=== b10_display_scan ===
**config.mk**
```make
export PLATFORM = sky130hd
export DESIGN_NAME = b10_display_scan
export DESIGN_NICKNAME = d
export VERILOG_FILES = /design/src/rtl/b10_display_scan_pkg.sv /design/src/rtl/b10_display_scan_decode.sv /design/src/rtl/b10_display_scan.sv
export SDC_FILE = /design/constraint.sdc
export NUM_CORES = 1
export LEC_CHECK = 0
export ABC_AREA = 0
export CAP_MARGIN = 20
export CORE_ASPECT_RATIO = 0.7
export CORE_MARGIN = 4
export CORE_UTILIZATION = 40
export DETAILED_ROUTE_END_ITERATION = 6
export HOLD_SLACK_MARGIN = 0.1
export PLACE_DENSITY = 0.59
export SLEW_MARGIN = 10
export SYNTH_ARGS = -nofsm -noshare
export SYNTH_HDL_FRONTEND = slang
export SYNTH_SLANG_ARGS = --single-unit
```
**constraint.sdc**
```tcl
create_clock -name clock -period 2.2 [get_ports clock]
set_input_delay 0.44 -clock clock [delete_from_list [all_inputs] [get_ports clock]]
set_output_delay 0.44 -clock clock [all_outputs]
set_load 0.02 [all_outputs]
```
**src/rtl/b10_display_scan_pkg.sv**
```systemverilog
// Shared constants for the base-10 display scanner: BCD width and 7-segment glyphs.
package b10_display_scan_pkg;

  localparam int unsigned BCD_W = 4;
  localparam int unsigned SEG_W = 7;

  // Segment bit0=a .. bit6=g, active high
  localparam logic [SEG_W-1:0] SEG_0     = 7'h3F;
  localparam logic [SEG_W-1:0] SEG_1     = 7'h06;
  localparam logic [SEG_W-1:0] SEG_2     = 7'h5B;
  localparam logic [SEG_W-1:0] SEG_3     = 7'h4F;
  localparam logic [SEG_W-1:0] SEG_4     = 7'h66;
  localparam logic [SEG_W-1:0] SEG_5     = 7'h6D;
  localparam logic [SEG_W-1:0] SEG_6     = 7'h7D;
  localparam logic [SEG_W-1:0] SEG_7     = 7'h07;
  localparam logic [SEG_W-1:0] SEG_8     = 7'h7F;
  localparam logic [SEG_W-1:0] SEG_9     = 7'h6F;
  localparam logic [SEG_W-1:0] SEG_DASH  = 7'h40;
  localparam logic [SEG_W-1:0] SEG_BLANK = 7'h00;

  function automatic logic bcd_invalid(input logic [BCD_W-1:0] code);
    return code > 4'd9;
  endfunction

endpackage

```
**src/rtl/b10_display_scan_decode.sv**
```systemverilog
// Combinational BCD to 7-segment decoder; codes above 9 render as a dash.
module bcd_to_7seg
  import b10_display_scan_pkg::*;
(
  input  logic [BCD_W-1:0] code_i,
  output logic [SEG_W-1:0] seg_o
);

  always_comb begin
    seg_o = SEG_DASH;
    case (code_i)
      4'd0:    seg_o = SEG_0;
      4'd1:    seg_o = SEG_1;
      4'd2:    seg_o = SEG_2;
      4'd3:    seg_o = SEG_3;
      4'd4:    seg_o = SEG_4;
      4'd5:    seg_o = SEG_5;
      4'd6:    seg_o = SEG_6;
      4'd7:    seg_o = SEG_7;
      4'd8:    seg_o = SEG_8;
      4'd9:    seg_o = SEG_9;
      default: seg_o = SEG_DASH;
    endcase
  end

endmodule

```
**src/rtl/b10_display_scan.sv**
```systemverilog
// Time-multiplexed 7-segment driver: snapshots N packed BCD digits on load and
// scans them one digit per SCAN_DIV clocks, with optional leading-zero blanking.
module b10_display_scan
  import b10_display_scan_pkg::*;
#(
  parameter int unsigned N_DIGITS = 4,
  parameter int unsigned SCAN_DIV = 1000,
  parameter int unsigned BLANK_LZ = 1
) (
  input  logic                      clock,
  input  logic                      reset_,
  input  logic [BCD_W*N_DIGITS-1:0] digits,
  input  logic                      load,
  output logic [SEG_W-1:0]          seg,
  output logic [N_DIGITS-1:0]       an_,
  output logic                      err
);

  localparam int unsigned PW = (SCAN_DIV > 1) ? $clog2(SCAN_DIV) : 1;
  localparam int unsigned IW = (N_DIGITS > 1) ? $clog2(N_DIGITS) : 1;

  logic [PW-1:0]             presc_q, presc_d;
  logic [IW-1:0]             idx_q, idx_d;
  logic [BCD_W*N_DIGITS-1:0] snap_q, snap_d;
  logic                      err_q, err_d;
  logic [SEG_W-1:0]          seg_q, seg_d;
  logic [N_DIGITS-1:0]       an_q, an_d;

  logic                      tick;
  logic [BCD_W-1:0]          cur_code;
  logic [SEG_W-1:0]          cur_seg;
  logic [N_DIGITS-1:0]       zero_sfx;
  logic                      zero_run;
  logic                      cur_blank;
  logic                      load_err;

  assign tick     = (presc_q == PW'(SCAN_DIV - 1));
  assign cur_code = snap_q[idx_q*BCD_W +: BCD_W];

  bcd_to_7seg u_dec (
    .code_i (cur_code),
    .seg_o  (cur_seg)
  );

  // zero_sfx[i] is set when snapshot digits i..N-1 are all zero
  always_comb begin
    zero_sfx = '0;
    zero_run = 1'b1;
    for (int unsigned k = 0; k < N_DIGITS; k++) begin
      zero_run = zero_run && (snap_q[(N_DIGITS-1-k)*BCD_W +: BCD_W] == '0);
      zero_sfx[N_DIGITS-1-k] = zero_run;
    end
  end

  assign cur_blank = (BLANK_LZ != 0) && (idx_q != '0) && zero_sfx[idx_q];

  always_comb begin
    load_err = 1'b0;
    for (int unsigned k = 0; k < N_DIGITS; k++) begin
      load_err = load_err | bcd_invalid(digits[k*BCD_W +: BCD_W]);
    end
  end

  // Display registers sample snap_q, so a load coinciding with a tick shows old data
  always_comb begin
    presc_d = tick ? '0 : presc_q + 1'b1;
    idx_d   = idx_q;
    seg_d   = seg_q;
    an_d    = an_q;
    if (tick) begin
      idx_d = (idx_q == IW'(N_DIGITS - 1)) ? '0 : idx_q + 1'b1;
      an_d  = '1;
      if (cur_blank) begin
        seg_d = SEG_BLANK;
      end else begin
        seg_d       = cur_seg;
        an_d[idx_q] = 1'b0;
      end
    end
    snap_d = load ? digits   : snap_q;
    err_d  = load ? load_err : err_q;
  end

  always_ff @(posedge clock or negedge reset_) begin
    if (!reset_) begin
      presc_q <= '0;
      idx_q   <= '0;
      snap_q  <= '0;
      err_q   <= 1'b0;
      seg_q   <= SEG_BLANK;
      an_q    <= '1;
    end else begin
      presc_q <= presc_d;
      idx_q   <= idx_d;
      snap_q  <= snap_d;
      err_q   <= err_d;
      seg_q   <= seg_d;
      an_q    <= an_d;
    end
  end

  assign seg = seg_q;
  assign an_ = an_q;
  assign err = err_q;

endmodule
```
==> metrics.yaml <==
critical_path:
  crit_required_ns: 2.37
  worstPathMaxFanout: 8
  cp.arrival_ns: 2.23
  r2r_cells: 5
  r2r_start: "idx_q[0]"
synth:
  yosysTopAreaCell: "dfrtp_1"
  ys_area_um2: 2012
  flop_cell: "dfrtp_1"
  ys_sh_adder: 0.06841
hold_path:
  hold_class: "in2async"
power:
  internal_power_w: 0.001140
  swShare: 0.2314
finish:
  drive_above_1_share: 0.2000
  clockBufferCount: 8
timing:
  skew_ns: 0.001972
status:
  status: "complete, no violations"
drt:
  drc: 0
cts:
  clk_pin_slew_worst_paths_ns: 0.07
global_route:
  track_usage: 0.1466
placement:
  placedInstanceArea_um2: 2405
-- metal layers --
layer	global-route usage	up-vias	routed length (um)
met3	0.04232	6	201
met4	0.05302	0	46
met1	0.1885	667	2044
met2	0.2386	28	1807
met5	0	-	0
li1	-	687	-
-- worst max-delay path by stage --
stage | startpoint | end | slack, ns | cells after the start
after floorplan | idx_q[0] | seg[0] | 0.19 | 6
after global placement | idx_q[0] | seg[3] | 0.22 | 7
after detailed placement | idx_q[0] | seg[3] | 0.03 | 7
after CTS | idx_q[0] | seg[3] | 0.02 | 7
after global routing | idx_q[0] | seg[5] | 0.04 | 5
final | idx_q[0] | seg[5] | 0.14 | 5
-- repair_timing --
| item | in CTS | in global routing |
|---|---|---|
| resized | 0 | 2 |
| setup buffers | 0 | 1 |
| hold buffers | 0 | 0 |
| setup endpoints to repair | 0 | 2 |
-- placed cells by master, fill, tap and decap left out, types with 5 or more instances in the layout --
master / count
clkbuf_8: 7
clkdlybuf4s50_1: 29
nand3_1: 5
ha_1: 11
dfrtp_1: 35
nor2_1: 11
mux2_2: 16
a21oi_1: 5
inv_1: 6
o21ai_0: 10
nand2_1: 16
buf_4: 7
Fig. 1: b10_display_scan, gate families picked out
(3 px per um)
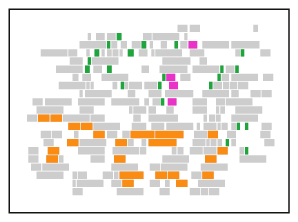
- magenta: AND-OR and OR-AND gates (cells 4; most used o22a_1)
- orange: multiplexers (cells 22; most used mux2_2)
- green: NAND gates (cells 22; most used nand2_1)

Fig. 2: b10_display_scan, metal layers overlaid
(3 px per um)
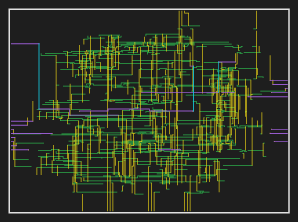
- purple: metal 3 (wire length 202 um)
- yellow: metal 2 (wire length 1810 um)
- cyan: metal 4 (wire length 46.9 um)
- green: metal 1 (wire length 2040 um)


=== disp_scan_s ===
Fig. 3: disp_scan_s, metal layers overlaid
(3 px per um)
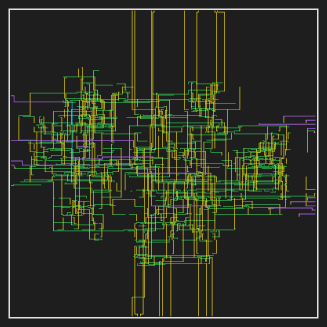
Fig. 4: disp_scan_s, metal 3
(4 px per um)
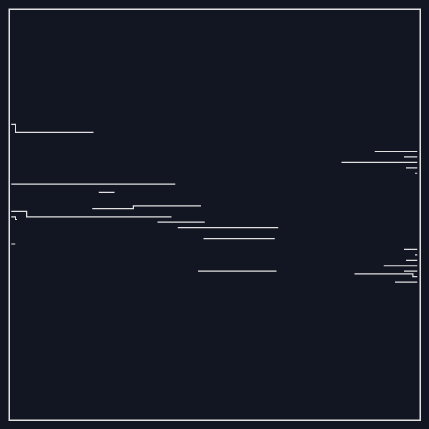
==> src/rtl/disp_scan_s_pkg.sv <==
// Shared constants for the 4-digit seven-segment scanner: blanking values and
// the active-low hex glyph table.
package disp_scan_s_pkg;

    localparam logic [6:0] SEG_BLANK = 7'h7F;
    localparam logic [3:0] AN_OFF    = 4'hF;

    // Segment vectors are {g,f,e,d,c,b,a}: bit 0 drives segment a, bit 6 segment g; 0 = lit.
    localparam int SEG_BIT_A = 0;
    localparam int SEG_BIT_B = 1;
    localparam int SEG_BIT_C = 2;
    localparam int SEG_BIT_D = 3;
    localparam int SEG_BIT_E = 4;
    localparam int SEG_BIT_F = 5;
    localparam int SEG_BIT_G = 6;

    localparam logic [6:0] SEG_HEX_0 = 7'b1000000;
    localparam logic [6:0] SEG_HEX_1 = 7'b1111001;
    localparam logic [6:0] SEG_HEX_2 = 7'b0100100;
    localparam logic [6:0] SEG_HEX_3 = 7'b0110000;
    localparam logic [6:0] SEG_HEX_4 = 7'b0011001;
    localparam logic [6:0] SEG_HEX_5 = 7'b0010010;
    localparam logic [6:0] SEG_HEX_6 = 7'b0000010;
    localparam logic [6:0] SEG_HEX_7 = 7'b1111000;
    localparam logic [6:0] SEG_HEX_8 = 7'b0000000;
    localparam logic [6:0] SEG_HEX_9 = 7'b0010000;
    localparam logic [6:0] SEG_HEX_A = 7'b0001000;
    localparam logic [6:0] SEG_HEX_B = 7'b0000011;
    localparam logic [6:0] SEG_HEX_C = 7'b1000110;
    localparam logic [6:0] SEG_HEX_D = 7'b0100001;
    localparam logic [6:0] SEG_HEX_E = 7'b0000110;
    localparam logic [6:0] SEG_HEX_F = 7'b0001110;

endpackage

==> src/rtl/disp_scan_s_hex7seg.sv <==
// Combinational nibble to active-low seven-segment glyph decoder.
module hex7seg_s
    import disp_scan_s_pkg::*;
(
    input  logic [3:0] nibble,
    output logic [6:0] seg
);

    always_comb begin
        seg = SEG_BLANK;
        case (nibble)
            4'h0: seg = SEG_HEX_0;
            4'h1: seg = SEG_HEX_1;
            4'h2: seg = SEG_HEX_2;
            4'h3: seg = SEG_HEX_3;
            4'h4: seg = SEG_HEX_4;
            4'h5: seg = SEG_HEX_5;
            4'h6: seg = SEG_HEX_6;
            4'h7: seg = SEG_HEX_7;
            4'h8: seg = SEG_HEX_8;
            4'h9: seg = SEG_HEX_9;
            4'hA: seg = SEG_HEX_A;
            4'hB: seg = SEG_HEX_B;
            4'hC: seg = SEG_HEX_C;
            4'hD: seg = SEG_HEX_D;
            4'hE: seg = SEG_HEX_E;
            4'hF: seg = SEG_HEX_F;
            default: seg = SEG_BLANK;
        endcase
    end

endmodule

==> src/rtl/disp_scan_s.sv <==
// Time-multiplexed 4-digit common-anode display driver; lanes and blank mask are
// snapshotted once per scan frame so a frame never mixes old and new values.
module disp_scan_s
    import disp_scan_s_pkg::*;
#(
    parameter  int REFRESH_DIV = 50000,
    localparam int CNT_W       = $clog2(REFRESH_DIV)
) (
    input  logic       clk,
    input  logic       rst,
    input  logic [3:0] d_disp0,
    input  logic [3:0] d_disp1,
    input  logic [3:0] d_disp2,
    input  logic [3:0] d_disp3,
    input  logic [3:0] blank,
    output logic [3:0] an,
    output logic [6:0] seg,
    output logic       frame_tick
);

    logic [CNT_W-1:0] div_cnt_q, div_cnt_d;
    logic [1:0]       idx_q, idx_d;
    logic [3:0]       snap_q [4];
    logic [3:0]       snap_d [4];
    logic [3:0]       snap_blank_q, snap_blank_d;
    logic [3:0]       an_q, an_d;
    logic [6:0]       seg_q, seg_d;
    logic             frame_tick_q, frame_tick_d;

    logic             tick;
    logic [3:0]       cur_nibble;
    logic [6:0]       cur_seg;

    assign tick = (div_cnt_q == CNT_W'(REFRESH_DIV - 1));

    always_comb begin
        div_cnt_d    = div_cnt_q + CNT_W'(1);
        idx_d        = idx_q;
        snap_d       = snap_q;
        snap_blank_d = snap_blank_q;
        frame_tick_d = 1'b0;
        if (tick) begin
            div_cnt_d = '0;
            idx_d     = idx_q + 2'd1;
            // Frame boundary: the last digit slot is ending, so latch a fresh frame.
            if (idx_q == 2'd3) begin
                snap_d[0]    = d_disp0;
                snap_d[1]    = d_disp1;
                snap_d[2]    = d_disp2;
                snap_d[3]    = d_disp3;
                snap_blank_d = blank;
                frame_tick_d = 1'b1;
            end
        end
    end

    assign cur_nibble = snap_q[idx_q];

    hex7seg_s u_hex7seg (
        .nibble (cur_nibble),
        .seg    (cur_seg)
    );

    always_comb begin
        an_d  = AN_OFF;
        seg_d = SEG_BLANK;
        if (!snap_blank_q[idx_q]) begin
            an_d  = ~(4'b0001 << idx_q);
            seg_d = cur_seg;
        end
    end

    always_ff @(posedge clk) begin
        if (rst) begin
            div_cnt_q    <= '0;
            idx_q        <= 2'd0;
            snap_q[0]    <= 4'h0;
            snap_q[1]    <= 4'h0;
            snap_q[2]    <= 4'h0;
            snap_q[3]    <= 4'h0;
            snap_blank_q <= 4'hF;
            an_q         <= AN_OFF;
            seg_q        <= SEG_BLANK;
            frame_tick_q <= 1'b0;
        end else begin
            div_cnt_q    <= div_cnt_d;
            idx_q        <= idx_d;
            snap_q       <= snap_d;
            snap_blank_q <= snap_blank_d;
            an_q         <= an_d;
            seg_q        <= seg_d;
            frame_tick_q <= frame_tick_d;
        end
    end

    assign an         = an_q;
    assign seg        = seg_q;
    assign frame_tick = frame_tick_q;

endmodule

==> config.mk <==
export PLATFORM = sky130hd
export DESIGN_NAME = disp_scan_s
export DESIGN_NICKNAME = d
export VERILOG_FILES = /design/src/rtl/disp_scan_s_pkg.sv /design/src/rtl/disp_scan_s_hex7seg.sv /design/src/rtl/disp_scan_s.sv
export SDC_FILE = /design/constraint.sdc
export NUM_CORES = 1
export LEC_CHECK = 0
export ABC_AREA = 1
export CORE_MARGIN = 2
export CORE_UTILIZATION = 25
export CTS_CLUSTER_SIZE = 28
export DETAILED_ROUTE_END_ITERATION = 10
export DONT_BUFFER_PORTS = 1
export GPL_ROUTABILITY_DRIVEN = 0
export HOLD_SLACK_MARGIN = 0.02
export SLEW_MARGIN = 15
export SYNTH_ARGS = -nofsm -noshare
export SYNTH_HDL_FRONTEND = slang
export SYNTH_SLANG_ARGS = --single-unit
==> constraint.sdc <==
create_clock -name clk -period 1.7 [get_ports clk]
set_input_delay 0.34 -clock clk [delete_from_list [all_inputs] [get_ports clk]]
set_output_delay 0.34 -clock clk [all_outputs]
set_load 0.005 [all_outputs]
==> metrics.yaml <==
status:
  status: "complete, no violations"
finish:
  logic_gates: 236
  sh_seq_area: 0.3683
  fin_util: 0.2918
  inverters: 24
  buffer_area_frac: 0.03586
synth:
  synthTopCellsByCount: "nand2_1 (86), dfxtp_1 (50), nand3_1 (31)"
  ys_seq_share: 0.4139
  synthesis.area_um2: 2419
timing:
  slew_violations: 0
  worst_hold_slack_ns: 0.1023
hold_path:
  hold_end: "snap_q[5]"
placement:
  dp.final_hpwl_mm: 4.107
cts:
  cts_buffers: 5
  worstSkewPairLatency_ns: 0.30
floorplanning:
  core_area_um2: 9328
  die_x_um: 102.4
  die_height_um: 102.4
critical_path:
  setup.worst_path.end_class: "flip-flop"
  path_class: "reg2reg"
  cpMostUsedCell: "nand2_1"
  worstPathMaxFanout: 9
  timing.reg2reg.setup_slack_ns: 0.17
  cp.arrival_ns: 1.73
drt:
  detail_route.vias_per_cell: 4.399
global_route:
  grt_max_degree: 22
  grt_pass1_wl_mm: 8.976
Notes on Fig. 3 above:
- cyan: metal 4 (wire length 19.0 um)
- green: metal 1 (wire length 2590 um)
- yellow: metal 2 (wire length 2530 um)
- purple: metal 3 (wire length 284 um)
vias post-DR: 2019
Tot GR Track Use: 0.1084
aggregate routed wire length: 5.427 mm
drt wl/cell: 11.82 um

Notes on Fig. 4 above:
- main direction: horizontal
- wire length on this layer: 284 um
- longest straight run: 40.7 um
met3 usage: 0.03078

-- per-layer routing --
metal	wire length (um)	vias to the layer above
li1	-	1075
met1	2593	912
met2	2531	30
met3	283	2
met4	19	0
met5	0	-
-- flip-flops by register name, indices dropped and copies added, names as in the netlist --
name / flops
div_cnt_q: 16
snap_q: 16
seg: 7
an: 4
snap_blank_q: 4
idx_q: 2
frame_tick: 1
-- stage by stage --
step,instances,setup WS [ns]
after floorplan,322,0.1376
after global placement,452,0.07130
after detailed placement,452,0.05848
after CTS,459,0.04082
after global routing,459,0.004815
final,459,0.1667
-- power breakdown --
part           internal [W]  leakage, nW  switching (W)
clock              0.000471       0.0573       0.000372
combinational    0.00000663        0.604      0.0000145
sequential          0.00118        0.404     0.00000428
-- cells by family (layout without fill, tap and decap cells) --
| family | after synthesis | in the layout | share of synthesized area |
|---|---|---|---|
| simple gates | 188 | 188 | 0.3699 |
| xor+xnor | 6 | 6 | 0.02173 |
| compound gates | 31 | 31 | 0.06673 |
| fa+ha+maj | 11 | 11 | 0.05691 |
| flops | 50 | 50 | 0.4139 |
| buf+inv | 36 | 44 | 0.07087 |

=== mram_arbiter ===
Fig. 5: mram_arbiter, the clock network
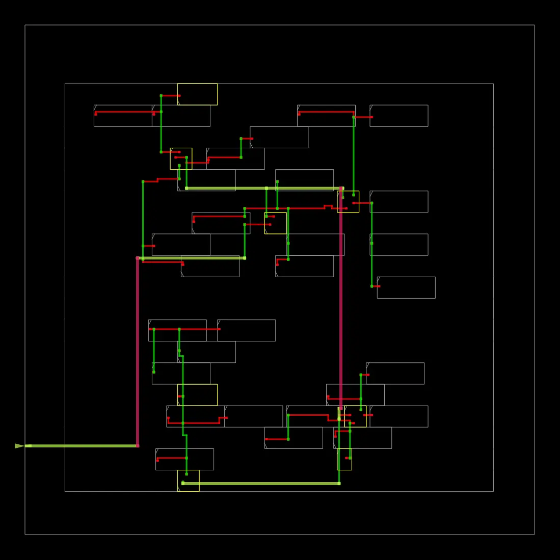
Fig. 6: mram_arbiter, metal 3
(8 px per um)
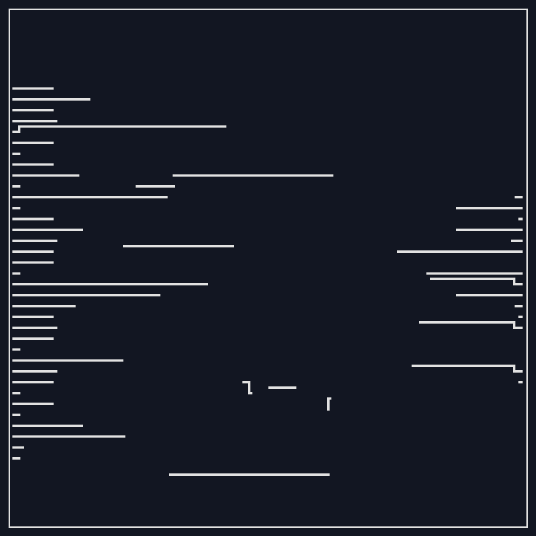
Fig. 7: mram_arbiter, gate families picked out
(4 px per um)
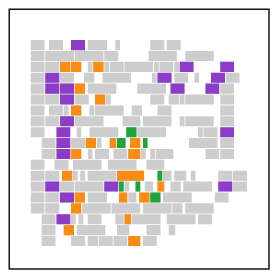
## src/rtl/mram_pkg.sv

```systemverilog
// mram_pkg: shared definitions for the Mram round-robin arbiter.
//   - default geometry (address width, word width, depth)
//   - arbiter FSM state encoding
//   - client identifiers used for round-robin bookkeeping
//   - helper that produces the power-on fill pattern
package mram_pkg;

  localparam int DEF_ADDR_W = 4;
  localparam int DEF_WORD_W = 8;
  localparam int DEF_DEPTH  = 16;

  typedef enum logic [1:0] {
    ST_INIT = 2'd0,
    ST_IDLE = 2'd1,
    ST_BUSY = 2'd2,
    ST_ACK  = 2'd3
  } arb_state_t;

  localparam logic CLI_A = 1'b0;
  localparam logic CLI_B = 1'b1;

  // Fill pattern for word k is 2*k; the caller truncates to the word width,
  // which supplies the modulo 2**WORD_W.
  function automatic int unsigned init_word(input int unsigned k);
    return k << 1;
  endfunction

endpackage

```

## src/rtl/rr_arb2.sv

```systemverilog
// rr_arb2: pure two-way round-robin picker.
//   req  [1:0] in   request vector, bit 0 = client A, bit 1 = client B
//   last       in   id of the client granted most recently (CLI_A / CLI_B)
//   gnt  [1:0] out  one-hot grant (or zero when nothing requests)
module rr_arb2
  import mram_pkg::*;
(
  input  logic [1:0] req,
  input  logic       last,
  output logic [1:0] gnt
);

  always_comb begin
    gnt = req;
    // On a tie the client that did not win last time gets the slot.
    if (req == 2'b11) begin
      gnt = (last == CLI_B) ? 2'b01 : 2'b10;
    end
  end

endmodule

```

## src/rtl/mram_arbiter.sv

```systemverilog
// mram_arbiter: two-requester round-robin controller for the single-port
// word RAM. It owns the RAM pins and serialises client A / client B accesses,
// returning read data and a one-cycle ack per completed access.
//
// Ports
//   clk, rst                 clock (rising edge), synchronous active-high reset
//   a_req/a_we/a_addr/a_wdata client A request, direction, address, write data
//   a_ack                     client A one-cycle completion pulse
//   b_*                       same for client B
//   rdata                     read data of the acked access (valid with ack)
//   init_done                 RAM ready for client traffic
//   mem_addr/mem_din/mem_wr/mem_cs/mem_rd  registered RAM pins
//   mem_dout                  RAM combinational read data
//
// Optional feature: define MRAM_ARB_INIT_EN to fill the RAM with the pattern
// word[k] = 2*k after every reset before client traffic is admitted.
module mram_arbiter
  import mram_pkg::*;
#(
  parameter int ADDR_W = DEF_ADDR_W,
  parameter int WORD_W = DEF_WORD_W,
  parameter int DEPTH  = DEF_DEPTH
) (
  input  logic              clk,
  input  logic              rst,
  input  logic              a_req,
  input  logic              a_we,
  input  logic [ADDR_W-1:0] a_addr,
  input  logic [WORD_W-1:0] a_wdata,
  output logic              a_ack,
  input  logic              b_req,
  input  logic              b_we,
  input  logic [ADDR_W-1:0] b_addr,
  input  logic [WORD_W-1:0] b_wdata,
  output logic              b_ack,
  output logic [WORD_W-1:0] rdata,
  output logic              init_done,
  output logic [ADDR_W-1:0] mem_addr,
  output logic [WORD_W-1:0] mem_din,
  output logic              mem_wr,
  output logic              mem_cs,
  output logic              mem_rd,
  input  logic [WORD_W-1:0] mem_dout
);

  // The fill counter walks the whole address span, so the depth has to match it.
  if (DEPTH != (1 << ADDR_W)) begin : g_depth_check
    $error("mram_arbiter: DEPTH must equal 2**ADDR_W");
  end

`ifdef MRAM_ARB_INIT_EN
  localparam arb_state_t RESET_STATE = ST_INIT;
  localparam logic [ADDR_W-1:0] LAST_ADDR = ADDR_W'(DEPTH - 1);
`else
  localparam arb_state_t RESET_STATE = ST_IDLE;
`endif

  arb_state_t        state_reg, state_next;
  logic              last_reg, last_next;     // client granted most recently
  logic              owner_reg, owner_next;   // client owning the access in flight
  logic [ADDR_W-1:0] addr_reg, addr_next;
  logic [WORD_W-1:0] din_reg, din_next;
  logic              wr_reg, wr_next;
  logic              cs_reg, cs_next;
  logic              rd_reg, rd_next;
  logic [WORD_W-1:0] rdata_reg, rdata_next;
  logic              a_ack_reg, a_ack_next;
  logic              b_ack_reg, b_ack_next;
  logic [1:0]        gnt;

`ifdef MRAM_ARB_INIT_EN
  logic [ADDR_W-1:0] init_cnt_reg, init_cnt_next;
  logic              init_done_reg, init_done_next;
`endif

  rr_arb2 u_rr (
    .req  ({b_req, a_req}),
    .last (last_reg),
    .gnt  (gnt)
  );

  always_comb begin
    state_next = state_reg;
    last_next  = last_reg;
    owner_next = owner_reg;
    addr_next  = addr_reg;
    din_next   = din_reg;
    wr_next    = wr_reg;
    cs_next    = cs_reg;
    rd_next    = rd_reg;
    rdata_next = rdata_reg;
    a_ack_next = 1'b0;
    b_ack_next = 1'b0;
`ifdef MRAM_ARB_INIT_EN
    init_cnt_next  = init_cnt_reg;
    init_done_next = init_done_reg;
`endif

    unique case (state_reg)
      ST_INIT: begin
`ifdef MRAM_ARB_INIT_EN
        // One fill word per cycle; the RAM captures it on the following edge.
        addr_next     = init_cnt_reg;
        din_next      = WORD_W'(init_word(32'(init_cnt_reg)));
        wr_next       = 1'b1;
        cs_next       = 1'b1;
        rd_next       = 1'b0;
        init_cnt_next = init_cnt_reg + 1'b1;
        if (init_cnt_reg == LAST_ADDR) begin
          state_next     = ST_IDLE;
          init_done_next = 1'b1;
        end
`else
        state_next = ST_IDLE;
`endif
      end

      ST_IDLE: begin
        cs_next = 1'b0;
        wr_next = 1'b0;
        rd_next = 1'b0;
        if (gnt != 2'b00) begin
          // gnt is one-hot here; bit 1 set means client B won.
          owner_next = gnt[1] ? CLI_B : CLI_A;
          last_next  = gnt[1] ? CLI_B : CLI_A;
          addr_next  = gnt[1] ? b_addr  : a_addr;
          din_next   = gnt[1] ? b_wdata : a_wdata;
          wr_next    = gnt[1] ? b_we    : a_we;
          rd_next    = gnt[1] ? ~b_we   : ~a_we;
          cs_next    = 1'b1;
          state_next = ST_BUSY;
        end
      end

      ST_BUSY: begin
        // RAM read is combinational, so its data is valid while the pins are held.
        if (!wr_reg) begin
          rdata_next = mem_dout;
        end
        wr_next    = 1'b0;
        rd_next    = 1'b0;
        cs_next    = 1'b0;
        state_next = ST_ACK;
      end

      ST_ACK: begin
        a_ack_next = (owner_reg == CLI_A);
        b_ack_next = (owner_reg == CLI_B);
        state_next = ST_IDLE;
      end

      default: state_next = ST_IDLE;
    endcase
  end

  always_ff @(posedge clk) begin
    if (rst) begin
      state_reg <= RESET_STATE;
      last_reg  <= CLI_B;
      owner_reg <= CLI_A;
      addr_reg  <= '0;
      din_reg   <= '0;
      wr_reg    <= 1'b0;
      cs_reg    <= 1'b0;
      rd_reg    <= 1'b0;
      rdata_reg <= '0;
      a_ack_reg <= 1'b0;
      b_ack_reg <= 1'b0;
`ifdef MRAM_ARB_INIT_EN
      init_cnt_reg  <= '0;
      init_done_reg <= 1'b0;
`endif
    end else begin
      state_reg <= state_next;
      last_reg  <= last_next;
      owner_reg <= owner_next;
      addr_reg  <= addr_next;
      din_reg   <= din_next;
      wr_reg    <= wr_next;
      cs_reg    <= cs_next;
      rd_reg    <= rd_next;
      rdata_reg <= rdata_next;
      a_ack_reg <= a_ack_next;
      b_ack_reg <= b_ack_next;
`ifdef MRAM_ARB_INIT_EN
      init_cnt_reg  <= init_cnt_next;
      init_done_reg <= init_done_next;
`endif
    end
  end

  assign a_ack    = a_ack_reg;
  assign b_ack    = b_ack_reg;
  assign rdata    = rdata_reg;
  assign mem_addr = addr_reg;
  assign mem_din  = din_reg;
  assign mem_wr   = wr_reg;
  assign mem_cs   = cs_reg;
  assign mem_rd   = rd_reg;
`ifdef MRAM_ARB_INIT_EN
  assign init_done = init_done_reg;
`else
  assign init_done = 1'b1;
`endif

endmodule
```

## config.mk

```make
export PLATFORM = sky130hd
export DESIGN_NAME = mram_arbiter
export DESIGN_NICKNAME = d
export VERILOG_FILES = /design/src/rtl/mram_pkg.sv /design/src/rtl/rr_arb2.sv /design/src/rtl/mram_arbiter.sv
export SDC_FILE = /design/constraint.sdc
export NUM_CORES = 1
export LEC_CHECK = 0
export CORE_MARGIN = 5
export CORE_UTILIZATION = 41
export CTS_CLUSTER_SIZE = 30
export DETAILED_ROUTE_END_ITERATION = 10
export PLACE_DENSITY = 0.88
export SLEW_MARGIN = 20
export SYNTH_ARGS = -nofsm -noshare
export SYNTH_HDL_FRONTEND = slang
export SYNTH_SLANG_ARGS = --single-unit
```

## constraint.sdc

```tcl
create_clock -name clk -period 3.5 [get_ports clk]
set_input_delay 0.7 -clock clk [delete_from_list [all_inputs] [get_ports clk]]
set_output_delay 0.7 -clock clk [all_outputs]
set_load 0.1 [all_outputs]
```

==> metrics.yaml <==
status:
  status: "complete, no violations"
critical_path:
  critPathBufInv: 1
  crit_end: "mem_wr"
  path_class: "reg2out"
  timing.reg2reg.setup_slack_ns: 1.65
  cp_slowest_cell: "clkdlybuf4s50_1"
drt:
  detail_route.vias_per_cell: 5.174
finish:
  drive_above_1_share: 0.05495
  antenna_cells: 0
floorplanning:
  io_pins: 64
synth:
  yosysTopAreaCell: "dfxtp_1"
  flop_cell: "dfxtp_1"
global_route:
  grt_pass1_wl_mm: 4.878
cts:
  numClockSinks: 29
flow_run:
  warnings: 28
placement:
  dp.final_hpwl_mm: 2.276
Notes on Fig. 5 above:
number of clock buffers in the layout: 7
clk latency of the worst-skew pair: 0.32 ns

Notes on Fig. 6 above:
- nets with wire on the layer: 53
- wire length on this layer: 398 um
- share of all routed wire: 14%
- main direction: horizontal
aggregate routed wire length: 2.946 mm
vias post-DR: 1102
met3 usage: 0.09499

Notes on Fig. 7 above:
- orange: inverting AOI/OAI gates (cells 21; most used a211oi_1)
- green: NAND gates (cells 7; most used nand2_1)
- purple: multiplexers (cells 21; most used mux2i_1)

[per-layer routing]
metal,vias up,GRT usage,share of wire
met3,4,0.09499,0.13
met4,0,0.07916,0.017
met1,490,0.1461,0.40
li1,547,-,-
met5,-,0,0
met2,61,0.2629,0.45
[final cells by class]
class	instances	share of cell area
clock buffer	7	0.03430
clock inverter	1	0.002639
inverter	2	0.003958
multi-input combinational	81	0.3054
sequential	29	0.3061
tap	31	0.02045
timing repair buffer	62	0.3272
[metrics by stage]
stage               total power (W)  setup slack [ns]  cells  area (um^2)  utilization
floorplan                 0.0008534             1.860    120         1220            -
CTS                        0.001230            0.9428    213         1897       0.6762
finish                     0.001217            0.9657    213         1897       0.6762
detailed placement        0.0009982             1.135    205         1827       0.6512
global route               0.001278            0.8868    213         1897       0.6762
global placement          0.0009881             1.208    205         1827       0.6512
[kinds of logic (layout without fill, tap and decap cells)]
group           count (synthesis)  in the layout  synth area share
compound gates                 22             22            0.1405
fa+ha+maj                       3              3           0.03077
buf+inv                        10             72           0.04923
flops                          29             29            0.4759
mux                            21             21            0.1723
other cells                     1              1          0.003074
simple gates                   34             34            0.1282

=== ps2_paddle_keys ===
Fig. 8: ps2_paddle_keys, gate families picked out
(3 px per um)
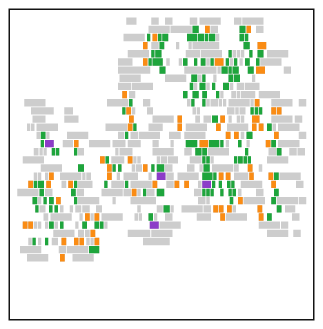
Fig. 9: ps2_paddle_keys, clock network drawn from the DEF
(4 px per um)
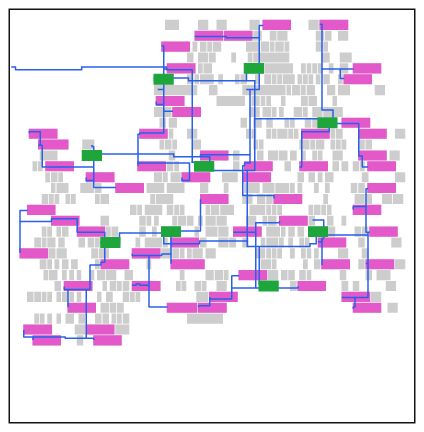
## src/rtl/ps2_paddle_keys.sv

```systemverilog
// PS/2 keyboard receiver plus key-state decoder for the two-player paddle game.
// Player 1 uses W/S/A/D and player 2 uses the arrow keys. Every output is registered.
module ps2_paddle_keys #(
  parameter int unsigned FILTER_LEN     = 8,
  parameter int unsigned TIMEOUT_CYCLES = 50000
) (
  input  logic       clock,
  input  logic       reset_n,
  input  logic       ps2_clk,
  input  logic       ps2_dat,
  output logic       p1_up,
  output logic       p1_down,
  output logic       p1_left,
  output logic       p1_right,
  output logic       p2_up,
  output logic       p2_down,
  output logic       p2_left,
  output logic       p2_right,
  output logic       scan_valid,
  output logic [7:0] scan_code,
  output logic       frame_err
);

  localparam int unsigned FW = $clog2(FILTER_LEN + 1);
  localparam int unsigned TW = $clog2(TIMEOUT_CYCLES + 1);

  typedef enum logic [1:0] {StIdle, StData, StParity, StStop} state_e;

  state_e        r_state, w_state_next;
  logic          r_clk_s1, r_clk_s2, r_dat_s1, r_dat_s2;
  logic          r_clk_filt;
  logic [FW-1:0] r_filt_cnt;
  logic [TW-1:0] r_idle_cnt;
  logic [7:0]    r_shift;
  logic [2:0]    r_bit_cnt;
  logic          r_parity;
  logic          r_ext, r_brk;
  logic [7:0]    r_keys;
  logic          r_scan_valid, r_frame_err;
  logic [7:0]    r_scan_code;

  logic          w_filt_flip, w_strobe, w_timeout;
  logic          w_frame_done, w_frame_ok, w_frame_bad;
  logic          w_key_hit;
  logic [2:0]    w_key_idx;

  always_ff @(posedge clock) begin
    if (!reset_n) begin
      r_clk_s1 <= 1'b1;
      r_clk_s2 <= 1'b1;
      r_dat_s1 <= 1'b1;
      r_dat_s2 <= 1'b1;
    end else begin
      r_clk_s1 <= ps2_clk;
      r_clk_s2 <= r_clk_s1;
      r_dat_s1 <= ps2_dat;
      r_dat_s2 <= r_dat_s1;
    end
  end

  // Filtered clock flips on the FILTER_LEN-th consecutive sample that disagrees with it.
  assign w_filt_flip = (r_clk_s2 != r_clk_filt) && (r_filt_cnt == FW'(FILTER_LEN - 1));
  assign w_strobe    = w_filt_flip && !r_clk_s2;

  always_ff @(posedge clock) begin
    if (!reset_n) begin
      r_clk_filt <= 1'b1;
      r_filt_cnt <= '0;
    end else if (r_clk_s2 == r_clk_filt) begin
      r_filt_cnt <= '0;
    end else if (w_filt_flip) begin
      r_clk_filt <= r_clk_s2;
      r_filt_cnt <= '0;
    end else begin
      r_filt_cnt <= r_filt_cnt + 1'b1;
    end
  end

  assign w_timeout = (r_state != StIdle) && !w_strobe &&
                     (r_idle_cnt == TW'(TIMEOUT_CYCLES - 1));

  always_ff @(posedge clock) begin
    if (!reset_n) r_state <= StIdle;
    else          r_state <= w_state_next;
  end

  always_comb begin
    w_state_next = r_state;
    if (w_timeout) begin
      w_state_next = StIdle;
    end else if (w_strobe) begin
      unique case (r_state)
        StIdle:   if (!r_dat_s2) w_state_next = StData;
        StData:   if (r_bit_cnt == 3'd7) w_state_next = StParity;
        StParity: w_state_next = StStop;
        StStop:   w_state_next = StIdle;
        default:  w_state_next = StIdle;
      endcase
    end
  end

  always_comb begin
    w_frame_done = w_strobe && (r_state == StStop);
    w_frame_ok   = w_frame_done && r_dat_s2 && (^{r_shift, r_parity});
    w_frame_bad  = w_frame_done && !w_frame_ok;
  end

  always_comb begin
    w_key_hit = 1'b1;
    w_key_idx = 3'd0;
    case ({r_ext, r_shift})
      9'h01D:  w_key_idx = 3'd0;
      9'h01B:  w_key_idx = 3'd1;
      9'h01C:  w_key_idx = 3'd2;
      9'h023:  w_key_idx = 3'd3;
      9'h175:  w_key_idx = 3'd4;
      9'h172:  w_key_idx = 3'd5;
      9'h16B:  w_key_idx = 3'd6;
      9'h174:  w_key_idx = 3'd7;
      default: w_key_hit = 1'b0;
    endcase
  end

  always_ff @(posedge clock) begin
    if (!reset_n) begin
      r_shift    <= '0;
      r_bit_cnt  <= '0;
      r_parity   <= 1'b0;
      r_idle_cnt <= '0;
    end else begin
      if (r_state == StIdle || w_strobe) r_idle_cnt <= '0;
      else                               r_idle_cnt <= r_idle_cnt + 1'b1;
      if (w_strobe) begin
        case (r_state)
          StIdle:   r_bit_cnt <= '0;
          StData: begin
            r_shift   <= {r_dat_s2, r_shift[7:1]};
            r_bit_cnt <= r_bit_cnt + 1'b1;
          end
          StParity: r_parity <= r_dat_s2;
          default:  ;
        endcase
      end
    end
  end

  always_ff @(posedge clock) begin
    if (!reset_n) begin
      r_scan_valid <= 1'b0;
      r_frame_err  <= 1'b0;
      r_scan_code  <= '0;
      r_ext        <= 1'b0;
      r_brk        <= 1'b0;
      r_keys       <= '0;
    end else begin
      r_scan_valid <= w_frame_ok;
      r_frame_err  <= w_frame_bad;
      if (w_frame_ok) begin
        r_scan_code <= r_shift;
        if (r_shift == 8'hE0) begin
          r_ext <= 1'b1;
        end else if (r_shift == 8'hF0) begin
          r_brk <= 1'b1;
        end else begin
          if (w_key_hit) r_keys[w_key_idx] <= ~r_brk;
          r_ext <= 1'b0;
          r_brk <= 1'b0;
        end
      end
    end
  end

  assign p1_up      = r_keys[0];
  assign p1_down    = r_keys[1];
  assign p1_left    = r_keys[2];
  assign p1_right   = r_keys[3];
  assign p2_up      = r_keys[4];
  assign p2_down    = r_keys[5];
  assign p2_left    = r_keys[6];
  assign p2_right   = r_keys[7];
  assign scan_valid = r_scan_valid;
  assign scan_code  = r_scan_code;
  assign frame_err  = r_frame_err;

endmodule

```

## config.mk

```make
export PLATFORM = sky130hd
export DESIGN_NAME = ps2_paddle_keys
export DESIGN_NICKNAME = d
export VERILOG_FILES = /design/src/rtl/ps2_paddle_keys.sv
export SDC_FILE = /design/constraint.sdc
export NUM_CORES = 1
export LEC_CHECK = 0
export ABC_AREA = 1
export CORE_AREA = 2 2 99 101
export CTS_BUF_LIST = sky130_fd_sc_hd__clkbuf_8
export CTS_CLUSTER_DIAMETER = 150
export DETAILED_ROUTE_END_ITERATION = 7
export DIE_AREA = 0 0 101 103
export PLACE_DENSITY = 0.6
export RECOVER_POWER = 100
export REMOVE_ABC_BUFFERS = 1
export SYNTH_ARGS = -nofsm -noshare
export SYNTH_HDL_FRONTEND = slang
export SYNTH_SLANG_ARGS = --single-unit
```

## constraint.sdc

```tcl
create_clock -name clock -period 1.75 [get_ports clock]
set_input_delay 0.35 -clock clock [delete_from_list [all_inputs] [get_ports clock]]
set_output_delay 0.35 -clock clock [all_outputs]
set_load 0.05 [all_outputs]
```

==> metrics.yaml <==
status:
  status: "finished, violations left"
  violations: "setup timing"
synth:
  yosys.area_share.xor_xnor: 0.01269
  synth-seq-cells: 59
timing:
  finalSetupTns_ns: -0.4362
  setup_viol: 9
  fin_ws_ns: -0.09423
  period_used_share: 1.054
  worst_hold_slack_ns: 0.4154
floorplanning:
  die_height_um: 103
  die_x_um: 101
  tapcell.inserted: 114
power:
  powerDensity_nw_per_um2: 796.0
  internal_power_w: 0.002202
  seq-power_w: 0.00135
critical_path:
  critPathMaxStageDelay_ns: 0.35
  r2r_end: "r_keys[5]"
cts:
  htree_levels: 3
drt:
  wl_met1_mm: 2.852
finish:
  finalNetCount: 439
global_route:
  grt_max_degree: 17
## Picture notes: Fig. 8
- green: NAND gates (cells 128; most used nand2_1)
- purple: XOR/XNOR gates (cells 4; most used xor2_1; where middle)
- orange: inverting AOI/OAI gates (cells 65; most used a21oi_1)
Non-Filler Instances: 546
Top cell excl fill/tap: nand2_1

## Picture notes: Fig. 9
- green: clock drivers (count 9)
- magenta: flip-flops (count 59)
- blue: clock wires (length 855 um)
- routed clock nets: 10
clock group share of total power: 0.505
clk pwr: 0.00142 W
clk latency of the worst-skew pair: 0.36 ns
Worst Skew: 0.01241 ns

==> cell usage in the layout (no fill, tap or decap), types with 2 or more instances in the layout <==
| master | netlist | final |
|---|---|---|
| nor2_2 | 2 | 5 |
| or2_2 | 6 | 6 |
| o21ai_1 | 0 | 8 |
| nand3_2 | 2 | 5 |
| a21oi_2 | 1 | 4 |
| buf_4 | 2 | 37 |
| clkinvlp_4 | 0 | 2 |
| o21ai_0 | 29 | 21 |
| a21oi_1 | 34 | 31 |
| xor2_1 | 3 | 3 |
| nand2_1 | 72 | 69 |
| ha_1 | 8 | 7 |
| nor2_1 | 36 | 33 |
| clkbuf_8 | 0 | 10 |
| buf_12 | 0 | 2 |
| nand2_2 | 4 | 6 |
| dfxtp_2 | 0 | 2 |
| nor3_1 | 7 | 7 |
| dfxtp_1 | 59 | 56 |
| inv_2 | 4 | 6 |
| nor4_1 | 3 | 3 |
| nand3b_1 | 2 | 2 |
| nand4_1 | 18 | 18 |
| clkdlybuf4s50_1 | 0 | 3 |
| bufinv_16 | 0 | 2 |
| inv_1 | 46 | 44 |
| nand3_1 | 30 | 27 |

=== if_stage_skid_reg ===
Fig. 10: if_stage_skid_reg, the clock network
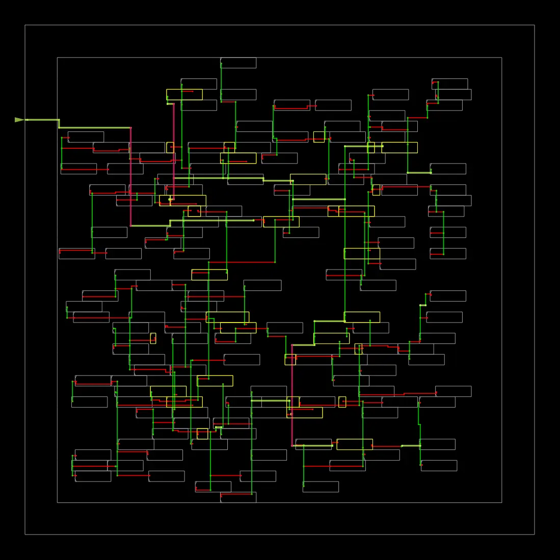
Fig. 11: if_stage_skid_reg, metal 3
(4 px per um)
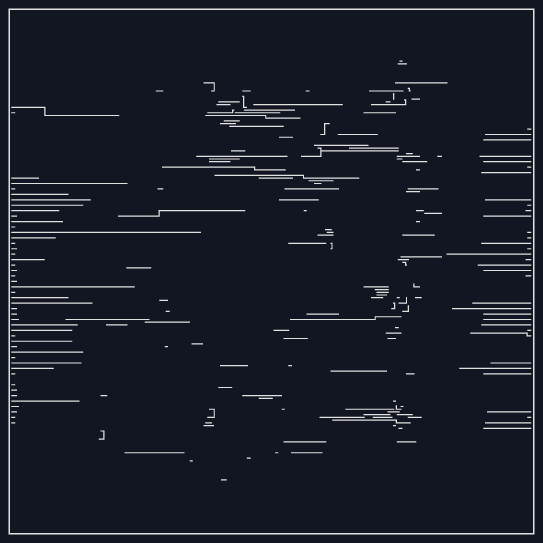
**config.mk**
```make
export PLATFORM = sky130hd
export DESIGN_NAME = if_stage_skid_reg
export DESIGN_NICKNAME = d
export VERILOG_FILES = /design/src/rtl/pipe_pkg.sv /design/src/rtl/pipe_slot.sv /design/src/rtl/if_stage_skid_reg.sv
export SDC_FILE = /design/constraint.sdc
export NUM_CORES = 1
export LEC_CHECK = 0
export CAP_MARGIN = 25
export CORE_MARGIN = 8
export CORE_UTILIZATION = 46
export DETAILED_ROUTE_END_ITERATION = 6
export PLACE_DENSITY = 0.77
export SYNTH_ARGS = -nofsm -noshare
export SYNTH_HDL_FRONTEND = slang
export SYNTH_SLANG_ARGS = --single-unit
```
**constraint.sdc**
```tcl
create_clock -name clk -period 2.1 [get_ports clk]
set_clock_uncertainty 0.05 [all_clocks]
set_input_delay 0.525 -clock clk [delete_from_list [all_inputs] [get_ports clk]]
set_output_delay 0.525 -clock clk [all_outputs]
set_load 0.02 [all_outputs]
```
**src/rtl/pipe_pkg.sv**
```systemverilog
// Shared definitions for the fetch->decode pipeline register.
//   PC_W_DEF / INSTR_W_DEF : default field widths
//   NOP_INSTR              : bubble encoding at the default instruction width
//   slot_t                 : {valid, pc, instr} view of one storage slot
//   occ_count()            : number of valid slots out of two
package pipe_pkg;

  localparam int PC_W_DEF    = 32;
  localparam int INSTR_W_DEF = 32;

  localparam logic [INSTR_W_DEF-1:0] NOP_INSTR = '0;

  typedef struct packed {
    logic                   valid;
    logic [PC_W_DEF-1:0]    pc;
    logic [INSTR_W_DEF-1:0] instr;
  } slot_t;

  function automatic logic [1:0] occ_count(input logic a, input logic b);
    return {1'b0, a} + {1'b0, b};
  endfunction

endpackage

```
**src/rtl/pipe_slot.sv**
```systemverilog
// One storage slot (valid + PC + instruction) of the IF/ID skid register.
// Ports:
//   clk, rst_n    : clock, async active-low reset
//   flush_i       : drop the entry; valid->0, instr->NOP, PC kept
//   load_i        : capture pc_i/instr_i and mark valid
//   clr_vld_i     : entry consumed; valid->0, PC/instr kept
//   pc_i, instr_i : data to load
//   valid_o, pc_o, instr_o : registered slot contents
// Priority: flush > load > clr_vld > hold.
module pipe_slot
  import pipe_pkg::*;
#(
  parameter int                  PC_W      = PC_W_DEF,
  parameter int                  INSTR_W   = INSTR_W_DEF,
  parameter logic [INSTR_W-1:0]  NOP_VALUE = {INSTR_W{1'b0}}
) (
  input  logic               clk,
  input  logic               rst_n,
  input  logic               flush_i,
  input  logic               load_i,
  input  logic               clr_vld_i,
  input  logic [PC_W-1:0]    pc_i,
  input  logic [INSTR_W-1:0] instr_i,
  output logic               valid_o,
  output logic [PC_W-1:0]    pc_o,
  output logic [INSTR_W-1:0] instr_o
);

  logic               valid_q, valid_d;
  logic [PC_W-1:0]    pc_q, pc_d;
  logic [INSTR_W-1:0] instr_q, instr_d;

  always_comb begin
    valid_d = valid_q;
    pc_d    = pc_q;
    instr_d = instr_q;
    if (flush_i) begin
      // PC is left alone so the decode side still sees the last head PC.
      valid_d = 1'b0;
      instr_d = NOP_VALUE;
    end else if (load_i) begin
      valid_d = 1'b1;
      pc_d    = pc_i;
      instr_d = instr_i;
    end else if (clr_vld_i) begin
      valid_d = 1'b0;
    end
  end

  always_ff @(posedge clk or negedge rst_n) begin
    if (!rst_n) begin
      valid_q <= 1'b0;
      pc_q    <= '0;
      instr_q <= NOP_VALUE;
    end else begin
      valid_q <= valid_d;
      pc_q    <= pc_d;
      instr_q <= instr_d;
    end
  end

  assign valid_o = valid_q;
  assign pc_o    = pc_q;
  assign instr_o = instr_q;

endmodule

```
**src/rtl/if_stage_skid_reg.sv**
```systemverilog
// IF/ID pipeline register with valid/ready handshakes and a 2-entry skid
// buffer, plus freeze (hazard stall) and flush (taken branch) controls.
// Ports:
//   clk, reset          : clock, async active-low reset
//   freeze              : hold all state, block both handshakes
//   flush               : discard held and incoming entries
//   in_valid/in_ready   : fetch-side handshake, pc_in/instr_in payload
//   out_valid/out_ready : decode-side handshake, pc_out/instr_out payload
//   occupancy           : held entries, 0..2
// The main slot is the head and drives the outputs; the skid slot only
// fills when decode stalls while fetch delivers.
module if_stage_skid_reg
  import pipe_pkg::*;
#(
  parameter int                 PC_W      = PC_W_DEF,
  parameter int                 INSTR_W   = INSTR_W_DEF,
  parameter logic [INSTR_W-1:0] NOP_VALUE = {INSTR_W{1'b0}}
) (
  input  logic               clk,
  input  logic               reset,
  input  logic               freeze,
  input  logic               flush,
  input  logic               in_valid,
  output logic               in_ready,
  input  logic [PC_W-1:0]    pc_in,
  input  logic [INSTR_W-1:0] instr_in,
  output logic               out_valid,
  input  logic               out_ready,
  output logic [PC_W-1:0]    pc_out,
  output logic [INSTR_W-1:0] instr_out,
  output logic [1:0]         occupancy
);

  logic               m_vld, s_vld;
  logic [PC_W-1:0]    m_pc, s_pc;
  logic [INSTR_W-1:0] m_instr, s_instr;

  logic               accept, drain;
  logic               m_load, m_clr, s_load, s_clr;
  logic [PC_W-1:0]    m_pc_src;
  logic [INSTR_W-1:0] m_instr_src;

  // reset gates in_ready so fetch never handshakes while we are held in reset.
  assign in_ready = reset & ~s_vld & ~freeze & ~flush;
  assign accept   = in_valid & in_ready;
  assign drain    = m_vld & out_ready & ~freeze & ~flush;

  // Freeze needs no explicit term: it forces accept=drain=0, so every
  // load/clear below stays low and both slots hold.
  always_comb begin
    m_load      = 1'b0;
    m_clr       = 1'b0;
    s_load      = 1'b0;
    s_clr       = 1'b0;
    m_pc_src    = pc_in;
    m_instr_src = instr_in;
    if (drain && s_vld) begin
      // Full: head leaves, skid entry moves up. accept is impossible here.
      m_load      = 1'b1;
      m_pc_src    = s_pc;
      m_instr_src = s_instr;
      s_clr       = 1'b1;
    end else if (accept && (!m_vld || drain)) begin
      // Empty, or pass-through while the head drains.
      m_load = 1'b1;
    end else if (accept) begin
      // Head stalled by decode: park the new entry in the skid slot.
      s_load = 1'b1;
    end else if (drain) begin
      m_clr = 1'b1;
    end
  end

  pipe_slot #(
    .PC_W      (PC_W),
    .INSTR_W   (INSTR_W),
    .NOP_VALUE (NOP_VALUE)
  ) u_main (
    .clk       (clk),
    .rst_n     (reset),
    .flush_i   (flush),
    .load_i    (m_load),
    .clr_vld_i (m_clr),
    .pc_i      (m_pc_src),
    .instr_i   (m_instr_src),
    .valid_o   (m_vld),
    .pc_o      (m_pc),
    .instr_o   (m_instr)
  );

  pipe_slot #(
    .PC_W      (PC_W),
    .INSTR_W   (INSTR_W),
    .NOP_VALUE (NOP_VALUE)
  ) u_skid (
    .clk       (clk),
    .rst_n     (reset),
    .flush_i   (flush),
    .load_i    (s_load),
    .clr_vld_i (s_clr),
    .pc_i      (pc_in),
    .instr_i   (instr_in),
    .valid_o   (s_vld),
    .pc_o      (s_pc),
    .instr_o   (s_instr)
  );

  assign out_valid = m_vld;
  assign pc_out    = m_pc;
  // Decode sees a bubble whenever the head is empty, regardless of stale data.
  assign instr_out = m_vld ? m_instr : NOP_VALUE;
  assign occupancy = occ_count(m_vld, s_vld);

  // A valid skid entry behind an empty head would reorder traffic.
  a_no_orphan_skid: assert property (@(posedge clk) disable iff (!reset)
    !(!m_vld && s_vld));

  // Only one slot may be written from the fetch side per cycle.
  a_single_load: assert property (@(posedge clk) disable iff (!reset)
    !(s_load && m_load));

endmodule

```
==> metrics.yaml <==
status:
  status: "finished, violations left"
  violations: "setup timing"
global_route:
  grt_max_degree: 70
  track_usage: 0.2215
critical_path:
  crit_end: "u_skid.pc_o[5]"
  crit_required_ns: 2.34
  critPathLaunch: "freeze"
  r2r_cells: 6
  r2r_end: "u_skid.pc_o[5]"
synth:
  ys_seq_share: 0.5371
  synthAoiAreaFrac: 0.2214
  synthesis.area_um2: 6057
  yosysTopAreaCell: "dfrtp_1"
  mux_area_frac: 0.05949
  edf_count: 0
drt:
  vias: 5517
  post_drt_wl_per_cell_um: 20.77
  ant_nets: 0
  dr.pass1.iters: 5
cts:
  cts_resized: 69
  cts_tree: "done"
timing:
  fin_ws_ns: -0.1248
  finalHoldViolCount: 0
  setup_viol: 58
finish:
  fill_cells: 969
  final_area_um2: 8880
placement:
  place_ws_ns: -0.8122
  placedInstanceArea_um2: 7794
floorplanning:
  die_x_um: 130.8
Notes on Fig. 10 above:
Sink Count: 130
clk latency of the worst-skew pair: 0.41 ns

Notes on Fig. 11 above:
- nets with wire on the layer: 159
- main direction: horizontal

## per-stage QoR
stage / TNS, ns / hold slack [ns]
floorplan: -5.176 / 0.1794
global placement: -85.68 / 0.4205
detailed placement: -100.76 / 0.4460
CTS: -0.9372 / 0.3018
global route: -7.196 / 0.3332
finish: -4.019 / 0.2663
## cell usage in the layout (no fill, tap or decap), types with 7 or more instances in the layout
master,Yosys,routed
mux2_4,0,24
o21ai_1,0,20
clkbuf_16,0,22
clkdlybuf4s50_1,0,98
buf_4,6,28
a221oi_1,31,30
dlygate4sd2_1,0,16
nand2b_1,32,32
nor2_1,33,31
o22ai_1,32,32
a2bb2oi_1,32,32
and2_1,32,32
o31ai_1,31,31
dfrtp_1,130,129
nand2_4,0,7
nand2_2,0,8
o21ai_0,63,35
buf_12,0,8
nand2_1,65,50
clkdlybuf4s15_1,0,16
mux2_2,31,8
buf_6,0,9
## Yosys cell counts (2+ instances only)
library cell / count
a2bb2oi_1: 32
and2_1: 32
dfrtp_1: 130
o31ai_1: 31
buf_2: 10
nand2_1: 65
buf_4: 6
nor2_1: 33
nand2b_1: 32
clkbuf_1: 39
o21ai_0: 63
a221oi_1: 31
buf_1: 2
inv_1: 4
o22ai_1: 32
mux2_2: 31

=== panel_blitter_flat ===
`config.mk`:
```
export PLATFORM = sky130hd
export DESIGN_NAME = panel_blitter_flat
export DESIGN_NICKNAME = d
export VERILOG_FILES = /design/src/rtl/panel_blitter_pkg.sv /design/src/rtl/panel_blitter_if.sv /design/src/rtl/panel_blitter_scanner.sv /design/src/rtl/panel_blitter.sv /design/src/flat_wrapper.sv
export SDC_FILE = /design/constraint.sdc
export NUM_CORES = 1
export LEC_CHECK = 0
export CORE_MARGIN = 8
export CORE_UTILIZATION = 30
export DETAILED_ROUTE_END_ITERATION = 10
export MAX_ROUTING_LAYER = met4
export PLACE_DENSITY = 0.51
export SKIP_CTS_REPAIR_TIMING = 1
export SLEW_MARGIN = 10
export SYNTH_ARGS = -nofsm -noshare
export SYNTH_HDL_FRONTEND = slang
export SYNTH_SLANG_ARGS = --single-unit
```
`constraint.sdc`:
```
create_clock -name CLOCK_50 -period 4.1 [get_ports CLOCK_50]
set_clock_uncertainty 0.1 [all_clocks]
set_input_delay 1.23 -clock CLOCK_50 [delete_from_list [all_inputs] [get_ports CLOCK_50]]
set_output_delay 1.23 -clock CLOCK_50 [all_outputs]
set_load 0.02 [all_outputs]
```
`src/rtl/panel_blitter_pkg.sv`:
```
// Shared types and constants for the multi-panel sprite blitter.
package blit_pkg;

    localparam int unsigned COLOUR_W = 3;
    localparam logic        BG_BIT   = 1'b1;

    typedef enum logic [1:0] {
        IDLE,
        DRAW,
        FLUSH,
        DONE
    } state_t;

    // Index width for a counter over n values, never narrower than one bit.
    function automatic int unsigned idx_w(input int unsigned n);
        return (n > 1) ? $clog2(n) : 1;
    endfunction

endpackage

```
`src/rtl/panel_blitter_if.sv`:
```
// Plot bus towards vga_adapter plus the shared sprite ROM port.
interface panel_blitter_if
    import blit_pkg::*;
#(
    parameter int unsigned X_W         = 8,
    parameter int unsigned Y_W         = 7,
    parameter int unsigned ADDR_W      = 15,
    parameter int unsigned NUM_SPRITES = 3
) ();

    logic [X_W-1:0]         x;
    logic [Y_W-1:0]         y;
    logic [COLOUR_W-1:0]    colour;
    logic                   plot;
    logic [ADDR_W-1:0]      rom_addr;
    logic [NUM_SPRITES-1:0] rom_q;

    modport master (
        output x, y, colour, plot, rom_addr,
        input  rom_q
    );

    modport slave (
        input  x, y, colour, plot, rom_addr,
        output rom_q
    );

endinterface

```
`src/rtl/panel_blitter_scanner.sv`:
```
// Column/row/panel scan counters with last-pixel detect and sprite-local ROM address.
module panel_scanner
    import blit_pkg::*;
#(
    parameter int unsigned NUM_PANELS = 2,
    parameter int unsigned PANEL_W    = 80,
    parameter int unsigned PANEL_H    = 120,
    parameter int unsigned ADDR_W     = 15,
    parameter int unsigned CW         = idx_w(PANEL_W),
    parameter int unsigned RW         = idx_w(PANEL_H),
    parameter int unsigned PNW        = idx_w(NUM_PANELS)
) (
    input  logic              clk,
    input  logic              rst_n,
    input  logic              clear,
    input  logic              advance,
    output logic [CW-1:0]     col,
    output logic [RW-1:0]     row,
    output logic [PNW-1:0]    panel,
    output logic              last,
    output logic [ADDR_W-1:0] rom_addr
);

    logic col_end;
    logic row_end;
    logic panel_end;

    assign col_end   = (col == CW'(PANEL_W - 1));
    assign row_end   = (row == RW'(PANEL_H - 1));
    assign panel_end = (panel == PNW'(NUM_PANELS - 1));
    assign last      = col_end && row_end && panel_end;
    assign rom_addr  = ADDR_W'(row) * ADDR_W'(PANEL_W) + ADDR_W'(col);

    always_ff @(posedge clk or negedge rst_n) begin
        if (!rst_n) begin
            col   <= '0;
            row   <= '0;
            panel <= '0;
        end else if (clear) begin
            col   <= '0;
            row   <= '0;
            panel <= '0;
        end else if (advance) begin
            if (col_end) begin
                col <= '0;
                if (row_end) begin
                    row   <= '0;
                    panel <= panel_end ? '0 : panel + 1'b1;
                end else begin
                    row <= row + 1'b1;
                end
            end else begin
                col <= col + 1'b1;
            end
        end
    end

endmodule

```
`src/rtl/panel_blitter.sv`:
```
// Multi-panel sprite blitter: FSM, input snapshot, ROM-latency pipeline and colour mux.
module panel_blitter
    import blit_pkg::*;
#(
    parameter int unsigned NUM_PANELS  = 2,
    parameter int unsigned PANEL_W     = 80,
    parameter int unsigned PANEL_H     = 120,
    parameter int unsigned NUM_SPRITES = 3,
    parameter int unsigned SEL_W       = 2,
    parameter int unsigned X_W         = 8,
    parameter int unsigned Y_W         = 7,
    parameter int unsigned ADDR_W      = 15,
    parameter int unsigned ROM_LAT     = 1
) (
    input  logic                           CLOCK_50,
    input  logic                           reset_n,
    input  logic                           start,
    input  logic [NUM_PANELS*SEL_W-1:0]    panel_sel,
    input  logic [NUM_PANELS*COLOUR_W-1:0] fg_colour,
    input  logic [NUM_PANELS*COLOUR_W-1:0] bg_colour,
    output logic                           busy,
    output logic                           done,
    panel_blitter_if.master                bus
);

    localparam int unsigned CW   = idx_w(PANEL_W);
    localparam int unsigned RW   = idx_w(PANEL_H);
    localparam int unsigned PNW  = idx_w(NUM_PANELS);
    localparam int unsigned LAST = ROM_LAT - 1;

    state_t                         state;
    logic [1:0]                     flush_cnt;
    logic [NUM_PANELS*SEL_W-1:0]    sel_snap;
    logic [NUM_PANELS*COLOUR_W-1:0] fg_snap;
    logic [NUM_PANELS*COLOUR_W-1:0] bg_snap;

    logic [CW-1:0]  col;
    logic [RW-1:0]  row;
    logic [PNW-1:0] panel;
    logic           last;
    logic           accept;

    assign accept = (state == IDLE) && start;

    panel_scanner #(
        .NUM_PANELS (NUM_PANELS),
        .PANEL_W    (PANEL_W),
        .PANEL_H    (PANEL_H),
        .ADDR_W     (ADDR_W),
        .CW         (CW),
        .RW         (RW),
        .PNW        (PNW)
    ) u_scanner (
        .clk      (CLOCK_50),
        .rst_n    (reset_n),
        .clear    (accept),
        .advance  (state == DRAW),
        .col      (col),
        .row      (row),
        .panel    (panel),
        .last     (last),
        .rom_addr (bus.rom_addr)
    );

    always_ff @(posedge CLOCK_50 or negedge reset_n) begin
        if (!reset_n) begin
            state     <= IDLE;
            flush_cnt <= '0;
            sel_snap  <= '0;
            fg_snap   <= '0;
            bg_snap   <= '0;
            busy      <= 1'b0;
            done      <= 1'b0;
        end else begin
            done <= 1'b0;
            case (state)
                IDLE: begin
                    if (start) begin
                        sel_snap <= panel_sel;
                        fg_snap  <= fg_colour;
                        bg_snap  <= bg_colour;
                        busy     <= 1'b1;
                        state    <= DRAW;
                    end
                end
                DRAW: begin
                    if (last) begin
                        flush_cnt <= '0;
                        state     <= FLUSH;
                    end
                end
                FLUSH: begin
                    // ROM_LAT+1 drain cycles: delay stages plus the output register.
                    if (flush_cnt == 2'(ROM_LAT)) begin
                        busy  <= 1'b0;
                        done  <= 1'b1;
                        state <= DONE;
                    end else begin
                        flush_cnt <= flush_cnt + 1'b1;
                    end
                end
                DONE: state <= IDLE;
                default: state <= IDLE;
            endcase
        end
    end

    logic           v_d   [ROM_LAT];
    logic [PNW-1:0] pan_d [ROM_LAT];
    logic [CW-1:0]  col_d [ROM_LAT];
    logic [RW-1:0]  row_d [ROM_LAT];

    always_ff @(posedge CLOCK_50 or negedge reset_n) begin
        if (!reset_n) begin
            for (int unsigned i = 0; i < ROM_LAT; i++) begin
                v_d[i]   <= 1'b0;
                pan_d[i] <= '0;
                col_d[i] <= '0;
                row_d[i] <= '0;
            end
        end else begin
            v_d[0]   <= (state == DRAW);
            pan_d[0] <= panel;
            col_d[0] <= col;
            row_d[0] <= row;
            for (int unsigned i = 1; i < ROM_LAT; i++) begin
                v_d[i]   <= v_d[i-1];
                pan_d[i] <= pan_d[i-1];
                col_d[i] <= col_d[i-1];
                row_d[i] <= row_d[i-1];
            end
        end
    end

    logic [SEL_W-1:0] sel_d;
    logic             pix_bit;

    // Selects outside the ROM set leave pix_bit at background.
    always_comb begin
        sel_d   = sel_snap[pan_d[LAST]*SEL_W +: SEL_W];
        pix_bit = BG_BIT;
        for (int unsigned s = 0; s < NUM_SPRITES; s++) begin
            if (sel_d == SEL_W'(s)) pix_bit = bus.rom_q[s];
        end
    end

    logic [X_W-1:0]      x_q;
    logic [Y_W-1:0]      y_q;
    logic [COLOUR_W-1:0] colour_q;
    logic                plot_q;

    always_ff @(posedge CLOCK_50 or negedge reset_n) begin
        if (!reset_n) begin
            x_q      <= '0;
            y_q      <= '0;
            colour_q <= '0;
            plot_q   <= 1'b0;
        end else begin
            plot_q <= v_d[LAST];
            if (v_d[LAST]) begin
                x_q      <= X_W'(pan_d[LAST]) * X_W'(PANEL_W) + X_W'(col_d[LAST]);
                y_q      <= Y_W'(row_d[LAST]);
                colour_q <= (pix_bit == BG_BIT) ? bg_snap[pan_d[LAST]*COLOUR_W +: COLOUR_W]
                                                : fg_snap[pan_d[LAST]*COLOUR_W +: COLOUR_W];
            end
        end
    end

    assign bus.x      = x_q;
    assign bus.y      = y_q;
    assign bus.colour = colour_q;
    assign bus.plot   = plot_q;

endmodule

```
`src/flat_wrapper.sv`:
```
// flat-port wrapper written by rule: the top's interface ports become plain ports
module panel_blitter_flat import blit_pkg::*;
#(
    parameter int unsigned NUM_PANELS  = 2,
    parameter int unsigned PANEL_W     = 80,
    parameter int unsigned PANEL_H     = 120,
    parameter int unsigned NUM_SPRITES = 3,
    parameter int unsigned SEL_W       = 2,
    parameter int unsigned X_W         = 8,
    parameter int unsigned Y_W         = 7,
    parameter int unsigned ADDR_W      = 15,
    parameter int unsigned ROM_LAT     = 1
)
  (CLOCK_50, reset_n, start, panel_sel, fg_colour, bg_colour, busy, done, bus_x, bus_y, bus_colour, bus_plot, bus_rom_addr, bus_rom_q);
  panel_blitter_if #(.X_W(X_W), .Y_W(Y_W), .ADDR_W(ADDR_W), .NUM_SPRITES(NUM_SPRITES)) bus_i ();
  input  logic CLOCK_50;
  input  logic reset_n;
  input  logic start;
  input  logic [NUM_PANELS*SEL_W-1:0] panel_sel;
  input  logic [NUM_PANELS*COLOUR_W-1:0] fg_colour;
  input  logic [NUM_PANELS*COLOUR_W-1:0] bg_colour;
  output logic busy;
  output logic done;
  output wire logic [$bits(bus_i.x)-1:0] bus_x;
  output wire logic [$bits(bus_i.y)-1:0] bus_y;
  output wire logic [$bits(bus_i.colour)-1:0] bus_colour;
  output wire logic [$bits(bus_i.plot)-1:0] bus_plot;
  output wire logic [$bits(bus_i.rom_addr)-1:0] bus_rom_addr;
  input wire logic [$bits(bus_i.rom_q)-1:0] bus_rom_q;
  assign bus_x = bus_i.x;
  assign bus_y = bus_i.y;
  assign bus_colour = bus_i.colour;
  assign bus_plot = bus_i.plot;
  assign bus_rom_addr = bus_i.rom_addr;
  assign bus_i.rom_q = bus_rom_q;
  panel_blitter #(.NUM_PANELS(NUM_PANELS), .PANEL_W(PANEL_W), .PANEL_H(PANEL_H), .NUM_SPRITES(NUM_SPRITES), .SEL_W(SEL_W), .X_W(X_W), .Y_W(Y_W), .ADDR_W(ADDR_W), .ROM_LAT(ROM_LAT)) u_core (.CLOCK_50(CLOCK_50), .reset_n(reset_n), .start(start), .panel_sel(panel_sel), .fg_colour(fg_colour), .bg_colour(bg_colour), .busy(busy), .done(done), .bus(bus_i));
endmodule
```
==> metrics.yaml <==
placement:
  place_ws_ns: -0.09129
  gp_congestion: 0.8025
  placedInstanceArea_um2: 4309
hold_path:
  hp-start: "u_core.u_scanner.panel"
drt:
  dr.pass1.iters: 4
timing:
  max_slew_margin: 0.3626
  fin_ws_ns: 0.08222
  slew_violations: 0
  setup_viol: 0
floorplanning:
  die_height_um: 124.6
  io_pins: 58
synth:
  ys_area_um2: 3538
  fp_nets: 380
  postSynthAreaPerCell_um2: 10.63
  synthCells: 333
  ys_types: 51
cts:
  cts_root_buf: "clkbuf_16"
power:
  vdd_ir_drop_max_mv: 0.2171
global_route:
  antenna_found_initial: 0
finish:
  fin_util: 0.4029
  drive_above_1_share: 0.1429
  syn_to_final_growth_pct: 30.59
critical_path:
  critPathLaunch: "u_core.u_scanner.row[1]"
  critPathBufInv: 1
  path_cells: "ha_1, ha_1, fa_2, a211oi_4, o21bai_1, o21a_1, nand3_1, xor3_1, buf_2"
  critPathMaxStageDelay_ns: 0.38
status:
  status: "complete, no violations"
-- worst paths after layout --
path	cells after the start	slack, ns	endpoint
hold reg to reg	0	0.34	u_core.pan_d
max in group asynchronous	2	2.38	u_core.row_d[6]
setup reg to reg	7	1.94	u_core.state[1]
min in group asynchronous	1	0.77	u_core.bg_snap[4]
setup / recovery	9	0.08	bus_rom_addr[12]
hold / removal	0	0.34	u_core.pan_d
-- cell families after synthesis --
logic type,after synthesis,share of synthesized area
other,1,0.001060
AND-OR/OR-AND,45,0.08875
buffers and inverters,25,0.03218
AND/OR/NAND/NOR,126,0.1630
multiplexers,21,0.06436
adder cells (fa/ha/maj),25,0.09265
XOR/XNOR,18,0.04880
flip-flops,72,0.5092
-- area by class of cell --
class,instances,area (um^2)
Clock buffer,10,229.0
Timing Repair Buffer,70,658.1
Fill cell,1092,6847
Multi-Input combinational cell,236,1638
Clock inverter,6,70.07
Inverter,12,45.04
Tap cell,143,178.9
Sequential cell,72,1802
-- power by group --
part | internal, W | switching (W)
clock network | 0.000473 | 0.000293
registers | 0.000711 | 0
logic | 0.0000203 | 0.0000197
total | 0.00120 | 0.000313
Fig. 12: panel_blitter_flat, gate families picked out
(2 px per um)
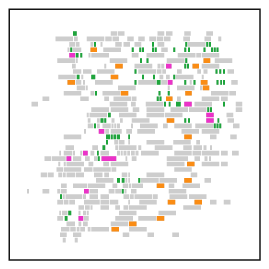
- green: NAND gates (cells 79; most used nand2_1)
- orange: multiplexers (cells 21; most used mux2_2)
- magenta: AND-OR and OR-AND gates (cells 12)
Non-Filler Instances: 549
Comb area share: 0.3545
Top cell excl fill/tap: dfrtp_1

Fig. 13: panel_blitter_flat, the clock network
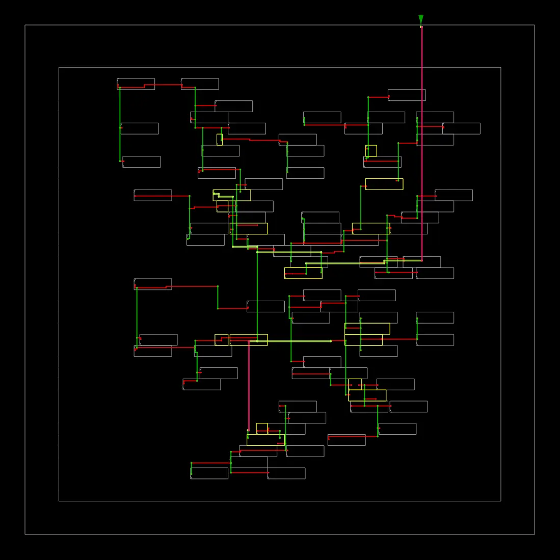
number of clock buffers in the layout: 10
clk latency of the worst-skew pair: 0.33 ns
clk pwr: 0.000766 W

Fig. 14: panel_blitter_flat, clock network drawn from the DEF
(4 px per um)
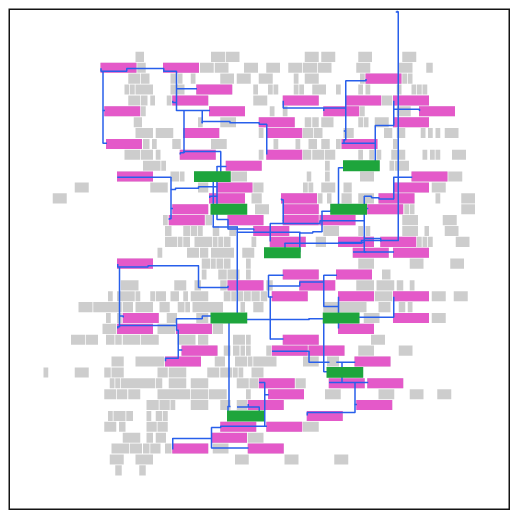
- green: clock drivers (count 9)
- blue: clock wires (length 914 um)
- magenta: flip-flops (count 72)
- routed clock nets: 10
clock group share of total power: 0.505


=== data_cal_acc ===
Fig. 15: data_cal_acc, metal 3
(8 px per um)
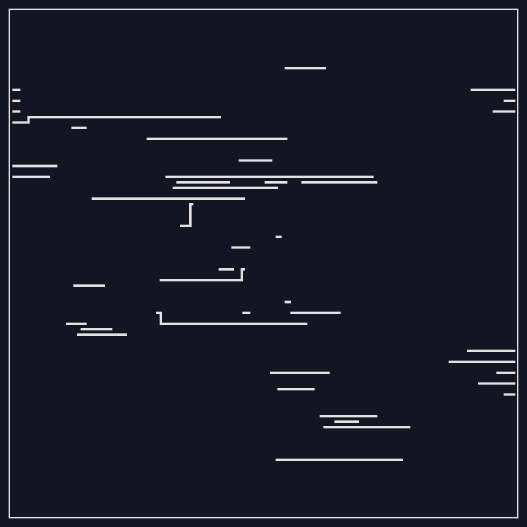
## config.mk

```make
export PLATFORM = sky130hd
export DESIGN_NAME = data_cal_acc
export DESIGN_NICKNAME = d
export VERILOG_FILES = /design/src/rtl/data_cal_acc.sv
export SDC_FILE = /design/constraint.sdc
export NUM_CORES = 1
export LEC_CHECK = 0
export CAP_MARGIN = 10
export CORE_MARGIN = 1
export CORE_UTILIZATION = 55
export CTS_BUF_LIST = sky130_fd_sc_hd__clkbuf_4
export DETAILED_ROUTE_END_ITERATION = 6
export PLACE_DENSITY_LB_ADDON = 0.08
export RECOVER_POWER = 50
export SYNTH_ARGS = -nofsm -noshare
export SYNTH_HDL_FRONTEND = slang
export SYNTH_SLANG_ARGS = --single-unit
export TNS_END_PERCENT = 50
```

## constraint.sdc

```tcl
create_clock -name clk -period 4.1 [get_ports clk]
set_clock_uncertainty 0.1 [all_clocks]
set_input_delay 1.23 -clock clk [delete_from_list [all_inputs] [get_ports clk]]
set_output_delay 1.23 -clock clk [all_outputs]
set_load 0.02 [all_outputs]
```

## src/rtl/data_cal_acc.sv

```systemverilog
// Window reducer for the data_cal result stream: accumulates 2^LOG2N valid
// samples into sum/avg/max/min and offers each window result on a ready/valid port.
module data_cal_acc #(
   parameter int LOG2N = 2
) (
   input  logic               clk,
   input  logic               rst,
   input  logic [4:0]         din,
   input  logic               din_valid,
   input  logic               clr,
   input  logic               res_ready,
   output logic               res_valid,
   output logic [4+LOG2N:0]   res_sum,
   output logic [4:0]         res_avg,
   output logic [4:0]         res_max,
   output logic [4:0]         res_min,
   output logic               overrun,
   output logic [LOG2N-1:0]   fill_cnt
);

   localparam int AW = 5 + LOG2N;
   localparam logic [LOG2N-1:0] LAST = '1;

   logic [LOG2N-1:0] fill_q, fill_d;
   logic [AW-1:0]    acc_q, acc_d;
   logic [4:0]       max_q, max_d;
   logic [4:0]       min_q, min_d;
   logic             rvalid_q, rvalid_d;
   logic [AW-1:0]    rsum_q, rsum_d;
   logic [4:0]       rmax_q, rmax_d;
   logic [4:0]       rmin_q, rmin_d;
   logic             ovr_q, ovr_d;

   logic             take, done, first, xfer;
   logic [AW-1:0]    acc_sum;
   logic [4:0]       smax, smin;

   always_comb begin
      take    = din_valid && !clr;
      done    = take && (fill_q == LAST);
      first   = (fill_q == '0);
      xfer    = rvalid_q && res_ready;
      acc_sum = acc_q + AW'(din);
      // An empty window seeds max/min from the sample instead of comparing to stale state
      smax    = (first || din > max_q) ? din : max_q;
      smin    = (first || din < min_q) ? din : min_q;

      fill_d   = fill_q;
      acc_d    = acc_q;
      max_d    = max_q;
      min_d    = min_q;
      rvalid_d = rvalid_q;
      rsum_d   = rsum_q;
      rmax_d   = rmax_q;
      rmin_d   = rmin_q;
      ovr_d    = ovr_q;

      if (clr) begin
         fill_d = '0;
         acc_d  = '0;
         max_d  = '0;
         min_d  = '0;
         ovr_d  = 1'b0;
      end else if (take) begin
         if (done) begin
            fill_d = '0;
            acc_d  = '0;
            max_d  = '0;
            min_d  = '0;
         end else begin
            fill_d = fill_q + LOG2N'(1);
            acc_d  = acc_sum;
            max_d  = smax;
            min_d  = smin;
         end
      end

      if (xfer)
         rvalid_d = 1'b0;

      // A finished window replaces the result only if the slot is free or being emptied now
      if (done) begin
         if (!rvalid_q || res_ready) begin
            rvalid_d = 1'b1;
            rsum_d   = acc_sum;
            rmax_d   = smax;
            rmin_d   = smin;
         end else begin
            ovr_d = 1'b1;
         end
      end
   end

   always_ff @(posedge clk) begin
      if (rst) begin
         fill_q   <= '0;
         acc_q    <= '0;
         max_q    <= '0;
         min_q    <= '0;
         rvalid_q <= 1'b0;
         rsum_q   <= '0;
         rmax_q   <= '0;
         rmin_q   <= '0;
         ovr_q    <= 1'b0;
      end else begin
         fill_q   <= fill_d;
         acc_q    <= acc_d;
         max_q    <= max_d;
         min_q    <= min_d;
         rvalid_q <= rvalid_d;
         rsum_q   <= rsum_d;
         rmax_q   <= rmax_d;
         rmin_q   <= rmin_d;
         ovr_q    <= ovr_d;
      end
   end

   assign res_valid = rvalid_q;
   assign res_sum   = rsum_q;
   assign res_avg   = rsum_q[AW-1:LOG2N];
   assign res_max   = rmax_q;
   assign res_min   = rmin_q;
   assign overrun   = ovr_q;
   assign fill_cnt  = fill_q;

endmodule

```

==> metrics.yaml <==
status:
  status: "complete, no violations"
synth:
  synthTopCellsByCount: "dfxtp_1 (38), nor2_1 (26), a21oi_1 (18), mux2i_1 (18), inv_1 (17)"
  flop_cell: "dfxtp_1"
  fp_nets: 246
critical_path:
  path_class: "in2reg"
  crit_end: "res_max[1]"
  cp_slowest_cell: "clkdlybuf4s50_1"
  r2r_start: "max_q[2]"
floorplanning:
  core_area_um2: 3468
  tapcell.inserted: 46
  placementRows: 21
global_route:
  grt_util_met2: 0.4295
  grt_overflow: 0
  grt_util_met1: 0.2939
drt:
  wl_met2_mm: 2.317
hold_path:
  hp-start: "res_valid"
power:
  p_total_w: 0.0007238
placement:
  dp.final_hpwl_mm: 3.427
cts:
  holdBufCountCts: 0
finish:
  buffer_area_frac: 0.1535
timing:
  period_needed_ns: 3.314
Notes on Fig. 15 above:
- main direction: horizontal
- share of all routed wire: 5.9%
- wire length on this layer: 281 um
- nets with wire on the layer: 34

==> state kept, by name, indices dropped and copies added (netlist names) <==
register   count
max_q          5
min_q          5
res_max        5
overrun        1
fill_cnt       2
res_valid      1
acc_q          7
res_sum        7
res_min        5
==> cells by family (layout without fill, tap and decap cells) <==
family	Yosys count	in the layout	share of synthesized area
AOI/OAI and AO/OA	61	61	0.2218
xor gates and xnor gates	3	3	0.01269
adders and majority gates	17	17	0.1063
buffers and inverters	33	64	0.08217
DFF	38	38	0.3674
muxes	18	18	0.08701
and+or+nand+nor	49	49	0.1227
==> cells in the final DEF, fill, tap and decap left out, types with 7 or more instances in the layout <==
cell	n
inv_1	17
clkdlybuf4s50_1	7
dlygate4sd3_1	28
o21ai_0	11
mux2i_1	18
ha_1	16
nor2_1	26
a21oi_1	18
dfxtp_1	38
==> per-stage QoR <==
stage	area, um^2	utilization
6_report	2477	0.7143
5_1_grt	2477	0.7143
4_1_cts	2477	0.7143
3_5_place_dp	2406	0.6937
3_3_place_gp	2406	0.6937
2_1_floorplan	2071	-
==> power breakdown <==
part           internal, W  switching (W)
Combinational    0.0000418      0.0000563
Sequential        0.000374     0.00000395
Clock             0.000123       0.000125

=== interpolation_filter_8 ===
Fig. 16: interpolation_filter_8, clock network drawn from the DEF
(3 px per um)
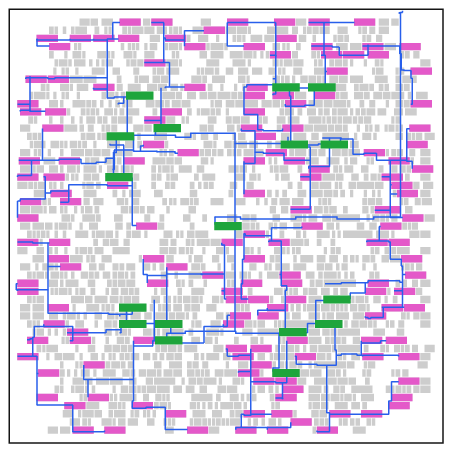
Fig. 17: interpolation_filter_8, metal layers overlaid
(2 px per um)
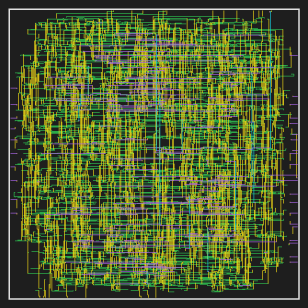
File: src/rtl/audio_pkg.sv
`default_nettype none
// ============================================================================
// Module      : audio_pkg
// Description : Shared definitions for the codec audio datapath: default
//               sample width and the state encoding of the interpolating
//               upsampler on the DAC path.
// Ports       : none (package)
// Revision    : 1.0 - initial release
// ============================================================================
package audio_pkg;

    // Default sample width, signed two's complement
    localparam int AUDIO_DATA_WIDTH = 24;

    // Interpolator states, explicitly encoded in two bits
    typedef enum logic [1:0] {
        FILL0 = 2'd0,   // waiting for the first sample of a segment pair
        FILL1 = 2'd1,   // waiting for the second sample of a segment pair
        RUN   = 2'd2,   // producing interpolated samples
        STALL = 2'd3    // boundary reached with no next sample; holding
    } interp_state_t;

endpackage : audio_pkg
`default_nettype wire

File: src/rtl/interpolation_filter_8.sv
`default_nettype none
// ============================================================================
// Module      : interpolation_filter_8
// Description : Linear-interpolation upsampler for the DAC path. Takes signed
//               low-rate samples over valid/ready and emits INTERP_FACTOR
//               linearly interpolated samples per input interval, one per
//               out_enable strobe from the DAC serializer.
// Ports       : clk        - system clock
//               reset      - synchronous, active-high reset
//               in_valid   - signal carries a new low-rate sample
//               in_ready   - block can accept a sample this cycle
//               signal     - signed input sample
//               out_enable - one-cycle request for the next output sample
//               result     - signed interpolated output (registered)
//               out_valid  - one-cycle pulse, result updated this cycle
//               underrun   - sticky, a segment boundary had no next sample
// Revision    : 1.0 - initial release
// ============================================================================
module interpolation_filter_8
    import audio_pkg::*;
#(
    parameter int AUDIO_DATA_WIDTH = audio_pkg::AUDIO_DATA_WIDTH,
    parameter int INTERP_FACTOR    = 8,
    parameter int N                = 3
) (
    input  logic                        clk,
    input  logic                        reset,
    input  logic                        in_valid,
    output logic                        in_ready,
    input  logic [AUDIO_DATA_WIDTH-1:0] signal,
    input  logic                        out_enable,
    output logic [AUDIO_DATA_WIDTH-1:0] result,
    output logic                        out_valid,
    output logic                        underrun
);

    localparam int           W      = AUDIO_DATA_WIDTH;
    localparam logic [N-1:0] K_LAST = N'(INTERP_FACTOR - 1);

    interp_state_t      r_state;
    interp_state_t      w_next_state;

    logic [W-1:0]       r_prev;
    logic [W-1:0]       r_curr;
    logic [W-1:0]       r_hold;
    logic               r_hold_full;
    logic [W:0]         r_step;
    logic [W+N:0]       r_acc;
    logic [N-1:0]       r_k;

    logic               w_accept;
    logic               w_boundary;
    logic               w_new_avail;
    logic [W-1:0]       w_new_sample;
    logic [W:0]         w_new_step;
    logic [W:0]         w_from_prev_step;
    logic [W+N:0]       w_curr_scaled;
    logic [W+N:0]       w_prev_scaled;
    logic [W+N:0]       w_step_ext;

    // ------------------------------------------------------------------------
    // Handshake and segment-boundary decode
    // ------------------------------------------------------------------------
    assign w_accept     = in_valid && in_ready;
    assign w_boundary   = (r_state == RUN) && out_enable && (r_k == K_LAST);

    // The skid entry has priority; when it is empty a sample arriving on the
    // boundary cycle bypasses it and feeds the new segment directly.
    assign w_new_avail  = r_hold_full || w_accept;
    assign w_new_sample = r_hold_full ? r_hold : signal;

    // Differences are formed at W+1 bits so a full-scale swing cannot wrap.
    assign w_new_step       = {w_new_sample[W-1], w_new_sample} - {r_curr[W-1], r_curr};
    assign w_from_prev_step = {signal[W-1], signal} - {r_prev[W-1], r_prev};

    // Accumulator holds sample * INTERP_FACTOR, so the interpolant is acc>>>N.
    assign w_curr_scaled = {r_curr[W-1], r_curr, {N{1'b0}}};
    assign w_prev_scaled = {r_prev[W-1], r_prev, {N{1'b0}}};
    assign w_step_ext    = {{N{r_step[W]}}, r_step};

    // ------------------------------------------------------------------------
    // State register
    // ------------------------------------------------------------------------
    always_ff @(posedge clk) begin
        if (reset) begin
            r_state <= FILL0;
        end else begin
            r_state <= w_next_state;
        end
    end

    // ------------------------------------------------------------------------
    // Next-state and ready decode
    // ------------------------------------------------------------------------
    always_comb begin
        w_next_state = r_state;
        in_ready     = 1'b1;
        case (r_state)
            FILL0: if (w_accept) w_next_state = FILL1;
            FILL1: if (w_accept) w_next_state = RUN;
            RUN: begin
                in_ready = !r_hold_full;
                if (w_boundary && !w_new_avail) w_next_state = STALL;
            end
            STALL: if (w_accept) w_next_state = RUN;
            default: w_next_state = FILL0;
        endcase
    end

    // ------------------------------------------------------------------------
    // Datapath
    // ------------------------------------------------------------------------
    always_ff @(posedge clk) begin
        if (reset) begin
            r_prev      <= '0;
            r_curr      <= '0;
            r_hold      <= '0;
            r_hold_full <= 1'b0;
            r_step      <= '0;
            r_acc       <= '0;
            r_k         <= '0;
            result      <= '0;
            out_valid   <= 1'b0;
            underrun    <= 1'b0;
        end else begin
            // Every state answers a strobe, so the pulse tracks the request.
            out_valid <= out_enable;

            case (r_state)
                FILL0: begin
                    if (out_enable) result <= '0;
                    if (w_accept)   r_prev <= signal;
                end

                FILL1: begin
                    if (out_enable) result <= '0;
                    if (w_accept) begin
                        r_curr <= signal;
                        r_acc  <= w_prev_scaled;
                        r_step <= w_from_prev_step;
                        r_k    <= '0;
                    end
                end

                RUN: begin
                    // A sample arriving mid-segment parks in the skid entry.
                    if (w_accept && !w_boundary) begin
                        r_hold      <= signal;
                        r_hold_full <= 1'b1;
                    end
                    if (out_enable) begin
                        result <= r_acc[N +: W];
                        if (r_k == K_LAST) begin
                            r_prev <= r_curr;
                            r_acc  <= w_curr_scaled;
                            r_k    <= '0;
                            if (w_new_avail) begin
                                r_curr      <= w_new_sample;
                                r_step      <= w_new_step;
                                r_hold_full <= 1'b0;
                            end else begin
                                r_step   <= '0;
                                underrun <= 1'b1;
                            end
                        end else begin
                            r_acc <= r_acc + w_step_ext;
                            r_k   <= r_k + 1'b1;
                        end
                    end
                end

                STALL: begin
                    // The held value is emitted before any switch to the new
                    // segment, even when both happen on the same cycle.
                    if (out_enable) result <= r_prev;
                    if (w_accept) begin
                        r_curr <= signal;
                        r_step <= w_from_prev_step;
                        r_acc  <= w_prev_scaled;
                        r_k    <= '0;
                    end
                end

                default: ;
            endcase
        end
    end

endmodule : interpolation_filter_8
`default_nettype wire

File: config.mk
export PLATFORM = sky130hd
export DESIGN_NAME = interpolation_filter_8
export DESIGN_NICKNAME = d
export VERILOG_FILES = /design/src/rtl/audio_pkg.sv /design/src/rtl/interpolation_filter_8.sv
export SDC_FILE = /design/constraint.sdc
export NUM_CORES = 1
export LEC_CHECK = 0
export CORE_MARGIN = 2
export CORE_UTILIZATION = 56
export DETAILED_ROUTE_END_ITERATION = 7
export PLACE_DENSITY = 0.75
export SLEW_MARGIN = 20
export SYNTH_ARGS = -nofsm -noshare
export SYNTH_HDL_FRONTEND = slang
export SYNTH_SLANG_ARGS = --single-unit
export TNS_END_PERCENT = 50
File: constraint.sdc
create_clock -name clk -period 3.7 [get_ports clk]
set_input_delay 0.74 -clock clk [delete_from_list [all_inputs] [get_ports clk]]
set_output_delay 0.74 -clock clk [all_outputs]
set_load 0.05 [all_outputs]
==> metrics.yaml <==
synth:
  ys_seq_share: 0.2841
  synthesis.area_um2: 10990
  flop_cell: "dfxtp_1"
  edf_count: 0
power:
  powerClk_w: 0.00193
  pg_comb_w: 0.00133
  swShare: 0.3254
  seq_power_share: 0.363
critical_path:
  crit_required_ns: 4.01
  cp_slowest_cell: "clkdlybuf4s50_1"
  path_depth: 12
  cp.arrival_ns: 3.72
drt:
  ant_nets: 0
  dr.pass1.iters: 5
timing:
  tightestPinTransition_ns: 0.9038
  period_used_share: 0.9213
finish:
  inverters: 67
  buffer_area_frac: 0.08685
  largest_reg_flops: 27
global_route:
  track_usage: 0.3243
  grt_pass1_vias: 9699
floorplanning:
  core_area_um2: 19330
hold_path:
  hp-start: "r_hold[3]"
status:
  status: "complete, no violations"
About Fig. 16:
- magenta: flip-flops (count 156)
- blue: clock wires (length 2150 um)
- green: clock drivers (count 17)
- flops lie: all over the die
clk latency of the worst-skew pair: 0.43 ns
clock group share of total power: 0.377

About Fig. 17:
- yellow: metal 2 (wire length 14100 um)
- green: metal 1 (wire length 15900 um)
- purple: metal 3 (wire length 2920 um)
- cyan: metal 4 (wire length 409 um)

## layer usage
layer,vias up,wire (um),track usage
met5,-,0,0
met4,0,408,0.07224
met3,30,2917,0.05894
met2,414,14070,0.4805
met1,5070,15930,0.4879
li1,5269,-,-
## per-stage QoR
| stage | TNS [ns] | instances | setup WS (ns) | cell area (um^2) |
|---|---|---|---|---|
| after floorplan | 0 | 1440 | 0.2157 | 10990 |
| after global placement | -0.1745 | 1750 | -0.08256 | 12130 |
| after detailed placement | -0.2775 | 1750 | -0.1127 | 12130 |
| after CTS | 0 | 1782 | 0.3308 | 12760 |
| after global routing | 0 | 1782 | 0.1126 | 12760 |
| final | 0 | 1782 | 0.2912 | 12760 |
## kinds of logic (layout without fill, tap and decap cells)
| kind of cell | Yosys count | after routing | synth area share |
|---|---|---|---|
| adders and majority gates | 80 | 80 | 0.09309 |
| buffers and inverters | 149 | 226 | 0.05224 |
| and+or+nand+nor | 527 | 527 | 0.2142 |
| AOI/OAI and AO/OA | 413 | 413 | 0.2520 |
| DFF | 156 | 156 | 0.2841 |
| muxes | 69 | 69 | 0.06783 |
| xor gates and xnor gates | 46 | 46 | 0.03665 |

=== demux_rr_dispatcher ===
**config.mk**
```make
export PLATFORM = sky130hd
export DESIGN_NAME = demux_rr_dispatcher
export DESIGN_NICKNAME = d
export VERILOG_FILES = /design/src/rtl/demux_rr_dispatcher.sv
export SDC_FILE = /design/constraint.sdc
export NUM_CORES = 1
export LEC_CHECK = 0
export CORE_MARGIN = 8
export CORE_UTILIZATION = 42
export DETAILED_ROUTE_END_ITERATION = 10
export PLACE_DENSITY = 0.76
export SLEW_MARGIN = 40
export SYNTH_ARGS = -nofsm -noshare
export SYNTH_HDL_FRONTEND = slang
export SYNTH_SLANG_ARGS = --single-unit
```
**constraint.sdc**
```tcl
create_clock -name clk -period 3.12 [get_ports clk]
set_input_delay 0.624 -clock clk [delete_from_list [all_inputs] [get_ports clk]]
set_output_delay 0.624 -clock clk [all_outputs]
set_load 0.01 [all_outputs]
```
**src/rtl/demux_rr_dispatcher.sv**
```systemverilog
// rtl/demux_rr_dispatcher.sv - round-robin 1-to-8 word dispatcher with registered one-hot valid (optional DEMUX_RR_WDOG_EN stall watchdog)
module demux_rr_dispatcher #(
    parameter int DW       = 8,
    parameter int WDOG_CYC = 16
) (
    input  logic          clk,
    input  logic          rst_n,
    input  logic          en,
    input  logic [7:0]    mask,
    input  logic          s_valid,
    input  logic [DW-1:0] s_data,
    output logic          s_ready,
    output logic [7:0]    ch_valid,
    output logic [DW-1:0] ch_data,
    input  logic [7:0]    ch_ready,
    output logic [2:0]    ch_sel,
    output logic          busy,
    output logic [15:0]   disp_cnt,
    output logic          wdog_drop
);

    typedef enum logic {IDLE, SEND} state_t;

    state_t     state, state_nx;
    logic [2:0] ptr;
    logic [2:0] grant;
    logic       out_fire;
    logic       s_fire;
    logic       drop;

    assign busy     = (state == SEND);
    assign out_fire = busy & ch_ready[ch_sel];
    assign s_ready  = en & (|mask) & (~busy | out_fire) & ~drop;
    assign s_fire   = s_valid & s_ready;
    assign ch_valid = busy ? (8'd1 << ch_sel) : 8'd0;

    // Grant: first eligible channel after ptr, wrapping; ptr itself has lowest priority
    always_comb begin
        logic [2:0] idx;
        grant = ptr;
        idx   = ptr;
        for (int i = 8; i >= 1; i--) begin
            idx = ptr + 3'(i);
            if (mask[idx]) grant = idx;
        end
    end

`ifdef DEMUX_RR_WDOG_EN
    localparam int CW = $clog2(WDOG_CYC + 1);

    logic [CW-1:0] wcnt;

    // The last allowed stall cycle is the one where the count already equals WDOG_CYC-1
    assign drop = busy & ~ch_ready[ch_sel] & (wcnt == CW'(WDOG_CYC - 1));

    // Consecutive stall counter; restarts whenever a word is loaded or leaves
    always_ff @(posedge clk or negedge rst_n) begin
        if (!rst_n) begin
            wcnt      <= '0;
            wdog_drop <= 1'b0;
        end else begin
            wdog_drop <= drop;
            if (s_fire || out_fire || drop)
                wcnt <= '0;
            else if (busy)
                wcnt <= wcnt + 1'b1;
        end
    end
`else
    assign drop      = 1'b0;
    assign wdog_drop = 1'b0;
`endif

    // State register
    always_ff @(posedge clk or negedge rst_n) begin
        if (!rst_n) state <= IDLE;
        else        state <= state_nx;
    end

    // Next state: load on accept, leave SEND on completion without reload or on drop
    always_comb begin
        state_nx = state;
        case (state)
            IDLE: if (s_fire) state_nx = SEND;
            SEND: begin
                if (out_fire)  state_nx = s_fire ? SEND : IDLE;
                else if (drop) state_nx = IDLE;
            end
            default: state_nx = IDLE;
        endcase
    end

    // Output word register, grant pointer and completion counter
    always_ff @(posedge clk or negedge rst_n) begin
        if (!rst_n) begin
            ch_data  <= '0;
            ch_sel   <= 3'd0;
            ptr      <= 3'd7;
            disp_cnt <= 16'd0;
        end else begin
            if (s_fire) begin
                ch_data <= s_data;
                ch_sel  <= grant;
                ptr     <= grant;
            end
            if (out_fire) disp_cnt <= disp_cnt + 16'd1;
        end
    end

endmodule

```
==> metrics.yaml <==
cts:
  cts_root_buf: "clkbuf_8"
  holdBufCountCts: 0
  cts_tree: "done"
  post_cts.repair.setup_buffers: 0
status:
  status: "complete, no violations"
finish:
  layout_top_cell: "clkdlybuf4s50_1"
  fin_util: 0.5905
  largest_reg_flops: 16
  mi_logic_area_um2: 1256
  buffers: 72
  clock_cell_area_share: 0.02767
  top_register: "disp_cnt"
timing:
  fmax_mhz: 330.4
  finalSetupTns_ns: 0
synth:
  ys_seq_share: 0.3691
  synth-seq-cells: 31
  mux_area_frac: 0.1919
  postSynthAreaPerCell_um2: 9.823
floorplanning:
  core_area_um2: 4977
  io_pins: 66
  floorplan.core_util: 0.4243
global_route:
  grt_pass1_vias: 1896
  antenna_found_initial: 0
  grt_pass1_wl_mm: 8.976
  grt_max_degree: 32
  grt_util_met2: 0.2373
placement:
  place_ws_ns: 0.04431
critical_path:
  cp.arrival_ns: 2.40
[critical path: stages]
cell             delay [ns]
clkdlybuf4s50_1        0.41
mux4_2                 0.46
mux2i_2                0.24
a221oi_1               0.13
clkdlybuf4s50_1        0.54
[path summary, 6_finish.rpt]
check,endpoint,cells after the start,slack (ns),startpoint
setup reg to reg,ch_sel[0],8,0.41,ptr[0]
setup / recovery,s_ready,5,0.09,ch_ready[0]
hold / removal,ch_data[7],2,0.47,ch_data[7]
min in group asynchronous,disp_cnt[4],2,0.73,rst_n
hold reg to reg,ch_data[7],2,0.47,ch_data[7]
max in group asynchronous,ptr[1],2,2.06,rst_n
[through the flow]
stage          cells  cell area, um^2  hold WS [ns]
6_report         356             2939        0.4703
5_1_grt          356             2939        0.4959
4_1_cts          356             2935        0.4760
3_5_place_dp     348             2854        0.4623
3_3_place_gp     348             2854        0.4553
2_1_floorplan    215             2112        0.3284
[power by group]
group          switching [W]  total [W]  internal, W
combinational       0.000799    0.00171     0.000914
clock               0.000139   0.000295     0.000156
sequential          0.000170   0.000714     0.000544
total                0.00111    0.00272      0.00161
Fig. 18: demux_rr_dispatcher, the clock network
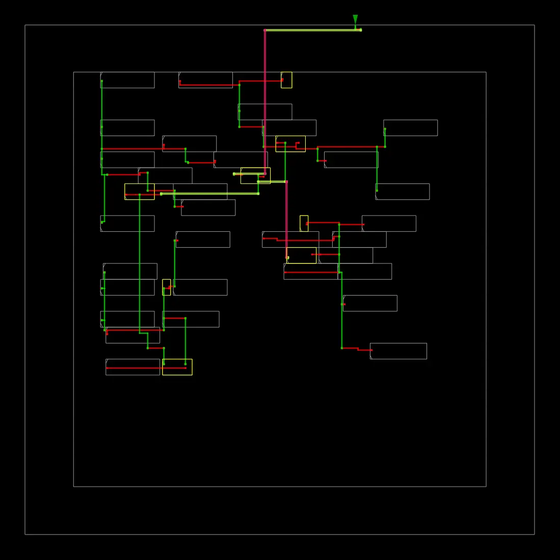
Sink Count: 31
CTS buffer count: 5
number of clock buffers in the layout: 7

Fig. 19: demux_rr_dispatcher, metal layers overlaid
(3 px per um)
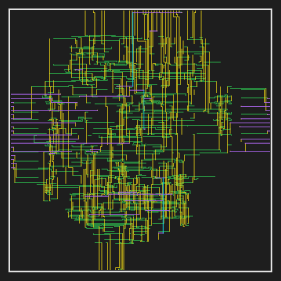
- green: metal 1 (wire length 2310 um)
- purple: metal 3 (wire length 419 um)
- cyan: metal 4 (wire length 55.8 um)
- yellow: metal 2 (wire length 2520 um)
aggregate routed wire length: 5.303 mm
Tot GR Track Use: 0.1487
drt wl/cell: 14.90 um
vias post-DR: 1842


=== kernel_pooler ===
Fig. 20: kernel_pooler, clock network drawn from the DEF
(1 px per um)
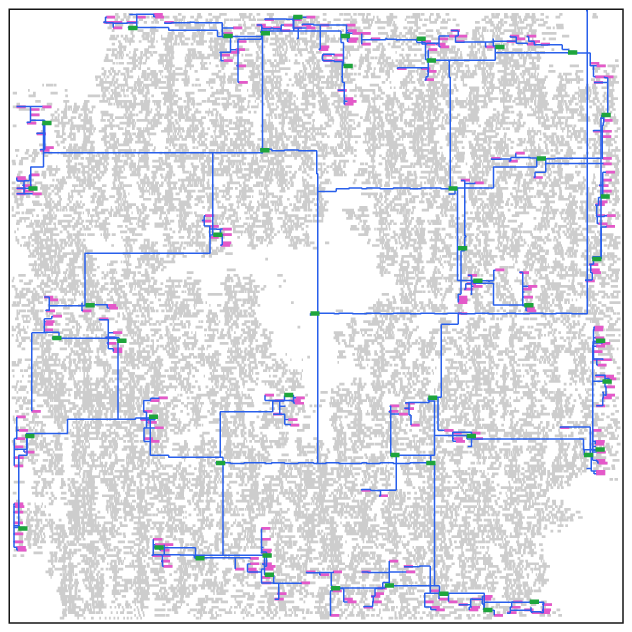
## src/rtl/kernel_pooler_pkg.sv

```systemverilog
// kernel_pooler_pkg: shared flat-bus indexing helper for the pooling engine.
package kernel_pooler_pkg;
    function automatic int flat_idx(input int major, input int minor, input int minor_n);
        return major * minor_n + minor;
    endfunction
endpackage

```

## src/rtl/kernel_pooler_window_max.sv

```systemverilog
// window_max: unsigned maximum of N packed DEPTH-bit values via a balanced comparator tree.
module window_max #(
    parameter int DEPTH = 8,
    parameter int N     = 9
) (
    input  logic [N*DEPTH-1:0] din_i,
    output logic [DEPTH-1:0]   max_o
);
    localparam int P = 1 << $clog2(N);

    // Heap-ordered tree: leaves at P..2P-1, zero padding is neutral for unsigned max.
    logic [DEPTH-1:0] t [1:2*P-1];

    always_comb begin
        for (int k = 0; k < P; k++)
            t[P+k] = (k < N) ? din_i[k*DEPTH +: DEPTH] : '0;
        for (int k = P - 1; k >= 1; k--)
            t[k] = (t[2*k] > t[2*k+1]) ? t[2*k] : t[2*k+1];
    end

    assign max_o = t[1];
endmodule

```

## src/rtl/kernel_pooler.sv

```systemverilog
// kernel_pooler: registered KXxKY stride-1 max pooling over a flat AXxAY matrix.
module kernel_pooler
    import kernel_pooler_pkg::*;
#(
    parameter int DEPTH = 8,
    parameter int KX    = 3,
    parameter int KY    = 3,
    parameter int AX    = 8,
    parameter int AY    = 8
) (
    input  logic                               clk,
    input  logic                               rst_n,
    input  logic                               in_valid,
    input  logic [DEPTH*AX*AY-1:0]             A,
    output logic                               out_valid,
    output logic [DEPTH*(AX-KX+1)*(AY-KY+1)-1:0] B
);
    localparam int OX = AX - KX + 1;
    localparam int OY = AY - KY + 1;
    localparam int N  = KX * KY;

    if (KX > AX || KY > AY) begin : g_bad_window
        $error("kernel_pooler: window larger than matrix");
    end

    logic [DEPTH*OX*OY-1:0] b_d, b_q;
    logic                   out_valid_q;

    // A is row-major (x fastest), B is x-major (j fastest).
    for (genvar i = 0; i < OX; i++) begin : g_x
        for (genvar j = 0; j < OY; j++) begin : g_y
            logic [N*DEPTH-1:0] win;
            for (genvar u = 0; u < KX; u++) begin : g_u
                for (genvar v = 0; v < KY; v++) begin : g_v
                    assign win[(v*KX+u)*DEPTH +: DEPTH] = A[flat_idx(j+v, i+u, AX)*DEPTH +: DEPTH];
                end
            end
            window_max #(.DEPTH(DEPTH), .N(N)) u_max (
                .din_i (win),
                .max_o (b_d[flat_idx(i, j, OY)*DEPTH +: DEPTH])
            );
        end
    end

    always_ff @(posedge clk or negedge rst_n) begin
        if (!rst_n) begin
            b_q         <= '0;
            out_valid_q <= 1'b0;
        end else begin
            out_valid_q <= in_valid;
            if (in_valid) b_q <= b_d;
        end
    end

    assign B         = b_q;
    assign out_valid = out_valid_q;
endmodule

```

## config.mk

```make
export PLATFORM = sky130hd
export DESIGN_NAME = kernel_pooler
export DESIGN_NICKNAME = d
export VERILOG_FILES = /design/src/rtl/kernel_pooler_pkg.sv /design/src/rtl/kernel_pooler_window_max.sv /design/src/rtl/kernel_pooler.sv
export SDC_FILE = /design/constraint.sdc
export NUM_CORES = 2
export LEC_CHECK = 0
export ABC_CLOCK_PERIOD_IN_PS = 1300
export CORE_MARGIN = 1.5
export CORE_UTILIZATION = 26
export DETAILED_ROUTE_END_ITERATION = 8
export PLACE_DENSITY_LB_ADDON = 0.12
export SYNTH_ARGS = -nofsm -noshare
export SYNTH_HDL_FRONTEND = slang
export SYNTH_HIERARCHICAL = 1
export SYNTH_SLANG_ARGS = --single-unit
```

## constraint.sdc

```tcl
create_clock -name clk -period 1.3 [get_ports clk]
set_input_delay 0.325 -clock clk [delete_from_list [all_inputs] [get_ports clk]]
set_output_delay 0.325 -clock clk [all_outputs]
set_load 0.01 [all_outputs]
```

==> metrics.yaml <==
power:
  power.switching_w: 0.1039
  power.group.top: "combinational cells"
  combPwrFrac: 0.855
  power.leakage_nw: 87.47
cts:
  cts_buffers: 48
  cts_root_buf: "clkbuf_16"
  worstSkewPairLatency_ns: 0.72
timing:
  fin_ws_ns: -5.364
  skew_ns: 0
  setup_viol: 577
  period_used_share: 5.126
synth:
  ys.warnings.count: 6
  edf_count: 0
  synthAoiAreaFrac: 0.1988
  simple_gate_share: 0.1092
  ys_area_um2: 96500
status:
  violations: "setup timing"
  status: "finished, violations left"
critical_path:
  timing.reg2reg.setup_slack_ns: 0.15
  cpLargestDelayFamily: "AND-OR/OR-AND gates"
  cp_slowest_cell: "a221oi_2"
finish:
  final_cell_mix: "buf_4 (4337), inv_1 (1950), ha_1 (1743)"
  layout_top_cell: "buf_4"
drt:
  drtIter0Drc: 4707
placement:
  dp.final_hpwl_mm: 402.6
About Fig. 20:
- magenta: flip-flops (count 289)
- green: clock drivers (count 48)
- blue: clock wires (length 8960 um)
- routed clock nets: 49
- flops lie: all over the die

[synthesized netlist by cell type (261+ instances only)]
master   count  area [um^2]
ha_1      2268        28380
inv_1     2161         8112
mux2i_1   1404        14050
a21oi_1    584         2923
o21ai_0    566         2833
nor2_1     427         1603
mux2_2     381         4290
nand2_1    360         1351
a21o_1     292         2192
dfrtp_1    289         7232
nand3_1    277         1386
nand4_1    261         1633
[registers in the layout (all words and copies together) (netlist names)]
signal,count
out_valid,1
B,288
[per-layer routing]
layer / share of wire / track usage / up-vias
met1: 0.45 / 0.3251 / 53840
li1: - / - / 53380
met2: 0.48 / 0.4420 / 2049
met3: 0.032 / 0.01934 / 652
met4: 0.037 / 0.07521 / 10
met5: 0.00013 / 0 / -
[tightest hold or removal path, cell delays in order]
cell and delay (ns):
dlygate4sd3_1 0.56, buf_8 0.13, buf_4 0.19
[layout make-up]
cell class | count | area, um^2
fillers | 35120 | 193900
flip-flops and latches | 289 | 7232
well taps | 4950 | 6193
diodes | 14 | 35.03
clock buffers | 68 | 1368
clock inverters | 21 | 416.7
inverters | 2162 | 8693
multi-input cells | 8833 | 98210
repair buffers | 5972 | 53050

=== pipe_skid_stage_flat ===
Fig. 21: pipe_skid_stage_flat, metal 3
(3 px per um)
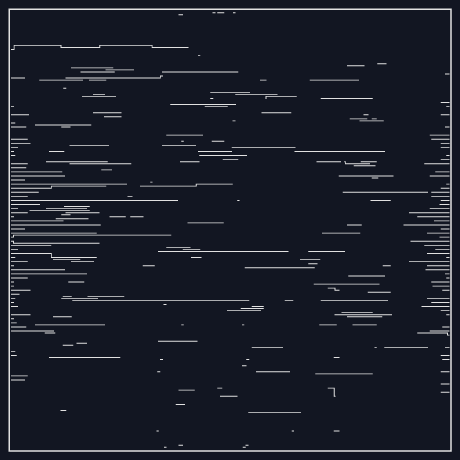
Fig. 22: pipe_skid_stage_flat, the clock network
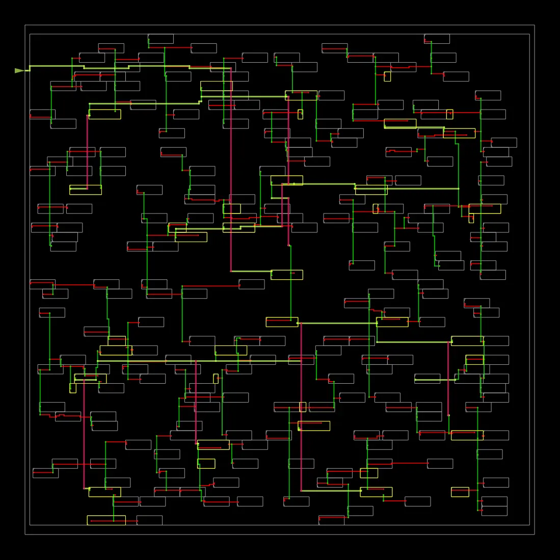
Fig. 23: pipe_skid_stage_flat, clock network drawn from the DEF
(3 px per um)
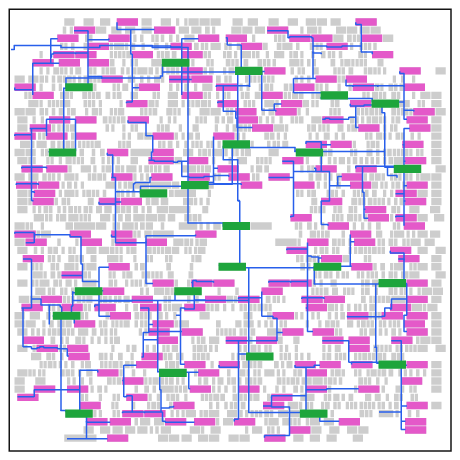
**config.mk**
```make
export PLATFORM = sky130hd
export DESIGN_NAME = pipe_skid_stage_flat
export DESIGN_NICKNAME = d
export VERILOG_FILES = /design/src/rtl/pipe_pkg.sv /design/src/rtl/pipe_skid_stage_if.sv /design/src/rtl/pipe_slot.sv /design/src/rtl/pipe_skid_stage.sv /design/src/flat_wrapper.sv
export SDC_FILE = /design/constraint.sdc
export NUM_CORES = 1
export LEC_CHECK = 0
export ABC_AREA = 1
export CAP_MARGIN = 15
export CORE_UTILIZATION = 50
export DETAILED_ROUTE_END_ITERATION = 10
export PLACE_DENSITY = 0.78
export SLEW_MARGIN = 20
export SYNTH_ARGS = -nofsm -noshare
export SYNTH_HDL_FRONTEND = slang
export SYNTH_HIERARCHICAL = 1
export SYNTH_SLANG_ARGS = --single-unit
export TNS_END_PERCENT = 50
```
**constraint.sdc**
```tcl
create_clock -name clk -period 3.17 [get_ports clk]
set_input_delay 0.634 -clock clk [delete_from_list [all_inputs] [get_ports clk]]
set_output_delay 0.634 -clock clk [all_outputs]
set_load 0.02 [all_outputs]
```
**src/rtl/pipe_pkg.sv**
```systemverilog
`default_nettype none
// ============================================================================
//  pipe_pkg
//  Shared pipeline-stage constants: occupancy encoding and MEM/WB payload layout.
//  Revision: 1.0
// ============================================================================
package pipe_pkg;

    localparam int state_w = 2;

    // Occupancy is read directly as {skid_v, main_v}.
    localparam logic [state_w-1:0] ST_EMPTY = 2'b00;
    localparam logic [state_w-1:0] ST_ONE   = 2'b01;
    localparam logic [state_w-1:0] ST_FULL  = 2'b11;

    localparam int PC_W  = 32;
    localparam int ALU_W = 32;
    localparam int RD_W  = 5;
    localparam int WE_W  = 1;
    localparam int RES_W = 32;

    localparam int RES_OFF = 0;
    localparam int WE_OFF  = RES_OFF + RES_W;
    localparam int RD_OFF  = WE_OFF + WE_W;
    localparam int ALU_OFF = RD_OFF + RD_W;
    localparam int PC_OFF  = ALU_OFF + ALU_W;

    localparam int MEMWB_W = 102;

    typedef struct packed {
        logic [PC_W-1:0]  pc;
        logic [ALU_W-1:0] alu_out;
        logic [RD_W-1:0]  reg_dst;
        logic             reg_we;
        logic [RES_W-1:0] result;
    } memwb_t;

    function automatic logic [MEMWB_W-1:0] pack_memwb(input memwb_t f);
        logic [MEMWB_W-1:0] v;
        v                      = '0;
        v[PC_OFF  +: PC_W]     = f.pc;
        v[ALU_OFF +: ALU_W]    = f.alu_out;
        v[RD_OFF  +: RD_W]     = f.reg_dst;
        v[WE_OFF]              = f.reg_we;
        v[RES_OFF +: RES_W]    = f.result;
        return v;
    endfunction

    function automatic memwb_t unpack_memwb(input logic [MEMWB_W-1:0] v);
        memwb_t f;
        f.pc      = v[PC_OFF  +: PC_W];
        f.alu_out = v[ALU_OFF +: ALU_W];
        f.reg_dst = v[RD_OFF  +: RD_W];
        f.reg_we  = v[WE_OFF];
        f.result  = v[RES_OFF +: RES_W];
        return f;
    endfunction

endpackage
`default_nettype wire

```
**src/rtl/pipe_skid_stage_if.sv**
```systemverilog
`default_nettype none
// ============================================================================
//  pipe_skid_stage_if
//  Upstream/downstream valid-ready channel plus flush for one stage boundary.
//  Revision: 1.0
// ============================================================================
interface pipe_skid_stage_if
    import pipe_pkg::*;
#(
    parameter int PAYLOAD_W = MEMWB_W
);
    logic                 flush;
    logic                 in_valid;
    logic                 in_ready;
    logic [PAYLOAD_W-1:0] in_data;
    logic                 out_valid;
    logic                 out_ready;
    logic [PAYLOAD_W-1:0] out_data;

    modport slave (
        input  flush, in_valid, in_data, out_ready,
        output in_ready, out_valid, out_data
    );

    modport master (
        output flush, in_valid, in_data, out_ready,
        input  in_ready, out_valid, out_data
    );
endinterface
`default_nettype wire

```
**src/rtl/pipe_slot.sv**
```systemverilog
`default_nettype none
// ============================================================================
//  pipe_slot
//  One valid + data holding register; clear drops the valid bit only.
//  Revision: 1.0
// ============================================================================
module pipe_slot #(
    parameter int W = 102
) (
    input  logic         clk,
    input  logic         rst,
    input  logic         load,
    input  logic         clr,
    input  logic [W-1:0] d,
    output logic         valid,
    output logic [W-1:0] q
);

    always_ff @(posedge clk) begin
        if (rst) begin
            valid <= 1'b0;
            q     <= '0;
        end else if (clr) begin
            valid <= 1'b0;
        end else if (load) begin
            valid <= 1'b1;
            q     <= d;
        end
    end

endmodule
`default_nettype wire

```
**src/rtl/pipe_skid_stage.sv**
```systemverilog
`default_nettype none
// ============================================================================
//  pipe_skid_stage
//  Valid/ready pipeline register with flush and optional two-entry skid buffer.
//  Revision: 1.0
// ============================================================================
module pipe_skid_stage
    import pipe_pkg::*;
#(
    parameter int PAYLOAD_W = MEMWB_W,
    parameter int SKID      = 1
) (
    input  logic             clk,
    input  logic             rst,
    pipe_skid_stage_if.slave bus
);

    logic                 main_v;
    logic [PAYLOAD_W-1:0] main_d;
    logic                 main_load;
    logic                 main_clr;
    logic [PAYLOAD_W-1:0] main_din;
    logic                 in_ready;
    logic                 in_fire;
    logic                 out_fire;

    assign in_fire       = bus.in_valid & in_ready;
    assign out_fire      = main_v & bus.out_ready;
    assign bus.in_ready  = in_ready;
    assign bus.out_valid = main_v;
    assign bus.out_data  = main_d;

    pipe_slot #(.W(PAYLOAD_W)) main (
        .clk   (clk),
        .rst   (rst),
        .load  (main_load),
        .clr   (main_clr),
        .d     (main_din),
        .valid (main_v),
        .q     (main_d)
    );

    generate
        if (SKID != 0) begin : g_skid
            logic                 skid_v;
            logic [PAYLOAD_W-1:0] skid_d;
            logic                 skid_load;
            logic                 skid_clr;
            logic [state_w-1:0]   state;

            assign state    = {skid_v, main_v};
            // Registered ready: depends only on skid occupancy, never on out_ready.
            assign in_ready = ~skid_v;

            always_comb begin
                main_load = 1'b0;
                main_clr  = 1'b0;
                main_din  = bus.in_data;
                skid_load = 1'b0;
                skid_clr  = 1'b0;
                if (bus.flush) begin
                    main_clr = 1'b1;
                    skid_clr = 1'b1;
                end else begin
                    case (state)
                        ST_EMPTY: begin
                            main_load = in_fire;
                        end
                        ST_ONE: begin
                            if (in_fire && out_fire) begin
                                main_load = 1'b1;
                            end else if (in_fire) begin
                                skid_load = 1'b1;
                            end else if (out_fire) begin
                                main_clr = 1'b1;
                            end
                        end
                        ST_FULL: begin
                            if (out_fire) begin
                                main_load = 1'b1;
                                main_din  = skid_d;
                                skid_clr  = 1'b1;
                            end
                        end
                        default: begin
                            // Unreachable skid-only state: promote skid into main.
                            main_load = 1'b1;
                            main_din  = skid_d;
                            skid_clr  = 1'b1;
                        end
                    endcase
                end
            end

            pipe_slot #(.W(PAYLOAD_W)) skid (
                .clk   (clk),
                .rst   (rst),
                .load  (skid_load),
                .clr   (skid_clr),
                .d     (bus.in_data),
                .valid (skid_v),
                .q     (skid_d)
            );
        end else begin : g_single
            assign in_ready = ~main_v | bus.out_ready;

            always_comb begin
                main_din  = bus.in_data;
                main_load = in_fire & ~bus.flush;
                main_clr  = bus.flush | (out_fire & ~in_fire);
            end
        end
    endgenerate

endmodule
`default_nettype wire

```
**src/flat_wrapper.sv**
```systemverilog
// flat-port wrapper written by rule: the top's interface ports become plain ports
module pipe_skid_stage_flat import pipe_pkg::*;
#(
    parameter int PAYLOAD_W = MEMWB_W,
    parameter int SKID      = 1
)
  (clk, rst, bus_flush, bus_in_valid, bus_in_data, bus_out_ready, bus_in_ready, bus_out_valid, bus_out_data);
  pipe_skid_stage_if #(.PAYLOAD_W(PAYLOAD_W)) bus_i ();
  input  logic clk;
  input  logic rst;
  input wire logic [$bits(bus_i.flush)-1:0] bus_flush;
  input wire logic [$bits(bus_i.in_valid)-1:0] bus_in_valid;
  input wire logic [$bits(bus_i.in_data)-1:0] bus_in_data;
  input wire logic [$bits(bus_i.out_ready)-1:0] bus_out_ready;
  output wire logic [$bits(bus_i.in_ready)-1:0] bus_in_ready;
  output wire logic [$bits(bus_i.out_valid)-1:0] bus_out_valid;
  output wire logic [$bits(bus_i.out_data)-1:0] bus_out_data;
  assign bus_i.flush = bus_flush;
  assign bus_i.in_valid = bus_in_valid;
  assign bus_i.in_data = bus_in_data;
  assign bus_i.out_ready = bus_out_ready;
  assign bus_in_ready = bus_i.in_ready;
  assign bus_out_valid = bus_i.out_valid;
  assign bus_out_data = bus_i.out_data;
  pipe_skid_stage #(.PAYLOAD_W(PAYLOAD_W), .SKID(SKID)) u_core (.clk(clk), .rst(rst), .bus(bus_i));
endmodule
```
==> metrics.yaml <==
power:
  power.leakage_nw: 6.355
  internal_power_w: 0.004610
  vdd_ir_drop_max_mv: 0.3158
  power.switching_w: 0.001544
cts:
  cts_resized: 0
  htree_levels: 1
  post_cts.repair.setup_buffers: 0
global_route:
  grt_pass1_vias: 9709
  grt_pass1_wl_mm: 47.27
synth:
  ys_area_um2: 10480
  synthCells: 1693
  yosys_cells: 1693
  synth-seq-cells: 206
  ys_sh_adder: 0
  synthAoiAreaFrac: 0.0009550
critical_path:
  r2r_cells: 7
  startpoint_type: "flip-flop"
floorplanning:
  core_area_um2: 20360
  floorplan.core_util: 0.5147
finish:
  fill_cells: 1930
  final_area_um2: 13260
  fin_cells: 2105
  top_regs: "u_core/g_skid.skid/q x102, u_core/main/q x102"
status:
  status: "complete, no violations"
timing:
  finalHoldViolCount: 0
  slew_violations: 0
  setup_viol: 0
flow_run:
  warnings: 26
drt:
  post_drt_wl_per_cell_um: 13.76
  wl_met1_mm: 12.27
Notes on Fig. 21 above:
- longest straight run: 58.7 um
- main direction: horizontal

Notes on Fig. 22 above:
Sink Count: 206
clk latency of the worst-skew pair: 0.49 ns
number of clock buffers in the layout: 34
flip-flops: 206

Notes on Fig. 23 above:
- blue: clock wires (length 2490 um)
- green: clock drivers (count 23)
- magenta: flip-flops (count 206)
- routed clock nets: 24
clk pwr: 0.00258 W
Worst Skew: 0.005397 ns
clock group share of total power: 0.420

## layout make-up
class                      count  area, um^2  area share
multi-input combinational   1138        4842      0.3653
sequential                   206        4128      0.3114
timing repair buffer         236        2397      0.1808
inverter                     214       809.5     0.06107
clock buffer                  34       686.9     0.05182
tap                          270       337.8     0.02548
clock inverter                 5       50.05    0.003775
antenna                        2       5.005   0.0003775
## cell usage after synthesis (2+ instances only)
| cell type | instances | area (um^2) |
|---|---|---|
| buf_1 | 10 | 37.54 |
| buf_2 | 50 | 250.2 |
| buf_4 | 30 | 225.2 |
| buf_6 | 8 | 90.09 |
| clkbuf_1 | 35 | 131.4 |
| clkbuf_4 | 2 | 15.01 |
| dfxtp_1 | 206 | 4124 |
| inv_1 | 211 | 792.0 |
| inv_2 | 3 | 11.26 |
| nand2_1 | 410 | 1539 |
| nand3_1 | 205 | 1026 |
| nand4_1 | 102 | 638.1 |
| nor2_1 | 412 | 1546 |
| nor2_2 | 2 | 12.51 |
| nor3_1 | 2 | 10.01 |
| o21ai_0 | 2 | 10.01 |

=== silife_load_master ===
Fig. 24: silife_load_master, metal 3
(4 px per um)
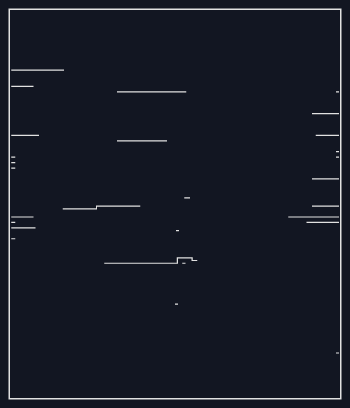
Fig. 25: silife_load_master, clock network drawn from the DEF
(4 px per um)
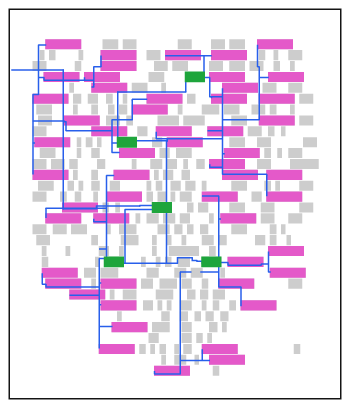
**src/rtl/silife_pkg.sv**
```systemverilog
// Shared types and load-chain polarity constants for the silife host-side blocks.
package silife_pkg;

  typedef enum logic [2:0] {
    IDLE,
    SHIFT_LO,
    SHIFT_HI,
    STALL,
    HOLD,
    GAP
  } state_e;

  localparam logic LOAD_CS_ACTIVE = 1'b1;
  localparam logic LOAD_CLK_IDLE  = 1'b0;

endpackage

```
**src/rtl/silife_load_master.sv**
```systemverilog
// Full-duplex serial master for the silife cell-load chain: shifts words out MSB first
// on load_cs/load_clk/load_data and assembles the word returning from the chain end.
module silife_load_master
  import silife_pkg::*;
#(
  parameter int unsigned CLK_DIV = 2,
  parameter int unsigned WORD_W  = 8
) (
  input  logic              clk,
  input  logic              reset_n,
  input  logic [WORD_W-1:0] i_data,
  input  logic              i_last,
  input  logic              i_valid,
  output logic              o_ready,
  input  logic              i_abort,
  output logic              o_load_cs,
  output logic              o_load_clk,
  output logic              o_load_data,
  input  logic              i_load_data_ret,
  output logic [WORD_W-1:0] o_rx_data,
  output logic              o_rx_valid,
  output logic              o_busy
);

  localparam int unsigned      BIT_W      = (WORD_W > 1) ? $clog2(WORD_W) : 1;
  localparam logic [7:0]       PHASE_LAST = 8'(CLK_DIV - 1);
  localparam logic [BIT_W-1:0] BIT_LAST   = BIT_W'(WORD_W - 1);

  state_e              state_q, state_d;
  logic [7:0]          phase_q, phase_d;
  logic [BIT_W-1:0]    bit_q, bit_d;
  logic [WORD_W-1:0]   tx_q, tx_d;
  logic                tx_last_q, tx_last_d;
  logic [WORD_W-1:0]   rx_sh_q, rx_sh_d;
  logic [WORD_W-1:0]   rx_data_q, rx_data_d;
  logic                rx_valid_q, rx_valid_d;
  logic                buf_full_q, buf_full_d;
  logic [WORD_W-1:0]   buf_data_q, buf_data_d;
  logic                buf_last_q, buf_last_d;
  logic                cs_q, cs_d;
  logic                lclk_q, lclk_d;
  logic                ldata_q, ldata_d;

  logic phase_done;
  logic accept;
  logic load;
  logic frame_active;

  assign phase_done = (phase_q == PHASE_LAST);
  assign accept     = i_valid && !buf_full_q && !i_abort;

  // State register (all flops, including the output registers).
  always_ff @(posedge clk or negedge reset_n) begin
    if (!reset_n) begin
      state_q    <= IDLE;
      phase_q    <= '0;
      bit_q      <= '0;
      tx_q       <= '0;
      tx_last_q  <= 1'b0;
      rx_sh_q    <= '0;
      rx_data_q  <= '0;
      rx_valid_q <= 1'b0;
      buf_full_q <= 1'b0;
      buf_data_q <= '0;
      buf_last_q <= 1'b0;
      cs_q       <= ~LOAD_CS_ACTIVE;
      lclk_q     <= LOAD_CLK_IDLE;
      ldata_q    <= 1'b0;
    end else begin
      // NOTE: non-blocking assignments so every flop samples pre-edge values.
      state_q    <= state_d;
      phase_q    <= phase_d;
      bit_q      <= bit_d;
      tx_q       <= tx_d;
      tx_last_q  <= tx_last_d;
      rx_sh_q    <= rx_sh_d;
      rx_data_q  <= rx_data_d;
      rx_valid_q <= rx_valid_d;
      buf_full_q <= buf_full_d;
      buf_data_q <= buf_data_d;
      buf_last_q <= buf_last_d;
      cs_q       <= cs_d;
      lclk_q     <= lclk_d;
      ldata_q    <= ldata_d;
    end
  end

  // Next-state and datapath.
  always_comb begin
    // NOTE: defaults first on every path, otherwise holding values infers latches.
    state_d    = state_q;
    phase_d    = phase_q;
    bit_d      = bit_q;
    tx_d       = tx_q;
    tx_last_d  = tx_last_q;
    rx_sh_d    = rx_sh_q;
    rx_data_d  = rx_data_q;
    rx_valid_d = 1'b0;
    buf_full_d = buf_full_q;
    buf_data_d = buf_data_q;
    buf_last_d = buf_last_q;
    load       = 1'b0;

    unique case (state_q)
      IDLE, STALL: load = buf_full_q;
      SHIFT_LO: begin
        if (phase_done) begin
          state_d = SHIFT_HI;
          phase_d = '0;
        end else begin
          phase_d = phase_q + 8'd1;
        end
      end
      SHIFT_HI: begin
        if (phase_q == '0) rx_sh_d = (rx_sh_q << 1) | WORD_W'(i_load_data_ret);
        if (phase_done) begin
          phase_d = '0;
          if (bit_q != BIT_LAST) begin
            bit_d   = bit_q + 1'b1;
            tx_d    = tx_q << 1;
            state_d = SHIFT_LO;
          end else begin
            rx_valid_d = 1'b1;
            rx_data_d  = rx_sh_d;
            // Word boundary costs no cycle: the decision is folded into this edge.
            if (tx_last_q)       state_d = HOLD;
            else if (buf_full_q) load    = 1'b1;
            else                 state_d = STALL;
          end
        end else begin
          phase_d = phase_q + 8'd1;
        end
      end
      HOLD, GAP: begin
        if (phase_done) begin
          state_d = (state_q == HOLD) ? GAP : IDLE;
          phase_d = '0;
        end else begin
          phase_d = phase_q + 8'd1;
        end
      end
      default: state_d = IDLE;
    endcase

    if (load) begin
      tx_d       = buf_data_q;
      tx_last_d  = buf_last_q;
      bit_d      = '0;
      phase_d    = '0;
      state_d    = SHIFT_LO;
      buf_full_d = 1'b0;
    end

    if (accept) begin
      buf_full_d = 1'b1;
      buf_data_d = i_data;
      buf_last_d = i_last;
    end

    // Abort wins over everything but reset; a partial word never reaches o_rx_data.
    if (i_abort) begin
      state_d    = GAP;
      phase_d    = '0;
      bit_d      = '0;
      buf_full_d = 1'b0;
      rx_valid_d = 1'b0;
      rx_data_d  = rx_data_q;
    end
  end

  // Output decode, registered so the chain lines are glitch-free.
  always_comb begin
    frame_active = state_d inside {SHIFT_LO, SHIFT_HI, STALL, HOLD};
    cs_d         = frame_active ? LOAD_CS_ACTIVE : ~LOAD_CS_ACTIVE;
    lclk_d       = (state_d == SHIFT_HI) ? ~LOAD_CLK_IDLE : LOAD_CLK_IDLE;
    ldata_d      = frame_active & tx_d[WORD_W-1];
  end

  assign o_load_cs   = cs_q;
  assign o_load_clk  = lclk_q;
  assign o_load_data = ldata_q;
  assign o_rx_data   = rx_data_q;
  assign o_rx_valid  = rx_valid_q;
  assign o_ready     = !buf_full_q;
  assign o_busy      = (state_q != IDLE) || buf_full_q;

endmodule

```
**config.mk**
```make
export PLATFORM = sky130hd
export DESIGN_NAME = silife_load_master
export DESIGN_NICKNAME = d
export VERILOG_FILES = /design/src/rtl/silife_pkg.sv /design/src/rtl/silife_load_master.sv
export SDC_FILE = /design/constraint.sdc
export NUM_CORES = 1
export LEC_CHECK = 0
export CELL_PAD_IN_SITES_DETAIL_PLACEMENT = 1
export CELL_PAD_IN_SITES_GLOBAL_PLACEMENT = 1
export CORE_ASPECT_RATIO = 1.2
export CORE_MARGIN = 5
export CORE_UTILIZATION = 40
export DETAILED_ROUTE_END_ITERATION = 8
export PLACE_DENSITY = 0.76
export SLEW_MARGIN = 20
export SYNTH_ARGS = -nofsm -noshare
export SYNTH_HDL_FRONTEND = slang
export SYNTH_SLANG_ARGS = --single-unit
export TNS_END_PERCENT = 5
```
**constraint.sdc**
```tcl
create_clock -name clk -period 2.63 [get_ports clk]
set_input_delay 0.526 -clock clk [delete_from_list [all_inputs] [get_ports clk]]
set_output_delay 0.526 -clock clk [all_outputs]
set_load 0.05 [all_outputs]
```
==> metrics.yaml <==
status:
  status: "complete, no violations"
drt:
  drtIter0Drc: 70
  post_drt_wl_per_cell_um: 15.64
  ant_nets: 0
finish:
  finalNetCount: 286
  mi_logic_area_um2: 1112
  sh_seq_area: 0.4433
  drive_above_1_share: 0.1685
  final_cell_mix: "dfrtp_1 (53), nand2_1 (28), clkdlybuf4s50_1 (26)"
global_route:
  grt_util_met1: 0.1745
  antenna_found_initial: 0
cts:
  cts_buffer_depth: 2
  cts_tree: "done"
placement:
  dp.cells: 341
  io_buffers: 27
  dp.final_hpwl_mm: 4.080
critical_path:
  critPathMaxStageDelay_ns: 0.80
  startpoint_type: "flip-flop"
  cp_slowest_cell: "clkdlybuf4s50_1"
  timing.reg2reg.setup_slack_ns: 0.26
synth:
  synthCells: 236
hold_path:
  hold_class: "in2async"
power:
  combPwrFrac: 0.301
  seq_power_share: 0.486
timing:
  setup_viol: 0
Notes on Fig. 24 above:
- share of all routed wire: 3.0%
- wire length on this layer: 162 um
- main direction: horizontal
- nets with wire on the layer: 23
aggregate routed wire length: 5.460 mm
met3 usage: 0.03160
vias post-DR: 1822

Notes on Fig. 25 above:
- magenta: flip-flops (count 53)
- green: clock drivers (count 5)
- blue: clock wires (length 644 um)
- routed clock nets: 6
- flops lie: all over the die

-- synthesized netlist by cell type, drive strengths merged, types with 2 or more instances --
master | count | area, um^2
buf | 5 | 30.02
mux2 | 18 | 210.2
clkbuf | 6 | 22.52
nand2 | 28 | 105.1
xor2 | 5 | 43.79
inv | 8 | 30.03
nor3 | 2 | 10.01
nand3 | 12 | 60.06
a21oi | 5 | 25.02
dfrtp | 53 | 1326
xnor2 | 2 | 17.52
o21ai | 16 | 80.08
nor3b | 3 | 27.52
nor4 | 3 | 33.78
nor2b | 2 | 12.51
or2 | 2 | 12.51
nand4 | 3 | 18.77
a31oi | 7 | 43.79
or3b | 2 | 17.52
and3 | 4 | 26.28
or3 | 2 | 12.51
mux2i | 9 | 90.09
a22oi | 2 | 15.01
nor2 | 18 | 67.56
ha | 6 | 75.07
-- path summary, 6_finish.rpt --
| path | endpoint |
|---|---|
| worst max-delay path | o_busy |
| worst min-delay path | phase_q[6] |
| worst max register to register | tx_last_q |
| worst min register to register | o_rx_data[7] |
| max in group asynchronous | buf_data_q[4] |
| min in group clk | o_rx_data[7] |

=== xgriscv_mem_arbiter_flat ===
Fig. 26: xgriscv_mem_arbiter_flat, gate families picked out
(2 px per um)
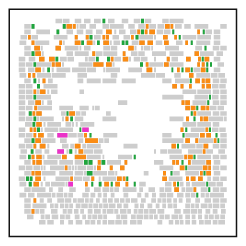
Fig. 27: xgriscv_mem_arbiter_flat, the clock network
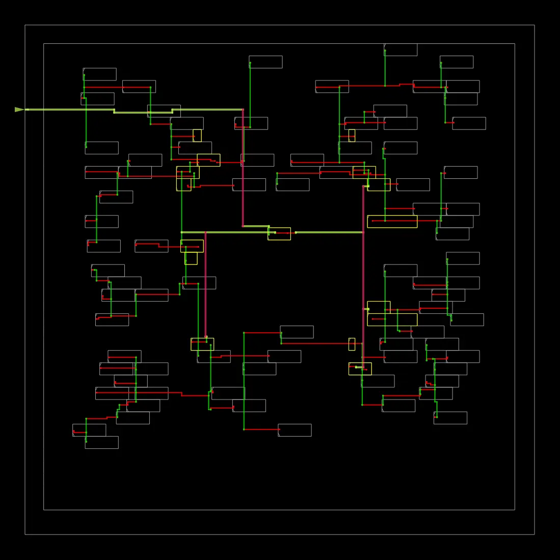
[src/rtl/xgriscv_mem_arbiter_if.sv]
// ---------------------------------------------------------------------------
// xgriscv_mem_arbiter_if
//   Bundles the fetch port, the data port and the unified-memory port
//   of the memory arbiter.
//   slave  : arbiter side  (takes requests and read data, drives acks/mem_*)
//   master : requester/memory side (drives requests and mem_rdata)
// ---------------------------------------------------------------------------
interface xgriscv_mem_arbiter_if #(
   parameter int ADDR_W = 32,
   parameter int DATA_W = 32
);
   // instruction fetch port
   logic              if_req;
   logic [ADDR_W-1:0] if_addr;
   logic [DATA_W-1:0] if_rdata;
   logic              if_ack;
   // data port
   logic              d_req;
   logic              d_we;
   logic [3:0]        d_amp;
   logic [ADDR_W-1:0] d_addr;
   logic [DATA_W-1:0] d_wdata;
   logic [DATA_W-1:0] d_rdata;
   logic              d_ack;
   // unified memory port
   logic              mem_en;
   logic              mem_we;
   logic [3:0]        mem_amp;
   logic [ADDR_W-1:0] mem_addr;
   logic [DATA_W-1:0] mem_wdata;
   logic [DATA_W-1:0] mem_rdata;
   // stalls toward hazard logic
   logic              stallF;
   logic              stallM;

   modport slave (
      input  if_req, if_addr, d_req, d_we, d_amp, d_addr, d_wdata, mem_rdata,
      output if_rdata, if_ack, d_rdata, d_ack,
             mem_en, mem_we, mem_amp, mem_addr, mem_wdata, stallF, stallM
   );

   modport master (
      output if_req, if_addr, d_req, d_we, d_amp, d_addr, d_wdata, mem_rdata,
      input  if_rdata, if_ack, d_rdata, d_ack,
             mem_en, mem_we, mem_amp, mem_addr, mem_wdata, stallF, stallM
   );
endinterface

[src/rtl/xgriscv_mem_arbiter.sv]
// ---------------------------------------------------------------------------
// xgriscv_mem_arbiter
//   Shares one single-ported, fixed-latency memory between instruction fetch
//   and the MEM-stage data port. One access in flight at a time:
//   IDLE -> ISSUE -> WAIT (MEM_LAT-1 cycles) -> RESP -> IDLE.
//   Ports:
//     i_clk    clock, rising edge
//     i_reset  synchronous, active-high reset
//     bus      xgriscv_mem_arbiter_if.slave (fetch, data, memory, stalls)
// ---------------------------------------------------------------------------
module xgriscv_mem_arbiter #(
   parameter int ADDR_W     = 32,
   parameter int DATA_W     = 32,
   parameter int MEM_LAT    = 2,
   parameter int STARVE_MAX = 4
) (
   input  logic                  i_clk,
   input  logic                  i_reset,
   xgriscv_mem_arbiter_if.slave  bus
);
   localparam int SW = $clog2(STARVE_MAX + 1);
   localparam int WW = $clog2(MEM_LAT + 1);

   typedef enum logic [1:0] {S_IDLE, S_ISSUE, S_WAIT, S_RESP} state_t;

   state_t            r_state;
   logic              r_own_f;     // 1 = current access belongs to fetch
   logic [SW-1:0]     r_starve;
   logic [WW-1:0]     r_wcnt;
   logic              r_mem_en;
   logic              r_mem_we;
   logic [3:0]        r_mem_amp;
   logic [ADDR_W-1:0] r_mem_addr;
   logic [DATA_W-1:0] r_mem_wdata;
   logic              r_if_ack;
   logic              r_d_ack;

   logic w_any_req;
   logic w_pick_f;

   // Data (older instruction) wins unless fetch has been passed over
   // STARVE_MAX grants in a row.
   assign w_any_req = bus.if_req | bus.d_req;
   assign w_pick_f  = bus.if_req & (~bus.d_req | (r_starve == SW'(STARVE_MAX)));

   always_ff @(posedge i_clk) begin
      if (i_reset) begin
         r_state     <= S_IDLE;
         r_own_f     <= 1'b0;
         r_starve    <= '0;
         r_wcnt      <= '0;
         r_mem_en    <= 1'b0;
         r_mem_we    <= 1'b0;
         r_mem_amp   <= '0;
         r_mem_addr  <= '0;
         r_mem_wdata <= '0;
         r_if_ack    <= 1'b0;
         r_d_ack     <= 1'b0;
      end else begin
         case (r_state)
            S_IDLE: begin
               if (w_any_req) begin
                  r_state  <= S_ISSUE;
                  r_mem_en <= 1'b1;
                  r_own_f  <= w_pick_f;
                  if (w_pick_f) begin
                     r_mem_we    <= 1'b0;
                     r_mem_amp   <= '0;
                     r_mem_addr  <= bus.if_addr;
                     r_mem_wdata <= '0;
                     r_starve    <= '0;
                  end else begin
                     r_mem_we    <= bus.d_we;
                     r_mem_amp   <= bus.d_amp;
                     r_mem_addr  <= bus.d_addr;
                     r_mem_wdata <= bus.d_wdata;
                     if (!bus.if_req)
                        r_starve <= '0;
                     else if (r_starve != SW'(STARVE_MAX))
                        r_starve <= r_starve + 1'b1;
                  end
               end
            end
            S_ISSUE: begin
               r_mem_en <= 1'b0;
               if (MEM_LAT == 1) begin
                  r_state  <= S_RESP;
                  r_if_ack <= r_own_f;
                  r_d_ack  <= ~r_own_f;
               end else begin
                  r_state <= S_WAIT;
                  r_wcnt  <= WW'(MEM_LAT - 2);
               end
            end
            S_WAIT: begin
               if (r_wcnt == '0) begin
                  r_state  <= S_RESP;
                  r_if_ack <= r_own_f;
                  r_d_ack  <= ~r_own_f;
               end else begin
                  r_wcnt <= r_wcnt - 1'b1;
               end
            end
            S_RESP: begin
               // no arbitration here: a request seen in RESP is served from IDLE
               r_state  <= S_IDLE;
               r_if_ack <= 1'b0;
               r_d_ack  <= 1'b0;
            end
            default: r_state <= S_IDLE;
         endcase
      end
   end

   assign bus.mem_en    = r_mem_en;
   assign bus.mem_we    = r_mem_we;
   assign bus.mem_amp   = r_mem_amp;
   assign bus.mem_addr  = r_mem_addr;
   assign bus.mem_wdata = r_mem_wdata;
   assign bus.if_ack    = r_if_ack;
   assign bus.d_ack     = r_d_ack;
   // read data passes straight through from memory, only during the ack cycle
   assign bus.if_rdata  = r_if_ack ? bus.mem_rdata : '0;
   assign bus.d_rdata   = r_d_ack  ? bus.mem_rdata : '0;
   assign bus.stallF    = bus.if_req & ~r_if_ack;
   assign bus.stallM    = bus.d_req  & ~r_d_ack;
endmodule

[src/flat_wrapper.sv]
// flat-port wrapper written by rule: the top's interface ports become plain ports
module xgriscv_mem_arbiter_flat 
#(
   parameter int ADDR_W     = 32,
   parameter int DATA_W     = 32,
   parameter int MEM_LAT    = 2,
   parameter int STARVE_MAX = 4
)
  (i_clk, i_reset, bus_if_req, bus_if_addr, bus_d_req, bus_d_we, bus_d_amp, bus_d_addr, bus_d_wdata, bus_mem_rdata, bus_if_rdata, bus_if_ack, bus_d_rdata, bus_d_ack, bus_mem_en, bus_mem_we, bus_mem_amp, bus_mem_addr, bus_mem_wdata, bus_stallF, bus_stallM);
  xgriscv_mem_arbiter_if #(.ADDR_W(ADDR_W), .DATA_W(DATA_W)) bus_i ();
  input  logic i_clk;
  input  logic i_reset;
  input wire logic [$bits(bus_i.if_req)-1:0] bus_if_req;
  input wire logic [$bits(bus_i.if_addr)-1:0] bus_if_addr;
  input wire logic [$bits(bus_i.d_req)-1:0] bus_d_req;
  input wire logic [$bits(bus_i.d_we)-1:0] bus_d_we;
  input wire logic [$bits(bus_i.d_amp)-1:0] bus_d_amp;
  input wire logic [$bits(bus_i.d_addr)-1:0] bus_d_addr;
  input wire logic [$bits(bus_i.d_wdata)-1:0] bus_d_wdata;
  input wire logic [$bits(bus_i.mem_rdata)-1:0] bus_mem_rdata;
  output wire logic [$bits(bus_i.if_rdata)-1:0] bus_if_rdata;
  output wire logic [$bits(bus_i.if_ack)-1:0] bus_if_ack;
  output wire logic [$bits(bus_i.d_rdata)-1:0] bus_d_rdata;
  output wire logic [$bits(bus_i.d_ack)-1:0] bus_d_ack;
  output wire logic [$bits(bus_i.mem_en)-1:0] bus_mem_en;
  output wire logic [$bits(bus_i.mem_we)-1:0] bus_mem_we;
  output wire logic [$bits(bus_i.mem_amp)-1:0] bus_mem_amp;
  output wire logic [$bits(bus_i.mem_addr)-1:0] bus_mem_addr;
  output wire logic [$bits(bus_i.mem_wdata)-1:0] bus_mem_wdata;
  output wire logic [$bits(bus_i.stallF)-1:0] bus_stallF;
  output wire logic [$bits(bus_i.stallM)-1:0] bus_stallM;
  assign bus_i.if_req = bus_if_req;
  assign bus_i.if_addr = bus_if_addr;
  assign bus_i.d_req = bus_d_req;
  assign bus_i.d_we = bus_d_we;
  assign bus_i.d_amp = bus_d_amp;
  assign bus_i.d_addr = bus_d_addr;
  assign bus_i.d_wdata = bus_d_wdata;
  assign bus_i.mem_rdata = bus_mem_rdata;
  assign bus_if_rdata = bus_i.if_rdata;
  assign bus_if_ack = bus_i.if_ack;
  assign bus_d_rdata = bus_i.d_rdata;
  assign bus_d_ack = bus_i.d_ack;
  assign bus_mem_en = bus_i.mem_en;
  assign bus_mem_we = bus_i.mem_we;
  assign bus_mem_amp = bus_i.mem_amp;
  assign bus_mem_addr = bus_i.mem_addr;
  assign bus_mem_wdata = bus_i.mem_wdata;
  assign bus_stallF = bus_i.stallF;
  assign bus_stallM = bus_i.stallM;
  xgriscv_mem_arbiter #(.ADDR_W(ADDR_W), .DATA_W(DATA_W), .MEM_LAT(MEM_LAT), .STARVE_MAX(STARVE_MAX)) u_core (.i_clk(i_clk), .i_reset(i_reset), .bus(bus_i));
endmodule
[config.mk]
export PLATFORM = sky130hd
export DESIGN_NAME = xgriscv_mem_arbiter_flat
export DESIGN_NICKNAME = d
export VERILOG_FILES = /design/src/rtl/xgriscv_mem_arbiter_if.sv /design/src/rtl/xgriscv_mem_arbiter.sv /design/src/flat_wrapper.sv
export SDC_FILE = /design/constraint.sdc
export NUM_CORES = 1
export LEC_CHECK = 0
export CORE_MARGIN = 4
export CORE_UTILIZATION = 36
export CTS_CLUSTER_SIZE = 20
export DETAILED_ROUTE_END_ITERATION = 7
export PLACE_DENSITY = 0.94
export SLEW_MARGIN = 20
export SYNTH_ARGS = -nofsm -noshare
export SYNTH_HDL_FRONTEND = slang
export SYNTH_SLANG_ARGS = --single-unit
[constraint.sdc]
create_clock -name i_clk -period 2.25 [get_ports i_clk]
set_clock_uncertainty 0.1 [all_clocks]
set_input_delay 0.45 -clock i_clk [delete_from_list [all_inputs] [get_ports i_clk]]
set_output_delay 0.45 -clock i_clk [all_outputs]
set_load 0.03 [all_outputs]
==> metrics.yaml <==
status:
  status: "complete, no violations"
critical_path:
  cp_slowest_cell: "clkdlybuf4s50_1"
  setup.worst_path.end_class: "output pin"
  timing.reg2reg.setup_slack_ns: 0.42
synth:
  ys.warnings.count: 0
  yosysTopAreaCell: "dfxtp_1"
  flop_cell: "dfxtp_1"
  edf_count: 0
  synthArstFlopShare: 0
  ys_seq_share: 0.4040
  synthAoiAreaFrac: 0.2610
  synthTopLogicFamily: "AND-OR/OR-AND gates"
  ys_types: 35
power:
  powerDensity_nw_per_um2: 973.6
  power.leakage_nw: 2.648
  vdd_ir_drop_max_mv: 0.6517
cts:
  holdBufCountCts: 0
finish:
  fin_util: 0.6428
  logic_gates: 355
placement:
  gp_congestion: 0.9605
  placedInstanceArea_um2: 6725
drt:
  vias: 4725
timing:
  fin_ws_ns: 0.1718
  worst_hold_slack_ns: 0.3568
  period_needed_ns: 2.078
floorplanning:
  placementRows: 38
hold_path:
  hold_end: "u_core.bus.mem_wdata[19]"
## Picture notes: Fig. 26
- green: NAND gates (cells 80; most used nand2_1; where all over the die)
- orange: inverting AOI/OAI gates (cells 152; most used a21oi_1; where all over the die)
- magenta: AND-OR and OR-AND gates (cells 4; where left middle)
Non-Filler Instances: 889
Top cell excl fill/tap: clkdlybuf4s50_1
Comb area share: 0.3059

## Picture notes: Fig. 27
clk pwr: 0.00113 W
number of clock buffers in the layout: 11

per-stage QoR:
stage	instances	total power (W)
finish	889	0.006755
global placement	873	0.005534
floorplan	494	0.004083
detailed placement	873	0.005656
global route	889	0.007132
CTS	889	0.006809
routing by layer:
layer,track usage,part of all wire,vias up
met5,0,0,-
met4,0.06731,0.021,0
met3,0.04813,0.075,30
met2,0.3985,0.51,213
met1,0.2660,0.40,2225
li1,-,-,2257
cells in the mapped netlist, types with 2 or more instances:
cell / number
buf_4: 6
o21ai_1: 33
a32oi_1: 2
buf_2: 18
a21oi_1: 44
nand2_1: 41
nand2b_1: 3
o211ai_1: 38
nand3_1: 35
clkbuf_1: 27
dfxtp_1: 80
nor2_1: 39
a311oi_1: 31
ha_1: 7
inv_1: 6
nor3b_1: 2
and2_1: 64
power breakdown:
group | switching [W] | total (W) | internal, W
sequential | 0.000216 | 0.00200 | 0.00178
combinational | 0.00209 | 0.00362 | 0.00153
clock | 0.000508 | 0.00113 | 0.000627
total | 0.00282 | 0.00675 | 0.00394
tightest hold or removal path, stage by stage (launching register included):
cell     delay [ns]
dfxtp_1        0.31
nand2_1        0.05
a21oi_1        0.05

=== ir_nec_decoder ===
Fig. 28: ir_nec_decoder, gate families picked out
(2 px per um)
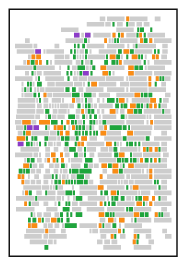
Fig. 29: ir_nec_decoder, the clock network
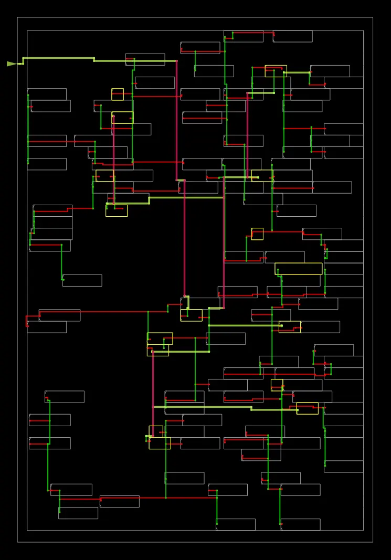
### config.mk
export PLATFORM = sky130hd
export DESIGN_NAME = ir_nec_decoder
export DESIGN_NICKNAME = d
export VERILOG_FILES = /design/src/rtl/ir_nec_decoder.sv
export SDC_FILE = /design/constraint.sdc
export NUM_CORES = 1
export LEC_CHECK = 0
export ABC_AREA = 1
export CORE_ASPECT_RATIO = 1.5
export CORE_MARGIN = 2
export CORE_UTILIZATION = 55
export CTS_BUF_LIST = sky130_fd_sc_hd__clkbuf_4 sky130_fd_sc_hd__clkbuf_8
export DETAILED_ROUTE_END_ITERATION = 8
export MAX_ROUTING_LAYER = met4
export PLACE_DENSITY = 0.79
export SYNTH_ARGS = -nofsm -noshare
export SYNTH_HDL_FRONTEND = slang
export SYNTH_SLANG_ARGS = --single-unit
export TNS_END_PERCENT = 5
### constraint.sdc
create_clock -name clk -period 1.7 [get_ports clk]
set_clock_uncertainty 0.05 [all_clocks]
set_input_delay 0.34 -clock clk [delete_from_list [all_inputs] [get_ports clk]]
set_output_delay 0.34 -clock clk [all_outputs]
set_load 0.03 [all_outputs]
### src/rtl/ir_nec_decoder.sv
// ir_nec_decoder
//   Decodes the demodulated, active-low output of an NEC infrared receiver
//   into a 32-bit code. Pulse widths are measured in ticks of TICK_DIV
//   system clocks (10 us at 50 MHz with the default).
//
// Parameters
//   TICK_DIV     system clocks per width-measurement tick
//   CHECK_INV    1: accept a frame only if both inverse bytes match
//
// Ports
//   clk          system clock
//   res          asynchronous active-low reset
//   ir           raw receiver output (low = burst, idle high), async to clk
//   code         last accepted frame, first received bit in code[0]
//                (addr=[7:0], ~addr=[15:8], cmd=[23:16], ~cmd=[31:24])
//   data_valid   one-cycle pulse, code updated in the same cycle
//   repeat_pulse one-cycle pulse on a valid repeat frame
//   err          one-cycle pulse on a protocol or inverse-check failure
//                after a valid leader low
module ir_nec_decoder #(
    parameter int TICK_DIV  = 500,
    parameter bit CHECK_INV = 1'b1
) (
    input  logic        clk,
    input  logic        res,
    input  logic        ir,
    output logic [31:0] code,
    output logic        data_valid,
    output logic        repeat_pulse,
    output logic        err
);

    typedef enum logic [2:0] {
        IDLE,
        LEAD_LOW,
        LEAD_HIGH,
        BIT_LOW,
        BIT_HIGH,
        FINISH,
        RPT_LOW
    } state_t;

    localparam int            PW        = (TICK_DIV > 1) ? $clog2(TICK_DIV) : 1;
    localparam logic [PW-1:0] PRESC_MAX = PW'(TICK_DIV - 1);
    localparam logic [10:0]   CNT_SAT   = 11'd2047;

    // Acceptance windows in ticks, bounds inclusive.
    localparam logic [10:0] LL_MIN = 11'd800, LL_MAX = 11'd1000;
    localparam logic [10:0] LH_MIN = 11'd400, LH_MAX = 11'd500;
    localparam logic [10:0] RH_MIN = 11'd180, RH_MAX = 11'd270;
    localparam logic [10:0] BL_MIN = 11'd35,  BL_MAX = 11'd80;
    localparam logic [10:0] S0_MIN = 11'd35,  S0_MAX = 11'd80;
    localparam logic [10:0] S1_MIN = 11'd130, S1_MAX = 11'd210;

    function automatic logic in_win(input logic [10:0] v,
                                    input logic [10:0] lo,
                                    input logic [10:0] hi);
        return (v >= lo) && (v <= hi);
    endfunction

    // ------------------------------------------------------------------
    // Input synchronizer and edge detection
    // ------------------------------------------------------------------
    logic ir_meta, irs, irs_d;

    // NOTE: clocked state uses non-blocking assignments so every flop
    // samples the pre-edge value of its neighbours, like real hardware.
    always_ff @(posedge clk or negedge res) begin
        if (!res) begin
            ir_meta <= 1'b1;
            irs     <= 1'b1;
            irs_d   <= 1'b1;
        end else begin
            ir_meta <= ir;
            irs     <= ir_meta;
            irs_d   <= irs;
        end
    end

    logic fall, rise, edge_seen;
    assign fall      = irs_d & ~irs;
    assign rise      = ~irs_d & irs;
    assign edge_seen = irs_d ^ irs;

    // ------------------------------------------------------------------
    // Tick prescaler and width counter; both restart on every edge so cnt
    // is the width of the current level in whole ticks.
    // ------------------------------------------------------------------
    logic [PW-1:0] presc;
    logic [10:0]   cnt;

    always_ff @(posedge clk or negedge res) begin
        if (!res) begin
            presc <= '0;
            cnt   <= '0;
        end else if (edge_seen) begin
            presc <= '0;
            cnt   <= '0;
        end else if (presc == PRESC_MAX) begin
            presc <= '0;
            if (cnt != CNT_SAT) cnt <= cnt + 11'd1;
        end else begin
            presc <= presc + PW'(1);
        end
    end

    // ------------------------------------------------------------------
    // Frame FSM
    // ------------------------------------------------------------------
    state_t      state, state_nxt;
    logic [5:0]  bitcnt, bitcnt_nxt;
    logic [31:0] shreg, shreg_nxt;
    logic [31:0] code_nxt;
    logic        dv_nxt, rpt_nxt, err_nxt;
    logic        inv_ok;

    assign inv_ok = (shreg[15:8] == ~shreg[7:0]) && (shreg[31:24] == ~shreg[23:16]);

    // NOTE: the shift register is plain flops, not a memory, so it is
    // reset with everything else and never exposes stale bits.
    always_ff @(posedge clk or negedge res) begin
        if (!res) begin
            state        <= IDLE;
            bitcnt       <= '0;
            shreg        <= '0;
            code         <= '0;
            data_valid   <= 1'b0;
            repeat_pulse <= 1'b0;
            err          <= 1'b0;
        end else begin
            state        <= state_nxt;
            bitcnt       <= bitcnt_nxt;
            shreg        <= shreg_nxt;
            code         <= code_nxt;
            data_valid   <= dv_nxt;
            repeat_pulse <= rpt_nxt;
            err          <= err_nxt;
        end
    end

    always_comb begin
        // NOTE: every output of this block gets a default first, so no
        // branch can leave one unassigned and infer a latch.
        state_nxt  = state;
        bitcnt_nxt = bitcnt;
        shreg_nxt  = shreg;
        code_nxt   = code;
        dv_nxt     = 1'b0;
        rpt_nxt    = 1'b0;
        err_nxt    = 1'b0;

        case (state)
            IDLE: begin
                if (fall) state_nxt = LEAD_LOW;
            end

            // A bad leader low is treated as noise: no err.
            LEAD_LOW: begin
                if (rise) begin
                    state_nxt = in_win(cnt, LL_MIN, LL_MAX) ? LEAD_HIGH : IDLE;
                end else if (cnt > LL_MAX) begin
                    state_nxt = IDLE;
                end
            end

            LEAD_HIGH: begin
                if (fall) begin
                    if (in_win(cnt, LH_MIN, LH_MAX)) begin
                        state_nxt  = BIT_LOW;
                        bitcnt_nxt = '0;
                    end else if (in_win(cnt, RH_MIN, RH_MAX)) begin
                        state_nxt = RPT_LOW;
                    end else begin
                        state_nxt = IDLE;
                        err_nxt   = 1'b1;
                    end
                end else if (cnt > LH_MAX) begin
                    state_nxt = IDLE;
                    err_nxt   = 1'b1;
                end
            end

            // The 33rd burst is the stop burst that closes the frame.
            BIT_LOW: begin
                if (rise) begin
                    if (in_win(cnt, BL_MIN, BL_MAX)) begin
                        state_nxt = (bitcnt == 6'd32) ? FINISH : BIT_HIGH;
                    end else begin
                        state_nxt = IDLE;
                        err_nxt   = 1'b1;
                    end
                end else if (cnt > BL_MAX) begin
                    state_nxt = IDLE;
                    err_nxt   = 1'b1;
                end
            end

            // LSB arrives first: shift in at the top, shift right.
            BIT_HIGH: begin
                if (fall) begin
                    if (in_win(cnt, S0_MIN, S0_MAX) || in_win(cnt, S1_MIN, S1_MAX)) begin
                        shreg_nxt  = {in_win(cnt, S1_MIN, S1_MAX), shreg[31:1]};
                        bitcnt_nxt = bitcnt + 6'd1;
                        state_nxt  = BIT_LOW;
                    end else begin
                        state_nxt = IDLE;
                        err_nxt   = 1'b1;
                    end
                end else if (cnt > S1_MAX) begin
                    state_nxt = IDLE;
                    err_nxt   = 1'b1;
                end
            end

            // Single-cycle verdict; edges arriving now are deliberately dropped.
            FINISH: begin
                state_nxt = IDLE;
                if (!CHECK_INV || inv_ok) begin
                    code_nxt = shreg;
                    dv_nxt   = 1'b1;
                end else begin
                    err_nxt = 1'b1;
                end
            end

            RPT_LOW: begin
                if (rise) begin
                    state_nxt = IDLE;
                    if (in_win(cnt, BL_MIN, BL_MAX)) rpt_nxt = 1'b1;
                    else                             err_nxt = 1'b1;
                end else if (cnt > BL_MAX) begin
                    state_nxt = IDLE;
                    err_nxt   = 1'b1;
                end
            end

            default: state_nxt = IDLE;
        endcase
    end

endmodule

==> metrics.yaml <==
status:
  status: "finished, violations left"
  violations: "setup timing"
finish:
  final_cell_mix: "nand2_1 (138), dfrtp_1 (90), buf_4 (70)"
  antenna_cells: 0
critical_path:
  cp.arrival_ns: 2.05
  path_class: "reg2reg"
  crit_end: "shreg[13]"
  cpLargestDelayFamily: "simple AND/OR/NAND/NOR gates"
synth:
  synthArstFlopShare: 1.000
  topCellsByArea: "dfrtp_1 (46%), nand2_1 (11%), o21ai_2 (5.1%), o21ai_0 (4.5%), inv_1 (4.1%)"
  synthCells: 616
  synthAoiAreaFrac: 0.1258
  yosys.area_share.xor_xnor: 0.01186
global_route:
  grt_overflow: 0
  grt_max_degree: 51
  grt_pass1_wl_mm: 19.44
cts:
  cts_buffer_depth: 2
  cts_root_buf: "clkbuf_8"
  cts_tree: "done"
drt:
  wl_met3_um: 456
  drc: 0
  dr.pass1.iters: 5
timing:
  setup_viol: 61
  worst_hold_slack_ns: 0.3080
  fin_ws_ns: -0.1216
power:
  vdd_ir_drop_max_mv: 0.6192
## Picture notes: Fig. 28
- orange: inverting AOI/OAI gates (cells 103; most used o21ai_2; where all over the die)
- green: NAND gates (cells 246; most used nand2_1; where all over the die)
- purple: XOR/XNOR gates (cells 7; most used xor2_1)
Top cell excl fill/tap: nand2_1
Non-Filler Instances: 848

## Picture notes: Fig. 29
clk latency of the worst-skew pair: 0.39 ns
number of clock buffers in the layout: 9
CTS buffer count: 9
flip-flops: 99

==> power breakdown <==
group	leakage, nW	switching (W)	total (W)	internal (W)
logic	1.77	0.000170	0.000264	0.0000933
registers	1.36	0.0000287	0.00241	0.00238
clock network	0.0963	0.000914	0.00162	0.000704
==> area by class of cell <==
cell class | instances | area [um^2]
multi-input combinational | 424 | 2469
clock inverter | 7 | 88.84
tap | 112 | 140.1
timing repair buffer | 123 | 1140
fill | 671 | 2464
inverter | 74 | 286.5
sequential | 99 | 2489
clock buffer | 9 | 123.9
==> metal layers <==
layer  vias to the layer above  GRT usage
met1                      2203     0.2578
li1                       2233          -
met4                         0     0.1291
met3                        53    0.03766
met2                       132     0.4400
met5                         -          -
==> per-stage QoR <==
stage               worst slack, ns    util  instances
floorplan                  -0.01150       -        616
global placement            -0.2049  0.6559        805
detailed placement          -0.2568  0.6559        805
CTS                         -0.1044  0.6907        832
global route                -0.2342  0.7322        848
finish                      -0.1216  0.7322        848
==> sequential cells by signal, summed over array words and instances, names as in the netlist, 3 cells and up <==
signal,cells
code,32
shreg,32
cnt,11
presc,9
bitcnt,6
state,3

=== mux_rr_scheduler ===
Fig. 30: mux_rr_scheduler, clock network drawn from the DEF
(4 px per um)
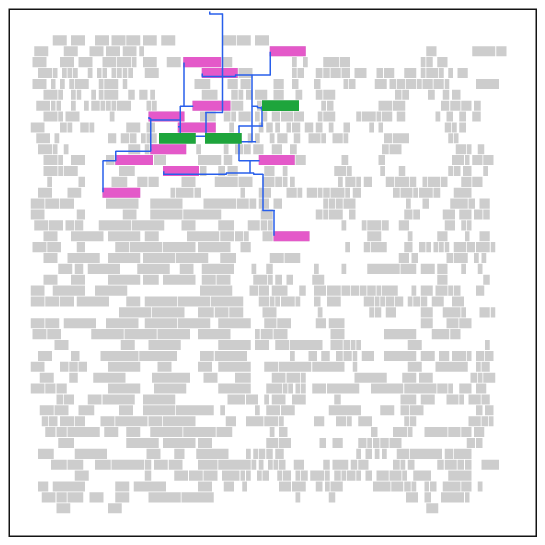
$ cat src/rtl/mux_rr_scheduler.sv
// rtl/mux_rr_scheduler.sv - round-robin scheduler for a 32:1 mux (optional grant timeout: MUX_RR_TIMEOUT_EN)
module mux_rr_scheduler #(
    parameter int MAX_HOLD = 16
) (
    input  logic        Clock_In,
    input  logic        Reset_N_In,
    input  logic        Enable_In,
    input  logic [31:0] Request_In,
    input  logic        Done_In,
    output logic [4:0]  Select_Out,
    output logic        Mux_Enable_Out,
    output logic [31:0] Grant_Out,
    output logic        Grant_Valid_Out
);

    typedef enum logic [1:0] {
        IDLE    = 2'd0,
        ARB     = 2'd1,
        GRANT   = 2'd2,
        RELEASE = 2'd3
    } state_t;

    state_t      state;
    state_t      state_next;
    logic [4:0]  last_ptr;
    logic [4:0]  pick;
    logic [4:0]  scan_idx;
    logic        any_req;
    logic        hold_expired;

    // MAX_HOLD must fit the 8-bit hold counter and allow at least two grant cycles
    if (MAX_HOLD < 2 || MAX_HOLD > 255) begin : g_bad_max_hold
        $error("mux_rr_scheduler: MAX_HOLD out of range 2..255");
    end

    assign any_req = |Request_In;

`ifdef MUX_RR_TIMEOUT_EN
    logic [7:0] hold_cnt;

    // Counts grant cycles; the grant is cut after MAX_HOLD cycles
    always_ff @(posedge Clock_In or negedge Reset_N_In) begin
        if (!Reset_N_In) begin
            hold_cnt <= 8'd0;
        end else if (state == ARB) begin
            hold_cnt <= 8'd0;
        end else if (state == GRANT) begin
            hold_cnt <= hold_cnt + 8'd1;
        end
    end

    assign hold_expired = (hold_cnt == 8'(MAX_HOLD - 1));
`else
    assign hold_expired = 1'b0;
`endif

    // Round-robin search: first requester at or after last_ptr+1, wrapping past 31;
    // scanning from the far end lets the nearest hit win
    always_comb begin
        pick     = last_ptr;
        scan_idx = last_ptr;
        for (int k = 32; k >= 1; k--) begin
            scan_idx = last_ptr + 5'(k);
            if (Request_In[scan_idx]) begin
                pick = scan_idx;
            end
        end
    end

    // State register
    always_ff @(posedge Clock_In or negedge Reset_N_In) begin
        if (!Reset_N_In) begin
            state <= IDLE;
        end else begin
            state <= state_next;
        end
    end

    // Next-state logic; all GRANT exit causes collapse into one transition
    always_comb begin
        state_next = state;
        case (state)
            IDLE: begin
                if (Enable_In && any_req) begin
                    state_next = ARB;
                end
            end
            ARB: begin
                if (Enable_In && any_req) begin
                    state_next = GRANT;
                end else begin
                    state_next = IDLE;
                end
            end
            GRANT: begin
                if (Done_In || !Request_In[Select_Out] || !Enable_In || hold_expired) begin
                    state_next = RELEASE;
                end
            end
            RELEASE: begin
                if (Enable_In && any_req) begin
                    state_next = ARB;
                end else begin
                    state_next = IDLE;
                end
            end
            default: state_next = IDLE;
        endcase
    end

    // Select latches the winner in ARB; the pointer advances when the grant is released
    always_ff @(posedge Clock_In or negedge Reset_N_In) begin
        if (!Reset_N_In) begin
            Select_Out <= 5'd0;
            last_ptr   <= 5'd31;
        end else begin
            if (state == ARB && state_next == GRANT) begin
                Select_Out <= pick;
            end
            if (state == RELEASE) begin
                last_ptr <= Select_Out;
            end
        end
    end

    assign Grant_Valid_Out = (state == GRANT);
    assign Mux_Enable_Out  = (state == GRANT);
    assign Grant_Out       = Grant_Valid_Out ? (32'd1 << Select_Out) : 32'd0;

endmodule

$ cat config.mk
export PLATFORM = sky130hd
export DESIGN_NAME = mux_rr_scheduler
export DESIGN_NICKNAME = d
export VERILOG_FILES = /design/src/rtl/mux_rr_scheduler.sv
export SDC_FILE = /design/constraint.sdc
export NUM_CORES = 1
export LEC_CHECK = 0
export ABC_AREA = 0
export CORE_MARGIN = 5
export CORE_UTILIZATION = 45
export CTS_BUF_LIST = sky130_fd_sc_hd__clkbuf_16
export DETAILED_ROUTE_END_ITERATION = 8
export PLACE_DENSITY_LB_ADDON = 0.08
export SYNTH_ARGS = -nofsm -noshare
export SYNTH_HDL_FRONTEND = slang
export SYNTH_SLANG_ARGS = --single-unit
$ cat constraint.sdc
create_clock -name Clock_In -period 9.34 [get_ports Clock_In]
set_input_delay 1.401 -clock Clock_In [delete_from_list [all_inputs] [get_ports Clock_In]]
set_output_delay 1.401 -clock Clock_In [all_outputs]
set_load 0.02 [all_outputs]
==> metrics.yaml <==
synth:
  yosysTopAreaCell: "mux4_2"
  synthAoiAreaFrac: 0.1810
  ys_sh_adder: 0.02454
  synthesis.area_um2: 6628
status:
  status: "complete, no violations"
critical_path:
  crit_end: "Select_Out[2]"
  critPathLaunch: "last_ptr[0]"
  r2r_start: "last_ptr[0]"
finish:
  fill_cells: 1382
  clock_cell_area_share: 0.01054
  fin_cells: 992
  final_area_um2: 7481
  dominant_cells: "logic gates"
  sh_seq_area: 0.04098
floorplanning:
  placementRows: 44
  io_pins: 75
flow_run:
  warnings: 36
global_route:
  grt_pass1_wl_mm: 42.23
cts:
  holdBufCountCts: 0
  htree_levels: 1
  cts_buffer_depth: 2
  worstSkewPairLatency_ns: 0.25
drt:
  drc: 0
placement:
  io_buffers: 74
## Picture notes: Fig. 30
- magenta: flip-flops (count 12)
- blue: clock wires (length 253 um)
- green: clock drivers (count 3)
- routed clock nets: 4

==> cell usage in the layout, fill, tap and decap left out, types with 7 or more instances in the layout <==
cell type	n
buf_4	12
xnor2_2	7
a211oi_1	18
nand2_1	88
nand2b_1	8
dfrtp_1	7
clkdlybuf4s50_1	74
nor2b_1	11
ha_1	13
xnor2_1	20
and2_1	8
a21oi_1	42
mux4_2	78
o21ai_0	25
nand3_1	22
nor4_1	10
mux2i_1	70
nor2_1	79
mux2_2	23
nor3b_1	9
o211ai_1	10
o21ai_1	9
nor3_1	12
inv_1	18
==> state kept, by name, indices dropped and copies added, names as in the netlist <==
register    flops
Select_Out      5
last_ptr        5
state           2
==> through the flow <==
stage | setup WS [ns] | hold WS, ns | utilization
floorplan | 4.845 | 0.4905 | -
global placement | 3.921 | 0.5185 | 0.5112
detailed placement | 3.717 | 0.5196 | 0.5112
CTS | 3.712 | 0.5348 | 0.5167
global route | 3.286 | 0.5891 | 0.5167
finish | 3.665 | 0.5427 | 0.5167

=== mem_access_unit ===
## src/rtl/mem_access_unit.sv

```systemverilog
// Request/response front end for a single-port word memory: loads one or two words, stores one word,
// and rejects illegal requests with an error response and a saturating error counter.
module mem_access_unit #(
  parameter int N = 2097152
) (
  input  logic               clk,
  input  logic               reset,
  input  logic               req_valid,
  output logic               req_ready,
  input  logic [1:0]         req_op,
  input  logic [31:0]        req_addr1,
  input  logic [31:0]        req_addr2,
  input  logic [31:0]        req_wdata,
  output logic               resp_valid,
  input  logic               resp_ready,
  output logic signed [31:0] resp_data1,
  output logic signed [31:0] resp_data2,
  output logic               resp_err,
  output logic [7:0]         err_count,
  output logic [31:0]        mem_address1,
  output logic [31:0]        mem_address2,
  output logic [31:0]        mem_write_data,
  output logic               mem_EN,
  output logic [1:0]         mem_read,
  output logic               mem_write,
  input  logic [31:0]        mem_data1,
  input  logic [31:0]        mem_data2
);

  localparam logic [31:0] HALF = 32'(N / 2);
  localparam logic [1:0] OP_LOAD1 = 2'b00;
  localparam logic [1:0] OP_LOAD2 = 2'b01;
  localparam logic [1:0] OP_STORE = 2'b10;
  localparam logic [1:0] OP_RSVD  = 2'b11;

  typedef enum logic [1:0] {IDLE, ISSUE, WAIT, RESP} state_t;

  state_t      state, next_state;
  logic        pending;
  logic [1:0]  op_q;
  logic [31:0] addr1_q, addr2_q, wdata_q;
  logic        accept, rejected;

  assign accept   = req_valid && req_ready;
  assign rejected = (op_q == OP_RSVD) || (addr1_q >= HALF) ||
                    ((op_q == OP_LOAD2) && (addr2_q >= HALF));

  always_ff @(posedge clk or posedge reset) begin
    if (reset) state <= IDLE;
    else       state <= next_state;
  end

  // An accepted request spends one cycle in IDLE with pending set so it can be decoded from the registered copy.
  always_comb begin
    next_state     = state;
    req_ready      = 1'b0;
    resp_valid     = 1'b0;
    mem_EN         = 1'b0;
    mem_read       = 2'd0;
    mem_write      = 1'b0;
    mem_address1   = 32'd0;
    mem_address2   = 32'd0;
    mem_write_data = 32'd0;
    case (state)
      IDLE: begin
        req_ready = !pending;
        if (pending) next_state = rejected ? RESP : ISSUE;
      end
      ISSUE: begin
        mem_EN         = 1'b1;
        mem_address1   = addr1_q;
        mem_address2   = addr2_q;
        mem_write_data = wdata_q;
        if (op_q == OP_LOAD1)      mem_read = 2'd1;
        else if (op_q == OP_LOAD2) mem_read = 2'd2;
        mem_write  = (op_q == OP_STORE);
        next_state = (op_q == OP_STORE) ? RESP : WAIT;
      end
      WAIT: begin
        mem_EN         = 1'b1;
        mem_address1   = addr1_q;
        mem_address2   = addr2_q;
        mem_write_data = wdata_q;
        next_state     = RESP;
      end
      RESP: begin
        resp_valid = 1'b1;
        if (resp_ready) next_state = IDLE;
      end
      default: next_state = IDLE;
    endcase
  end

  always_ff @(posedge clk or posedge reset) begin
    if (reset) begin
      pending    <= 1'b0;
      op_q       <= 2'd0;
      addr1_q    <= 32'd0;
      addr2_q    <= 32'd0;
      wdata_q    <= 32'd0;
      resp_err   <= 1'b0;
      resp_data1 <= 32'sd0;
      resp_data2 <= 32'sd0;
      err_count  <= 8'd0;
    end else begin
      if (accept) begin
        pending <= 1'b1;
        op_q    <= req_op;
        addr1_q <= req_addr1;
        addr2_q <= req_addr2;
        wdata_q <= req_wdata;
      end
      if (state == IDLE && pending) begin
        pending    <= 1'b0;
        resp_err   <= rejected;
        resp_data1 <= 32'sd0;
        resp_data2 <= 32'sd0;
        if (rejected && err_count != 8'hFF) err_count <= err_count + 8'd1;
      end
      if (state == WAIT) begin
        resp_data1 <= mem_data1;
        resp_data2 <= (op_q == OP_LOAD2) ? mem_data2 : 32'd0;
      end
    end
  end

endmodule

```

## config.mk

```make
export PLATFORM = sky130hd
export DESIGN_NAME = mem_access_unit
export DESIGN_NICKNAME = d
export VERILOG_FILES = /design/src/rtl/mem_access_unit.sv
export SDC_FILE = /design/constraint.sdc
export NUM_CORES = 1
export LEC_CHECK = 0
export CAP_MARGIN = 20
export CORE_MARGIN = 1
export CORE_UTILIZATION = 37
export CTS_CLUSTER_DIAMETER = 100
export DETAILED_ROUTE_END_ITERATION = 10
export GPL_TIMING_DRIVEN = 0
export PLACE_DENSITY = 0.84
export SYNTH_ARGS = -nofsm -noshare
export SYNTH_HDL_FRONTEND = slang
export SYNTH_SLANG_ARGS = --single-unit
```

## constraint.sdc

```tcl
create_clock -name clk -period 5.44 [get_ports clk]
set_input_delay 1.088 -clock clk [delete_from_list [all_inputs] [get_ports clk]]
set_output_delay 1.088 -clock clk [all_outputs]
set_load 0.02 [all_outputs]
```

Fig. 31: mem_access_unit, metal layers overlaid
(2 px per um)
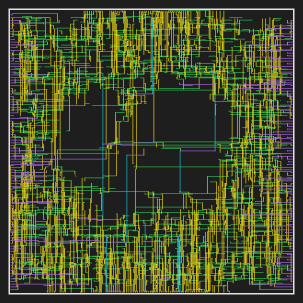
- yellow: metal 2 (wire length 10700 um)
- purple: metal 3 (wire length 1820 um)
- cyan: metal 4 (wire length 395 um)
- green: metal 1 (wire length 7990 um)

==> metrics.yaml <==
synth:
  ys.warnings.count: 0
cts:
  htree_levels: 4
  clk_pin_slew_worst_paths_ns: 0.07
  worstSkewPairLatency_ns: 0.43
drt:
  wl_mm: 20.93
  ant_nets: 0
  dr.pass1.iters: 4
  drtIter0Drc: 88
critical_path:
  cp.arrival_ns: 3.25
  cp_slowest_cell: "clkdlybuf4s50_1"
power:
  p_total_w: 0.008113
  clkPwrFrac: 0.146
  powerClk_w: 0.00118
finish:
  layout_top_cell: "clkdlybuf4s50_1"
  finalNetCount: 1067
timing:
  rsz0062_at_grt: "false"
  finalHoldViolCount: 0
  skew_ns: 0.01112
floorplanning:
  chip_area_um2: 20030
  floorplan.core_util: 0.3813
  core_area_um2: 18890
  die_x_um: 141.5
flow_run:
  warnings: 30
status:
  status: "complete, no violations"
global_route:
  grt_max_degree: 45
==> worst paths after layout <==
path	cells past startpoint	from	end	slack (ns)
worst max-delay path	6	state[0]	mem_address2[29]	1.11
worst min-delay path	2	resp_err	resp_err	0.49
worst max register to register	6	state[0]	resp_data1[15]	3.08
worst min register to register	2	resp_err	resp_err	0.49
max in group asynchronous	4	reset	addr1_q[25]	3.42
min in group asynchronous	2	reset	resp_data2[14]	1.12
==> layer usage <==
metal,global-route usage,vias to the layer above,part of all wire
li1,-,2595,-
met5,0,-,0
met2,0.3814,247,0.51
met1,0.2378,2720,0.38
met3,0.06750,26,0.087
met4,0.07244,0,0.019
==> area by class of cell <==
cell class / count / area [um^2] / area share
buffer: 33 / 147.6 / 0.01275
clock inverter: 13 / 116.4 / 0.01005
clock buffer: 19 / 442.9 / 0.03826
inverter: 7 / 30.03 / 0.002594
multi-input combinational: 318 / 2676 / 0.2312
timing repair buffer: 344 / 3483 / 0.3009
tap: 260 / 325.3 / 0.02810
sequential: 174 / 4354 / 0.3761
==> sequential cells by signal, indices dropped and copies added, names as in the netlist <==
name,count
wdata_q,32
state,2
err_count,8
resp_err,1
resp_data1,32
addr1_q,32
op_q,2
addr2_q,32
pending,1
resp_data2,32

=== systolic_feeder ===
Fig. 32: systolic_feeder, metal layers overlaid
(1 px per um)
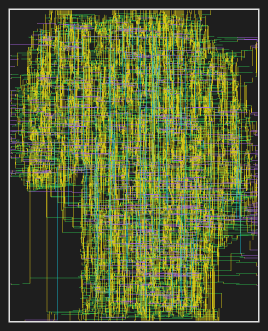
<file path="src/rtl/systolic_pkg.sv">
// rtl/systolic_pkg.sv - shared types and defaults for the systolic array operand path
package systolic_pkg;

  localparam int DEF_DATAWIDTH = 16;
  localparam int DEF_N_SIZE    = 5;

  typedef enum logic [2:0] {
    LOAD_A,
    LOAD_B,
    ARMED,
    STREAM,
    FLUSH
  } feeder_state_e;

  // Zero beats needed for the last operands to ripple through an n x n array.
  function automatic int feeder_flush_beats(input int n);
    return 2 * n - 1;
  endfunction

endpackage

</file>
<file path="src/rtl/feeder_matrix_bank.sv">
// rtl/feeder_matrix_bank.sv - N x N operand register file, row write, row or column read
module feeder_matrix_bank #(
  parameter int DATAWIDTH = 16,
  parameter int N_SIZE    = 5,
  parameter bit READ_COL  = 1'b0,
  localparam int RW       = (N_SIZE > 1) ? $clog2(N_SIZE) : 1
) (
  input  logic                          clk,
  input  logic                          i_we,
  input  logic [RW-1:0]                 i_row,
  input  logic [N_SIZE*DATAWIDTH-1:0]   i_data,
  input  logic [RW-1:0]                 i_sel,
  output logic [N_SIZE*DATAWIDTH-1:0]   o_data
);

  // Storage is deliberately unreset; every job rewrites all rows before use.
  logic [N_SIZE-1:0][DATAWIDTH-1:0] r_mem [N_SIZE];

  always_ff @(posedge clk) begin
    if (i_we) begin
      r_mem[i_row] <= i_data;
    end
  end

  generate
    if (READ_COL) begin : g_col
      for (genvar i = 0; i < N_SIZE; i++) begin : g_elem
        assign o_data[i*DATAWIDTH +: DATAWIDTH] = r_mem[i][i_sel];
      end
    end else begin : g_row
      assign o_data = r_mem[i_sel];
    end
  endgenerate

endmodule

</file>
<file path="src/rtl/systolic_feeder.sv">
// rtl/systolic_feeder.sv - buffers matrices A and B from a row stream and feeds them
// into the systolic array one k-beat at a time, followed by zero flush beats
module systolic_feeder #(
  parameter int DATAWIDTH = systolic_pkg::DEF_DATAWIDTH,
  parameter int N_SIZE    = systolic_pkg::DEF_N_SIZE
) (
  input  logic                        clk,
  input  logic                        rst_n,
  input  logic                        s_valid,
  output logic                        s_ready,
  input  logic [N_SIZE*DATAWIDTH-1:0] s_data,
  input  logic                        start,
  output logic                        busy,
  output logic                        arr_valid,
  output logic [N_SIZE*DATAWIDTH-1:0] arr_a,
  output logic [N_SIZE*DATAWIDTH-1:0] arr_b,
  output logic                        done
);

  import systolic_pkg::*;

  localparam int FLUSH_BEATS = feeder_flush_beats(N_SIZE);
  localparam int RW          = (N_SIZE > 1) ? $clog2(N_SIZE) : 1;
  localparam int KW          = $clog2(FLUSH_BEATS + 1);
  localparam int VW          = N_SIZE * DATAWIDTH;

  feeder_state_e     r_state;
  logic [RW-1:0]     r_row;
  logic [KW-1:0]     r_k;
  logic              r_s_ready;
  logic              r_busy;
  logic              r_arr_valid;
  logic [VW-1:0]     r_arr_a;
  logic [VW-1:0]     r_arr_b;
  logic              r_done;

  logic              w_xfer;
  logic              w_last_row;
  logic [KW-1:0]     w_k_inc;
  logic [RW-1:0]     w_rd_idx;
  logic [VW-1:0]     w_col_a;
  logic [VW-1:0]     w_row_b;

  assign w_xfer     = s_valid && r_s_ready;
  assign w_last_row = (r_row == RW'(N_SIZE - 1));
  assign w_k_inc    = r_k + 1'b1;

  // Outputs are registered, so the banks are read one beat ahead of what is displayed.
  assign w_rd_idx = (r_state == STREAM && r_k != KW'(N_SIZE - 1)) ? w_k_inc[RW-1:0] : '0;

  feeder_matrix_bank #(
    .DATAWIDTH (DATAWIDTH),
    .N_SIZE    (N_SIZE),
    .READ_COL  (1'b1)
  ) u_bank_a (
    .clk    (clk),
    .i_we   (r_state == LOAD_A && w_xfer),
    .i_row  (r_row),
    .i_data (s_data),
    .i_sel  (w_rd_idx),
    .o_data (w_col_a)
  );

  feeder_matrix_bank #(
    .DATAWIDTH (DATAWIDTH),
    .N_SIZE    (N_SIZE),
    .READ_COL  (1'b0)
  ) u_bank_b (
    .clk    (clk),
    .i_we   (r_state == LOAD_B && w_xfer),
    .i_row  (r_row),
    .i_data (s_data),
    .i_sel  (w_rd_idx),
    .o_data (w_row_b)
  );

  always_ff @(posedge clk or negedge rst_n) begin
    if (!rst_n) begin
      r_state     <= LOAD_A;
      r_row       <= '0;
      r_k         <= '0;
      r_s_ready   <= 1'b1;
      r_busy      <= 1'b0;
      r_arr_valid <= 1'b0;
      r_arr_a     <= '0;
      r_arr_b     <= '0;
      r_done      <= 1'b0;
    end else begin
      case (r_state)
        LOAD_A: begin
          if (w_xfer) begin
            if (w_last_row) begin
              r_row   <= '0;
              r_state <= LOAD_B;
            end else begin
              r_row <= r_row + 1'b1;
            end
          end
        end
        LOAD_B: begin
          if (w_xfer) begin
            if (w_last_row) begin
              r_row     <= '0;
              r_state   <= ARMED;
              r_s_ready <= 1'b0;
            end else begin
              r_row <= r_row + 1'b1;
            end
          end
        end
        ARMED: begin
          if (start) begin
            r_state     <= STREAM;
            r_k         <= '0;
            r_busy      <= 1'b1;
            r_arr_valid <= 1'b1;
            r_arr_a     <= w_col_a;
            r_arr_b     <= w_row_b;
          end
        end
        STREAM: begin
          if (r_k == KW'(N_SIZE - 1)) begin
            r_state     <= FLUSH;
            r_k         <= '0;
            r_arr_valid <= 1'b0;
            r_arr_a     <= '0;
            r_arr_b     <= '0;
            r_done      <= (FLUSH_BEATS == 1);
          end else begin
            r_k     <= w_k_inc;
            r_arr_a <= w_col_a;
            r_arr_b <= w_row_b;
          end
        end
        FLUSH: begin
          if (r_k == KW'(FLUSH_BEATS - 1)) begin
            r_state   <= LOAD_A;
            r_k       <= '0;
            r_busy    <= 1'b0;
            r_done    <= 1'b0;
            r_s_ready <= 1'b1;
          end else begin
            r_k    <= w_k_inc;
            r_done <= (w_k_inc == KW'(FLUSH_BEATS - 1));
          end
        end
        default: begin
          r_state <= LOAD_A;
        end
      endcase
    end
  end

  assign s_ready   = r_s_ready;
  assign busy      = r_busy;
  assign arr_valid = r_arr_valid;
  assign arr_a     = r_arr_a;
  assign arr_b     = r_arr_b;
  assign done      = r_done;

endmodule

</file>
<file path="config.mk">
export PLATFORM = sky130hd
export DESIGN_NAME = systolic_feeder
export DESIGN_NICKNAME = d
export VERILOG_FILES = /design/src/rtl/systolic_pkg.sv /design/src/rtl/feeder_matrix_bank.sv /design/src/rtl/systolic_feeder.sv
export SDC_FILE = /design/constraint.sdc
export NUM_CORES = 1
export LEC_CHECK = 0
export CORE_AREA = 2 2 246 309
export CTS_CLUSTER_DIAMETER = 40
export DETAILED_ROUTE_END_ITERATION = 10
export DIE_AREA = 0 0 248 311
export HOLD_SLACK_MARGIN = 0.03
export PLACE_DENSITY = 0.74
export SETUP_SLACK_MARGIN = 0.2
export SLEW_MARGIN = 5
export SYNTH_ARGS = -nofsm -noshare
export SYNTH_HDL_FRONTEND = slang
export SYNTH_SLANG_ARGS = --single-unit
</file>
<file path="constraint.sdc">
create_clock -name clk -period 9.4 [get_ports clk]
set_input_delay 2.82 -clock clk [delete_from_list [all_inputs] [get_ports clk]]
set_output_delay 2.82 -clock clk [all_outputs]
set_load 0.02 [all_outputs]
</file>
==> metrics.yaml <==
status:
  status: "complete, no violations"
drt:
  wl_mm: 107.8
  drtIter0Drc: 3161
cts:
  cts_tree: "done"
  cts_root_buf: "clkbuf_16"
  holdBufCountCts: 0
flow_run:
  warnings: 31
floorplanning:
  floorplan.core_util: 0.5172
synth:
  ys_types: 48
  yosys_cells: 2553
  flop_cell: "edfxtp_1"
  most_common_cell: "edfxtp_1"
  synth-seq-cells: 974
power:
  power.group.top: "sequential cells"
  powerClk_w: 0.00420
  pg_comb_w: 0.00448
  seq-power_w: 0.00548
global_route:
  grt_pass1_vias: 23910
  antenna_found_initial: 2
critical_path:
  path_depth: 5
  critPathMaxStageDelay_ns: 0.93
  r2r_start: "r_k[0]"
  worstPathMaxFanout: 66
placement:
  gp_congestion: 0.8343
  io_buffers: 247
  dp.final_hpwl_mm: 63.90
timing:
  rsz0062_at_grt: "false"
finish:
  antenna_cells: 0
About Fig. 32:
- cyan: metal 4 (wire length 5540 um)
- yellow: metal 2 (wire length 52.8 mm)
- green: metal 1 (wire length 39.8 mm)
- purple: metal 3 (wire length 9550 um)

cell families (layout without fill, tap and decap cells):
family,after synthesis,in the layout,synth area share
simple gates,377,377,0.04030
mux,161,161,0.04464
compound gates,743,743,0.1397
xor+xnor,3,3,0.0008813
buf+inv,290,562,0.03270
flops,974,974,0.7401
fa+ha+maj,5,5,0.001632
per-stage QoR:
stage / total power, W / setup slack (ns) / utilization
detailed placement: 0.009963 / 2.985 / 0.5600
finish: 0.01416 / 3.819 / 0.6086
CTS: 0.01415 / 3.664 / 0.6082
global route: 0.01467 / 3.630 / 0.6086
global placement: 0.009866 / 3.091 / 0.5600
floorplan: 0.008094 / 1.156 / -
final cells by class:
type	count	area, um^2
tap	969	1212
inverter	84	315.3
multi-input combinational	1289	8860
fill	5260	29020
clock buffer	119	2709
sequential	974	28380
clock inverter	75	862.1
timing repair buffer	284	2774
metal layers:
metal | vias up | track usage | wire, um | share of wire
met5 | - | 0 | 0 | 0
met4 | 0 | 0.1459 | 5540 | 0.051
met3 | 238 | 0.04269 | 9554 | 0.089
met2 | 1515 | 0.4486 | 52840 | 0.49
met1 | 12230 | 0.3655 | 39830 | 0.37
li1 | 10280 | - | - | -

=== w_grf_writeback ===
Fig. 33: w_grf_writeback, metal 3
(1.5 px per um)
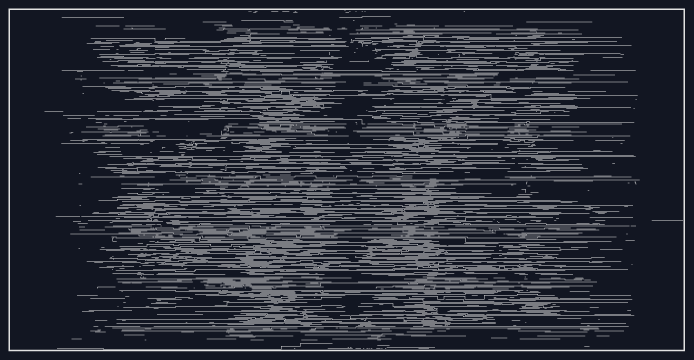
`config.mk`:
```
export PLATFORM = sky130hd
export DESIGN_NAME = w_grf_writeback
export DESIGN_NICKNAME = d
export VERILOG_FILES = /design/src/rtl/w_grf_writeback_pkg.sv /design/src/rtl/w_grf_writeback_read_port.sv /design/src/rtl/w_grf_writeback.sv
export SDC_FILE = /design/constraint.sdc
export NUM_CORES = 2
export LEC_CHECK = 0
export ABC_CLOCK_PERIOD_IN_PS = 2200
export CORE_ASPECT_RATIO = 0.5
export CORE_MARGIN = 2
export CORE_UTILIZATION = 55
export CTS_CLUSTER_SIZE = 8
export DETAILED_ROUTE_END_ITERATION = 8
export DONT_BUFFER_PORTS = 1
export GPL_ROUTABILITY_DRIVEN = 0
export GPL_TIMING_DRIVEN = 0
export PLACE_DENSITY = 0.72
export SLEW_MARGIN = 20
export SYNTH_ARGS = -nofsm -noshare
export SYNTH_HDL_FRONTEND = slang
export SYNTH_SLANG_ARGS = --single-unit
```
`constraint.sdc`:
```
create_clock -name clk -period 2.2 [get_ports clk]
set_input_delay 0.44 -clock clk [delete_from_list [all_inputs] [get_ports clk]]
set_output_delay 0.44 -clock clk [all_outputs]
set_load 0.05 [all_outputs]
```
`src/rtl/w_grf_writeback_pkg.sv`:
```
// Shared register-file constants: index width, the $0/$ra indices and the RegDst encodings.
// Both the E-stage destination mux and the register file use these values.
package w_grf_writeback_pkg;

    localparam int GRF_AW = 5;
    localparam logic [GRF_AW-1:0] GRF_ZERO = 5'd0;
    localparam logic [GRF_AW-1:0] GRF_RA   = 5'd31;

    // Destination-register select driven by the E stage.
    typedef enum logic [1:0] {
        REGDST_RT    = 2'd0,
        REGDST_RD    = 2'd1,
        REGDST_GRF31 = 2'd2
    } regdst_t;

endpackage

```
`src/rtl/w_grf_writeback_read_port.sv`:
```
// One combinational GRF read port: $0 forced to zero, optional same-cycle W->D forwarding.
// Latency 0 (pure combinational); no backpressure.
module w_grf_writeback_read_port #(
    parameter int DW     = 32,
    parameter int AW     = 5,
    parameter bit BYPASS = 1'b0
) (
    input  logic [AW-1:0] idx,
    input  logic [DW-1:0] row,
    input  logic [AW-1:0] w_a3,
    input  logic [DW-1:0] w_wd,
    input  logic          w_we,
    output logic [DW-1:0] data
);

    logic byp_hit;

    // A cancelled write (w_a3 == 0) must never be forwarded.
    assign byp_hit = BYPASS && w_we && (w_a3 != '0) && (w_a3 == idx);

    assign data = (idx == '0) ? '0 :
                  byp_hit     ? w_wd : row;

endmodule

```
`src/rtl/w_grf_writeback.sv`:
```
// 32x32 register file sinking W-stage writeback and serving two D-stage reads; build option GRF_WRITE_BYPASS_EN.
// Write latency 1 cycle, reads combinational (0 cycles with bypass, 1 cycle visibility without).
// No backpressure: every write is accepted; W_A3 == 0 is a cancelled write.
module w_grf_writeback
    import w_grf_writeback_pkg::*;
#(
    parameter int DW = 32,
    parameter int AW = GRF_AW
) (
    input  logic          clk,
    input  logic          reset,
    input  logic [AW-1:0] D_A1,
    input  logic [AW-1:0] D_A2,
    output logic [DW-1:0] D_RD1,
    output logic [DW-1:0] D_RD2,
    input  logic [AW-1:0] W_A3,
    input  logic [DW-1:0] W_WD,
    input  logic          W_WE,
    input  logic [31:0]   W_PC
);

    localparam int NREG = 2**AW;

`ifdef GRF_WRITE_BYPASS_EN
    localparam bit BYPASS = 1'b1;
`else
    localparam bit BYPASS = 1'b0;
`endif

    logic [DW-1:0] rf [0:NREG-1];
    logic          wr_commit;

    assign wr_commit = W_WE && (W_A3 != AW'(GRF_ZERO));

    // Reset wins over a coincident write, which is dropped without a trace line.
    always_ff @(posedge clk) begin
        if (reset) begin
            for (int i = 0; i < NREG; i++) begin
                rf[i] <= '0;
            end
        end else if (wr_commit) begin
            rf[W_A3] <= W_WD;
`ifndef SYNTHESIS
            $display("@%h: $%d <= %h", W_PC, W_A3, W_WD);
`endif
        end
    end

    w_grf_writeback_read_port #(.DW(DW), .AW(AW), .BYPASS(BYPASS)) u_rd1 (
        .idx  (D_A1),
        .row  (rf[D_A1]),
        .w_a3 (W_A3),
        .w_wd (W_WD),
        .w_we (W_WE),
        .data (D_RD1)
    );

    w_grf_writeback_read_port #(.DW(DW), .AW(AW), .BYPASS(BYPASS)) u_rd2 (
        .idx  (D_A2),
        .row  (rf[D_A2]),
        .w_a3 (W_A3),
        .w_wd (W_WD),
        .w_we (W_WE),
        .data (D_RD2)
    );

endmodule

```
==> metrics.yaml <==
timing:
  period_needed_ns: 3.017
  slew_violations: 0
  fmax_mhz: 331.5
  setup_viol: 323
  rsz0062_at_grt: "true"
  fin_ws_ns: -0.8169
finish:
  clockBufferCount: 153
  clock_cell_area_share: 0.05952
  antenna_cells: 2
  fill_cells: 6637
  layout_top_cell: "edfxtp_1"
  buffer_area_frac: 0.05708
  inverters: 2
synth:
  ys_types: 38
  ys_area_um2: 54480
  mux_area_frac: 0.2271
  ys.warnings.count: 0
  postSynthAreaPerCell_um2: 15.22
drt:
  wl_met3_mm: 40.56
  detail_route.vias_per_cell: 7.315
global_route:
  busiest_layer: "met2"
flow_run:
  maxCapViolations: 0
  warnings: 61
status:
  status: "finished, violations left"
  violations: "setup timing"
critical_path:
  path_class: "reg2out"
  cpLargestDelayFamily: "AND-OR/OR-AND gates"
cts:
  cts_buffers: 145
hold_path:
  hp-start: "W_WD[15]"
## Picture notes: Fig. 33
- wire length on this layer: 40.6 mm
- share of all routed wire: 19%

[where the power goes]
| part | leakage [nW] | internal [W] | total (W) | switching [W] |
|---|---|---|---|---|
| Clock | 1.90 | 0.0121 | 0.0204 | 0.00834 |
| Sequential | 9.75 | 0.0226 | 0.0232 | 0.000605 |
| Combinational | 10.4 | 0.00296 | 0.00806 | 0.00509 |
| Total | 22.0 | 0.0377 | 0.0517 | 0.0140 |
[repair_timing]
action / in CTS / in global routing
gates resized: 366 / 119
buffers inserted: 16 / 13
endpoints found under the hold margin: 32 / 0
pin swaps: 83 / 51
endpoints found under the setup margin: 448 / 644
hold buffers: 32 / 0
cloned: 4 / 7
[stage by stage]
step	area (um^2)	std cells	setup TNS, ns	hold WS (ns)
after floorplan	56610	3611	-13.12	0.6382
after global placement	58280	4939	-1079.79	0.6397
after detailed placement	58290	4939	-1126.69	0.6419
after CTS	64170	5145	-40.80	0.1964
after global routing	64900	5166	-43.00	0.2485
final	64910	5168	-51.52	0.2326
[kinds of logic (layout without fill, tap and decap cells)]
family,Yosys count,in the layout
flops,1024,1024
other cells,1,34
simple gates,1144,1149
buf+inv,400,622
mux,672,672
compound gates,339,339

=== spi_i2s_bridge ===
Fig. 34: spi_i2s_bridge, clock network drawn from the DEF
(3 px per um)
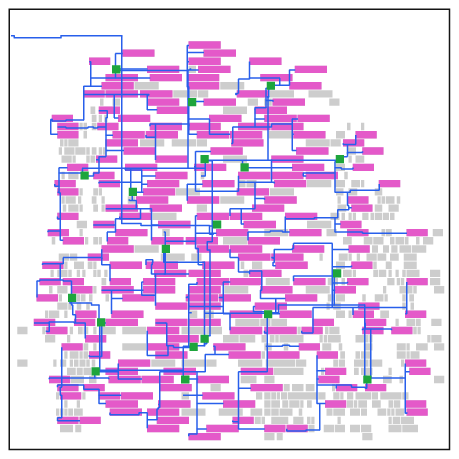
Fig. 35: spi_i2s_bridge, gate families picked out
(2 px per um)
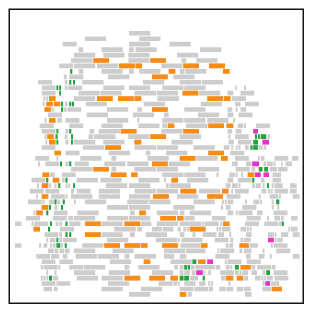
### src/rtl/spi_i2s_bridge.sv
// SPI-to-I2S audio bridge: SPI words are tagged left/right, buffered in a FIFO and
// replayed as one-bit-delayed I2S. Define SPI_I2S_BRIDGE_MONO_DUP_EN for mono duplication.
module spi_i2s_bridge #(
  parameter int SAMPLE_WIDTH = 16,
  parameter int SLOT_WIDTH   = 32,
  parameter int FIFO_DEPTH   = 8
) (
  input  logic                              serial_clk,
  input  logic                              reset,
  input  logic                              spi_chip_select,
  input  logic                              spi_mosi,
  output logic                              i2s_ws,
  output logic                              i2s_sound_bit_out,
  output logic [$clog2(2*SLOT_WIDTH)-1:0]   i2s_bit_number,
  output logic [$clog2(FIFO_DEPTH):0]       fifo_level,
  output logic                              overflow,
  output logic                              underflow
);

  localparam int BNW = $clog2(2*SLOT_WIDTH);
  localparam int AW  = $clog2(FIFO_DEPTH);
  localparam int LW  = AW + 1;
  localparam int CW  = $clog2(SAMPLE_WIDTH + 1);
  localparam int EW  = SAMPLE_WIDTH + 1;

  logic [CW-1:0]           bit_cnt;
  logic                    spi_tag;
  logic [SAMPLE_WIDTH-2:0] shift;
  logic [SAMPLE_WIDTH-1:0] shift_next;
  logic                    word_done;
  logic                    done_valid;
  logic [EW-1:0]           done_entry;

  logic [EW-1:0]           mem [FIFO_DEPTH];
  logic [AW-1:0]           wr_ptr;
  logic [AW-1:0]           rd_ptr;
  logic [EW-1:0]           head;
  logic                    fifo_empty;
  logic                    fifo_full;

  logic [SAMPLE_WIDTH-1:0] slot_reg;
  logic [BNW-1:0]          offset;
  logic                    slot_start;
  logic                    pop_attempt;
  logic                    pop_ok;
  logic                    push_ok;

  assign shift_next = {shift, spi_mosi};
  assign word_done  = !spi_chip_select && (bit_cnt == CW'(SAMPLE_WIDTH - 1));

  assign i2s_ws     = (i2s_bit_number >= BNW'(SLOT_WIDTH));
  assign offset     = i2s_ws ? (i2s_bit_number - BNW'(SLOT_WIDTH)) : i2s_bit_number;
  assign slot_start = (offset == '0);

  assign fifo_empty = (fifo_level == '0);
  assign fifo_full  = (fifo_level == LW'(FIFO_DEPTH));
  assign head       = mem[rd_ptr];

`ifdef SPI_I2S_BRIDGE_MONO_DUP_EN
  // Right slot replays the word loaded at the left slot, so it never pops.
  assign pop_attempt = slot_start && !i2s_ws;
  assign pop_ok      = pop_attempt && !fifo_empty;
`else
  assign pop_attempt = slot_start;
  assign pop_ok      = pop_attempt && !fifo_empty && (head[EW-1] == i2s_ws);
`endif

  // A full FIFO still accepts a word when a pop frees an entry on the same edge.
  assign push_ok = done_valid && (!fifo_full || pop_ok);

  always_comb begin
    i2s_sound_bit_out = 1'b0;
    for (int k = 1; k <= SAMPLE_WIDTH; k++) begin
      if (offset == BNW'(k)) i2s_sound_bit_out = slot_reg[SAMPLE_WIDTH-k];
    end
  end

  always_ff @(posedge serial_clk) begin
    if (!reset && push_ok) mem[wr_ptr] <= done_entry;
  end

  always_ff @(posedge serial_clk) begin
    if (reset) begin
      i2s_bit_number <= '0;
      bit_cnt        <= '0;
      spi_tag        <= 1'b0;
      shift          <= '0;
      done_valid     <= 1'b0;
      done_entry     <= '0;
      wr_ptr         <= '0;
      rd_ptr         <= '0;
      fifo_level     <= '0;
      slot_reg       <= '0;
      overflow       <= 1'b0;
      underflow      <= 1'b0;
    end else begin
      if (i2s_bit_number == BNW'(2*SLOT_WIDTH - 1)) i2s_bit_number <= '0;
      else                                          i2s_bit_number <= i2s_bit_number + BNW'(1);

      done_valid <= word_done;
      if (spi_chip_select) begin
        bit_cnt <= '0;
        spi_tag <= 1'b0;
      end else begin
        shift <= shift_next[SAMPLE_WIDTH-2:0];
        if (word_done) begin
          bit_cnt    <= '0;
          done_entry <= {spi_tag, shift_next};
          spi_tag    <= ~spi_tag;
        end else begin
          bit_cnt <= bit_cnt + CW'(1);
        end
      end

      if (push_ok) wr_ptr <= wr_ptr + AW'(1);
      if (pop_ok)  rd_ptr <= rd_ptr + AW'(1);
      if (pop_attempt) slot_reg <= pop_ok ? head[SAMPLE_WIDTH-1:0] : '0;

      case ({push_ok, pop_ok})
        2'b10:   fifo_level <= fifo_level + LW'(1);
        2'b01:   fifo_level <= fifo_level - LW'(1);
        default: fifo_level <= fifo_level;
      endcase

      if (done_valid && !push_ok)  overflow  <= 1'b1;
      if (pop_attempt && !pop_ok)  underflow <= 1'b1;
    end
  end

endmodule

### config.mk
export PLATFORM = sky130hd
export DESIGN_NAME = spi_i2s_bridge
export DESIGN_NICKNAME = d
export VERILOG_FILES = /design/src/rtl/spi_i2s_bridge.sv
export SDC_FILE = /design/constraint.sdc
export NUM_CORES = 1
export LEC_CHECK = 0
export CORE_UTILIZATION = 40
export CTS_BUF_LIST = sky130_fd_sc_hd__clkbuf_4
export CTS_CLUSTER_DIAMETER = 200
export CTS_CLUSTER_SIZE = 14
export DETAILED_ROUTE_END_ITERATION = 8
export GPL_TIMING_DRIVEN = 0
export HOLD_SLACK_MARGIN = 0.12
export SYNTH_ARGS = -nofsm -noshare
export SYNTH_HDL_FRONTEND = slang
export SYNTH_SLANG_ARGS = --single-unit
### constraint.sdc
create_clock -name serial_clk -period 9.9 [get_ports serial_clk]
set_input_delay 2.475 -clock serial_clk [delete_from_list [all_inputs] [get_ports serial_clk]]
set_output_delay 2.475 -clock serial_clk [all_outputs]
set_load 0.01 [all_outputs]
==> metrics.yaml <==
critical_path:
  r2r_cells: 15
synth:
  mux_area_frac: 0.1445
  simple_gate_share: 0.07993
  flop_cell: "edfxtp_1"
  synthTopLogicFamily: "multiplexers"
  ys.warnings.count: 0
  ys_sh_adder: 0.01743
drt:
  drtIter0Drc: 240
finish:
  final_cell_mix: "edfxtp_1 (136), dfxtp_1 (76), nor2_1 (58)"
  clockBufferCount: 32
  dominant_cells: "registers"
timing:
  rsz0062_at_grt: "false"
  fmax_mhz: 181.3
cts:
  cts_tree: "done"
  htree_levels: 1
status:
  status: "complete, no violations"
## Picture notes: Fig. 34
- green: clock drivers (count 19)
- magenta: flip-flops (count 212)
- blue: clock wires (length 2360 um)
- routed clock nets: 20
- flops lie: all over the die

## Picture notes: Fig. 35
- magenta: AND-OR and OR-AND gates (cells 9)
- orange: multiplexers (cells 76; most used mux2i_1; where all over the die)
- green: NAND gates (cells 56; most used nand2_1)

==> worst max-delay path, cell delays in order, from the launching register on <==
cell and delay [ns]:
dfxtp_1 0.44, inv_1 0.09, ha_1 0.26, nand3b_1 0.19, a21o_1 0.20, a311o_1 0.36, o311a_1 0.12, o21ai_0 0.18
clkdlybuf4s50_1 0.56
==> routing by layer <==
metal,wire length (um),global-route usage,share of wire
met2,8170,0.2776,0.50
met4,250,0.04427,0.015
met5,0,0,0
met1,7166,0.2047,0.44
met3,683,0.01875,0.042
==> power groups by stage <==
stage | registers, W | logic (W) | clock network (W)
after CTS | 0.000933 | 0.0000373 | 0.000433
after detailed placement | 0.000953 | 0.0000371 | 0
after floorplan | 0.000953 | 0.0000236 | 0
final | 0.000933 | 0.0000370 | 0.000417
after global routing | 0.000934 | 0.0000405 | 0.000468
after global placement | 0.000953 | 0.0000361 | 0
==> logic make-up after synthesis <==
group / Yosys count
buffers and inverters: 46
muxes: 76
xor gates and xnor gates: 10
adders and majority gates: 11
and+or+nand+nor: 144
AOI/OAI and AO/OA: 59
DFF: 212

=== parity_stream_gen ===
Fig. 36: parity_stream_gen, gate families picked out
(4 px per um)
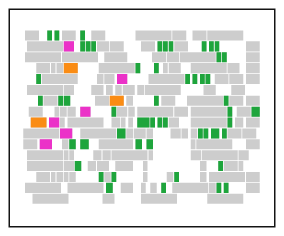
Fig. 37: parity_stream_gen, metal layers overlaid
(4 px per um)
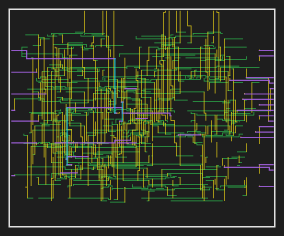
File: src/rtl/parity_stream_gen.sv
`default_nettype none
// +----------------------------------------------------------------------------+
// | parity_stream_gen: per-word and per-packet parity over a valid/ready stream |
// | Optional checker: define PARITY_CHECK_EN.  Rev 1.0                          |
// +----------------------------------------------------------------------------+
module parity_stream_gen #(
  parameter int WIDTH = 8,
  parameter int LEN_W = 8
) (
  input  logic             clk,
  input  logic             rst,
  input  logic [WIDTH-1:0] in_data,
  input  logic             in_valid,
  input  logic             in_last,
  output logic             in_ready,
  input  logic             odd_sel,
  output logic [WIDTH-1:0] out_data,
  output logic             out_valid,
  output logic             out_last,
  input  logic             out_ready,
  output logic             out_par,
  output logic             pkt_par,
  output logic [LEN_W-1:0] pkt_len
`ifdef PARITY_CHECK_EN
  ,
  input  logic             chk_par,
  output logic             pkt_err,
  output logic [7:0]       err_cnt
`endif
);

  localparam logic       ST_IDLE = 1'b0;
  localparam logic       ST_ACC  = 1'b1;
  localparam logic [LEN_W-1:0] CNT_ONE = {{(LEN_W-1){1'b0}}, 1'b1};
  localparam logic [LEN_W-1:0] CNT_MAX = {LEN_W{1'b1}};

  logic             state_q, state_d;
  logic             mode_q, mode_d;
  logic             acc_q, acc_d;
  logic [LEN_W-1:0] cnt_q, cnt_d;
  logic [WIDTH-1:0] out_data_q, out_data_d;
  logic             out_valid_q, out_valid_d;
  logic             out_last_q, out_last_d;
  logic             out_par_q, out_par_d;
  logic             pkt_par_q, pkt_par_d;
  logic [LEN_W-1:0] pkt_len_q, pkt_len_d;

  logic             accept;
  logic             first;
  logic             word_mode;
  logic             word_x;
  logic             acc_incl;
  logic [LEN_W-1:0] cnt_incl;

  assign in_ready = !out_valid_q || out_ready;
  assign accept   = in_valid && in_ready;
  assign first    = (state_q == ST_IDLE);

  // A packet's first word uses the odd_sel being latched, later words the stored mode
  assign word_mode = first ? odd_sel : mode_q;
  assign word_x    = ^in_data;
  assign acc_incl  = first ? word_x : (acc_q ^ word_x);
  assign cnt_incl  = first ? CNT_ONE : ((cnt_q == CNT_MAX) ? CNT_MAX : cnt_q + CNT_ONE);

  always_ff @(posedge clk or posedge rst) begin
    if (rst) begin
      state_q     <= ST_IDLE;
      mode_q      <= 1'b0;
      acc_q       <= 1'b0;
      cnt_q       <= '0;
      out_data_q  <= '0;
      out_valid_q <= 1'b0;
      out_last_q  <= 1'b0;
      out_par_q   <= 1'b0;
      pkt_par_q   <= 1'b0;
      pkt_len_q   <= '0;
    end else begin
      state_q     <= state_d;
      mode_q      <= mode_d;
      acc_q       <= acc_d;
      cnt_q       <= cnt_d;
      out_data_q  <= out_data_d;
      out_valid_q <= out_valid_d;
      out_last_q  <= out_last_d;
      out_par_q   <= out_par_d;
      pkt_par_q   <= pkt_par_d;
      pkt_len_q   <= pkt_len_d;
    end
  end

  always_comb begin
    state_d = state_q;
    if (accept) begin
      state_d = in_last ? ST_IDLE : ST_ACC;
    end
  end

  always_comb begin
    mode_d      = mode_q;
    acc_d       = acc_q;
    cnt_d       = cnt_q;
    out_data_d  = out_data_q;
    out_valid_d = out_valid_q;
    out_last_d  = out_last_q;
    out_par_d   = out_par_q;
    pkt_par_d   = pkt_par_q;
    pkt_len_d   = pkt_len_q;
    if (accept) begin
      mode_d      = word_mode;
      acc_d       = acc_incl;
      cnt_d       = cnt_incl;
      out_data_d  = in_data;
      out_valid_d = 1'b1;
      out_last_d  = in_last;
      out_par_d   = word_x ^ word_mode;
      pkt_par_d   = in_last ? (acc_incl ^ word_mode) : 1'b0;
      pkt_len_d   = in_last ? cnt_incl : '0;
    end else if (out_ready) begin
      out_valid_d = 1'b0;
    end
  end

  assign out_data  = out_data_q;
  assign out_valid = out_valid_q;
  assign out_last  = out_last_q;
  assign out_par   = out_par_q;
  assign pkt_par   = pkt_par_q;
  assign pkt_len   = pkt_len_q;

`ifdef PARITY_CHECK_EN
  logic       pkt_err_q, pkt_err_d;
  logic [7:0] err_cnt_q, err_cnt_d;

  always_ff @(posedge clk or posedge rst) begin
    if (rst) begin
      pkt_err_q <= 1'b0;
      err_cnt_q <= 8'd0;
    end else begin
      pkt_err_q <= pkt_err_d;
      err_cnt_q <= err_cnt_d;
    end
  end

  always_comb begin
    pkt_err_d = pkt_err_q;
    err_cnt_d = err_cnt_q;
    if (out_valid_q && out_ready && out_last_q && pkt_err_q && (err_cnt_q != 8'hFF)) begin
      err_cnt_d = err_cnt_q + 8'd1;
    end
    if (accept) begin
      pkt_err_d = in_last ? ((acc_incl ^ word_mode) != chk_par) : 1'b0;
    end
  end

  assign pkt_err = pkt_err_q;
  assign err_cnt = err_cnt_q;
`endif

endmodule
`default_nettype wire

File: config.mk
export PLATFORM = sky130hd
export DESIGN_NAME = parity_stream_gen
export DESIGN_NICKNAME = d
export VERILOG_FILES = /design/src/rtl/parity_stream_gen.sv
export SDC_FILE = /design/constraint.sdc
export NUM_CORES = 1
export LEC_CHECK = 0
export CAP_MARGIN = 20
export CORE_ASPECT_RATIO = 0.8
export CORE_MARGIN = 3
export CORE_UTILIZATION = 50
export DETAILED_ROUTE_END_ITERATION = 16
export PLACE_DENSITY_LB_ADDON = 0.08
export SYNTH_ARGS = -nofsm -noshare
export SYNTH_HDL_FRONTEND = slang
export SYNTH_SLANG_ARGS = --single-unit
File: constraint.sdc
create_clock -name clk -period 4 [get_ports clk]
set_clock_uncertainty 0.1 [all_clocks]
set_input_delay 1 -clock clk [delete_from_list [all_inputs] [get_ports clk]]
set_output_delay 1 -clock clk [all_outputs]
set_load 0.01 [all_outputs]
==> metrics.yaml <==
status:
  status: "complete, no violations"
drt:
  wl_met3_um: 225
placement:
  place_ws_ns: 0.7335
  io_buffers: 34
  dp.final_hpwl_mm: 2.498
global_route:
  busiest_layer: "met2"
cts:
  numClockSinks: 31
  post_cts.repair.setup_buffers: 0
  holdBufCountCts: 0
synth:
  flop_cell: "dfrtp_1"
power:
  p_total_w: 0.0008450
  vdd_ir_drop_max_mv: 0.2876
timing:
  finalSetupTns_ns: 0
  finalHoldViolCount: 0
  period_needed_ns: 3.268
finish:
  ff_latch_area_um2: 775.7
  antenna_cells: 0
  clockBufferCount: 7
  mi_logic_area_um2: 628.1
  comb_share: 0.3360
critical_path:
  cp.arrival_ns: 2.17
  path_cells: "clkdlybuf4s50_1, nand2b_1, clkdlybuf4s50_1"
  setup.worst_path.end_class: "output pin"
  cp_slowest_cell: "clkdlybuf4s50_1"
hold_path:
  hold_class: "reg2reg"
floorplanning:
  core_area_um2: 2582
  die_x_um: 65.98
About Fig. 36:
- magenta: AND-OR and OR-AND gates (cells 6; where left middle)
- orange: multiplexers (cells 3; most used mux2i_1)
- green: NAND gates (cells 52; most used nand2_1)

About Fig. 37:
- cyan: metal 4 (wire length 32.6 um)
- green: metal 1 (wire length 1600 um)
- purple: metal 3 (wire length 226 um)
- yellow: metal 2 (wire length 1570 um)
drt wl/cell: 15.11 um
vias post-DR: 1227
aggregate routed wire length: 3.430 mm
Tot GR Track Use: 0.2195

## where the power goes
group	internal, W	leakage [nW]	total, W	switching [W]
Combinational	0.000139	0.428	0.000263	0.000124
Sequential	0.000367	0.396	0.000414	0.0000468
Clock	0.0000684	0.0293	0.000169	0.000100
## path summary, 6_finish.rpt
path,depth (start not counted),end,slack [ns],startpoint
min in group asynchronous,3,out_data[0],0.94,rst
worst min register to register,2,out_data[6],0.38,out_data[6]
worst max-delay path,3,in_ready,0.73,out_ready
worst min-delay path,2,out_data[6],0.38,out_data[6]
max in group asynchronous,3,cnt_q[6],2.57,rst
worst max register to register,5,pkt_len[2],2.27,out_valid
## synth_stat cells, drive strengths merged (5+ instances only)
library cell	number	area, um^2
nand2	41	153.9
dfrtp	31	775.7
nor2	12	45.04
o21ai	11	55.05
a21oi	9	45.04
xnor2	9	86.34
nand3	6	30.03
clkbuf	5	18.77
## worst register-to-register path, delay by kind of cell (launching register included)
kind | cells | cell delay [ns]
AND-OR/OR-AND | 1 | 0.15
flip-flops | 1 | 0.39
AND/OR/NAND/NOR | 4 | 1.04

=== fetch_ctrl ===
$ cat config.mk
export PLATFORM = sky130hd
export DESIGN_NAME = fetch_ctrl
export DESIGN_NICKNAME = d
export VERILOG_FILES = /design/src/rtl/fetch_pkg.sv /design/src/rtl/fetch_d_reg.sv /design/src/rtl/fetch_ctrl.sv
export SDC_FILE = /design/constraint.sdc
export NUM_CORES = 1
export LEC_CHECK = 0
export CAP_MARGIN = 40
export CELL_PAD_IN_SITES_DETAIL_PLACEMENT = 0
export CELL_PAD_IN_SITES_GLOBAL_PLACEMENT = 1
export CORE_UTILIZATION = 37
export CTS_BUF_LIST = sky130_fd_sc_hd__clkbuf_4 sky130_fd_sc_hd__clkbuf_8 sky130_fd_sc_hd__clkbuf_16
export DETAILED_ROUTE_END_ITERATION = 6
export HOLD_SLACK_MARGIN = 0.1
export PLACE_DENSITY = 0.79
export SETUP_SLACK_MARGIN = 0.15
export SYNTH_ARGS = -nofsm -noshare
export SYNTH_HDL_FRONTEND = slang
export SYNTH_SLANG_ARGS = --single-unit
$ cat constraint.sdc
create_clock -name clk -period 3 [get_ports clk]
set_clock_uncertainty 0.2 [all_clocks]
set_input_delay 0.6 -clock clk [delete_from_list [all_inputs] [get_ports clk]]
set_output_delay 0.6 -clock clk [all_outputs]
set_load 0.1 [all_outputs]
$ cat src/rtl/fetch_pkg.sv
// Shared types and constants for the instruction fetch controller.
package fetch_pkg;

    // Fetch sequencer states. IDLE gives one dead cycle after reset, FETCH
    // issues reads, DRAIN waits out a request made obsolete by a redirect,
    // and HALT parks the front end after a misaligned redirect.
    typedef enum logic [1:0] {
        IDLE  = 2'd0,
        FETCH = 2'd1,
        DRAIN = 2'd2,
        HALT  = 2'd3
    } fetch_state_e;

    // Instruction word presented in the D-slot while it holds a bubble.
    localparam logic [31:0] BUBBLE_INSTR = 32'h0;

    // PC taken out of reset unless the instantiation overrides it.
    localparam logic [63:0] DEFAULT_RESET_PC = 64'h0;

    // A redirect target must be word aligned; low bits set means a bad target.
    function automatic logic is_misaligned(input logic [1:0] low_bits);
        return (low_bits != 2'b00);
    endfunction

endpackage

$ cat src/rtl/fetch_d_reg.sv
// F->D pipeline register. It holds its contents by default. It loads a new
// {instr, pc, pc+4} triple on load, and it clears to a bubble on flush.
// If both load and flush are asserted, flush wins.
module fetch_d_reg
    import fetch_pkg::*;
#(
    parameter int XLEN = 64,
    parameter int ILEN = 32
) (
    input  logic            clk,
    input  logic            rst,
    input  logic            load,
    input  logic            flush,
    input  logic [ILEN-1:0] instr_in,
    input  logic [XLEN-1:0] pc_in,
    input  logic [XLEN-1:0] pcplus4_in,
    output logic [ILEN-1:0] instr_out,
    output logic [XLEN-1:0] pc_out,
    output logic [XLEN-1:0] pcplus4_out,
    output logic            valid_out
);

    logic [ILEN-1:0] instr_d,   instr_q;
    logic [XLEN-1:0] pc_d,      pc_q;
    logic [XLEN-1:0] pcplus4_d, pcplus4_q;
    logic            valid_d,   valid_q;

    // Select the next D-slot contents: flush, load, or hold.
    always_comb begin
        instr_d   = instr_q;
        pc_d      = pc_q;
        pcplus4_d = pcplus4_q;
        valid_d   = valid_q;
        if (flush) begin
            instr_d   = ILEN'(BUBBLE_INSTR);
            pc_d      = '0;
            pcplus4_d = '0;
            valid_d   = 1'b0;
        end else if (load) begin
            instr_d   = instr_in;
            pc_d      = pc_in;
            pcplus4_d = pcplus4_in;
            valid_d   = 1'b1;
        end
    end

    // D-slot storage; reset leaves a bubble.
    always_ff @(posedge clk) begin
        if (rst) begin
            instr_q   <= ILEN'(BUBBLE_INSTR);
            pc_q      <= '0;
            pcplus4_q <= '0;
            valid_q   <= 1'b0;
        end else begin
            instr_q   <= instr_d;
            pc_q      <= pc_d;
            pcplus4_q <= pcplus4_d;
            valid_q   <= valid_d;
        end
    end

    assign instr_out   = instr_q;
    assign pc_out      = pc_q;
    assign pcplus4_out = pcplus4_q;
    assign valid_out   = valid_q;

endmodule

$ cat src/rtl/fetch_ctrl.sv
// Instruction fetch controller. It owns the PC and runs req/ack reads against
// an IMEM with variable latency. It applies decode redirects and stalls, and
// it feeds the F->D register.
//
// IMEM handshake: imem_req is held high until imem_ack. While imem_req=1 and
// imem_ack=0, imem_addr does not change. An ack in the same cycle as the
// request completes that request. An ack is only consumed while the FSM is
// in FETCH or DRAIN, so an ack that arrives in any other state is ignored.
module fetch_ctrl
    import fetch_pkg::*;
#(
    parameter int          XLEN     = 64,
    parameter int          ILEN     = 32,
    parameter int          IMEM_AW  = 8,
    parameter logic [63:0] RESET_PC = DEFAULT_RESET_PC
) (
    input  logic               clk,
    input  logic               rst,
    input  logic               StallD,
    input  logic               PCSrcD,
    input  logic               JalD,
    input  logic [XLEN-1:0]    PCTargetD,
    output logic               imem_req,
    output logic [IMEM_AW-1:0] imem_addr,
    input  logic               imem_ack,
    input  logic [ILEN-1:0]    imem_rdata,
    output logic [ILEN-1:0]    InstrD,
    output logic [XLEN-1:0]    PCD,
    output logic [XLEN-1:0]    PCPlus4D,
    output logic               ValidD,
    output logic               misalign_err,
    output logic [31:0]        fetch_cnt,
    output logic [1:0]         state_dbg
);

    fetch_state_e    state_d, state_q;
    logic [XLEN-1:0] pc_d, pc_q;
    logic [XLEN-1:0] pend_tgt_d, pend_tgt_q;
    logic            misalign_d, misalign_q;
    logic [31:0]     fetch_cnt_d, fetch_cnt_q;

    logic [XLEN-1:0] pc_plus4;
    logic            redir;
    logic            tgt_bad;
    logic            req;
    logic            d_load;
    logic            d_flush;

    // A redirect from decode counts only when decode is not stalled.
    assign redir    = (PCSrcD | JalD) & ~StallD;
    assign tgt_bad  = is_misaligned(PCTargetD[1:0]);
    assign pc_plus4 = pc_q + XLEN'(4);

    // Next-state logic. The D-slot commands and the request are set here.
    // Every output starts from a hold/idle default.
    always_comb begin
        state_d     = state_q;
        pc_d        = pc_q;
        pend_tgt_d  = pend_tgt_q;
        misalign_d  = misalign_q;
        fetch_cnt_d = fetch_cnt_q;
        req         = 1'b0;
        d_load      = 1'b0;
        d_flush     = 1'b0;
        case (state_q)
            IDLE: begin
                state_d = FETCH;
            end
            FETCH: begin
                // A valid D-slot that cannot drain blocks new requests.
                req = ~(ValidD & StallD);
                if (redir && tgt_bad) begin
                    // A bad target wins over any ack in this cycle.
                    misalign_d = 1'b1;
                    d_flush    = 1'b1;
                    state_d    = HALT;
                end else if (redir && (imem_ack || !req)) begin
                    // Nothing is left in flight, so retarget immediately.
                    // Any ack data in this cycle belongs to the wrong path.
                    pc_d    = PCTargetD;
                    d_flush = 1'b1;
                end else if (redir) begin
                    // The old request must complete before the address can move.
                    pend_tgt_d = PCTargetD;
                    d_flush    = 1'b1;
                    state_d    = DRAIN;
                end else if (StallD) begin
                    // Hold the D-slot and the PC. An ack in this cycle is
                    // not consumed, so the same address is fetched again.
                    d_load  = 1'b0;
                    d_flush = 1'b0;
                end else if (imem_ack) begin
                    d_load      = 1'b1;
                    pc_d        = pc_plus4;
                    fetch_cnt_d = fetch_cnt_q + 32'd1;
                end else begin
                    d_flush = 1'b1;
                end
            end
            DRAIN: begin
                // Keep the old address until its ack, then discard the data.
                req = 1'b1;
                if (imem_ack) begin
                    pc_d    = pend_tgt_q;
                    state_d = FETCH;
                end
            end
            HALT: begin
                d_flush = 1'b1;
            end
            default: begin
                state_d = IDLE;
            end
        endcase
    end

    // Sequencer state, PC, pending target, sticky error and delivery count.
    always_ff @(posedge clk) begin
        if (rst) begin
            state_q     <= IDLE;
            pc_q        <= XLEN'(RESET_PC);
            pend_tgt_q  <= '0;
            misalign_q  <= 1'b0;
            fetch_cnt_q <= 32'd0;
        end else begin
            state_q     <= state_d;
            pc_q        <= pc_d;
            pend_tgt_q  <= pend_tgt_d;
            misalign_q  <= misalign_d;
            fetch_cnt_q <= fetch_cnt_d;
        end
    end

    fetch_d_reg #(
        .XLEN (XLEN),
        .ILEN (ILEN)
    ) u_d_reg (
        .clk         (clk),
        .rst         (rst),
        .load        (d_load),
        .flush       (d_flush),
        .instr_in    (imem_rdata),
        .pc_in       (pc_q),
        .pcplus4_in  (pc_plus4),
        .instr_out   (InstrD),
        .pc_out      (PCD),
        .pcplus4_out (PCPlus4D),
        .valid_out   (ValidD)
    );

    assign imem_req     = req;
    assign imem_addr    = pc_q[IMEM_AW+1:2];
    assign misalign_err = misalign_q;
    assign fetch_cnt    = fetch_cnt_q;
    assign state_dbg    = state_q;

endmodule
Fig. 38: fetch_ctrl, metal 3
(2 px per um)
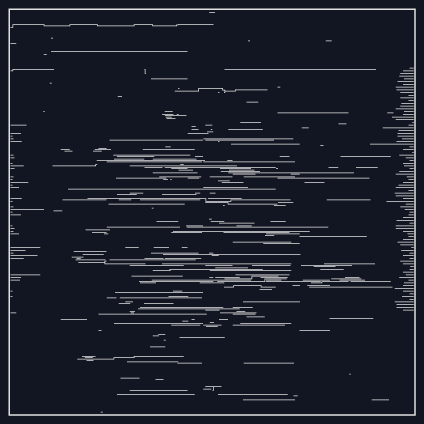
- main direction: horizontal
- longest straight run: 104 um
- nets with wire on the layer: 295
- wire length on this layer: 4870 um

==> metrics.yaml <==
status:
  status: "complete, no violations"
drt:
  drtIter0Drc: 1453
  dr.pass1.iters: 5
synth:
  ys_area_um2: 14810
placement:
  placedInstanceArea_um2: 18880
critical_path:
  crit_required_ns: 3.22
  r2r_end: "pc_q[29]"
  cp.arrival_ns: 3.00
power:
  power.switching_w: 0.003477
  power.group.top: "sequential cells"
  combPwrFrac: 0.200
global_route:
  grt_overflow: 0
  grt_max_degree: 93
timing:
  period_used_share: 0.9253
  slew_violations: 0
  fmax_mhz: 360.3
finish:
  ff_latch_area_um2: 6456
  dominant_cells: "logic gates"
hold_path:
  hold_end: "pc_q[48]"
flow_run:
  maxCapViolations: 0
Fig. 39: fetch_ctrl, clock network drawn from the DEF
(2 px per um)
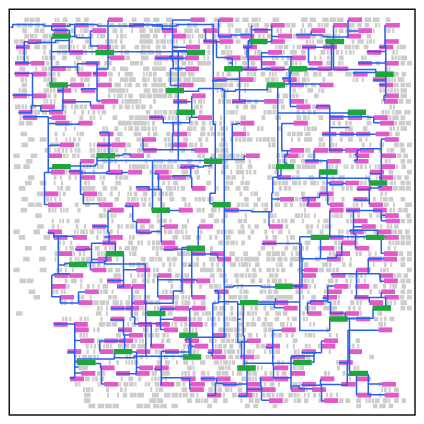
- blue: clock wires (length 4450 um)
- magenta: flip-flops (count 322)
- green: clock drivers (count 38)
- flops lie: all over the die
- routed clock nets: 39

==> how the worst max path moves through the flow <==
stage | from | to | slack (ns) | cells past startpoint
2_1_floorplan | state_dbg[0] | pc_q[54] | 0.16 | 8
3_3_place_gp | JalD | pc_q[29] | -0.11 | 9
3_5_place_dp | JalD | pc_q[29] | -0.12 | 9
4_1_cts | state_dbg[1] | fetch_cnt[17] | 0.26 | 7
5_1_grt | pc_q[11] | pc_q[47] | 0.19 | 8
6_report | state_dbg[1] | pc_q[29] | 0.22 | 9
==> worst max-delay path: cells and delay by family (launching register included) <==
family / cells / cell delay, ns
AOI/OAI and AO/OA: 4 / 0.98
buffers and inverters: 3 / 0.45
DFF: 1 / 0.36
and+or+nand+nor: 1 / 0.35
adders and majority gates: 1 / 0.31
==> repair_timing <==
| action | in CTS | in global routing |
|---|---|---|
| endpoints found under the setup margin | 0 | 17 |
| resized | 0 | 5 |
| hold buffers | 0 | 0 |
| setup buffers | 0 | 3 |
==> layer usage <==
metal,up-vias,track usage
met5,-,0
met4,0,0.06034
met3,49,0.05353
met2,609,0.3672
met1,7219,0.4154
li1,7395,-

=== periph_bus_flat ===
[src/rtl/periph_bus_if.sv]
// Register bus between a host and periph_bus: transfer strobes, word address,
// write data and the one-cycle read response.
interface periph_bus_if;
    logic        write_i;
    logic        read_i;
    logic [3:0]  addr_i;
    logic [31:0] value_i;
    logic [31:0] rdata_o;
    logic        rvalid_o;

    modport master (output write_i, read_i, addr_i, value_i, input rdata_o, rvalid_o);
    modport slave  (input write_i, read_i, addr_i, value_i, output rdata_o, rvalid_o);
endinterface

[src/rtl/periph_bus.sv]
// Small peripheral block: LED register, scratch and cycle counter registers,
// and a FIFO-fed 8N1 UART transmitter behind a single-cycle register bus.
module periph_bus #(
    parameter int FREQ       = 27000000,
    parameter int BAUD       = 115200,
    parameter int LED_W      = 6,
    parameter int FIFO_DEPTH = 16
) (
    input  logic             clk_i,
    input  logic             rstn_i,
    periph_bus_if.slave      bus,
    output logic [LED_W-1:0] led_o,
    output logic             uart_tx_o
);
    localparam int CLKS  = FREQ / BAUD;
    localparam int CNT_W = $clog2(CLKS);
    localparam int AW    = $clog2(FIFO_DEPTH);
    localparam int CW    = AW + 1;

    localparam logic [CNT_W-1:0] CNT_LAST  = CNT_W'(CLKS - 1);
    localparam logic [CW-1:0]    COUNT_MAX = CW'(FIFO_DEPTH);

    localparam logic [1:0] ST_IDLE  = 2'd0;
    localparam logic [1:0] ST_START = 2'd1;
    localparam logic [1:0] ST_DATA  = 2'd2;
    localparam logic [1:0] ST_STOP  = 2'd3;

    localparam logic [3:0] A_LED     = 4'd0;
    localparam logic [3:0] A_TXDATA  = 4'd1;
    localparam logic [3:0] A_STATUS  = 4'd2;
    localparam logic [3:0] A_CYCLES  = 4'd3;
    localparam logic [3:0] A_SCRATCH = 4'd4;

    logic [LED_W-1:0] led_q, led_d;
    logic [31:0]      scratch_q, scratch_d;
    logic [31:0]      cycles_q, cycles_d;
    logic             ovf_q, ovf_d;
    logic [31:0]      rdata_q, rdata_d;
    logic             rvalid_q, rvalid_d;
    logic [1:0]       state_q, state_d;
    logic [CNT_W-1:0] cnt_q, cnt_d;
    logic [2:0]       bit_q, bit_d;
    logic [7:0]       shift_q, shift_d;
    logic             tx_q, tx_d;
    logic [AW-1:0]    wr_ptr_q, wr_ptr_d;
    logic [AW-1:0]    rd_ptr_q, rd_ptr_d;
    logic [CW-1:0]    count_q, count_d;

    logic [7:0] fifo_mem [FIFO_DEPTH];

    logic        fifo_empty, fifo_full, pop, push_req, push_ok, ovf_event;
    logic [31:0] status, led_rd, rd_mux;

    always_comb begin
        fifo_empty = (count_q == '0);
        fifo_full  = (count_q == COUNT_MAX);
        pop        = (state_q == ST_IDLE) && !fifo_empty;
        push_req   = bus.write_i && (bus.addr_i == A_TXDATA);
        // A pop in the same cycle frees the slot, so a full FIFO still accepts.
        push_ok    = push_req && (!fifo_full || pop);
        ovf_event  = push_req && fifo_full && !pop;

        status          = '0;
        status[0]       = (state_q != ST_IDLE);
        status[1]       = fifo_empty;
        status[2]       = fifo_full;
        status[3]       = ovf_q;
        status[8 +: CW] = count_q;

        led_rd             = '0;
        led_rd[LED_W-1:0]  = led_q;

        case (bus.addr_i)
            A_LED:     rd_mux = led_rd;
            A_STATUS:  rd_mux = status;
            A_CYCLES:  rd_mux = cycles_q;
            A_SCRATCH: rd_mux = scratch_q;
            default:   rd_mux = '0;
        endcase
    end

    always_comb begin
        rvalid_d  = bus.read_i;
        rdata_d   = bus.read_i ? rd_mux : rdata_q;
        led_d     = (bus.write_i && bus.addr_i == A_LED) ? bus.value_i[LED_W-1:0] : led_q;
        scratch_d = (bus.write_i && bus.addr_i == A_SCRATCH) ? bus.value_i : scratch_q;
        cycles_d  = (bus.write_i && bus.addr_i == A_CYCLES) ? '0 : cycles_q + 32'd1;
        ovf_d     = ovf_event ? 1'b1
                  : ((bus.read_i && bus.addr_i == A_STATUS) ? 1'b0 : ovf_q);

        wr_ptr_d = push_ok ? wr_ptr_q + AW'(1) : wr_ptr_q;
        rd_ptr_d = pop ? rd_ptr_q + AW'(1) : rd_ptr_q;
        case ({push_ok, pop})
            2'b10:   count_d = count_q + CW'(1);
            2'b01:   count_d = count_q - CW'(1);
            default: count_d = count_q;
        endcase
    end

    always_comb begin
        state_d = state_q;
        cnt_d   = cnt_q;
        bit_d   = bit_q;
        shift_d = shift_q;
        case (state_q)
            ST_IDLE: begin
                if (pop) begin
                    shift_d = fifo_mem[rd_ptr_q];
                    cnt_d   = '0;
                    state_d = ST_START;
                end
            end
            ST_START: begin
                if (cnt_q == CNT_LAST) begin
                    cnt_d   = '0;
                    bit_d   = '0;
                    state_d = ST_DATA;
                end else begin
                    cnt_d = cnt_q + CNT_W'(1);
                end
            end
            ST_DATA: begin
                if (cnt_q == CNT_LAST) begin
                    cnt_d   = '0;
                    shift_d = {1'b0, shift_q[7:1]};
                    if (bit_q == 3'd7) begin
                        state_d = ST_STOP;
                    end else begin
                        bit_d = bit_q + 3'd1;
                    end
                end else begin
                    cnt_d = cnt_q + CNT_W'(1);
                end
            end
            ST_STOP: begin
                if (cnt_q == CNT_LAST) begin
                    cnt_d   = '0;
                    state_d = ST_IDLE;
                end else begin
                    cnt_d = cnt_q + CNT_W'(1);
                end
            end
            default: state_d = ST_IDLE;
        endcase
        // Line level follows the state being entered, so the output flop changes on the same edge.
        if (state_d == ST_START) begin
            tx_d = 1'b0;
        end else if (state_d == ST_DATA) begin
            tx_d = shift_d[0];
        end else begin
            tx_d = 1'b1;
        end
    end

    always_ff @(posedge clk_i) begin
        if (push_ok && rstn_i) begin
            fifo_mem[wr_ptr_q] <= bus.value_i[7:0];
        end
    end

    always_ff @(posedge clk_i) begin
        if (!rstn_i) begin
            led_q     <= '0;
            scratch_q <= '0;
            cycles_q  <= '0;
            ovf_q     <= 1'b0;
            rdata_q   <= '0;
            rvalid_q  <= 1'b0;
            state_q   <= ST_IDLE;
            cnt_q     <= '0;
            bit_q     <= '0;
            shift_q   <= '0;
            tx_q      <= 1'b1;
            wr_ptr_q  <= '0;
            rd_ptr_q  <= '0;
            count_q   <= '0;
        end else begin
            led_q     <= led_d;
            scratch_q <= scratch_d;
            cycles_q  <= cycles_d;
            ovf_q     <= ovf_d;
            rdata_q   <= rdata_d;
            rvalid_q  <= rvalid_d;
            state_q   <= state_d;
            cnt_q     <= cnt_d;
            bit_q     <= bit_d;
            shift_q   <= shift_d;
            tx_q      <= tx_d;
            wr_ptr_q  <= wr_ptr_d;
            rd_ptr_q  <= rd_ptr_d;
            count_q   <= count_d;
        end
    end

    assign bus.rdata_o  = rdata_q;
    assign bus.rvalid_o = rvalid_q;
    assign led_o        = led_q;
    assign uart_tx_o    = tx_q;
endmodule
[src/flat_wrapper.sv]
// flat-port wrapper written by rule: the top's interface ports become plain ports
module periph_bus_flat 
#(
    parameter int FREQ       = 27000000,
    parameter int BAUD       = 115200,
    parameter int LED_W      = 6,
    parameter int FIFO_DEPTH = 16
)
  (clk_i, rstn_i, led_o, uart_tx_o, bus_write_i, bus_read_i, bus_addr_i, bus_value_i, bus_rdata_o, bus_rvalid_o);
  periph_bus_if bus_i ();
  input  logic clk_i;
  input  logic rstn_i;
  output logic [LED_W-1:0] led_o;
  output logic uart_tx_o;
  input wire logic [$bits(bus_i.write_i)-1:0] bus_write_i;
  input wire logic [$bits(bus_i.read_i)-1:0] bus_read_i;
  input wire logic [$bits(bus_i.addr_i)-1:0] bus_addr_i;
  input wire logic [$bits(bus_i.value_i)-1:0] bus_value_i;
  output wire logic [$bits(bus_i.rdata_o)-1:0] bus_rdata_o;
  output wire logic [$bits(bus_i.rvalid_o)-1:0] bus_rvalid_o;
  assign bus_i.write_i = bus_write_i;
  assign bus_i.read_i = bus_read_i;
  assign bus_i.addr_i = bus_addr_i;
  assign bus_i.value_i = bus_value_i;
  assign bus_rdata_o = bus_i.rdata_o;
  assign bus_rvalid_o = bus_i.rvalid_o;
  periph_bus #(.FREQ(FREQ), .BAUD(BAUD), .LED_W(LED_W), .FIFO_DEPTH(FIFO_DEPTH)) u_core (.clk_i(clk_i), .rstn_i(rstn_i), .bus(bus_i), .led_o(led_o), .uart_tx_o(uart_tx_o));
endmodule
[config.mk]
export PLATFORM = sky130hd
export DESIGN_NAME = periph_bus_flat
export DESIGN_NICKNAME = d
export VERILOG_FILES = /design/src/rtl/periph_bus_if.sv /design/src/rtl/periph_bus.sv /design/src/flat_wrapper.sv
export SDC_FILE = /design/constraint.sdc
export NUM_CORES = 1
export LEC_CHECK = 0
export CAP_MARGIN = 20
export CORE_UTILIZATION = 45
export DETAILED_ROUTE_END_ITERATION = 16
export GPL_TIMING_DRIVEN = 0
export PLACE_DENSITY = 0.75
export SLEW_MARGIN = 20
export SYNTH_ARGS = -nofsm -noshare
export SYNTH_HDL_FRONTEND = slang
export SYNTH_SLANG_ARGS = --single-unit
[constraint.sdc]
create_clock -name clk_i -period 2.9 [get_ports clk_i]
set_clock_uncertainty 0.15 [all_clocks]
set_input_delay 0.435 -clock clk_i [delete_from_list [all_inputs] [get_ports clk_i]]
set_output_delay 0.435 -clock clk_i [all_outputs]
set_load 0.05 [all_outputs]
Fig. 40: periph_bus_flat, metal 3
(3 px per um)
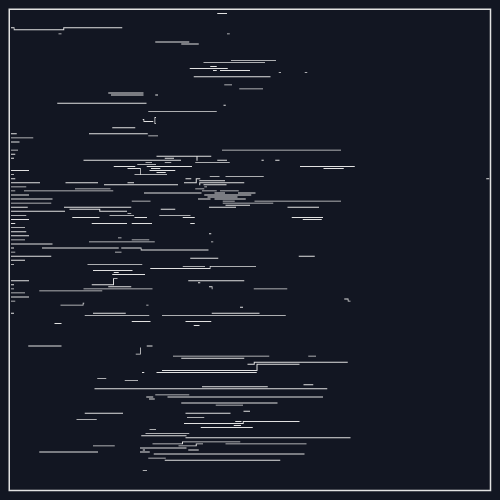
- longest straight run: 77.3 um
- wire length on this layer: 2240 um
- main direction: horizontal
met3 usage: 0.03481
vias post-DR: 8382
aggregate routed wire length: 27.65 mm

Fig. 41: periph_bus_flat, metal layers overlaid
(1.5 px per um)
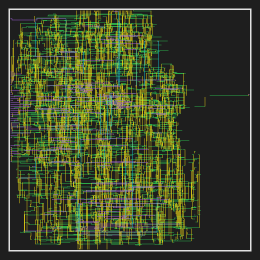
- green: metal 1 (wire length 11800 um)
- yellow: metal 2 (wire length 12900 um)
- purple: metal 3 (wire length 2240 um)
- cyan: metal 4 (wire length 661 um)
Tot GR Track Use: 0.2162
drt wl/cell: 18.86 um

-- layout make-up --
| type | instances | share of cell area |
|---|---|---|
| Inverter | 15 | 0.004160 |
| Timing Repair Buffer | 91 | 0.06786 |
| Multi-Input combinational cell | 656 | 0.3218 |
| Buffer | 62 | 0.01877 |
| Sequential cell | 271 | 0.4955 |
| Clock buffer | 43 | 0.05870 |
| Tap cell | 324 | 0.02995 |
| Clock inverter | 4 | 0.003236 |
-- where the power goes --
part           leakage, nW  internal, W  total [W]  switching, W
registers             2.31      0.00411    0.00422      0.000111
clock network        0.409      0.00187    0.00328       0.00141
logic                 1.54     0.000588    0.00143      0.000839
total                 4.26      0.00657    0.00893       0.00236
-- per-stage QoR --
stage | setup slack, ns | total power (W)
2_1_floorplan | 0.1373 | 0.005172
3_3_place_gp | -1.303 | 0.005571
3_5_place_dp | -1.255 | 0.005603
4_1_cts | -0.03292 | 0.008865
5_1_grt | 0.01188 | 0.009240
6_report | 0.2020 | 0.008926
-- critical path, cell delays in order (launching register included) --
cell      delay (ns)
dfxtp_1         0.30
clkbuf_1        0.23
nor4_4          0.49
buf_4           0.20
nand3_1         0.18
and3_1          0.32
nand2_1         0.34
nor3_4          0.10
buf_12          0.18
==> metrics.yaml <==
global_route:
  grt_max_degree: 19
  grt_util_met2: 0.3457
placement:
  gp_congestion: 0.8719
critical_path:
  path_class: "reg2reg"
  r2r_end: "u_core.fifo_mem[2][2]"
finish:
  mi_logic_area_um2: 4355
  fill_cells: 2013
timing:
  worst_hold_slack_ns: 0.3061
  fmax_mhz: 370.7
  rsz0062_at_grt: "false"
power:
  power.leakage_nw: 4.260
drt:
  wl_met1_mm: 11.82
  drtIter0Drc: 883
  dr.pass1.iters: 5
hold_path:
  hold_end: "u_core.scratch_q[13]"
synth:
  ys_area_um2: 11220
  ys.warnings.count: 0
floorplanning:
  placementRows: 57
  die_height_um: 159.9
  floorplan.core_util: 0.4601
cts:
  holdBufCountCts: 0
  clk_pin_slew_worst_paths_ns: 0.06
  cts_buffers: 26
status:
  status: "complete, no violations"

=== depacketizer ===
`config.mk`:
```
export PLATFORM = sky130hd
export DESIGN_NAME = depacketizer
export DESIGN_NICKNAME = d
export VERILOG_FILES = /design/src/rtl/eth_pkg.sv /design/src/rtl/depkt_hdr_check.sv /design/src/rtl/depacketizer.sv
export SDC_FILE = /design/constraint.sdc
export NUM_CORES = 1
export LEC_CHECK = 0
export CORE_MARGIN = 2
export CORE_UTILIZATION = 52
export DETAILED_ROUTE_END_ITERATION = 10
export PLACE_DENSITY = 0.95
export SYNTH_ARGS = -nofsm -noshare
export SYNTH_HDL_FRONTEND = slang
export SYNTH_SLANG_ARGS = --single-unit
```
`constraint.sdc`:
```
create_clock -name clk -period 8.1 [get_ports clk]
set_clock_uncertainty 0.15 [all_clocks]
set_input_delay 2.43 -clock clk [delete_from_list [all_inputs] [get_ports clk]]
set_output_delay 2.43 -clock clk [all_outputs]
set_load 0.05 [all_outputs]
```
`src/rtl/eth_pkg.sv`:
```
// Shared Ethernet/IPv4/UDP framing constants for the packetizer and depacketizer.
// Header word indices assume a 32-bit MAC stream with a 16-bit pad ahead of the destination MAC.
// Also holds the depacketizer state encoding.
package eth_pkg;

  // Header word indices within the 32-bit stream
  localparam logic [3:0] HDR_IDX_DMAC_HI  = 4'd0;   // {pad16, dmac[47:32]}
  localparam logic [3:0] HDR_IDX_DMAC_LO  = 4'd1;   // dmac[31:0]
  localparam logic [3:0] HDR_IDX_SMAC_HI  = 4'd2;   // smac[47:16]
  localparam logic [3:0] HDR_IDX_ETYPE    = 4'd3;   // {smac[15:0], ethertype}
  localparam logic [3:0] HDR_IDX_IP_VER   = 4'd4;   // {ver/ihl, tos, totlen}
  localparam logic [3:0] HDR_IDX_IP_FRAG  = 4'd5;   // {id, flags/frag}
  localparam logic [3:0] HDR_IDX_IP_PROTO = 4'd6;   // {ttl, proto, csum}
  localparam logic [3:0] HDR_IDX_IP_SRC   = 4'd7;   // sip
  localparam logic [3:0] HDR_IDX_IP_DST   = 4'd8;   // dip
  localparam logic [3:0] HDR_IDX_UDP_PORT = 4'd9;   // {sport, dport}
  localparam logic [3:0] HDR_IDX_UDP_LEN  = 4'd10;  // {udplen, ucsum}
  localparam logic [3:0] HDR_IDX_LAST     = HDR_IDX_UDP_LEN;

  localparam logic [15:0] ETHERTYPE_IPV4 = 16'h0800;
  localparam logic [7:0]  IP_VER_IHL     = 8'h45;
  localparam logic [7:0]  IP_PROTO_UDP   = 8'd17;
  localparam logic [15:0] UDP_HDR_BYTES  = 16'd8;

  // Depacketizer FSM encoding
  localparam logic [2:0] S_IDLE    = 3'd0;
  localparam logic [2:0] S_HDR     = 3'd1;
  localparam logic [2:0] S_PAYLOAD = 3'd2;
  localparam logic [2:0] S_PAD     = 3'd3;
  localparam logic [2:0] S_DISCARD = 3'd4;

endpackage

```
`src/rtl/depkt_hdr_check.sv`:
```
// Per-word header match: compares one header word, selected by idx, against the local identity.
// Latency: combinational. Backpressure: none (pure function of the current word).
// Ports: idx (header word index), data (stream word), match (word acceptable), udplen (data[31:16]).
module depkt_hdr_check
  import eth_pkg::*;
#(
  parameter logic [47:0] source_mac        = 48'h021234566790,
  parameter logic [31:0] source_ip         = {8'd192, 8'd168, 8'd50, 8'd50},
  parameter logic [15:0] source_port       = 16'd32179,
  parameter int          MAX_PAYLOAD_WORDS = 368
) (
  input  logic [3:0]  idx,
  input  logic [31:0] data,
  output logic        match,
  output logic [15:0] udplen
);

  // (udplen-8)/4 <= MAX with udplen word-aligned is the same as udplen <= 8 + 4*MAX
  localparam logic [15:0] MAX_UDPLEN = 16'(UDP_HDR_BYTES + 16'(4 * MAX_PAYLOAD_WORDS));

  assign udplen = data[31:16];

  always_comb begin
    match = 1'b0;
    case (idx)
      HDR_IDX_DMAC_HI:  match = (data[15:0] == source_mac[47:32]);
      HDR_IDX_DMAC_LO:  match = (data == source_mac[31:0]);
      HDR_IDX_SMAC_HI:  match = 1'b1;
      HDR_IDX_ETYPE:    match = (data[15:0] == ETHERTYPE_IPV4);
      HDR_IDX_IP_VER:   match = (data[31:24] == IP_VER_IHL);
      // MF is bit 13; fragment offset is [12:0]; DF is don't-care
      HDR_IDX_IP_FRAG:  match = (data[13:0] == 14'd0);
      HDR_IDX_IP_PROTO: match = (data[23:16] == IP_PROTO_UDP);
      HDR_IDX_IP_SRC:   match = 1'b1;
      HDR_IDX_IP_DST:   match = (data == source_ip);
      HDR_IDX_UDP_PORT: match = (data[15:0] == source_port);
      HDR_IDX_UDP_LEN:  match = (udplen >= 16'd12) && (udplen[1:0] == 2'b00) &&
                                (udplen <= MAX_UDPLEN);
      default:          match = 1'b0;
    endcase
  end

endmodule

```
`src/rtl/depacketizer.sv`:
```
// Receive UDP depacketizer: parses Eth/IPv4/UDP from the MAC rx stream, filters on local
// MAC/IP/port and writes payload words downstream; bad frames are dropped whole.
// Latency: rx word -> wr_en 1 cycle; eop -> pkt_ok/pkt_drop 1 cycle.
// Backpressure: ff_rx_rdy = registered ~wr_afull; every valid word is accepted regardless.
// Ports: clk, reset_n (sync, active-low); ff_rx_* MAC stream in, ff_rx_rdy out; rx_err on eop;
//        wr_afull in, wr_en/wr_data/wr_sop/wr_eop out; pkt_ok/pkt_drop pulses; good_cnt/drop_cnt.
module depacketizer
  import eth_pkg::*;
#(
  parameter logic [47:0] source_mac        = 48'h021234566790,
  parameter logic [31:0] source_ip         = {8'd192, 8'd168, 8'd50, 8'd50},
  parameter logic [15:0] source_port       = 16'd32179,
  parameter int          MAX_PAYLOAD_WORDS = 368
) (
  input  logic        clk,
  input  logic        reset_n,
  input  logic [31:0] ff_rx_data,
  input  logic        ff_rx_sop,
  input  logic        ff_rx_eop,
  input  logic [1:0]  ff_rx_mod,
  input  logic        ff_rx_dval,
  input  logic [5:0]  rx_err,
  output logic        ff_rx_rdy,
  input  logic        wr_afull,
  output logic        wr_en,
  output logic [31:0] wr_data,
  output logic        wr_sop,
  output logic        wr_eop,
  output logic        pkt_ok,
  output logic        pkt_drop,
  output logic [15:0] good_cnt,
  output logic [15:0] drop_cnt
);

  localparam int REM_W = $clog2(MAX_PAYLOAD_WORDS + 1);

  logic [2:0]       state, state_nx;
  logic [3:0]       idx, idx_nx;
  logic             match_q, match_nx;
  logic [REM_W-1:0] remaining, remaining_nx;
  logic             pl_first, pl_first_nx;

  logic             wr_en_nx, wr_sop_nx, wr_eop_nx, ok_nx, drop_nx;
  logic [31:0]      wr_data_nx;

  logic [3:0]       chk_idx;
  logic             word_match;
  logic [15:0]      udplen;
  logic [15:0]      pl_bytes;
  logic             unused_bits;

  // A sop word is always header word 0, whatever state the FSM is in
  assign chk_idx  = ff_rx_sop ? HDR_IDX_DMAC_HI : idx;
  assign pl_bytes = udplen - UDP_HDR_BYTES;
  // Payload is word-exact, so byte-empty count and the sub-word length bits carry no information
  assign unused_bits = ^{ff_rx_mod, pl_bytes[15:REM_W+2], pl_bytes[1:0]};

  depkt_hdr_check #(
    .source_mac        (source_mac),
    .source_ip         (source_ip),
    .source_port       (source_port),
    .MAX_PAYLOAD_WORDS (MAX_PAYLOAD_WORDS)
  ) u_hdr_check (
    .idx    (chk_idx),
    .data   (ff_rx_data),
    .match  (word_match),
    .udplen (udplen)
  );

  always_comb begin
    state_nx     = state;
    idx_nx       = idx;
    match_nx     = match_q;
    remaining_nx = remaining;
    pl_first_nx  = pl_first;
    wr_en_nx     = 1'b0;
    wr_data_nx   = ff_rx_data;
    wr_sop_nx    = 1'b0;
    wr_eop_nx    = 1'b0;
    ok_nx        = 1'b0;
    drop_nx      = 1'b0;

    if (ff_rx_dval) begin
      if (ff_rx_sop) begin
        // Abort whatever was in flight; close an open payload with an empty eop word
        if (state != S_IDLE) drop_nx = 1'b1;
        if (state == S_PAYLOAD && !pl_first) begin
          wr_en_nx   = 1'b1;
          wr_eop_nx  = 1'b1;
          wr_data_nx = 32'd0;
        end
        if (ff_rx_eop) begin
          drop_nx  = 1'b1;
          state_nx = S_IDLE;
        end else begin
          state_nx = S_HDR;
          idx_nx   = HDR_IDX_DMAC_HI + 4'd1;
          match_nx = word_match;
        end
      end else begin
        case (state)
          S_HDR: begin
            if (ff_rx_eop) begin
              drop_nx  = 1'b1;
              state_nx = S_IDLE;
            end else if (idx == HDR_IDX_LAST) begin
              if (match_q && word_match) begin
                state_nx     = S_PAYLOAD;
                remaining_nx = pl_bytes[REM_W+1:2];
                pl_first_nx  = 1'b1;
              end else begin
                state_nx = S_DISCARD;
              end
            end else begin
              idx_nx   = idx + 4'd1;
              match_nx = match_q & word_match;
            end
          end
          S_PAYLOAD: begin
            wr_en_nx     = 1'b1;
            wr_sop_nx    = pl_first;
            pl_first_nx  = 1'b0;
            remaining_nx = remaining - REM_W'(1);
            wr_eop_nx    = ff_rx_eop || (remaining == REM_W'(1));
            if (ff_rx_eop) begin
              // Early eop means truncated datagram
              if (remaining == REM_W'(1) && rx_err == 6'd0) ok_nx = 1'b1;
              else drop_nx = 1'b1;
              state_nx = S_IDLE;
            end else if (remaining == REM_W'(1)) begin
              state_nx = S_PAD;
            end
          end
          S_PAD: begin
            if (ff_rx_eop) begin
              if (rx_err == 6'd0) ok_nx = 1'b1;
              else drop_nx = 1'b1;
              state_nx = S_IDLE;
            end
          end
          S_DISCARD: begin
            if (ff_rx_eop) begin
              drop_nx  = 1'b1;
              state_nx = S_IDLE;
            end
          end
          default: ;  // IDLE: words outside a frame are ignored
        endcase
      end
    end
  end

  always_ff @(posedge clk) begin
    if (!reset_n) begin
      state     <= S_IDLE;
      idx       <= 4'd0;
      match_q   <= 1'b0;
      remaining <= '0;
      pl_first  <= 1'b0;
      ff_rx_rdy <= 1'b0;
      wr_en     <= 1'b0;
      wr_data   <= 32'd0;
      wr_sop    <= 1'b0;
      wr_eop    <= 1'b0;
      pkt_ok    <= 1'b0;
      pkt_drop  <= 1'b0;
      good_cnt  <= 16'd0;
      drop_cnt  <= 16'd0;
    end else begin
      state     <= state_nx;
      idx       <= idx_nx;
      match_q   <= match_nx;
      remaining <= remaining_nx;
      pl_first  <= pl_first_nx;
      ff_rx_rdy <= ~wr_afull;
      wr_en     <= wr_en_nx;
      wr_data   <= wr_data_nx;
      wr_sop    <= wr_sop_nx;
      wr_eop    <= wr_eop_nx;
      pkt_ok    <= ok_nx;
      pkt_drop  <= drop_nx;
      if (ok_nx)   good_cnt <= good_cnt + 16'd1;
      if (drop_nx) drop_cnt <= drop_cnt + 16'd1;
    end
  end

endmodule
```
==> metrics.yaml <==
global_route:
  grt_util_met2: 0.4291
status:
  status: "complete, no violations"
critical_path:
  cp.arrival_ns: 5.72
  cp_slowest_cell: "clkdlybuf4s50_1"
  crit_end: "remaining[0]"
  timing.reg2reg.setup_slack_ns: 5.06
timing:
  fin_ws_ns: 2.537
  max_slew_margin: 0.3650
  slew_violations: 0
  period_needed_ns: 5.563
power:
  p_total_w: 0.0008876
floorplanning:
  placementRows: 33
  die_x_um: 95.02
synth:
  synthAoiAreaFrac: 0.1444
finish:
  finalNetCount: 647
drt:
  top_layer: "met4"
cts:
  cts_resized: 0
layout make-up:
| type | instances | area (um^2) |
|---|---|---|
| Tap cell | 105 | 131.4 |
| Multi-Input combinational cell | 365 | 2356 |
| Timing Repair Buffer | 114 | 1139 |
| Fill cell | 556 | 2484 |
| Clock buffer | 10 | 127.6 |
| Inverter | 16 | 60.06 |
| Sequential cell | 88 | 1762 |
| Clock inverter | 6 | 75.07 |
synthesized netlist by cell type (4+ instances only):
master	count	area, um^2
nor3_1	20	100.1
nand4_1	9	56.30
or3_1	9	56.30
ha_1	7	87.58
nor3b_1	4	30.03
a211oi_1	6	45.04
dfxtp_1	88	1762
a32o_1	7	70.07
buf_2	11	55.05
inv_1	15	56.30
xor2_1	13	113.9
nand2_1	35	131.4
nor2_1	51	191.4
xnor2_1	21	183.9
o22ai_1	8	50.05
o21ai_0	10	50.05
clkbuf_1	12	45.04
mux2i_1	5	50.05
nor2b_1	5	31.28
and3_1	4	25.02
nor4_1	12	75.07
and2_1	41	256.5
a21oi_1	22	110.1
nand3_1	17	85.08
Fig. 42: depacketizer, gate families picked out
(3 px per um)
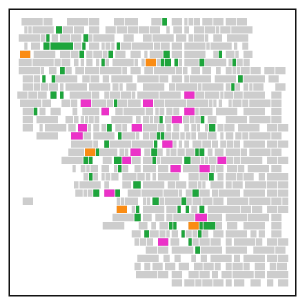
- green: NAND gates (cells 68; most used nand2_1)
- magenta: AND-OR and OR-AND gates (cells 18; most used a32o_1; where middle)
- orange: multiplexers (cells 5; most used mux2i_1)

Fig. 43: depacketizer, the clock network
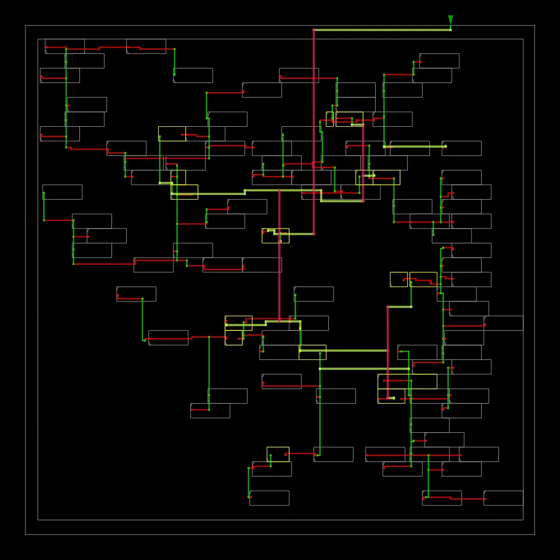
clk pwr: 0.000312 W
clk latency of the worst-skew pair: 0.36 ns


=== dcache_ctrl_flat ===
Fig. 44: dcache_ctrl_flat, clock network drawn from the DEF
(1 px per um)
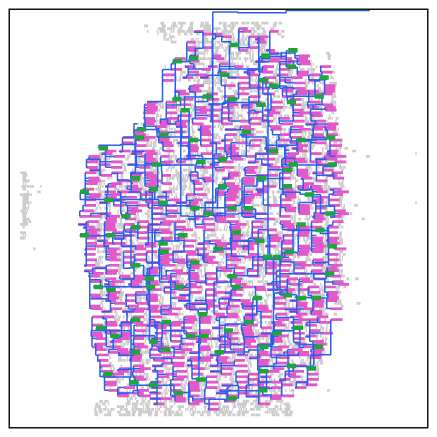
`src/rtl/dcache_pkg.sv`:
```
// Shared types and width helpers for the direct-mapped write-back data cache.
package dcache_pkg;

  localparam int ADDR_W = 32;
  localparam int DATA_W = 32;
  // Tag field sized for the smallest legal cache (1-bit index); larger caches zero-extend.
  localparam int TAG_MAX_W = ADDR_W - 3;

  typedef enum logic [1:0] {
    IDLE       = 2'd0,
    WRITE_BACK = 2'd1,
    ALLOCATE   = 2'd2
  } dcache_state_e;

  typedef struct packed {
    logic                 valid;
    logic                 dirty;
    logic [TAG_MAX_W-1:0] tag;
    logic [DATA_W-1:0]    data;
  } dcache_line_t;

  function automatic int index_w(input int num_lines);
    return $clog2(num_lines);
  endfunction

  function automatic int tag_w(input int num_lines);
    return ADDR_W - 2 - $clog2(num_lines);
  endfunction

endpackage

```
`src/rtl/dcache_ctrl_if.sv`:
```
// CPU data-port and main-memory port of the data cache, bundled for port connection.
interface dcache_ctrl_if;
  logic        mem_read_i;
  logic        mem_write_i;
  logic [31:0] addr_i;
  logic [31:0] write_data_i;
  logic [31:0] read_data_o;
  logic        stall_o;
  logic        mem_req_o;
  logic        mem_we_o;
  logic [31:0] mem_addr_o;
  logic [31:0] mem_wdata_o;
  logic        mem_ready_i;
  logic [31:0] mem_rdata_i;
  logic [31:0] miss_count_o;

  // Cache side
  modport slave (
    input  mem_read_i, mem_write_i, addr_i, write_data_i, mem_ready_i, mem_rdata_i,
    output read_data_o, stall_o, mem_req_o, mem_we_o, mem_addr_o, mem_wdata_o, miss_count_o
  );

  // CPU + memory environment side
  modport master (
    output mem_read_i, mem_write_i, addr_i, write_data_i, mem_ready_i, mem_rdata_i,
    input  read_data_o, stall_o, mem_req_o, mem_we_o, mem_addr_o, mem_wdata_o, miss_count_o
  );
endinterface

```
`src/rtl/dcache_array.sv`:
```
// Line storage: combinational read by index, one synchronous write port.
module dcache_array
  import dcache_pkg::*;
#(
  parameter  int NUM_LINES = 16,
  localparam int INDEX_W   = index_w(NUM_LINES)
) (
  input  logic               clk,
  input  logic               rst,
  input  logic [INDEX_W-1:0] rd_index,
  output dcache_line_t       rd_line,
  input  logic               we,
  input  logic [INDEX_W-1:0] wr_index,
  input  dcache_line_t       wr_line
);

  logic [NUM_LINES-1:0] valid_reg;
  logic [NUM_LINES-1:0] dirty_reg;
  logic [TAG_MAX_W-1:0] tag_mem  [NUM_LINES];
  logic [DATA_W-1:0]    data_mem [NUM_LINES];

  // Only the state bits are cleared; tag/data contents are meaningless until valid.
  always_ff @(posedge clk or posedge rst) begin
    if (rst) begin
      valid_reg <= '0;
      dirty_reg <= '0;
    end else if (we) begin
      valid_reg[wr_index] <= wr_line.valid;
      dirty_reg[wr_index] <= wr_line.dirty;
    end
  end

  always_ff @(posedge clk) begin
    if (we) begin
      tag_mem[wr_index]  <= wr_line.tag;
      data_mem[wr_index] <= wr_line.data;
    end
  end

  always_comb begin
    rd_line.valid = valid_reg[rd_index];
    rd_line.dirty = dirty_reg[rd_index];
    rd_line.tag   = tag_mem[rd_index];
    rd_line.data  = data_mem[rd_index];
  end

endmodule

```
`src/rtl/dcache_ctrl.sv`:
```
// Direct-mapped write-back/write-allocate cache controller: hit path, miss FSM,
// main-memory req/ready handshake and miss counter.
module dcache_ctrl
  import dcache_pkg::*;
#(
  parameter int NUM_LINES = 16
) (
  input logic          clk_i,
  input logic          rst_i,
  dcache_ctrl_if.slave bus
);

  localparam int INDEX_W = index_w(NUM_LINES);
  localparam int TAG_W   = tag_w(NUM_LINES);

  dcache_state_e      state_reg, state_next;
  logic [31:0]        miss_count_reg;
  logic [INDEX_W-1:0] index;
  logic [TAG_W-1:0]   tag;
  dcache_line_t       line, wr_line;
  logic               wr_en, is_write, is_read, hit, victim_dirty, miss;
  logic               unused_addr_bits;

  assign index            = bus.addr_i[INDEX_W+1:2];
  assign tag              = bus.addr_i[31:INDEX_W+2];
  assign unused_addr_bits = ^bus.addr_i[1:0];
  // A store wins when both request strobes are high.
  assign is_write         = bus.mem_write_i;
  assign is_read          = bus.mem_read_i & ~bus.mem_write_i;
  assign hit              = line.valid && (line.tag == TAG_MAX_W'(tag));
  assign victim_dirty     = line.valid & line.dirty;
  assign miss             = (state_reg == IDLE) && (is_read || is_write) && !hit;
  assign bus.miss_count_o = miss_count_reg;

  dcache_array #(.NUM_LINES(NUM_LINES)) u_array (
    .clk      (clk_i),
    .rst      (rst_i),
    .rd_index (index),
    .rd_line  (line),
    .we       (wr_en),
    .wr_index (index),
    .wr_line  (wr_line)
  );

  always_ff @(posedge clk_i or posedge rst_i) begin
    if (rst_i) state_reg <= IDLE;
    else       state_reg <= state_next;
  end

  always_ff @(posedge clk_i or posedge rst_i) begin
    if (rst_i)     miss_count_reg <= '0;
    else if (miss) miss_count_reg <= miss_count_reg + 32'd1;
  end

  always_comb begin
    state_next = state_reg;
    case (state_reg)
      IDLE: begin
        if (miss) begin
          if (victim_dirty) state_next = WRITE_BACK;
          else if (is_read) state_next = ALLOCATE;
        end
      end
      WRITE_BACK: if (bus.mem_ready_i) state_next = is_read ? ALLOCATE : IDLE;
      ALLOCATE:   if (bus.mem_ready_i) state_next = IDLE;
      default:    state_next = IDLE;
    endcase
  end

  always_comb begin
    bus.stall_o     = 1'b0;
    bus.mem_req_o   = 1'b0;
    bus.mem_we_o    = 1'b0;
    bus.mem_addr_o  = '0;
    bus.mem_wdata_o = '0;
    bus.read_data_o = '0;
    wr_en           = 1'b0;
    wr_line.valid   = 1'b1;
    wr_line.dirty   = 1'b1;
    wr_line.tag     = TAG_MAX_W'(tag);
    wr_line.data    = bus.write_data_i;
    case (state_reg)
      IDLE: begin
        // A store miss over a clean victim installs directly without stalling.
        bus.stall_o = miss && (is_read || victim_dirty);
        if (is_read && hit) bus.read_data_o = line.data;
        wr_en = is_write && (hit || !victim_dirty);
      end
      WRITE_BACK: begin
        bus.stall_o     = 1'b1;
        bus.mem_req_o   = 1'b1;
        bus.mem_we_o    = 1'b1;
        bus.mem_addr_o  = {line.tag[TAG_W-1:0], index, 2'b00};
        bus.mem_wdata_o = line.data;
        wr_en           = is_write && bus.mem_ready_i;
      end
      ALLOCATE: begin
        bus.stall_o   = 1'b1;
        bus.mem_req_o = 1'b1;
        bus.mem_addr_o = {bus.addr_i[31:2], 2'b00};
        wr_en         = bus.mem_ready_i;
        wr_line.dirty = 1'b0;
        wr_line.data  = bus.mem_rdata_i;
      end
      default: ;
    endcase
    if (rst_i) bus.stall_o = 1'b0;
  end

endmodule
```
`src/flat_wrapper.sv`:
```
// flat-port wrapper written by rule: the top's interface ports become plain ports
module dcache_ctrl_flat import dcache_pkg::*;
#(
  parameter int NUM_LINES = 16
)
  (clk_i, rst_i, bus_mem_read_i, bus_mem_write_i, bus_addr_i, bus_write_data_i, bus_mem_ready_i, bus_mem_rdata_i, bus_read_data_o, bus_stall_o, bus_mem_req_o, bus_mem_we_o, bus_mem_addr_o, bus_mem_wdata_o, bus_miss_count_o);
  dcache_ctrl_if bus_i ();
  input logic clk_i;
  input logic rst_i;
  input wire logic [$bits(bus_i.mem_read_i)-1:0] bus_mem_read_i;
  input wire logic [$bits(bus_i.mem_write_i)-1:0] bus_mem_write_i;
  input wire logic [$bits(bus_i.addr_i)-1:0] bus_addr_i;
  input wire logic [$bits(bus_i.write_data_i)-1:0] bus_write_data_i;
  input wire logic [$bits(bus_i.mem_ready_i)-1:0] bus_mem_ready_i;
  input wire logic [$bits(bus_i.mem_rdata_i)-1:0] bus_mem_rdata_i;
  output wire logic [$bits(bus_i.read_data_o)-1:0] bus_read_data_o;
  output wire logic [$bits(bus_i.stall_o)-1:0] bus_stall_o;
  output wire logic [$bits(bus_i.mem_req_o)-1:0] bus_mem_req_o;
  output wire logic [$bits(bus_i.mem_we_o)-1:0] bus_mem_we_o;
  output wire logic [$bits(bus_i.mem_addr_o)-1:0] bus_mem_addr_o;
  output wire logic [$bits(bus_i.mem_wdata_o)-1:0] bus_mem_wdata_o;
  output wire logic [$bits(bus_i.miss_count_o)-1:0] bus_miss_count_o;
  assign bus_i.mem_read_i = bus_mem_read_i;
  assign bus_i.mem_write_i = bus_mem_write_i;
  assign bus_i.addr_i = bus_addr_i;
  assign bus_i.write_data_i = bus_write_data_i;
  assign bus_i.mem_ready_i = bus_mem_ready_i;
  assign bus_i.mem_rdata_i = bus_mem_rdata_i;
  assign bus_read_data_o = bus_i.read_data_o;
  assign bus_stall_o = bus_i.stall_o;
  assign bus_mem_req_o = bus_i.mem_req_o;
  assign bus_mem_we_o = bus_i.mem_we_o;
  assign bus_mem_addr_o = bus_i.mem_addr_o;
  assign bus_mem_wdata_o = bus_i.mem_wdata_o;
  assign bus_miss_count_o = bus_i.miss_count_o;
  dcache_ctrl #(.NUM_LINES(NUM_LINES)) u_core (.clk_i(clk_i), .rst_i(rst_i), .bus(bus_i));
endmodule
```
`config.mk`:
```
export PLATFORM = sky130hd
export DESIGN_NAME = dcache_ctrl_flat
export DESIGN_NICKNAME = d
export VERILOG_FILES = /design/src/rtl/dcache_pkg.sv /design/src/rtl/dcache_ctrl_if.sv /design/src/rtl/dcache_array.sv /design/src/rtl/dcache_ctrl.sv /design/src/flat_wrapper.sv
export SDC_FILE = /design/constraint.sdc
export NUM_CORES = 1
export LEC_CHECK = 0
export ABC_AREA = 1
export CAP_MARGIN = 20
export CORE_MARGIN = 10
export CORE_UTILIZATION = 30
export DETAILED_ROUTE_END_ITERATION = 16
export HOLD_SLACK_MARGIN = 0.1
export SLEW_MARGIN = 10
export SYNTH_ARGS = -nofsm -noshare
export SYNTH_HDL_FRONTEND = slang
export SYNTH_HIERARCHICAL = 1
export SYNTH_SLANG_ARGS = --single-unit
```
`constraint.sdc`:
```
create_clock -name clk_i -period 19.6 [get_ports clk_i]
set_input_delay 4.9 -clock clk_i [delete_from_list [all_inputs] [get_ports clk_i]]
set_output_delay 4.9 -clock clk_i [all_outputs]
set_load 0.05 [all_outputs]
```
==> metrics.yaml <==
flow_run:
  warnings: 44
drt:
  dr.pass1.iters: 6
  wl_mm: 129.7
power:
  swShare: 0.2974
  powerDensity_nw_per_um2: 104.1
  internal_power_w: 0.004012
placement:
  place_ws_ns: 3.978
  gp_congestion: 0.8165
synth:
  simple_gate_share: 0.2295
  yosys_cells: 4883
  yosys.area.top_type_share: 0.6196
  synth-seq-cells: 1042
  ys.warnings.count: 6
finish:
  fin_cells: 7229
  ff_latch_area_um2: 30960
  layout_top_cell: "nand2_1"
  final_cell_mix: "nand2_1 (1665), edfxtp_1 (976), inv_1 (877)"
  drive_above_1_share: 0.04914
cts:
  cts_tree: "done"
  post_cts.repair.setup_buffers: 0
timing:
  period_needed_ns: 15.54
  worst_hold_slack_ns: 0.4876
  period_used_share: 0.7926
  finalHoldViolCount: 0
critical_path:
  cpMostUsedCell: "nand3_1"
  r2r_cells: 20
  cp_slowest_cell: "clkdlybuf4s50_1"
  setup.worst_path.end_class: "output pin"
status:
  status: "complete, no violations"
Notes on Fig. 44 above:
- green: clock drivers (count 103)
- magenta: flip-flops (count 1042)
- blue: clock wires (length 12300 um)
- routed clock nets: 104

## how the worst max path moves through the flow
| stage | endpoint | start | cells past startpoint |
|---|---|---|---|
| after global placement | bus_read_data_o[21] | bus_addr_i[3] | 14 |
| after detailed placement | bus_read_data_o[22] | bus_addr_i[3] | 14 |
| after floorplan | bus_read_data_o[2] | bus_addr_i[3] | 17 |
| after CTS | bus_read_data_o[22] | bus_addr_i[3] | 14 |
| after global routing | bus_read_data_o[15] | bus_addr_i[3] | 14 |
| final | bus_read_data_o[22] | bus_addr_i[3] | 14 |
## cell usage after synthesis (2+ instances only)
cell and count:
nor3b_1 3, buf_4 49, nor2_2 15, nand3_2 3, xnor2_1 24, xor2_1 26
conb_1 2, nor2_4 2, inv_2 4, dfrtp_1 66, nor2_1 83, buf_2 117
clkinv_1 2, nand2_1 1665, edfxtp_1 976, a21oi_1 28, nor3_1 16, nand3_1 776
clkbuf_1 33, ha_1 5, inv_1 888, nand2_2 2, nand4_1 13, buf_1 32
buf_6 6, o21ai_0 37


==> gallery <==
Gate families picked out.
(a)
(1.5 px per um)
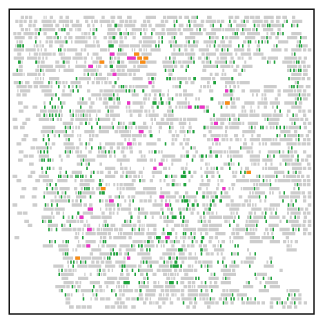
(b)
(4 px per um)
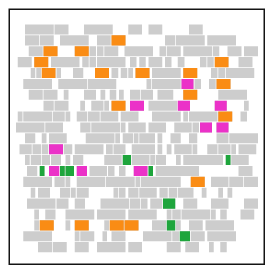
(c)
(2 px per um)
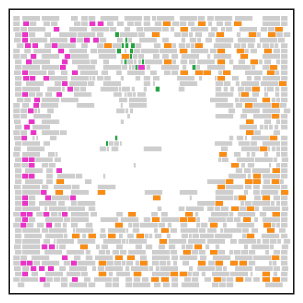
(d)
(3 px per um)
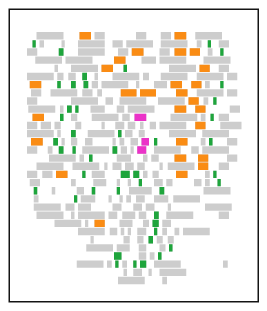
(e)
(2 px per um)
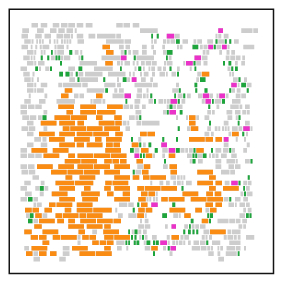
(f)
(3 px per um)
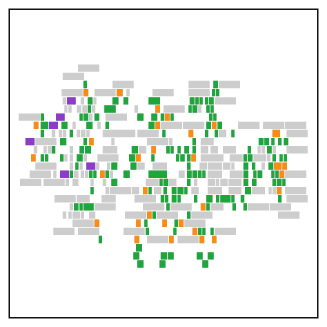
(e) is mux_rr_scheduler.
(f) is disp_scan_s.
(b) is data_cal_acc.
(c) is mem_access_unit.
(a) is fetch_ctrl.
(d) is silife_load_master.
- smallest die: (b)

Key to (a):
- green: NAND gates (cells 529; most used nand2_1; where all over the die)
- magenta: AND-OR and OR-AND gates (cells 25; most used a21o_1)
- orange: multiplexers (cells 9; most used mux2i_1)


==> notes/layouts.md <==
Pictures saved along the way, in no particular order.

Gate families picked out.
shot_01.png
(2 px per um)
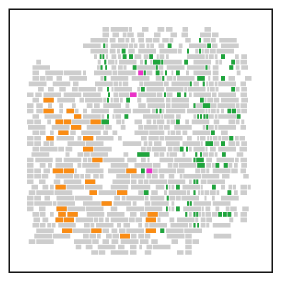
shot_02.png
(2 px per um)
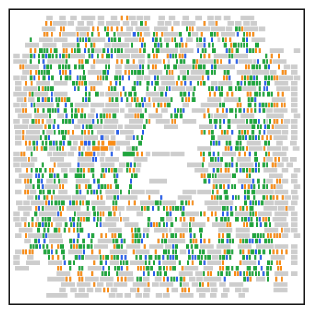
shot_03.png
(2 px per um)
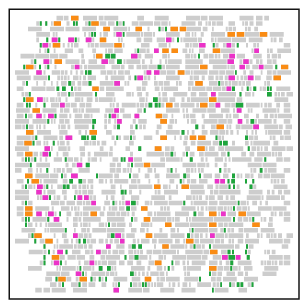
shot_04.png
(3 px per um)
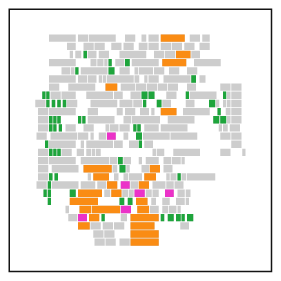
shot_05.png
(1.5 px per um)
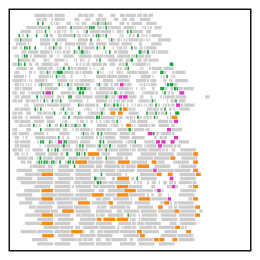
| picture | from |
|---|---|
| shot_02.png | pipe_skid_stage_flat |
| shot_01.png | if_stage_skid_reg |
| shot_03.png | interpolation_filter_8 |
| shot_05.png | periph_bus_flat |
| shot_04.png | demux_rr_dispatcher |
- most cells: shot_02.png
- fewest cells: shot_04.png

Power and IR drop assume default switching activity.
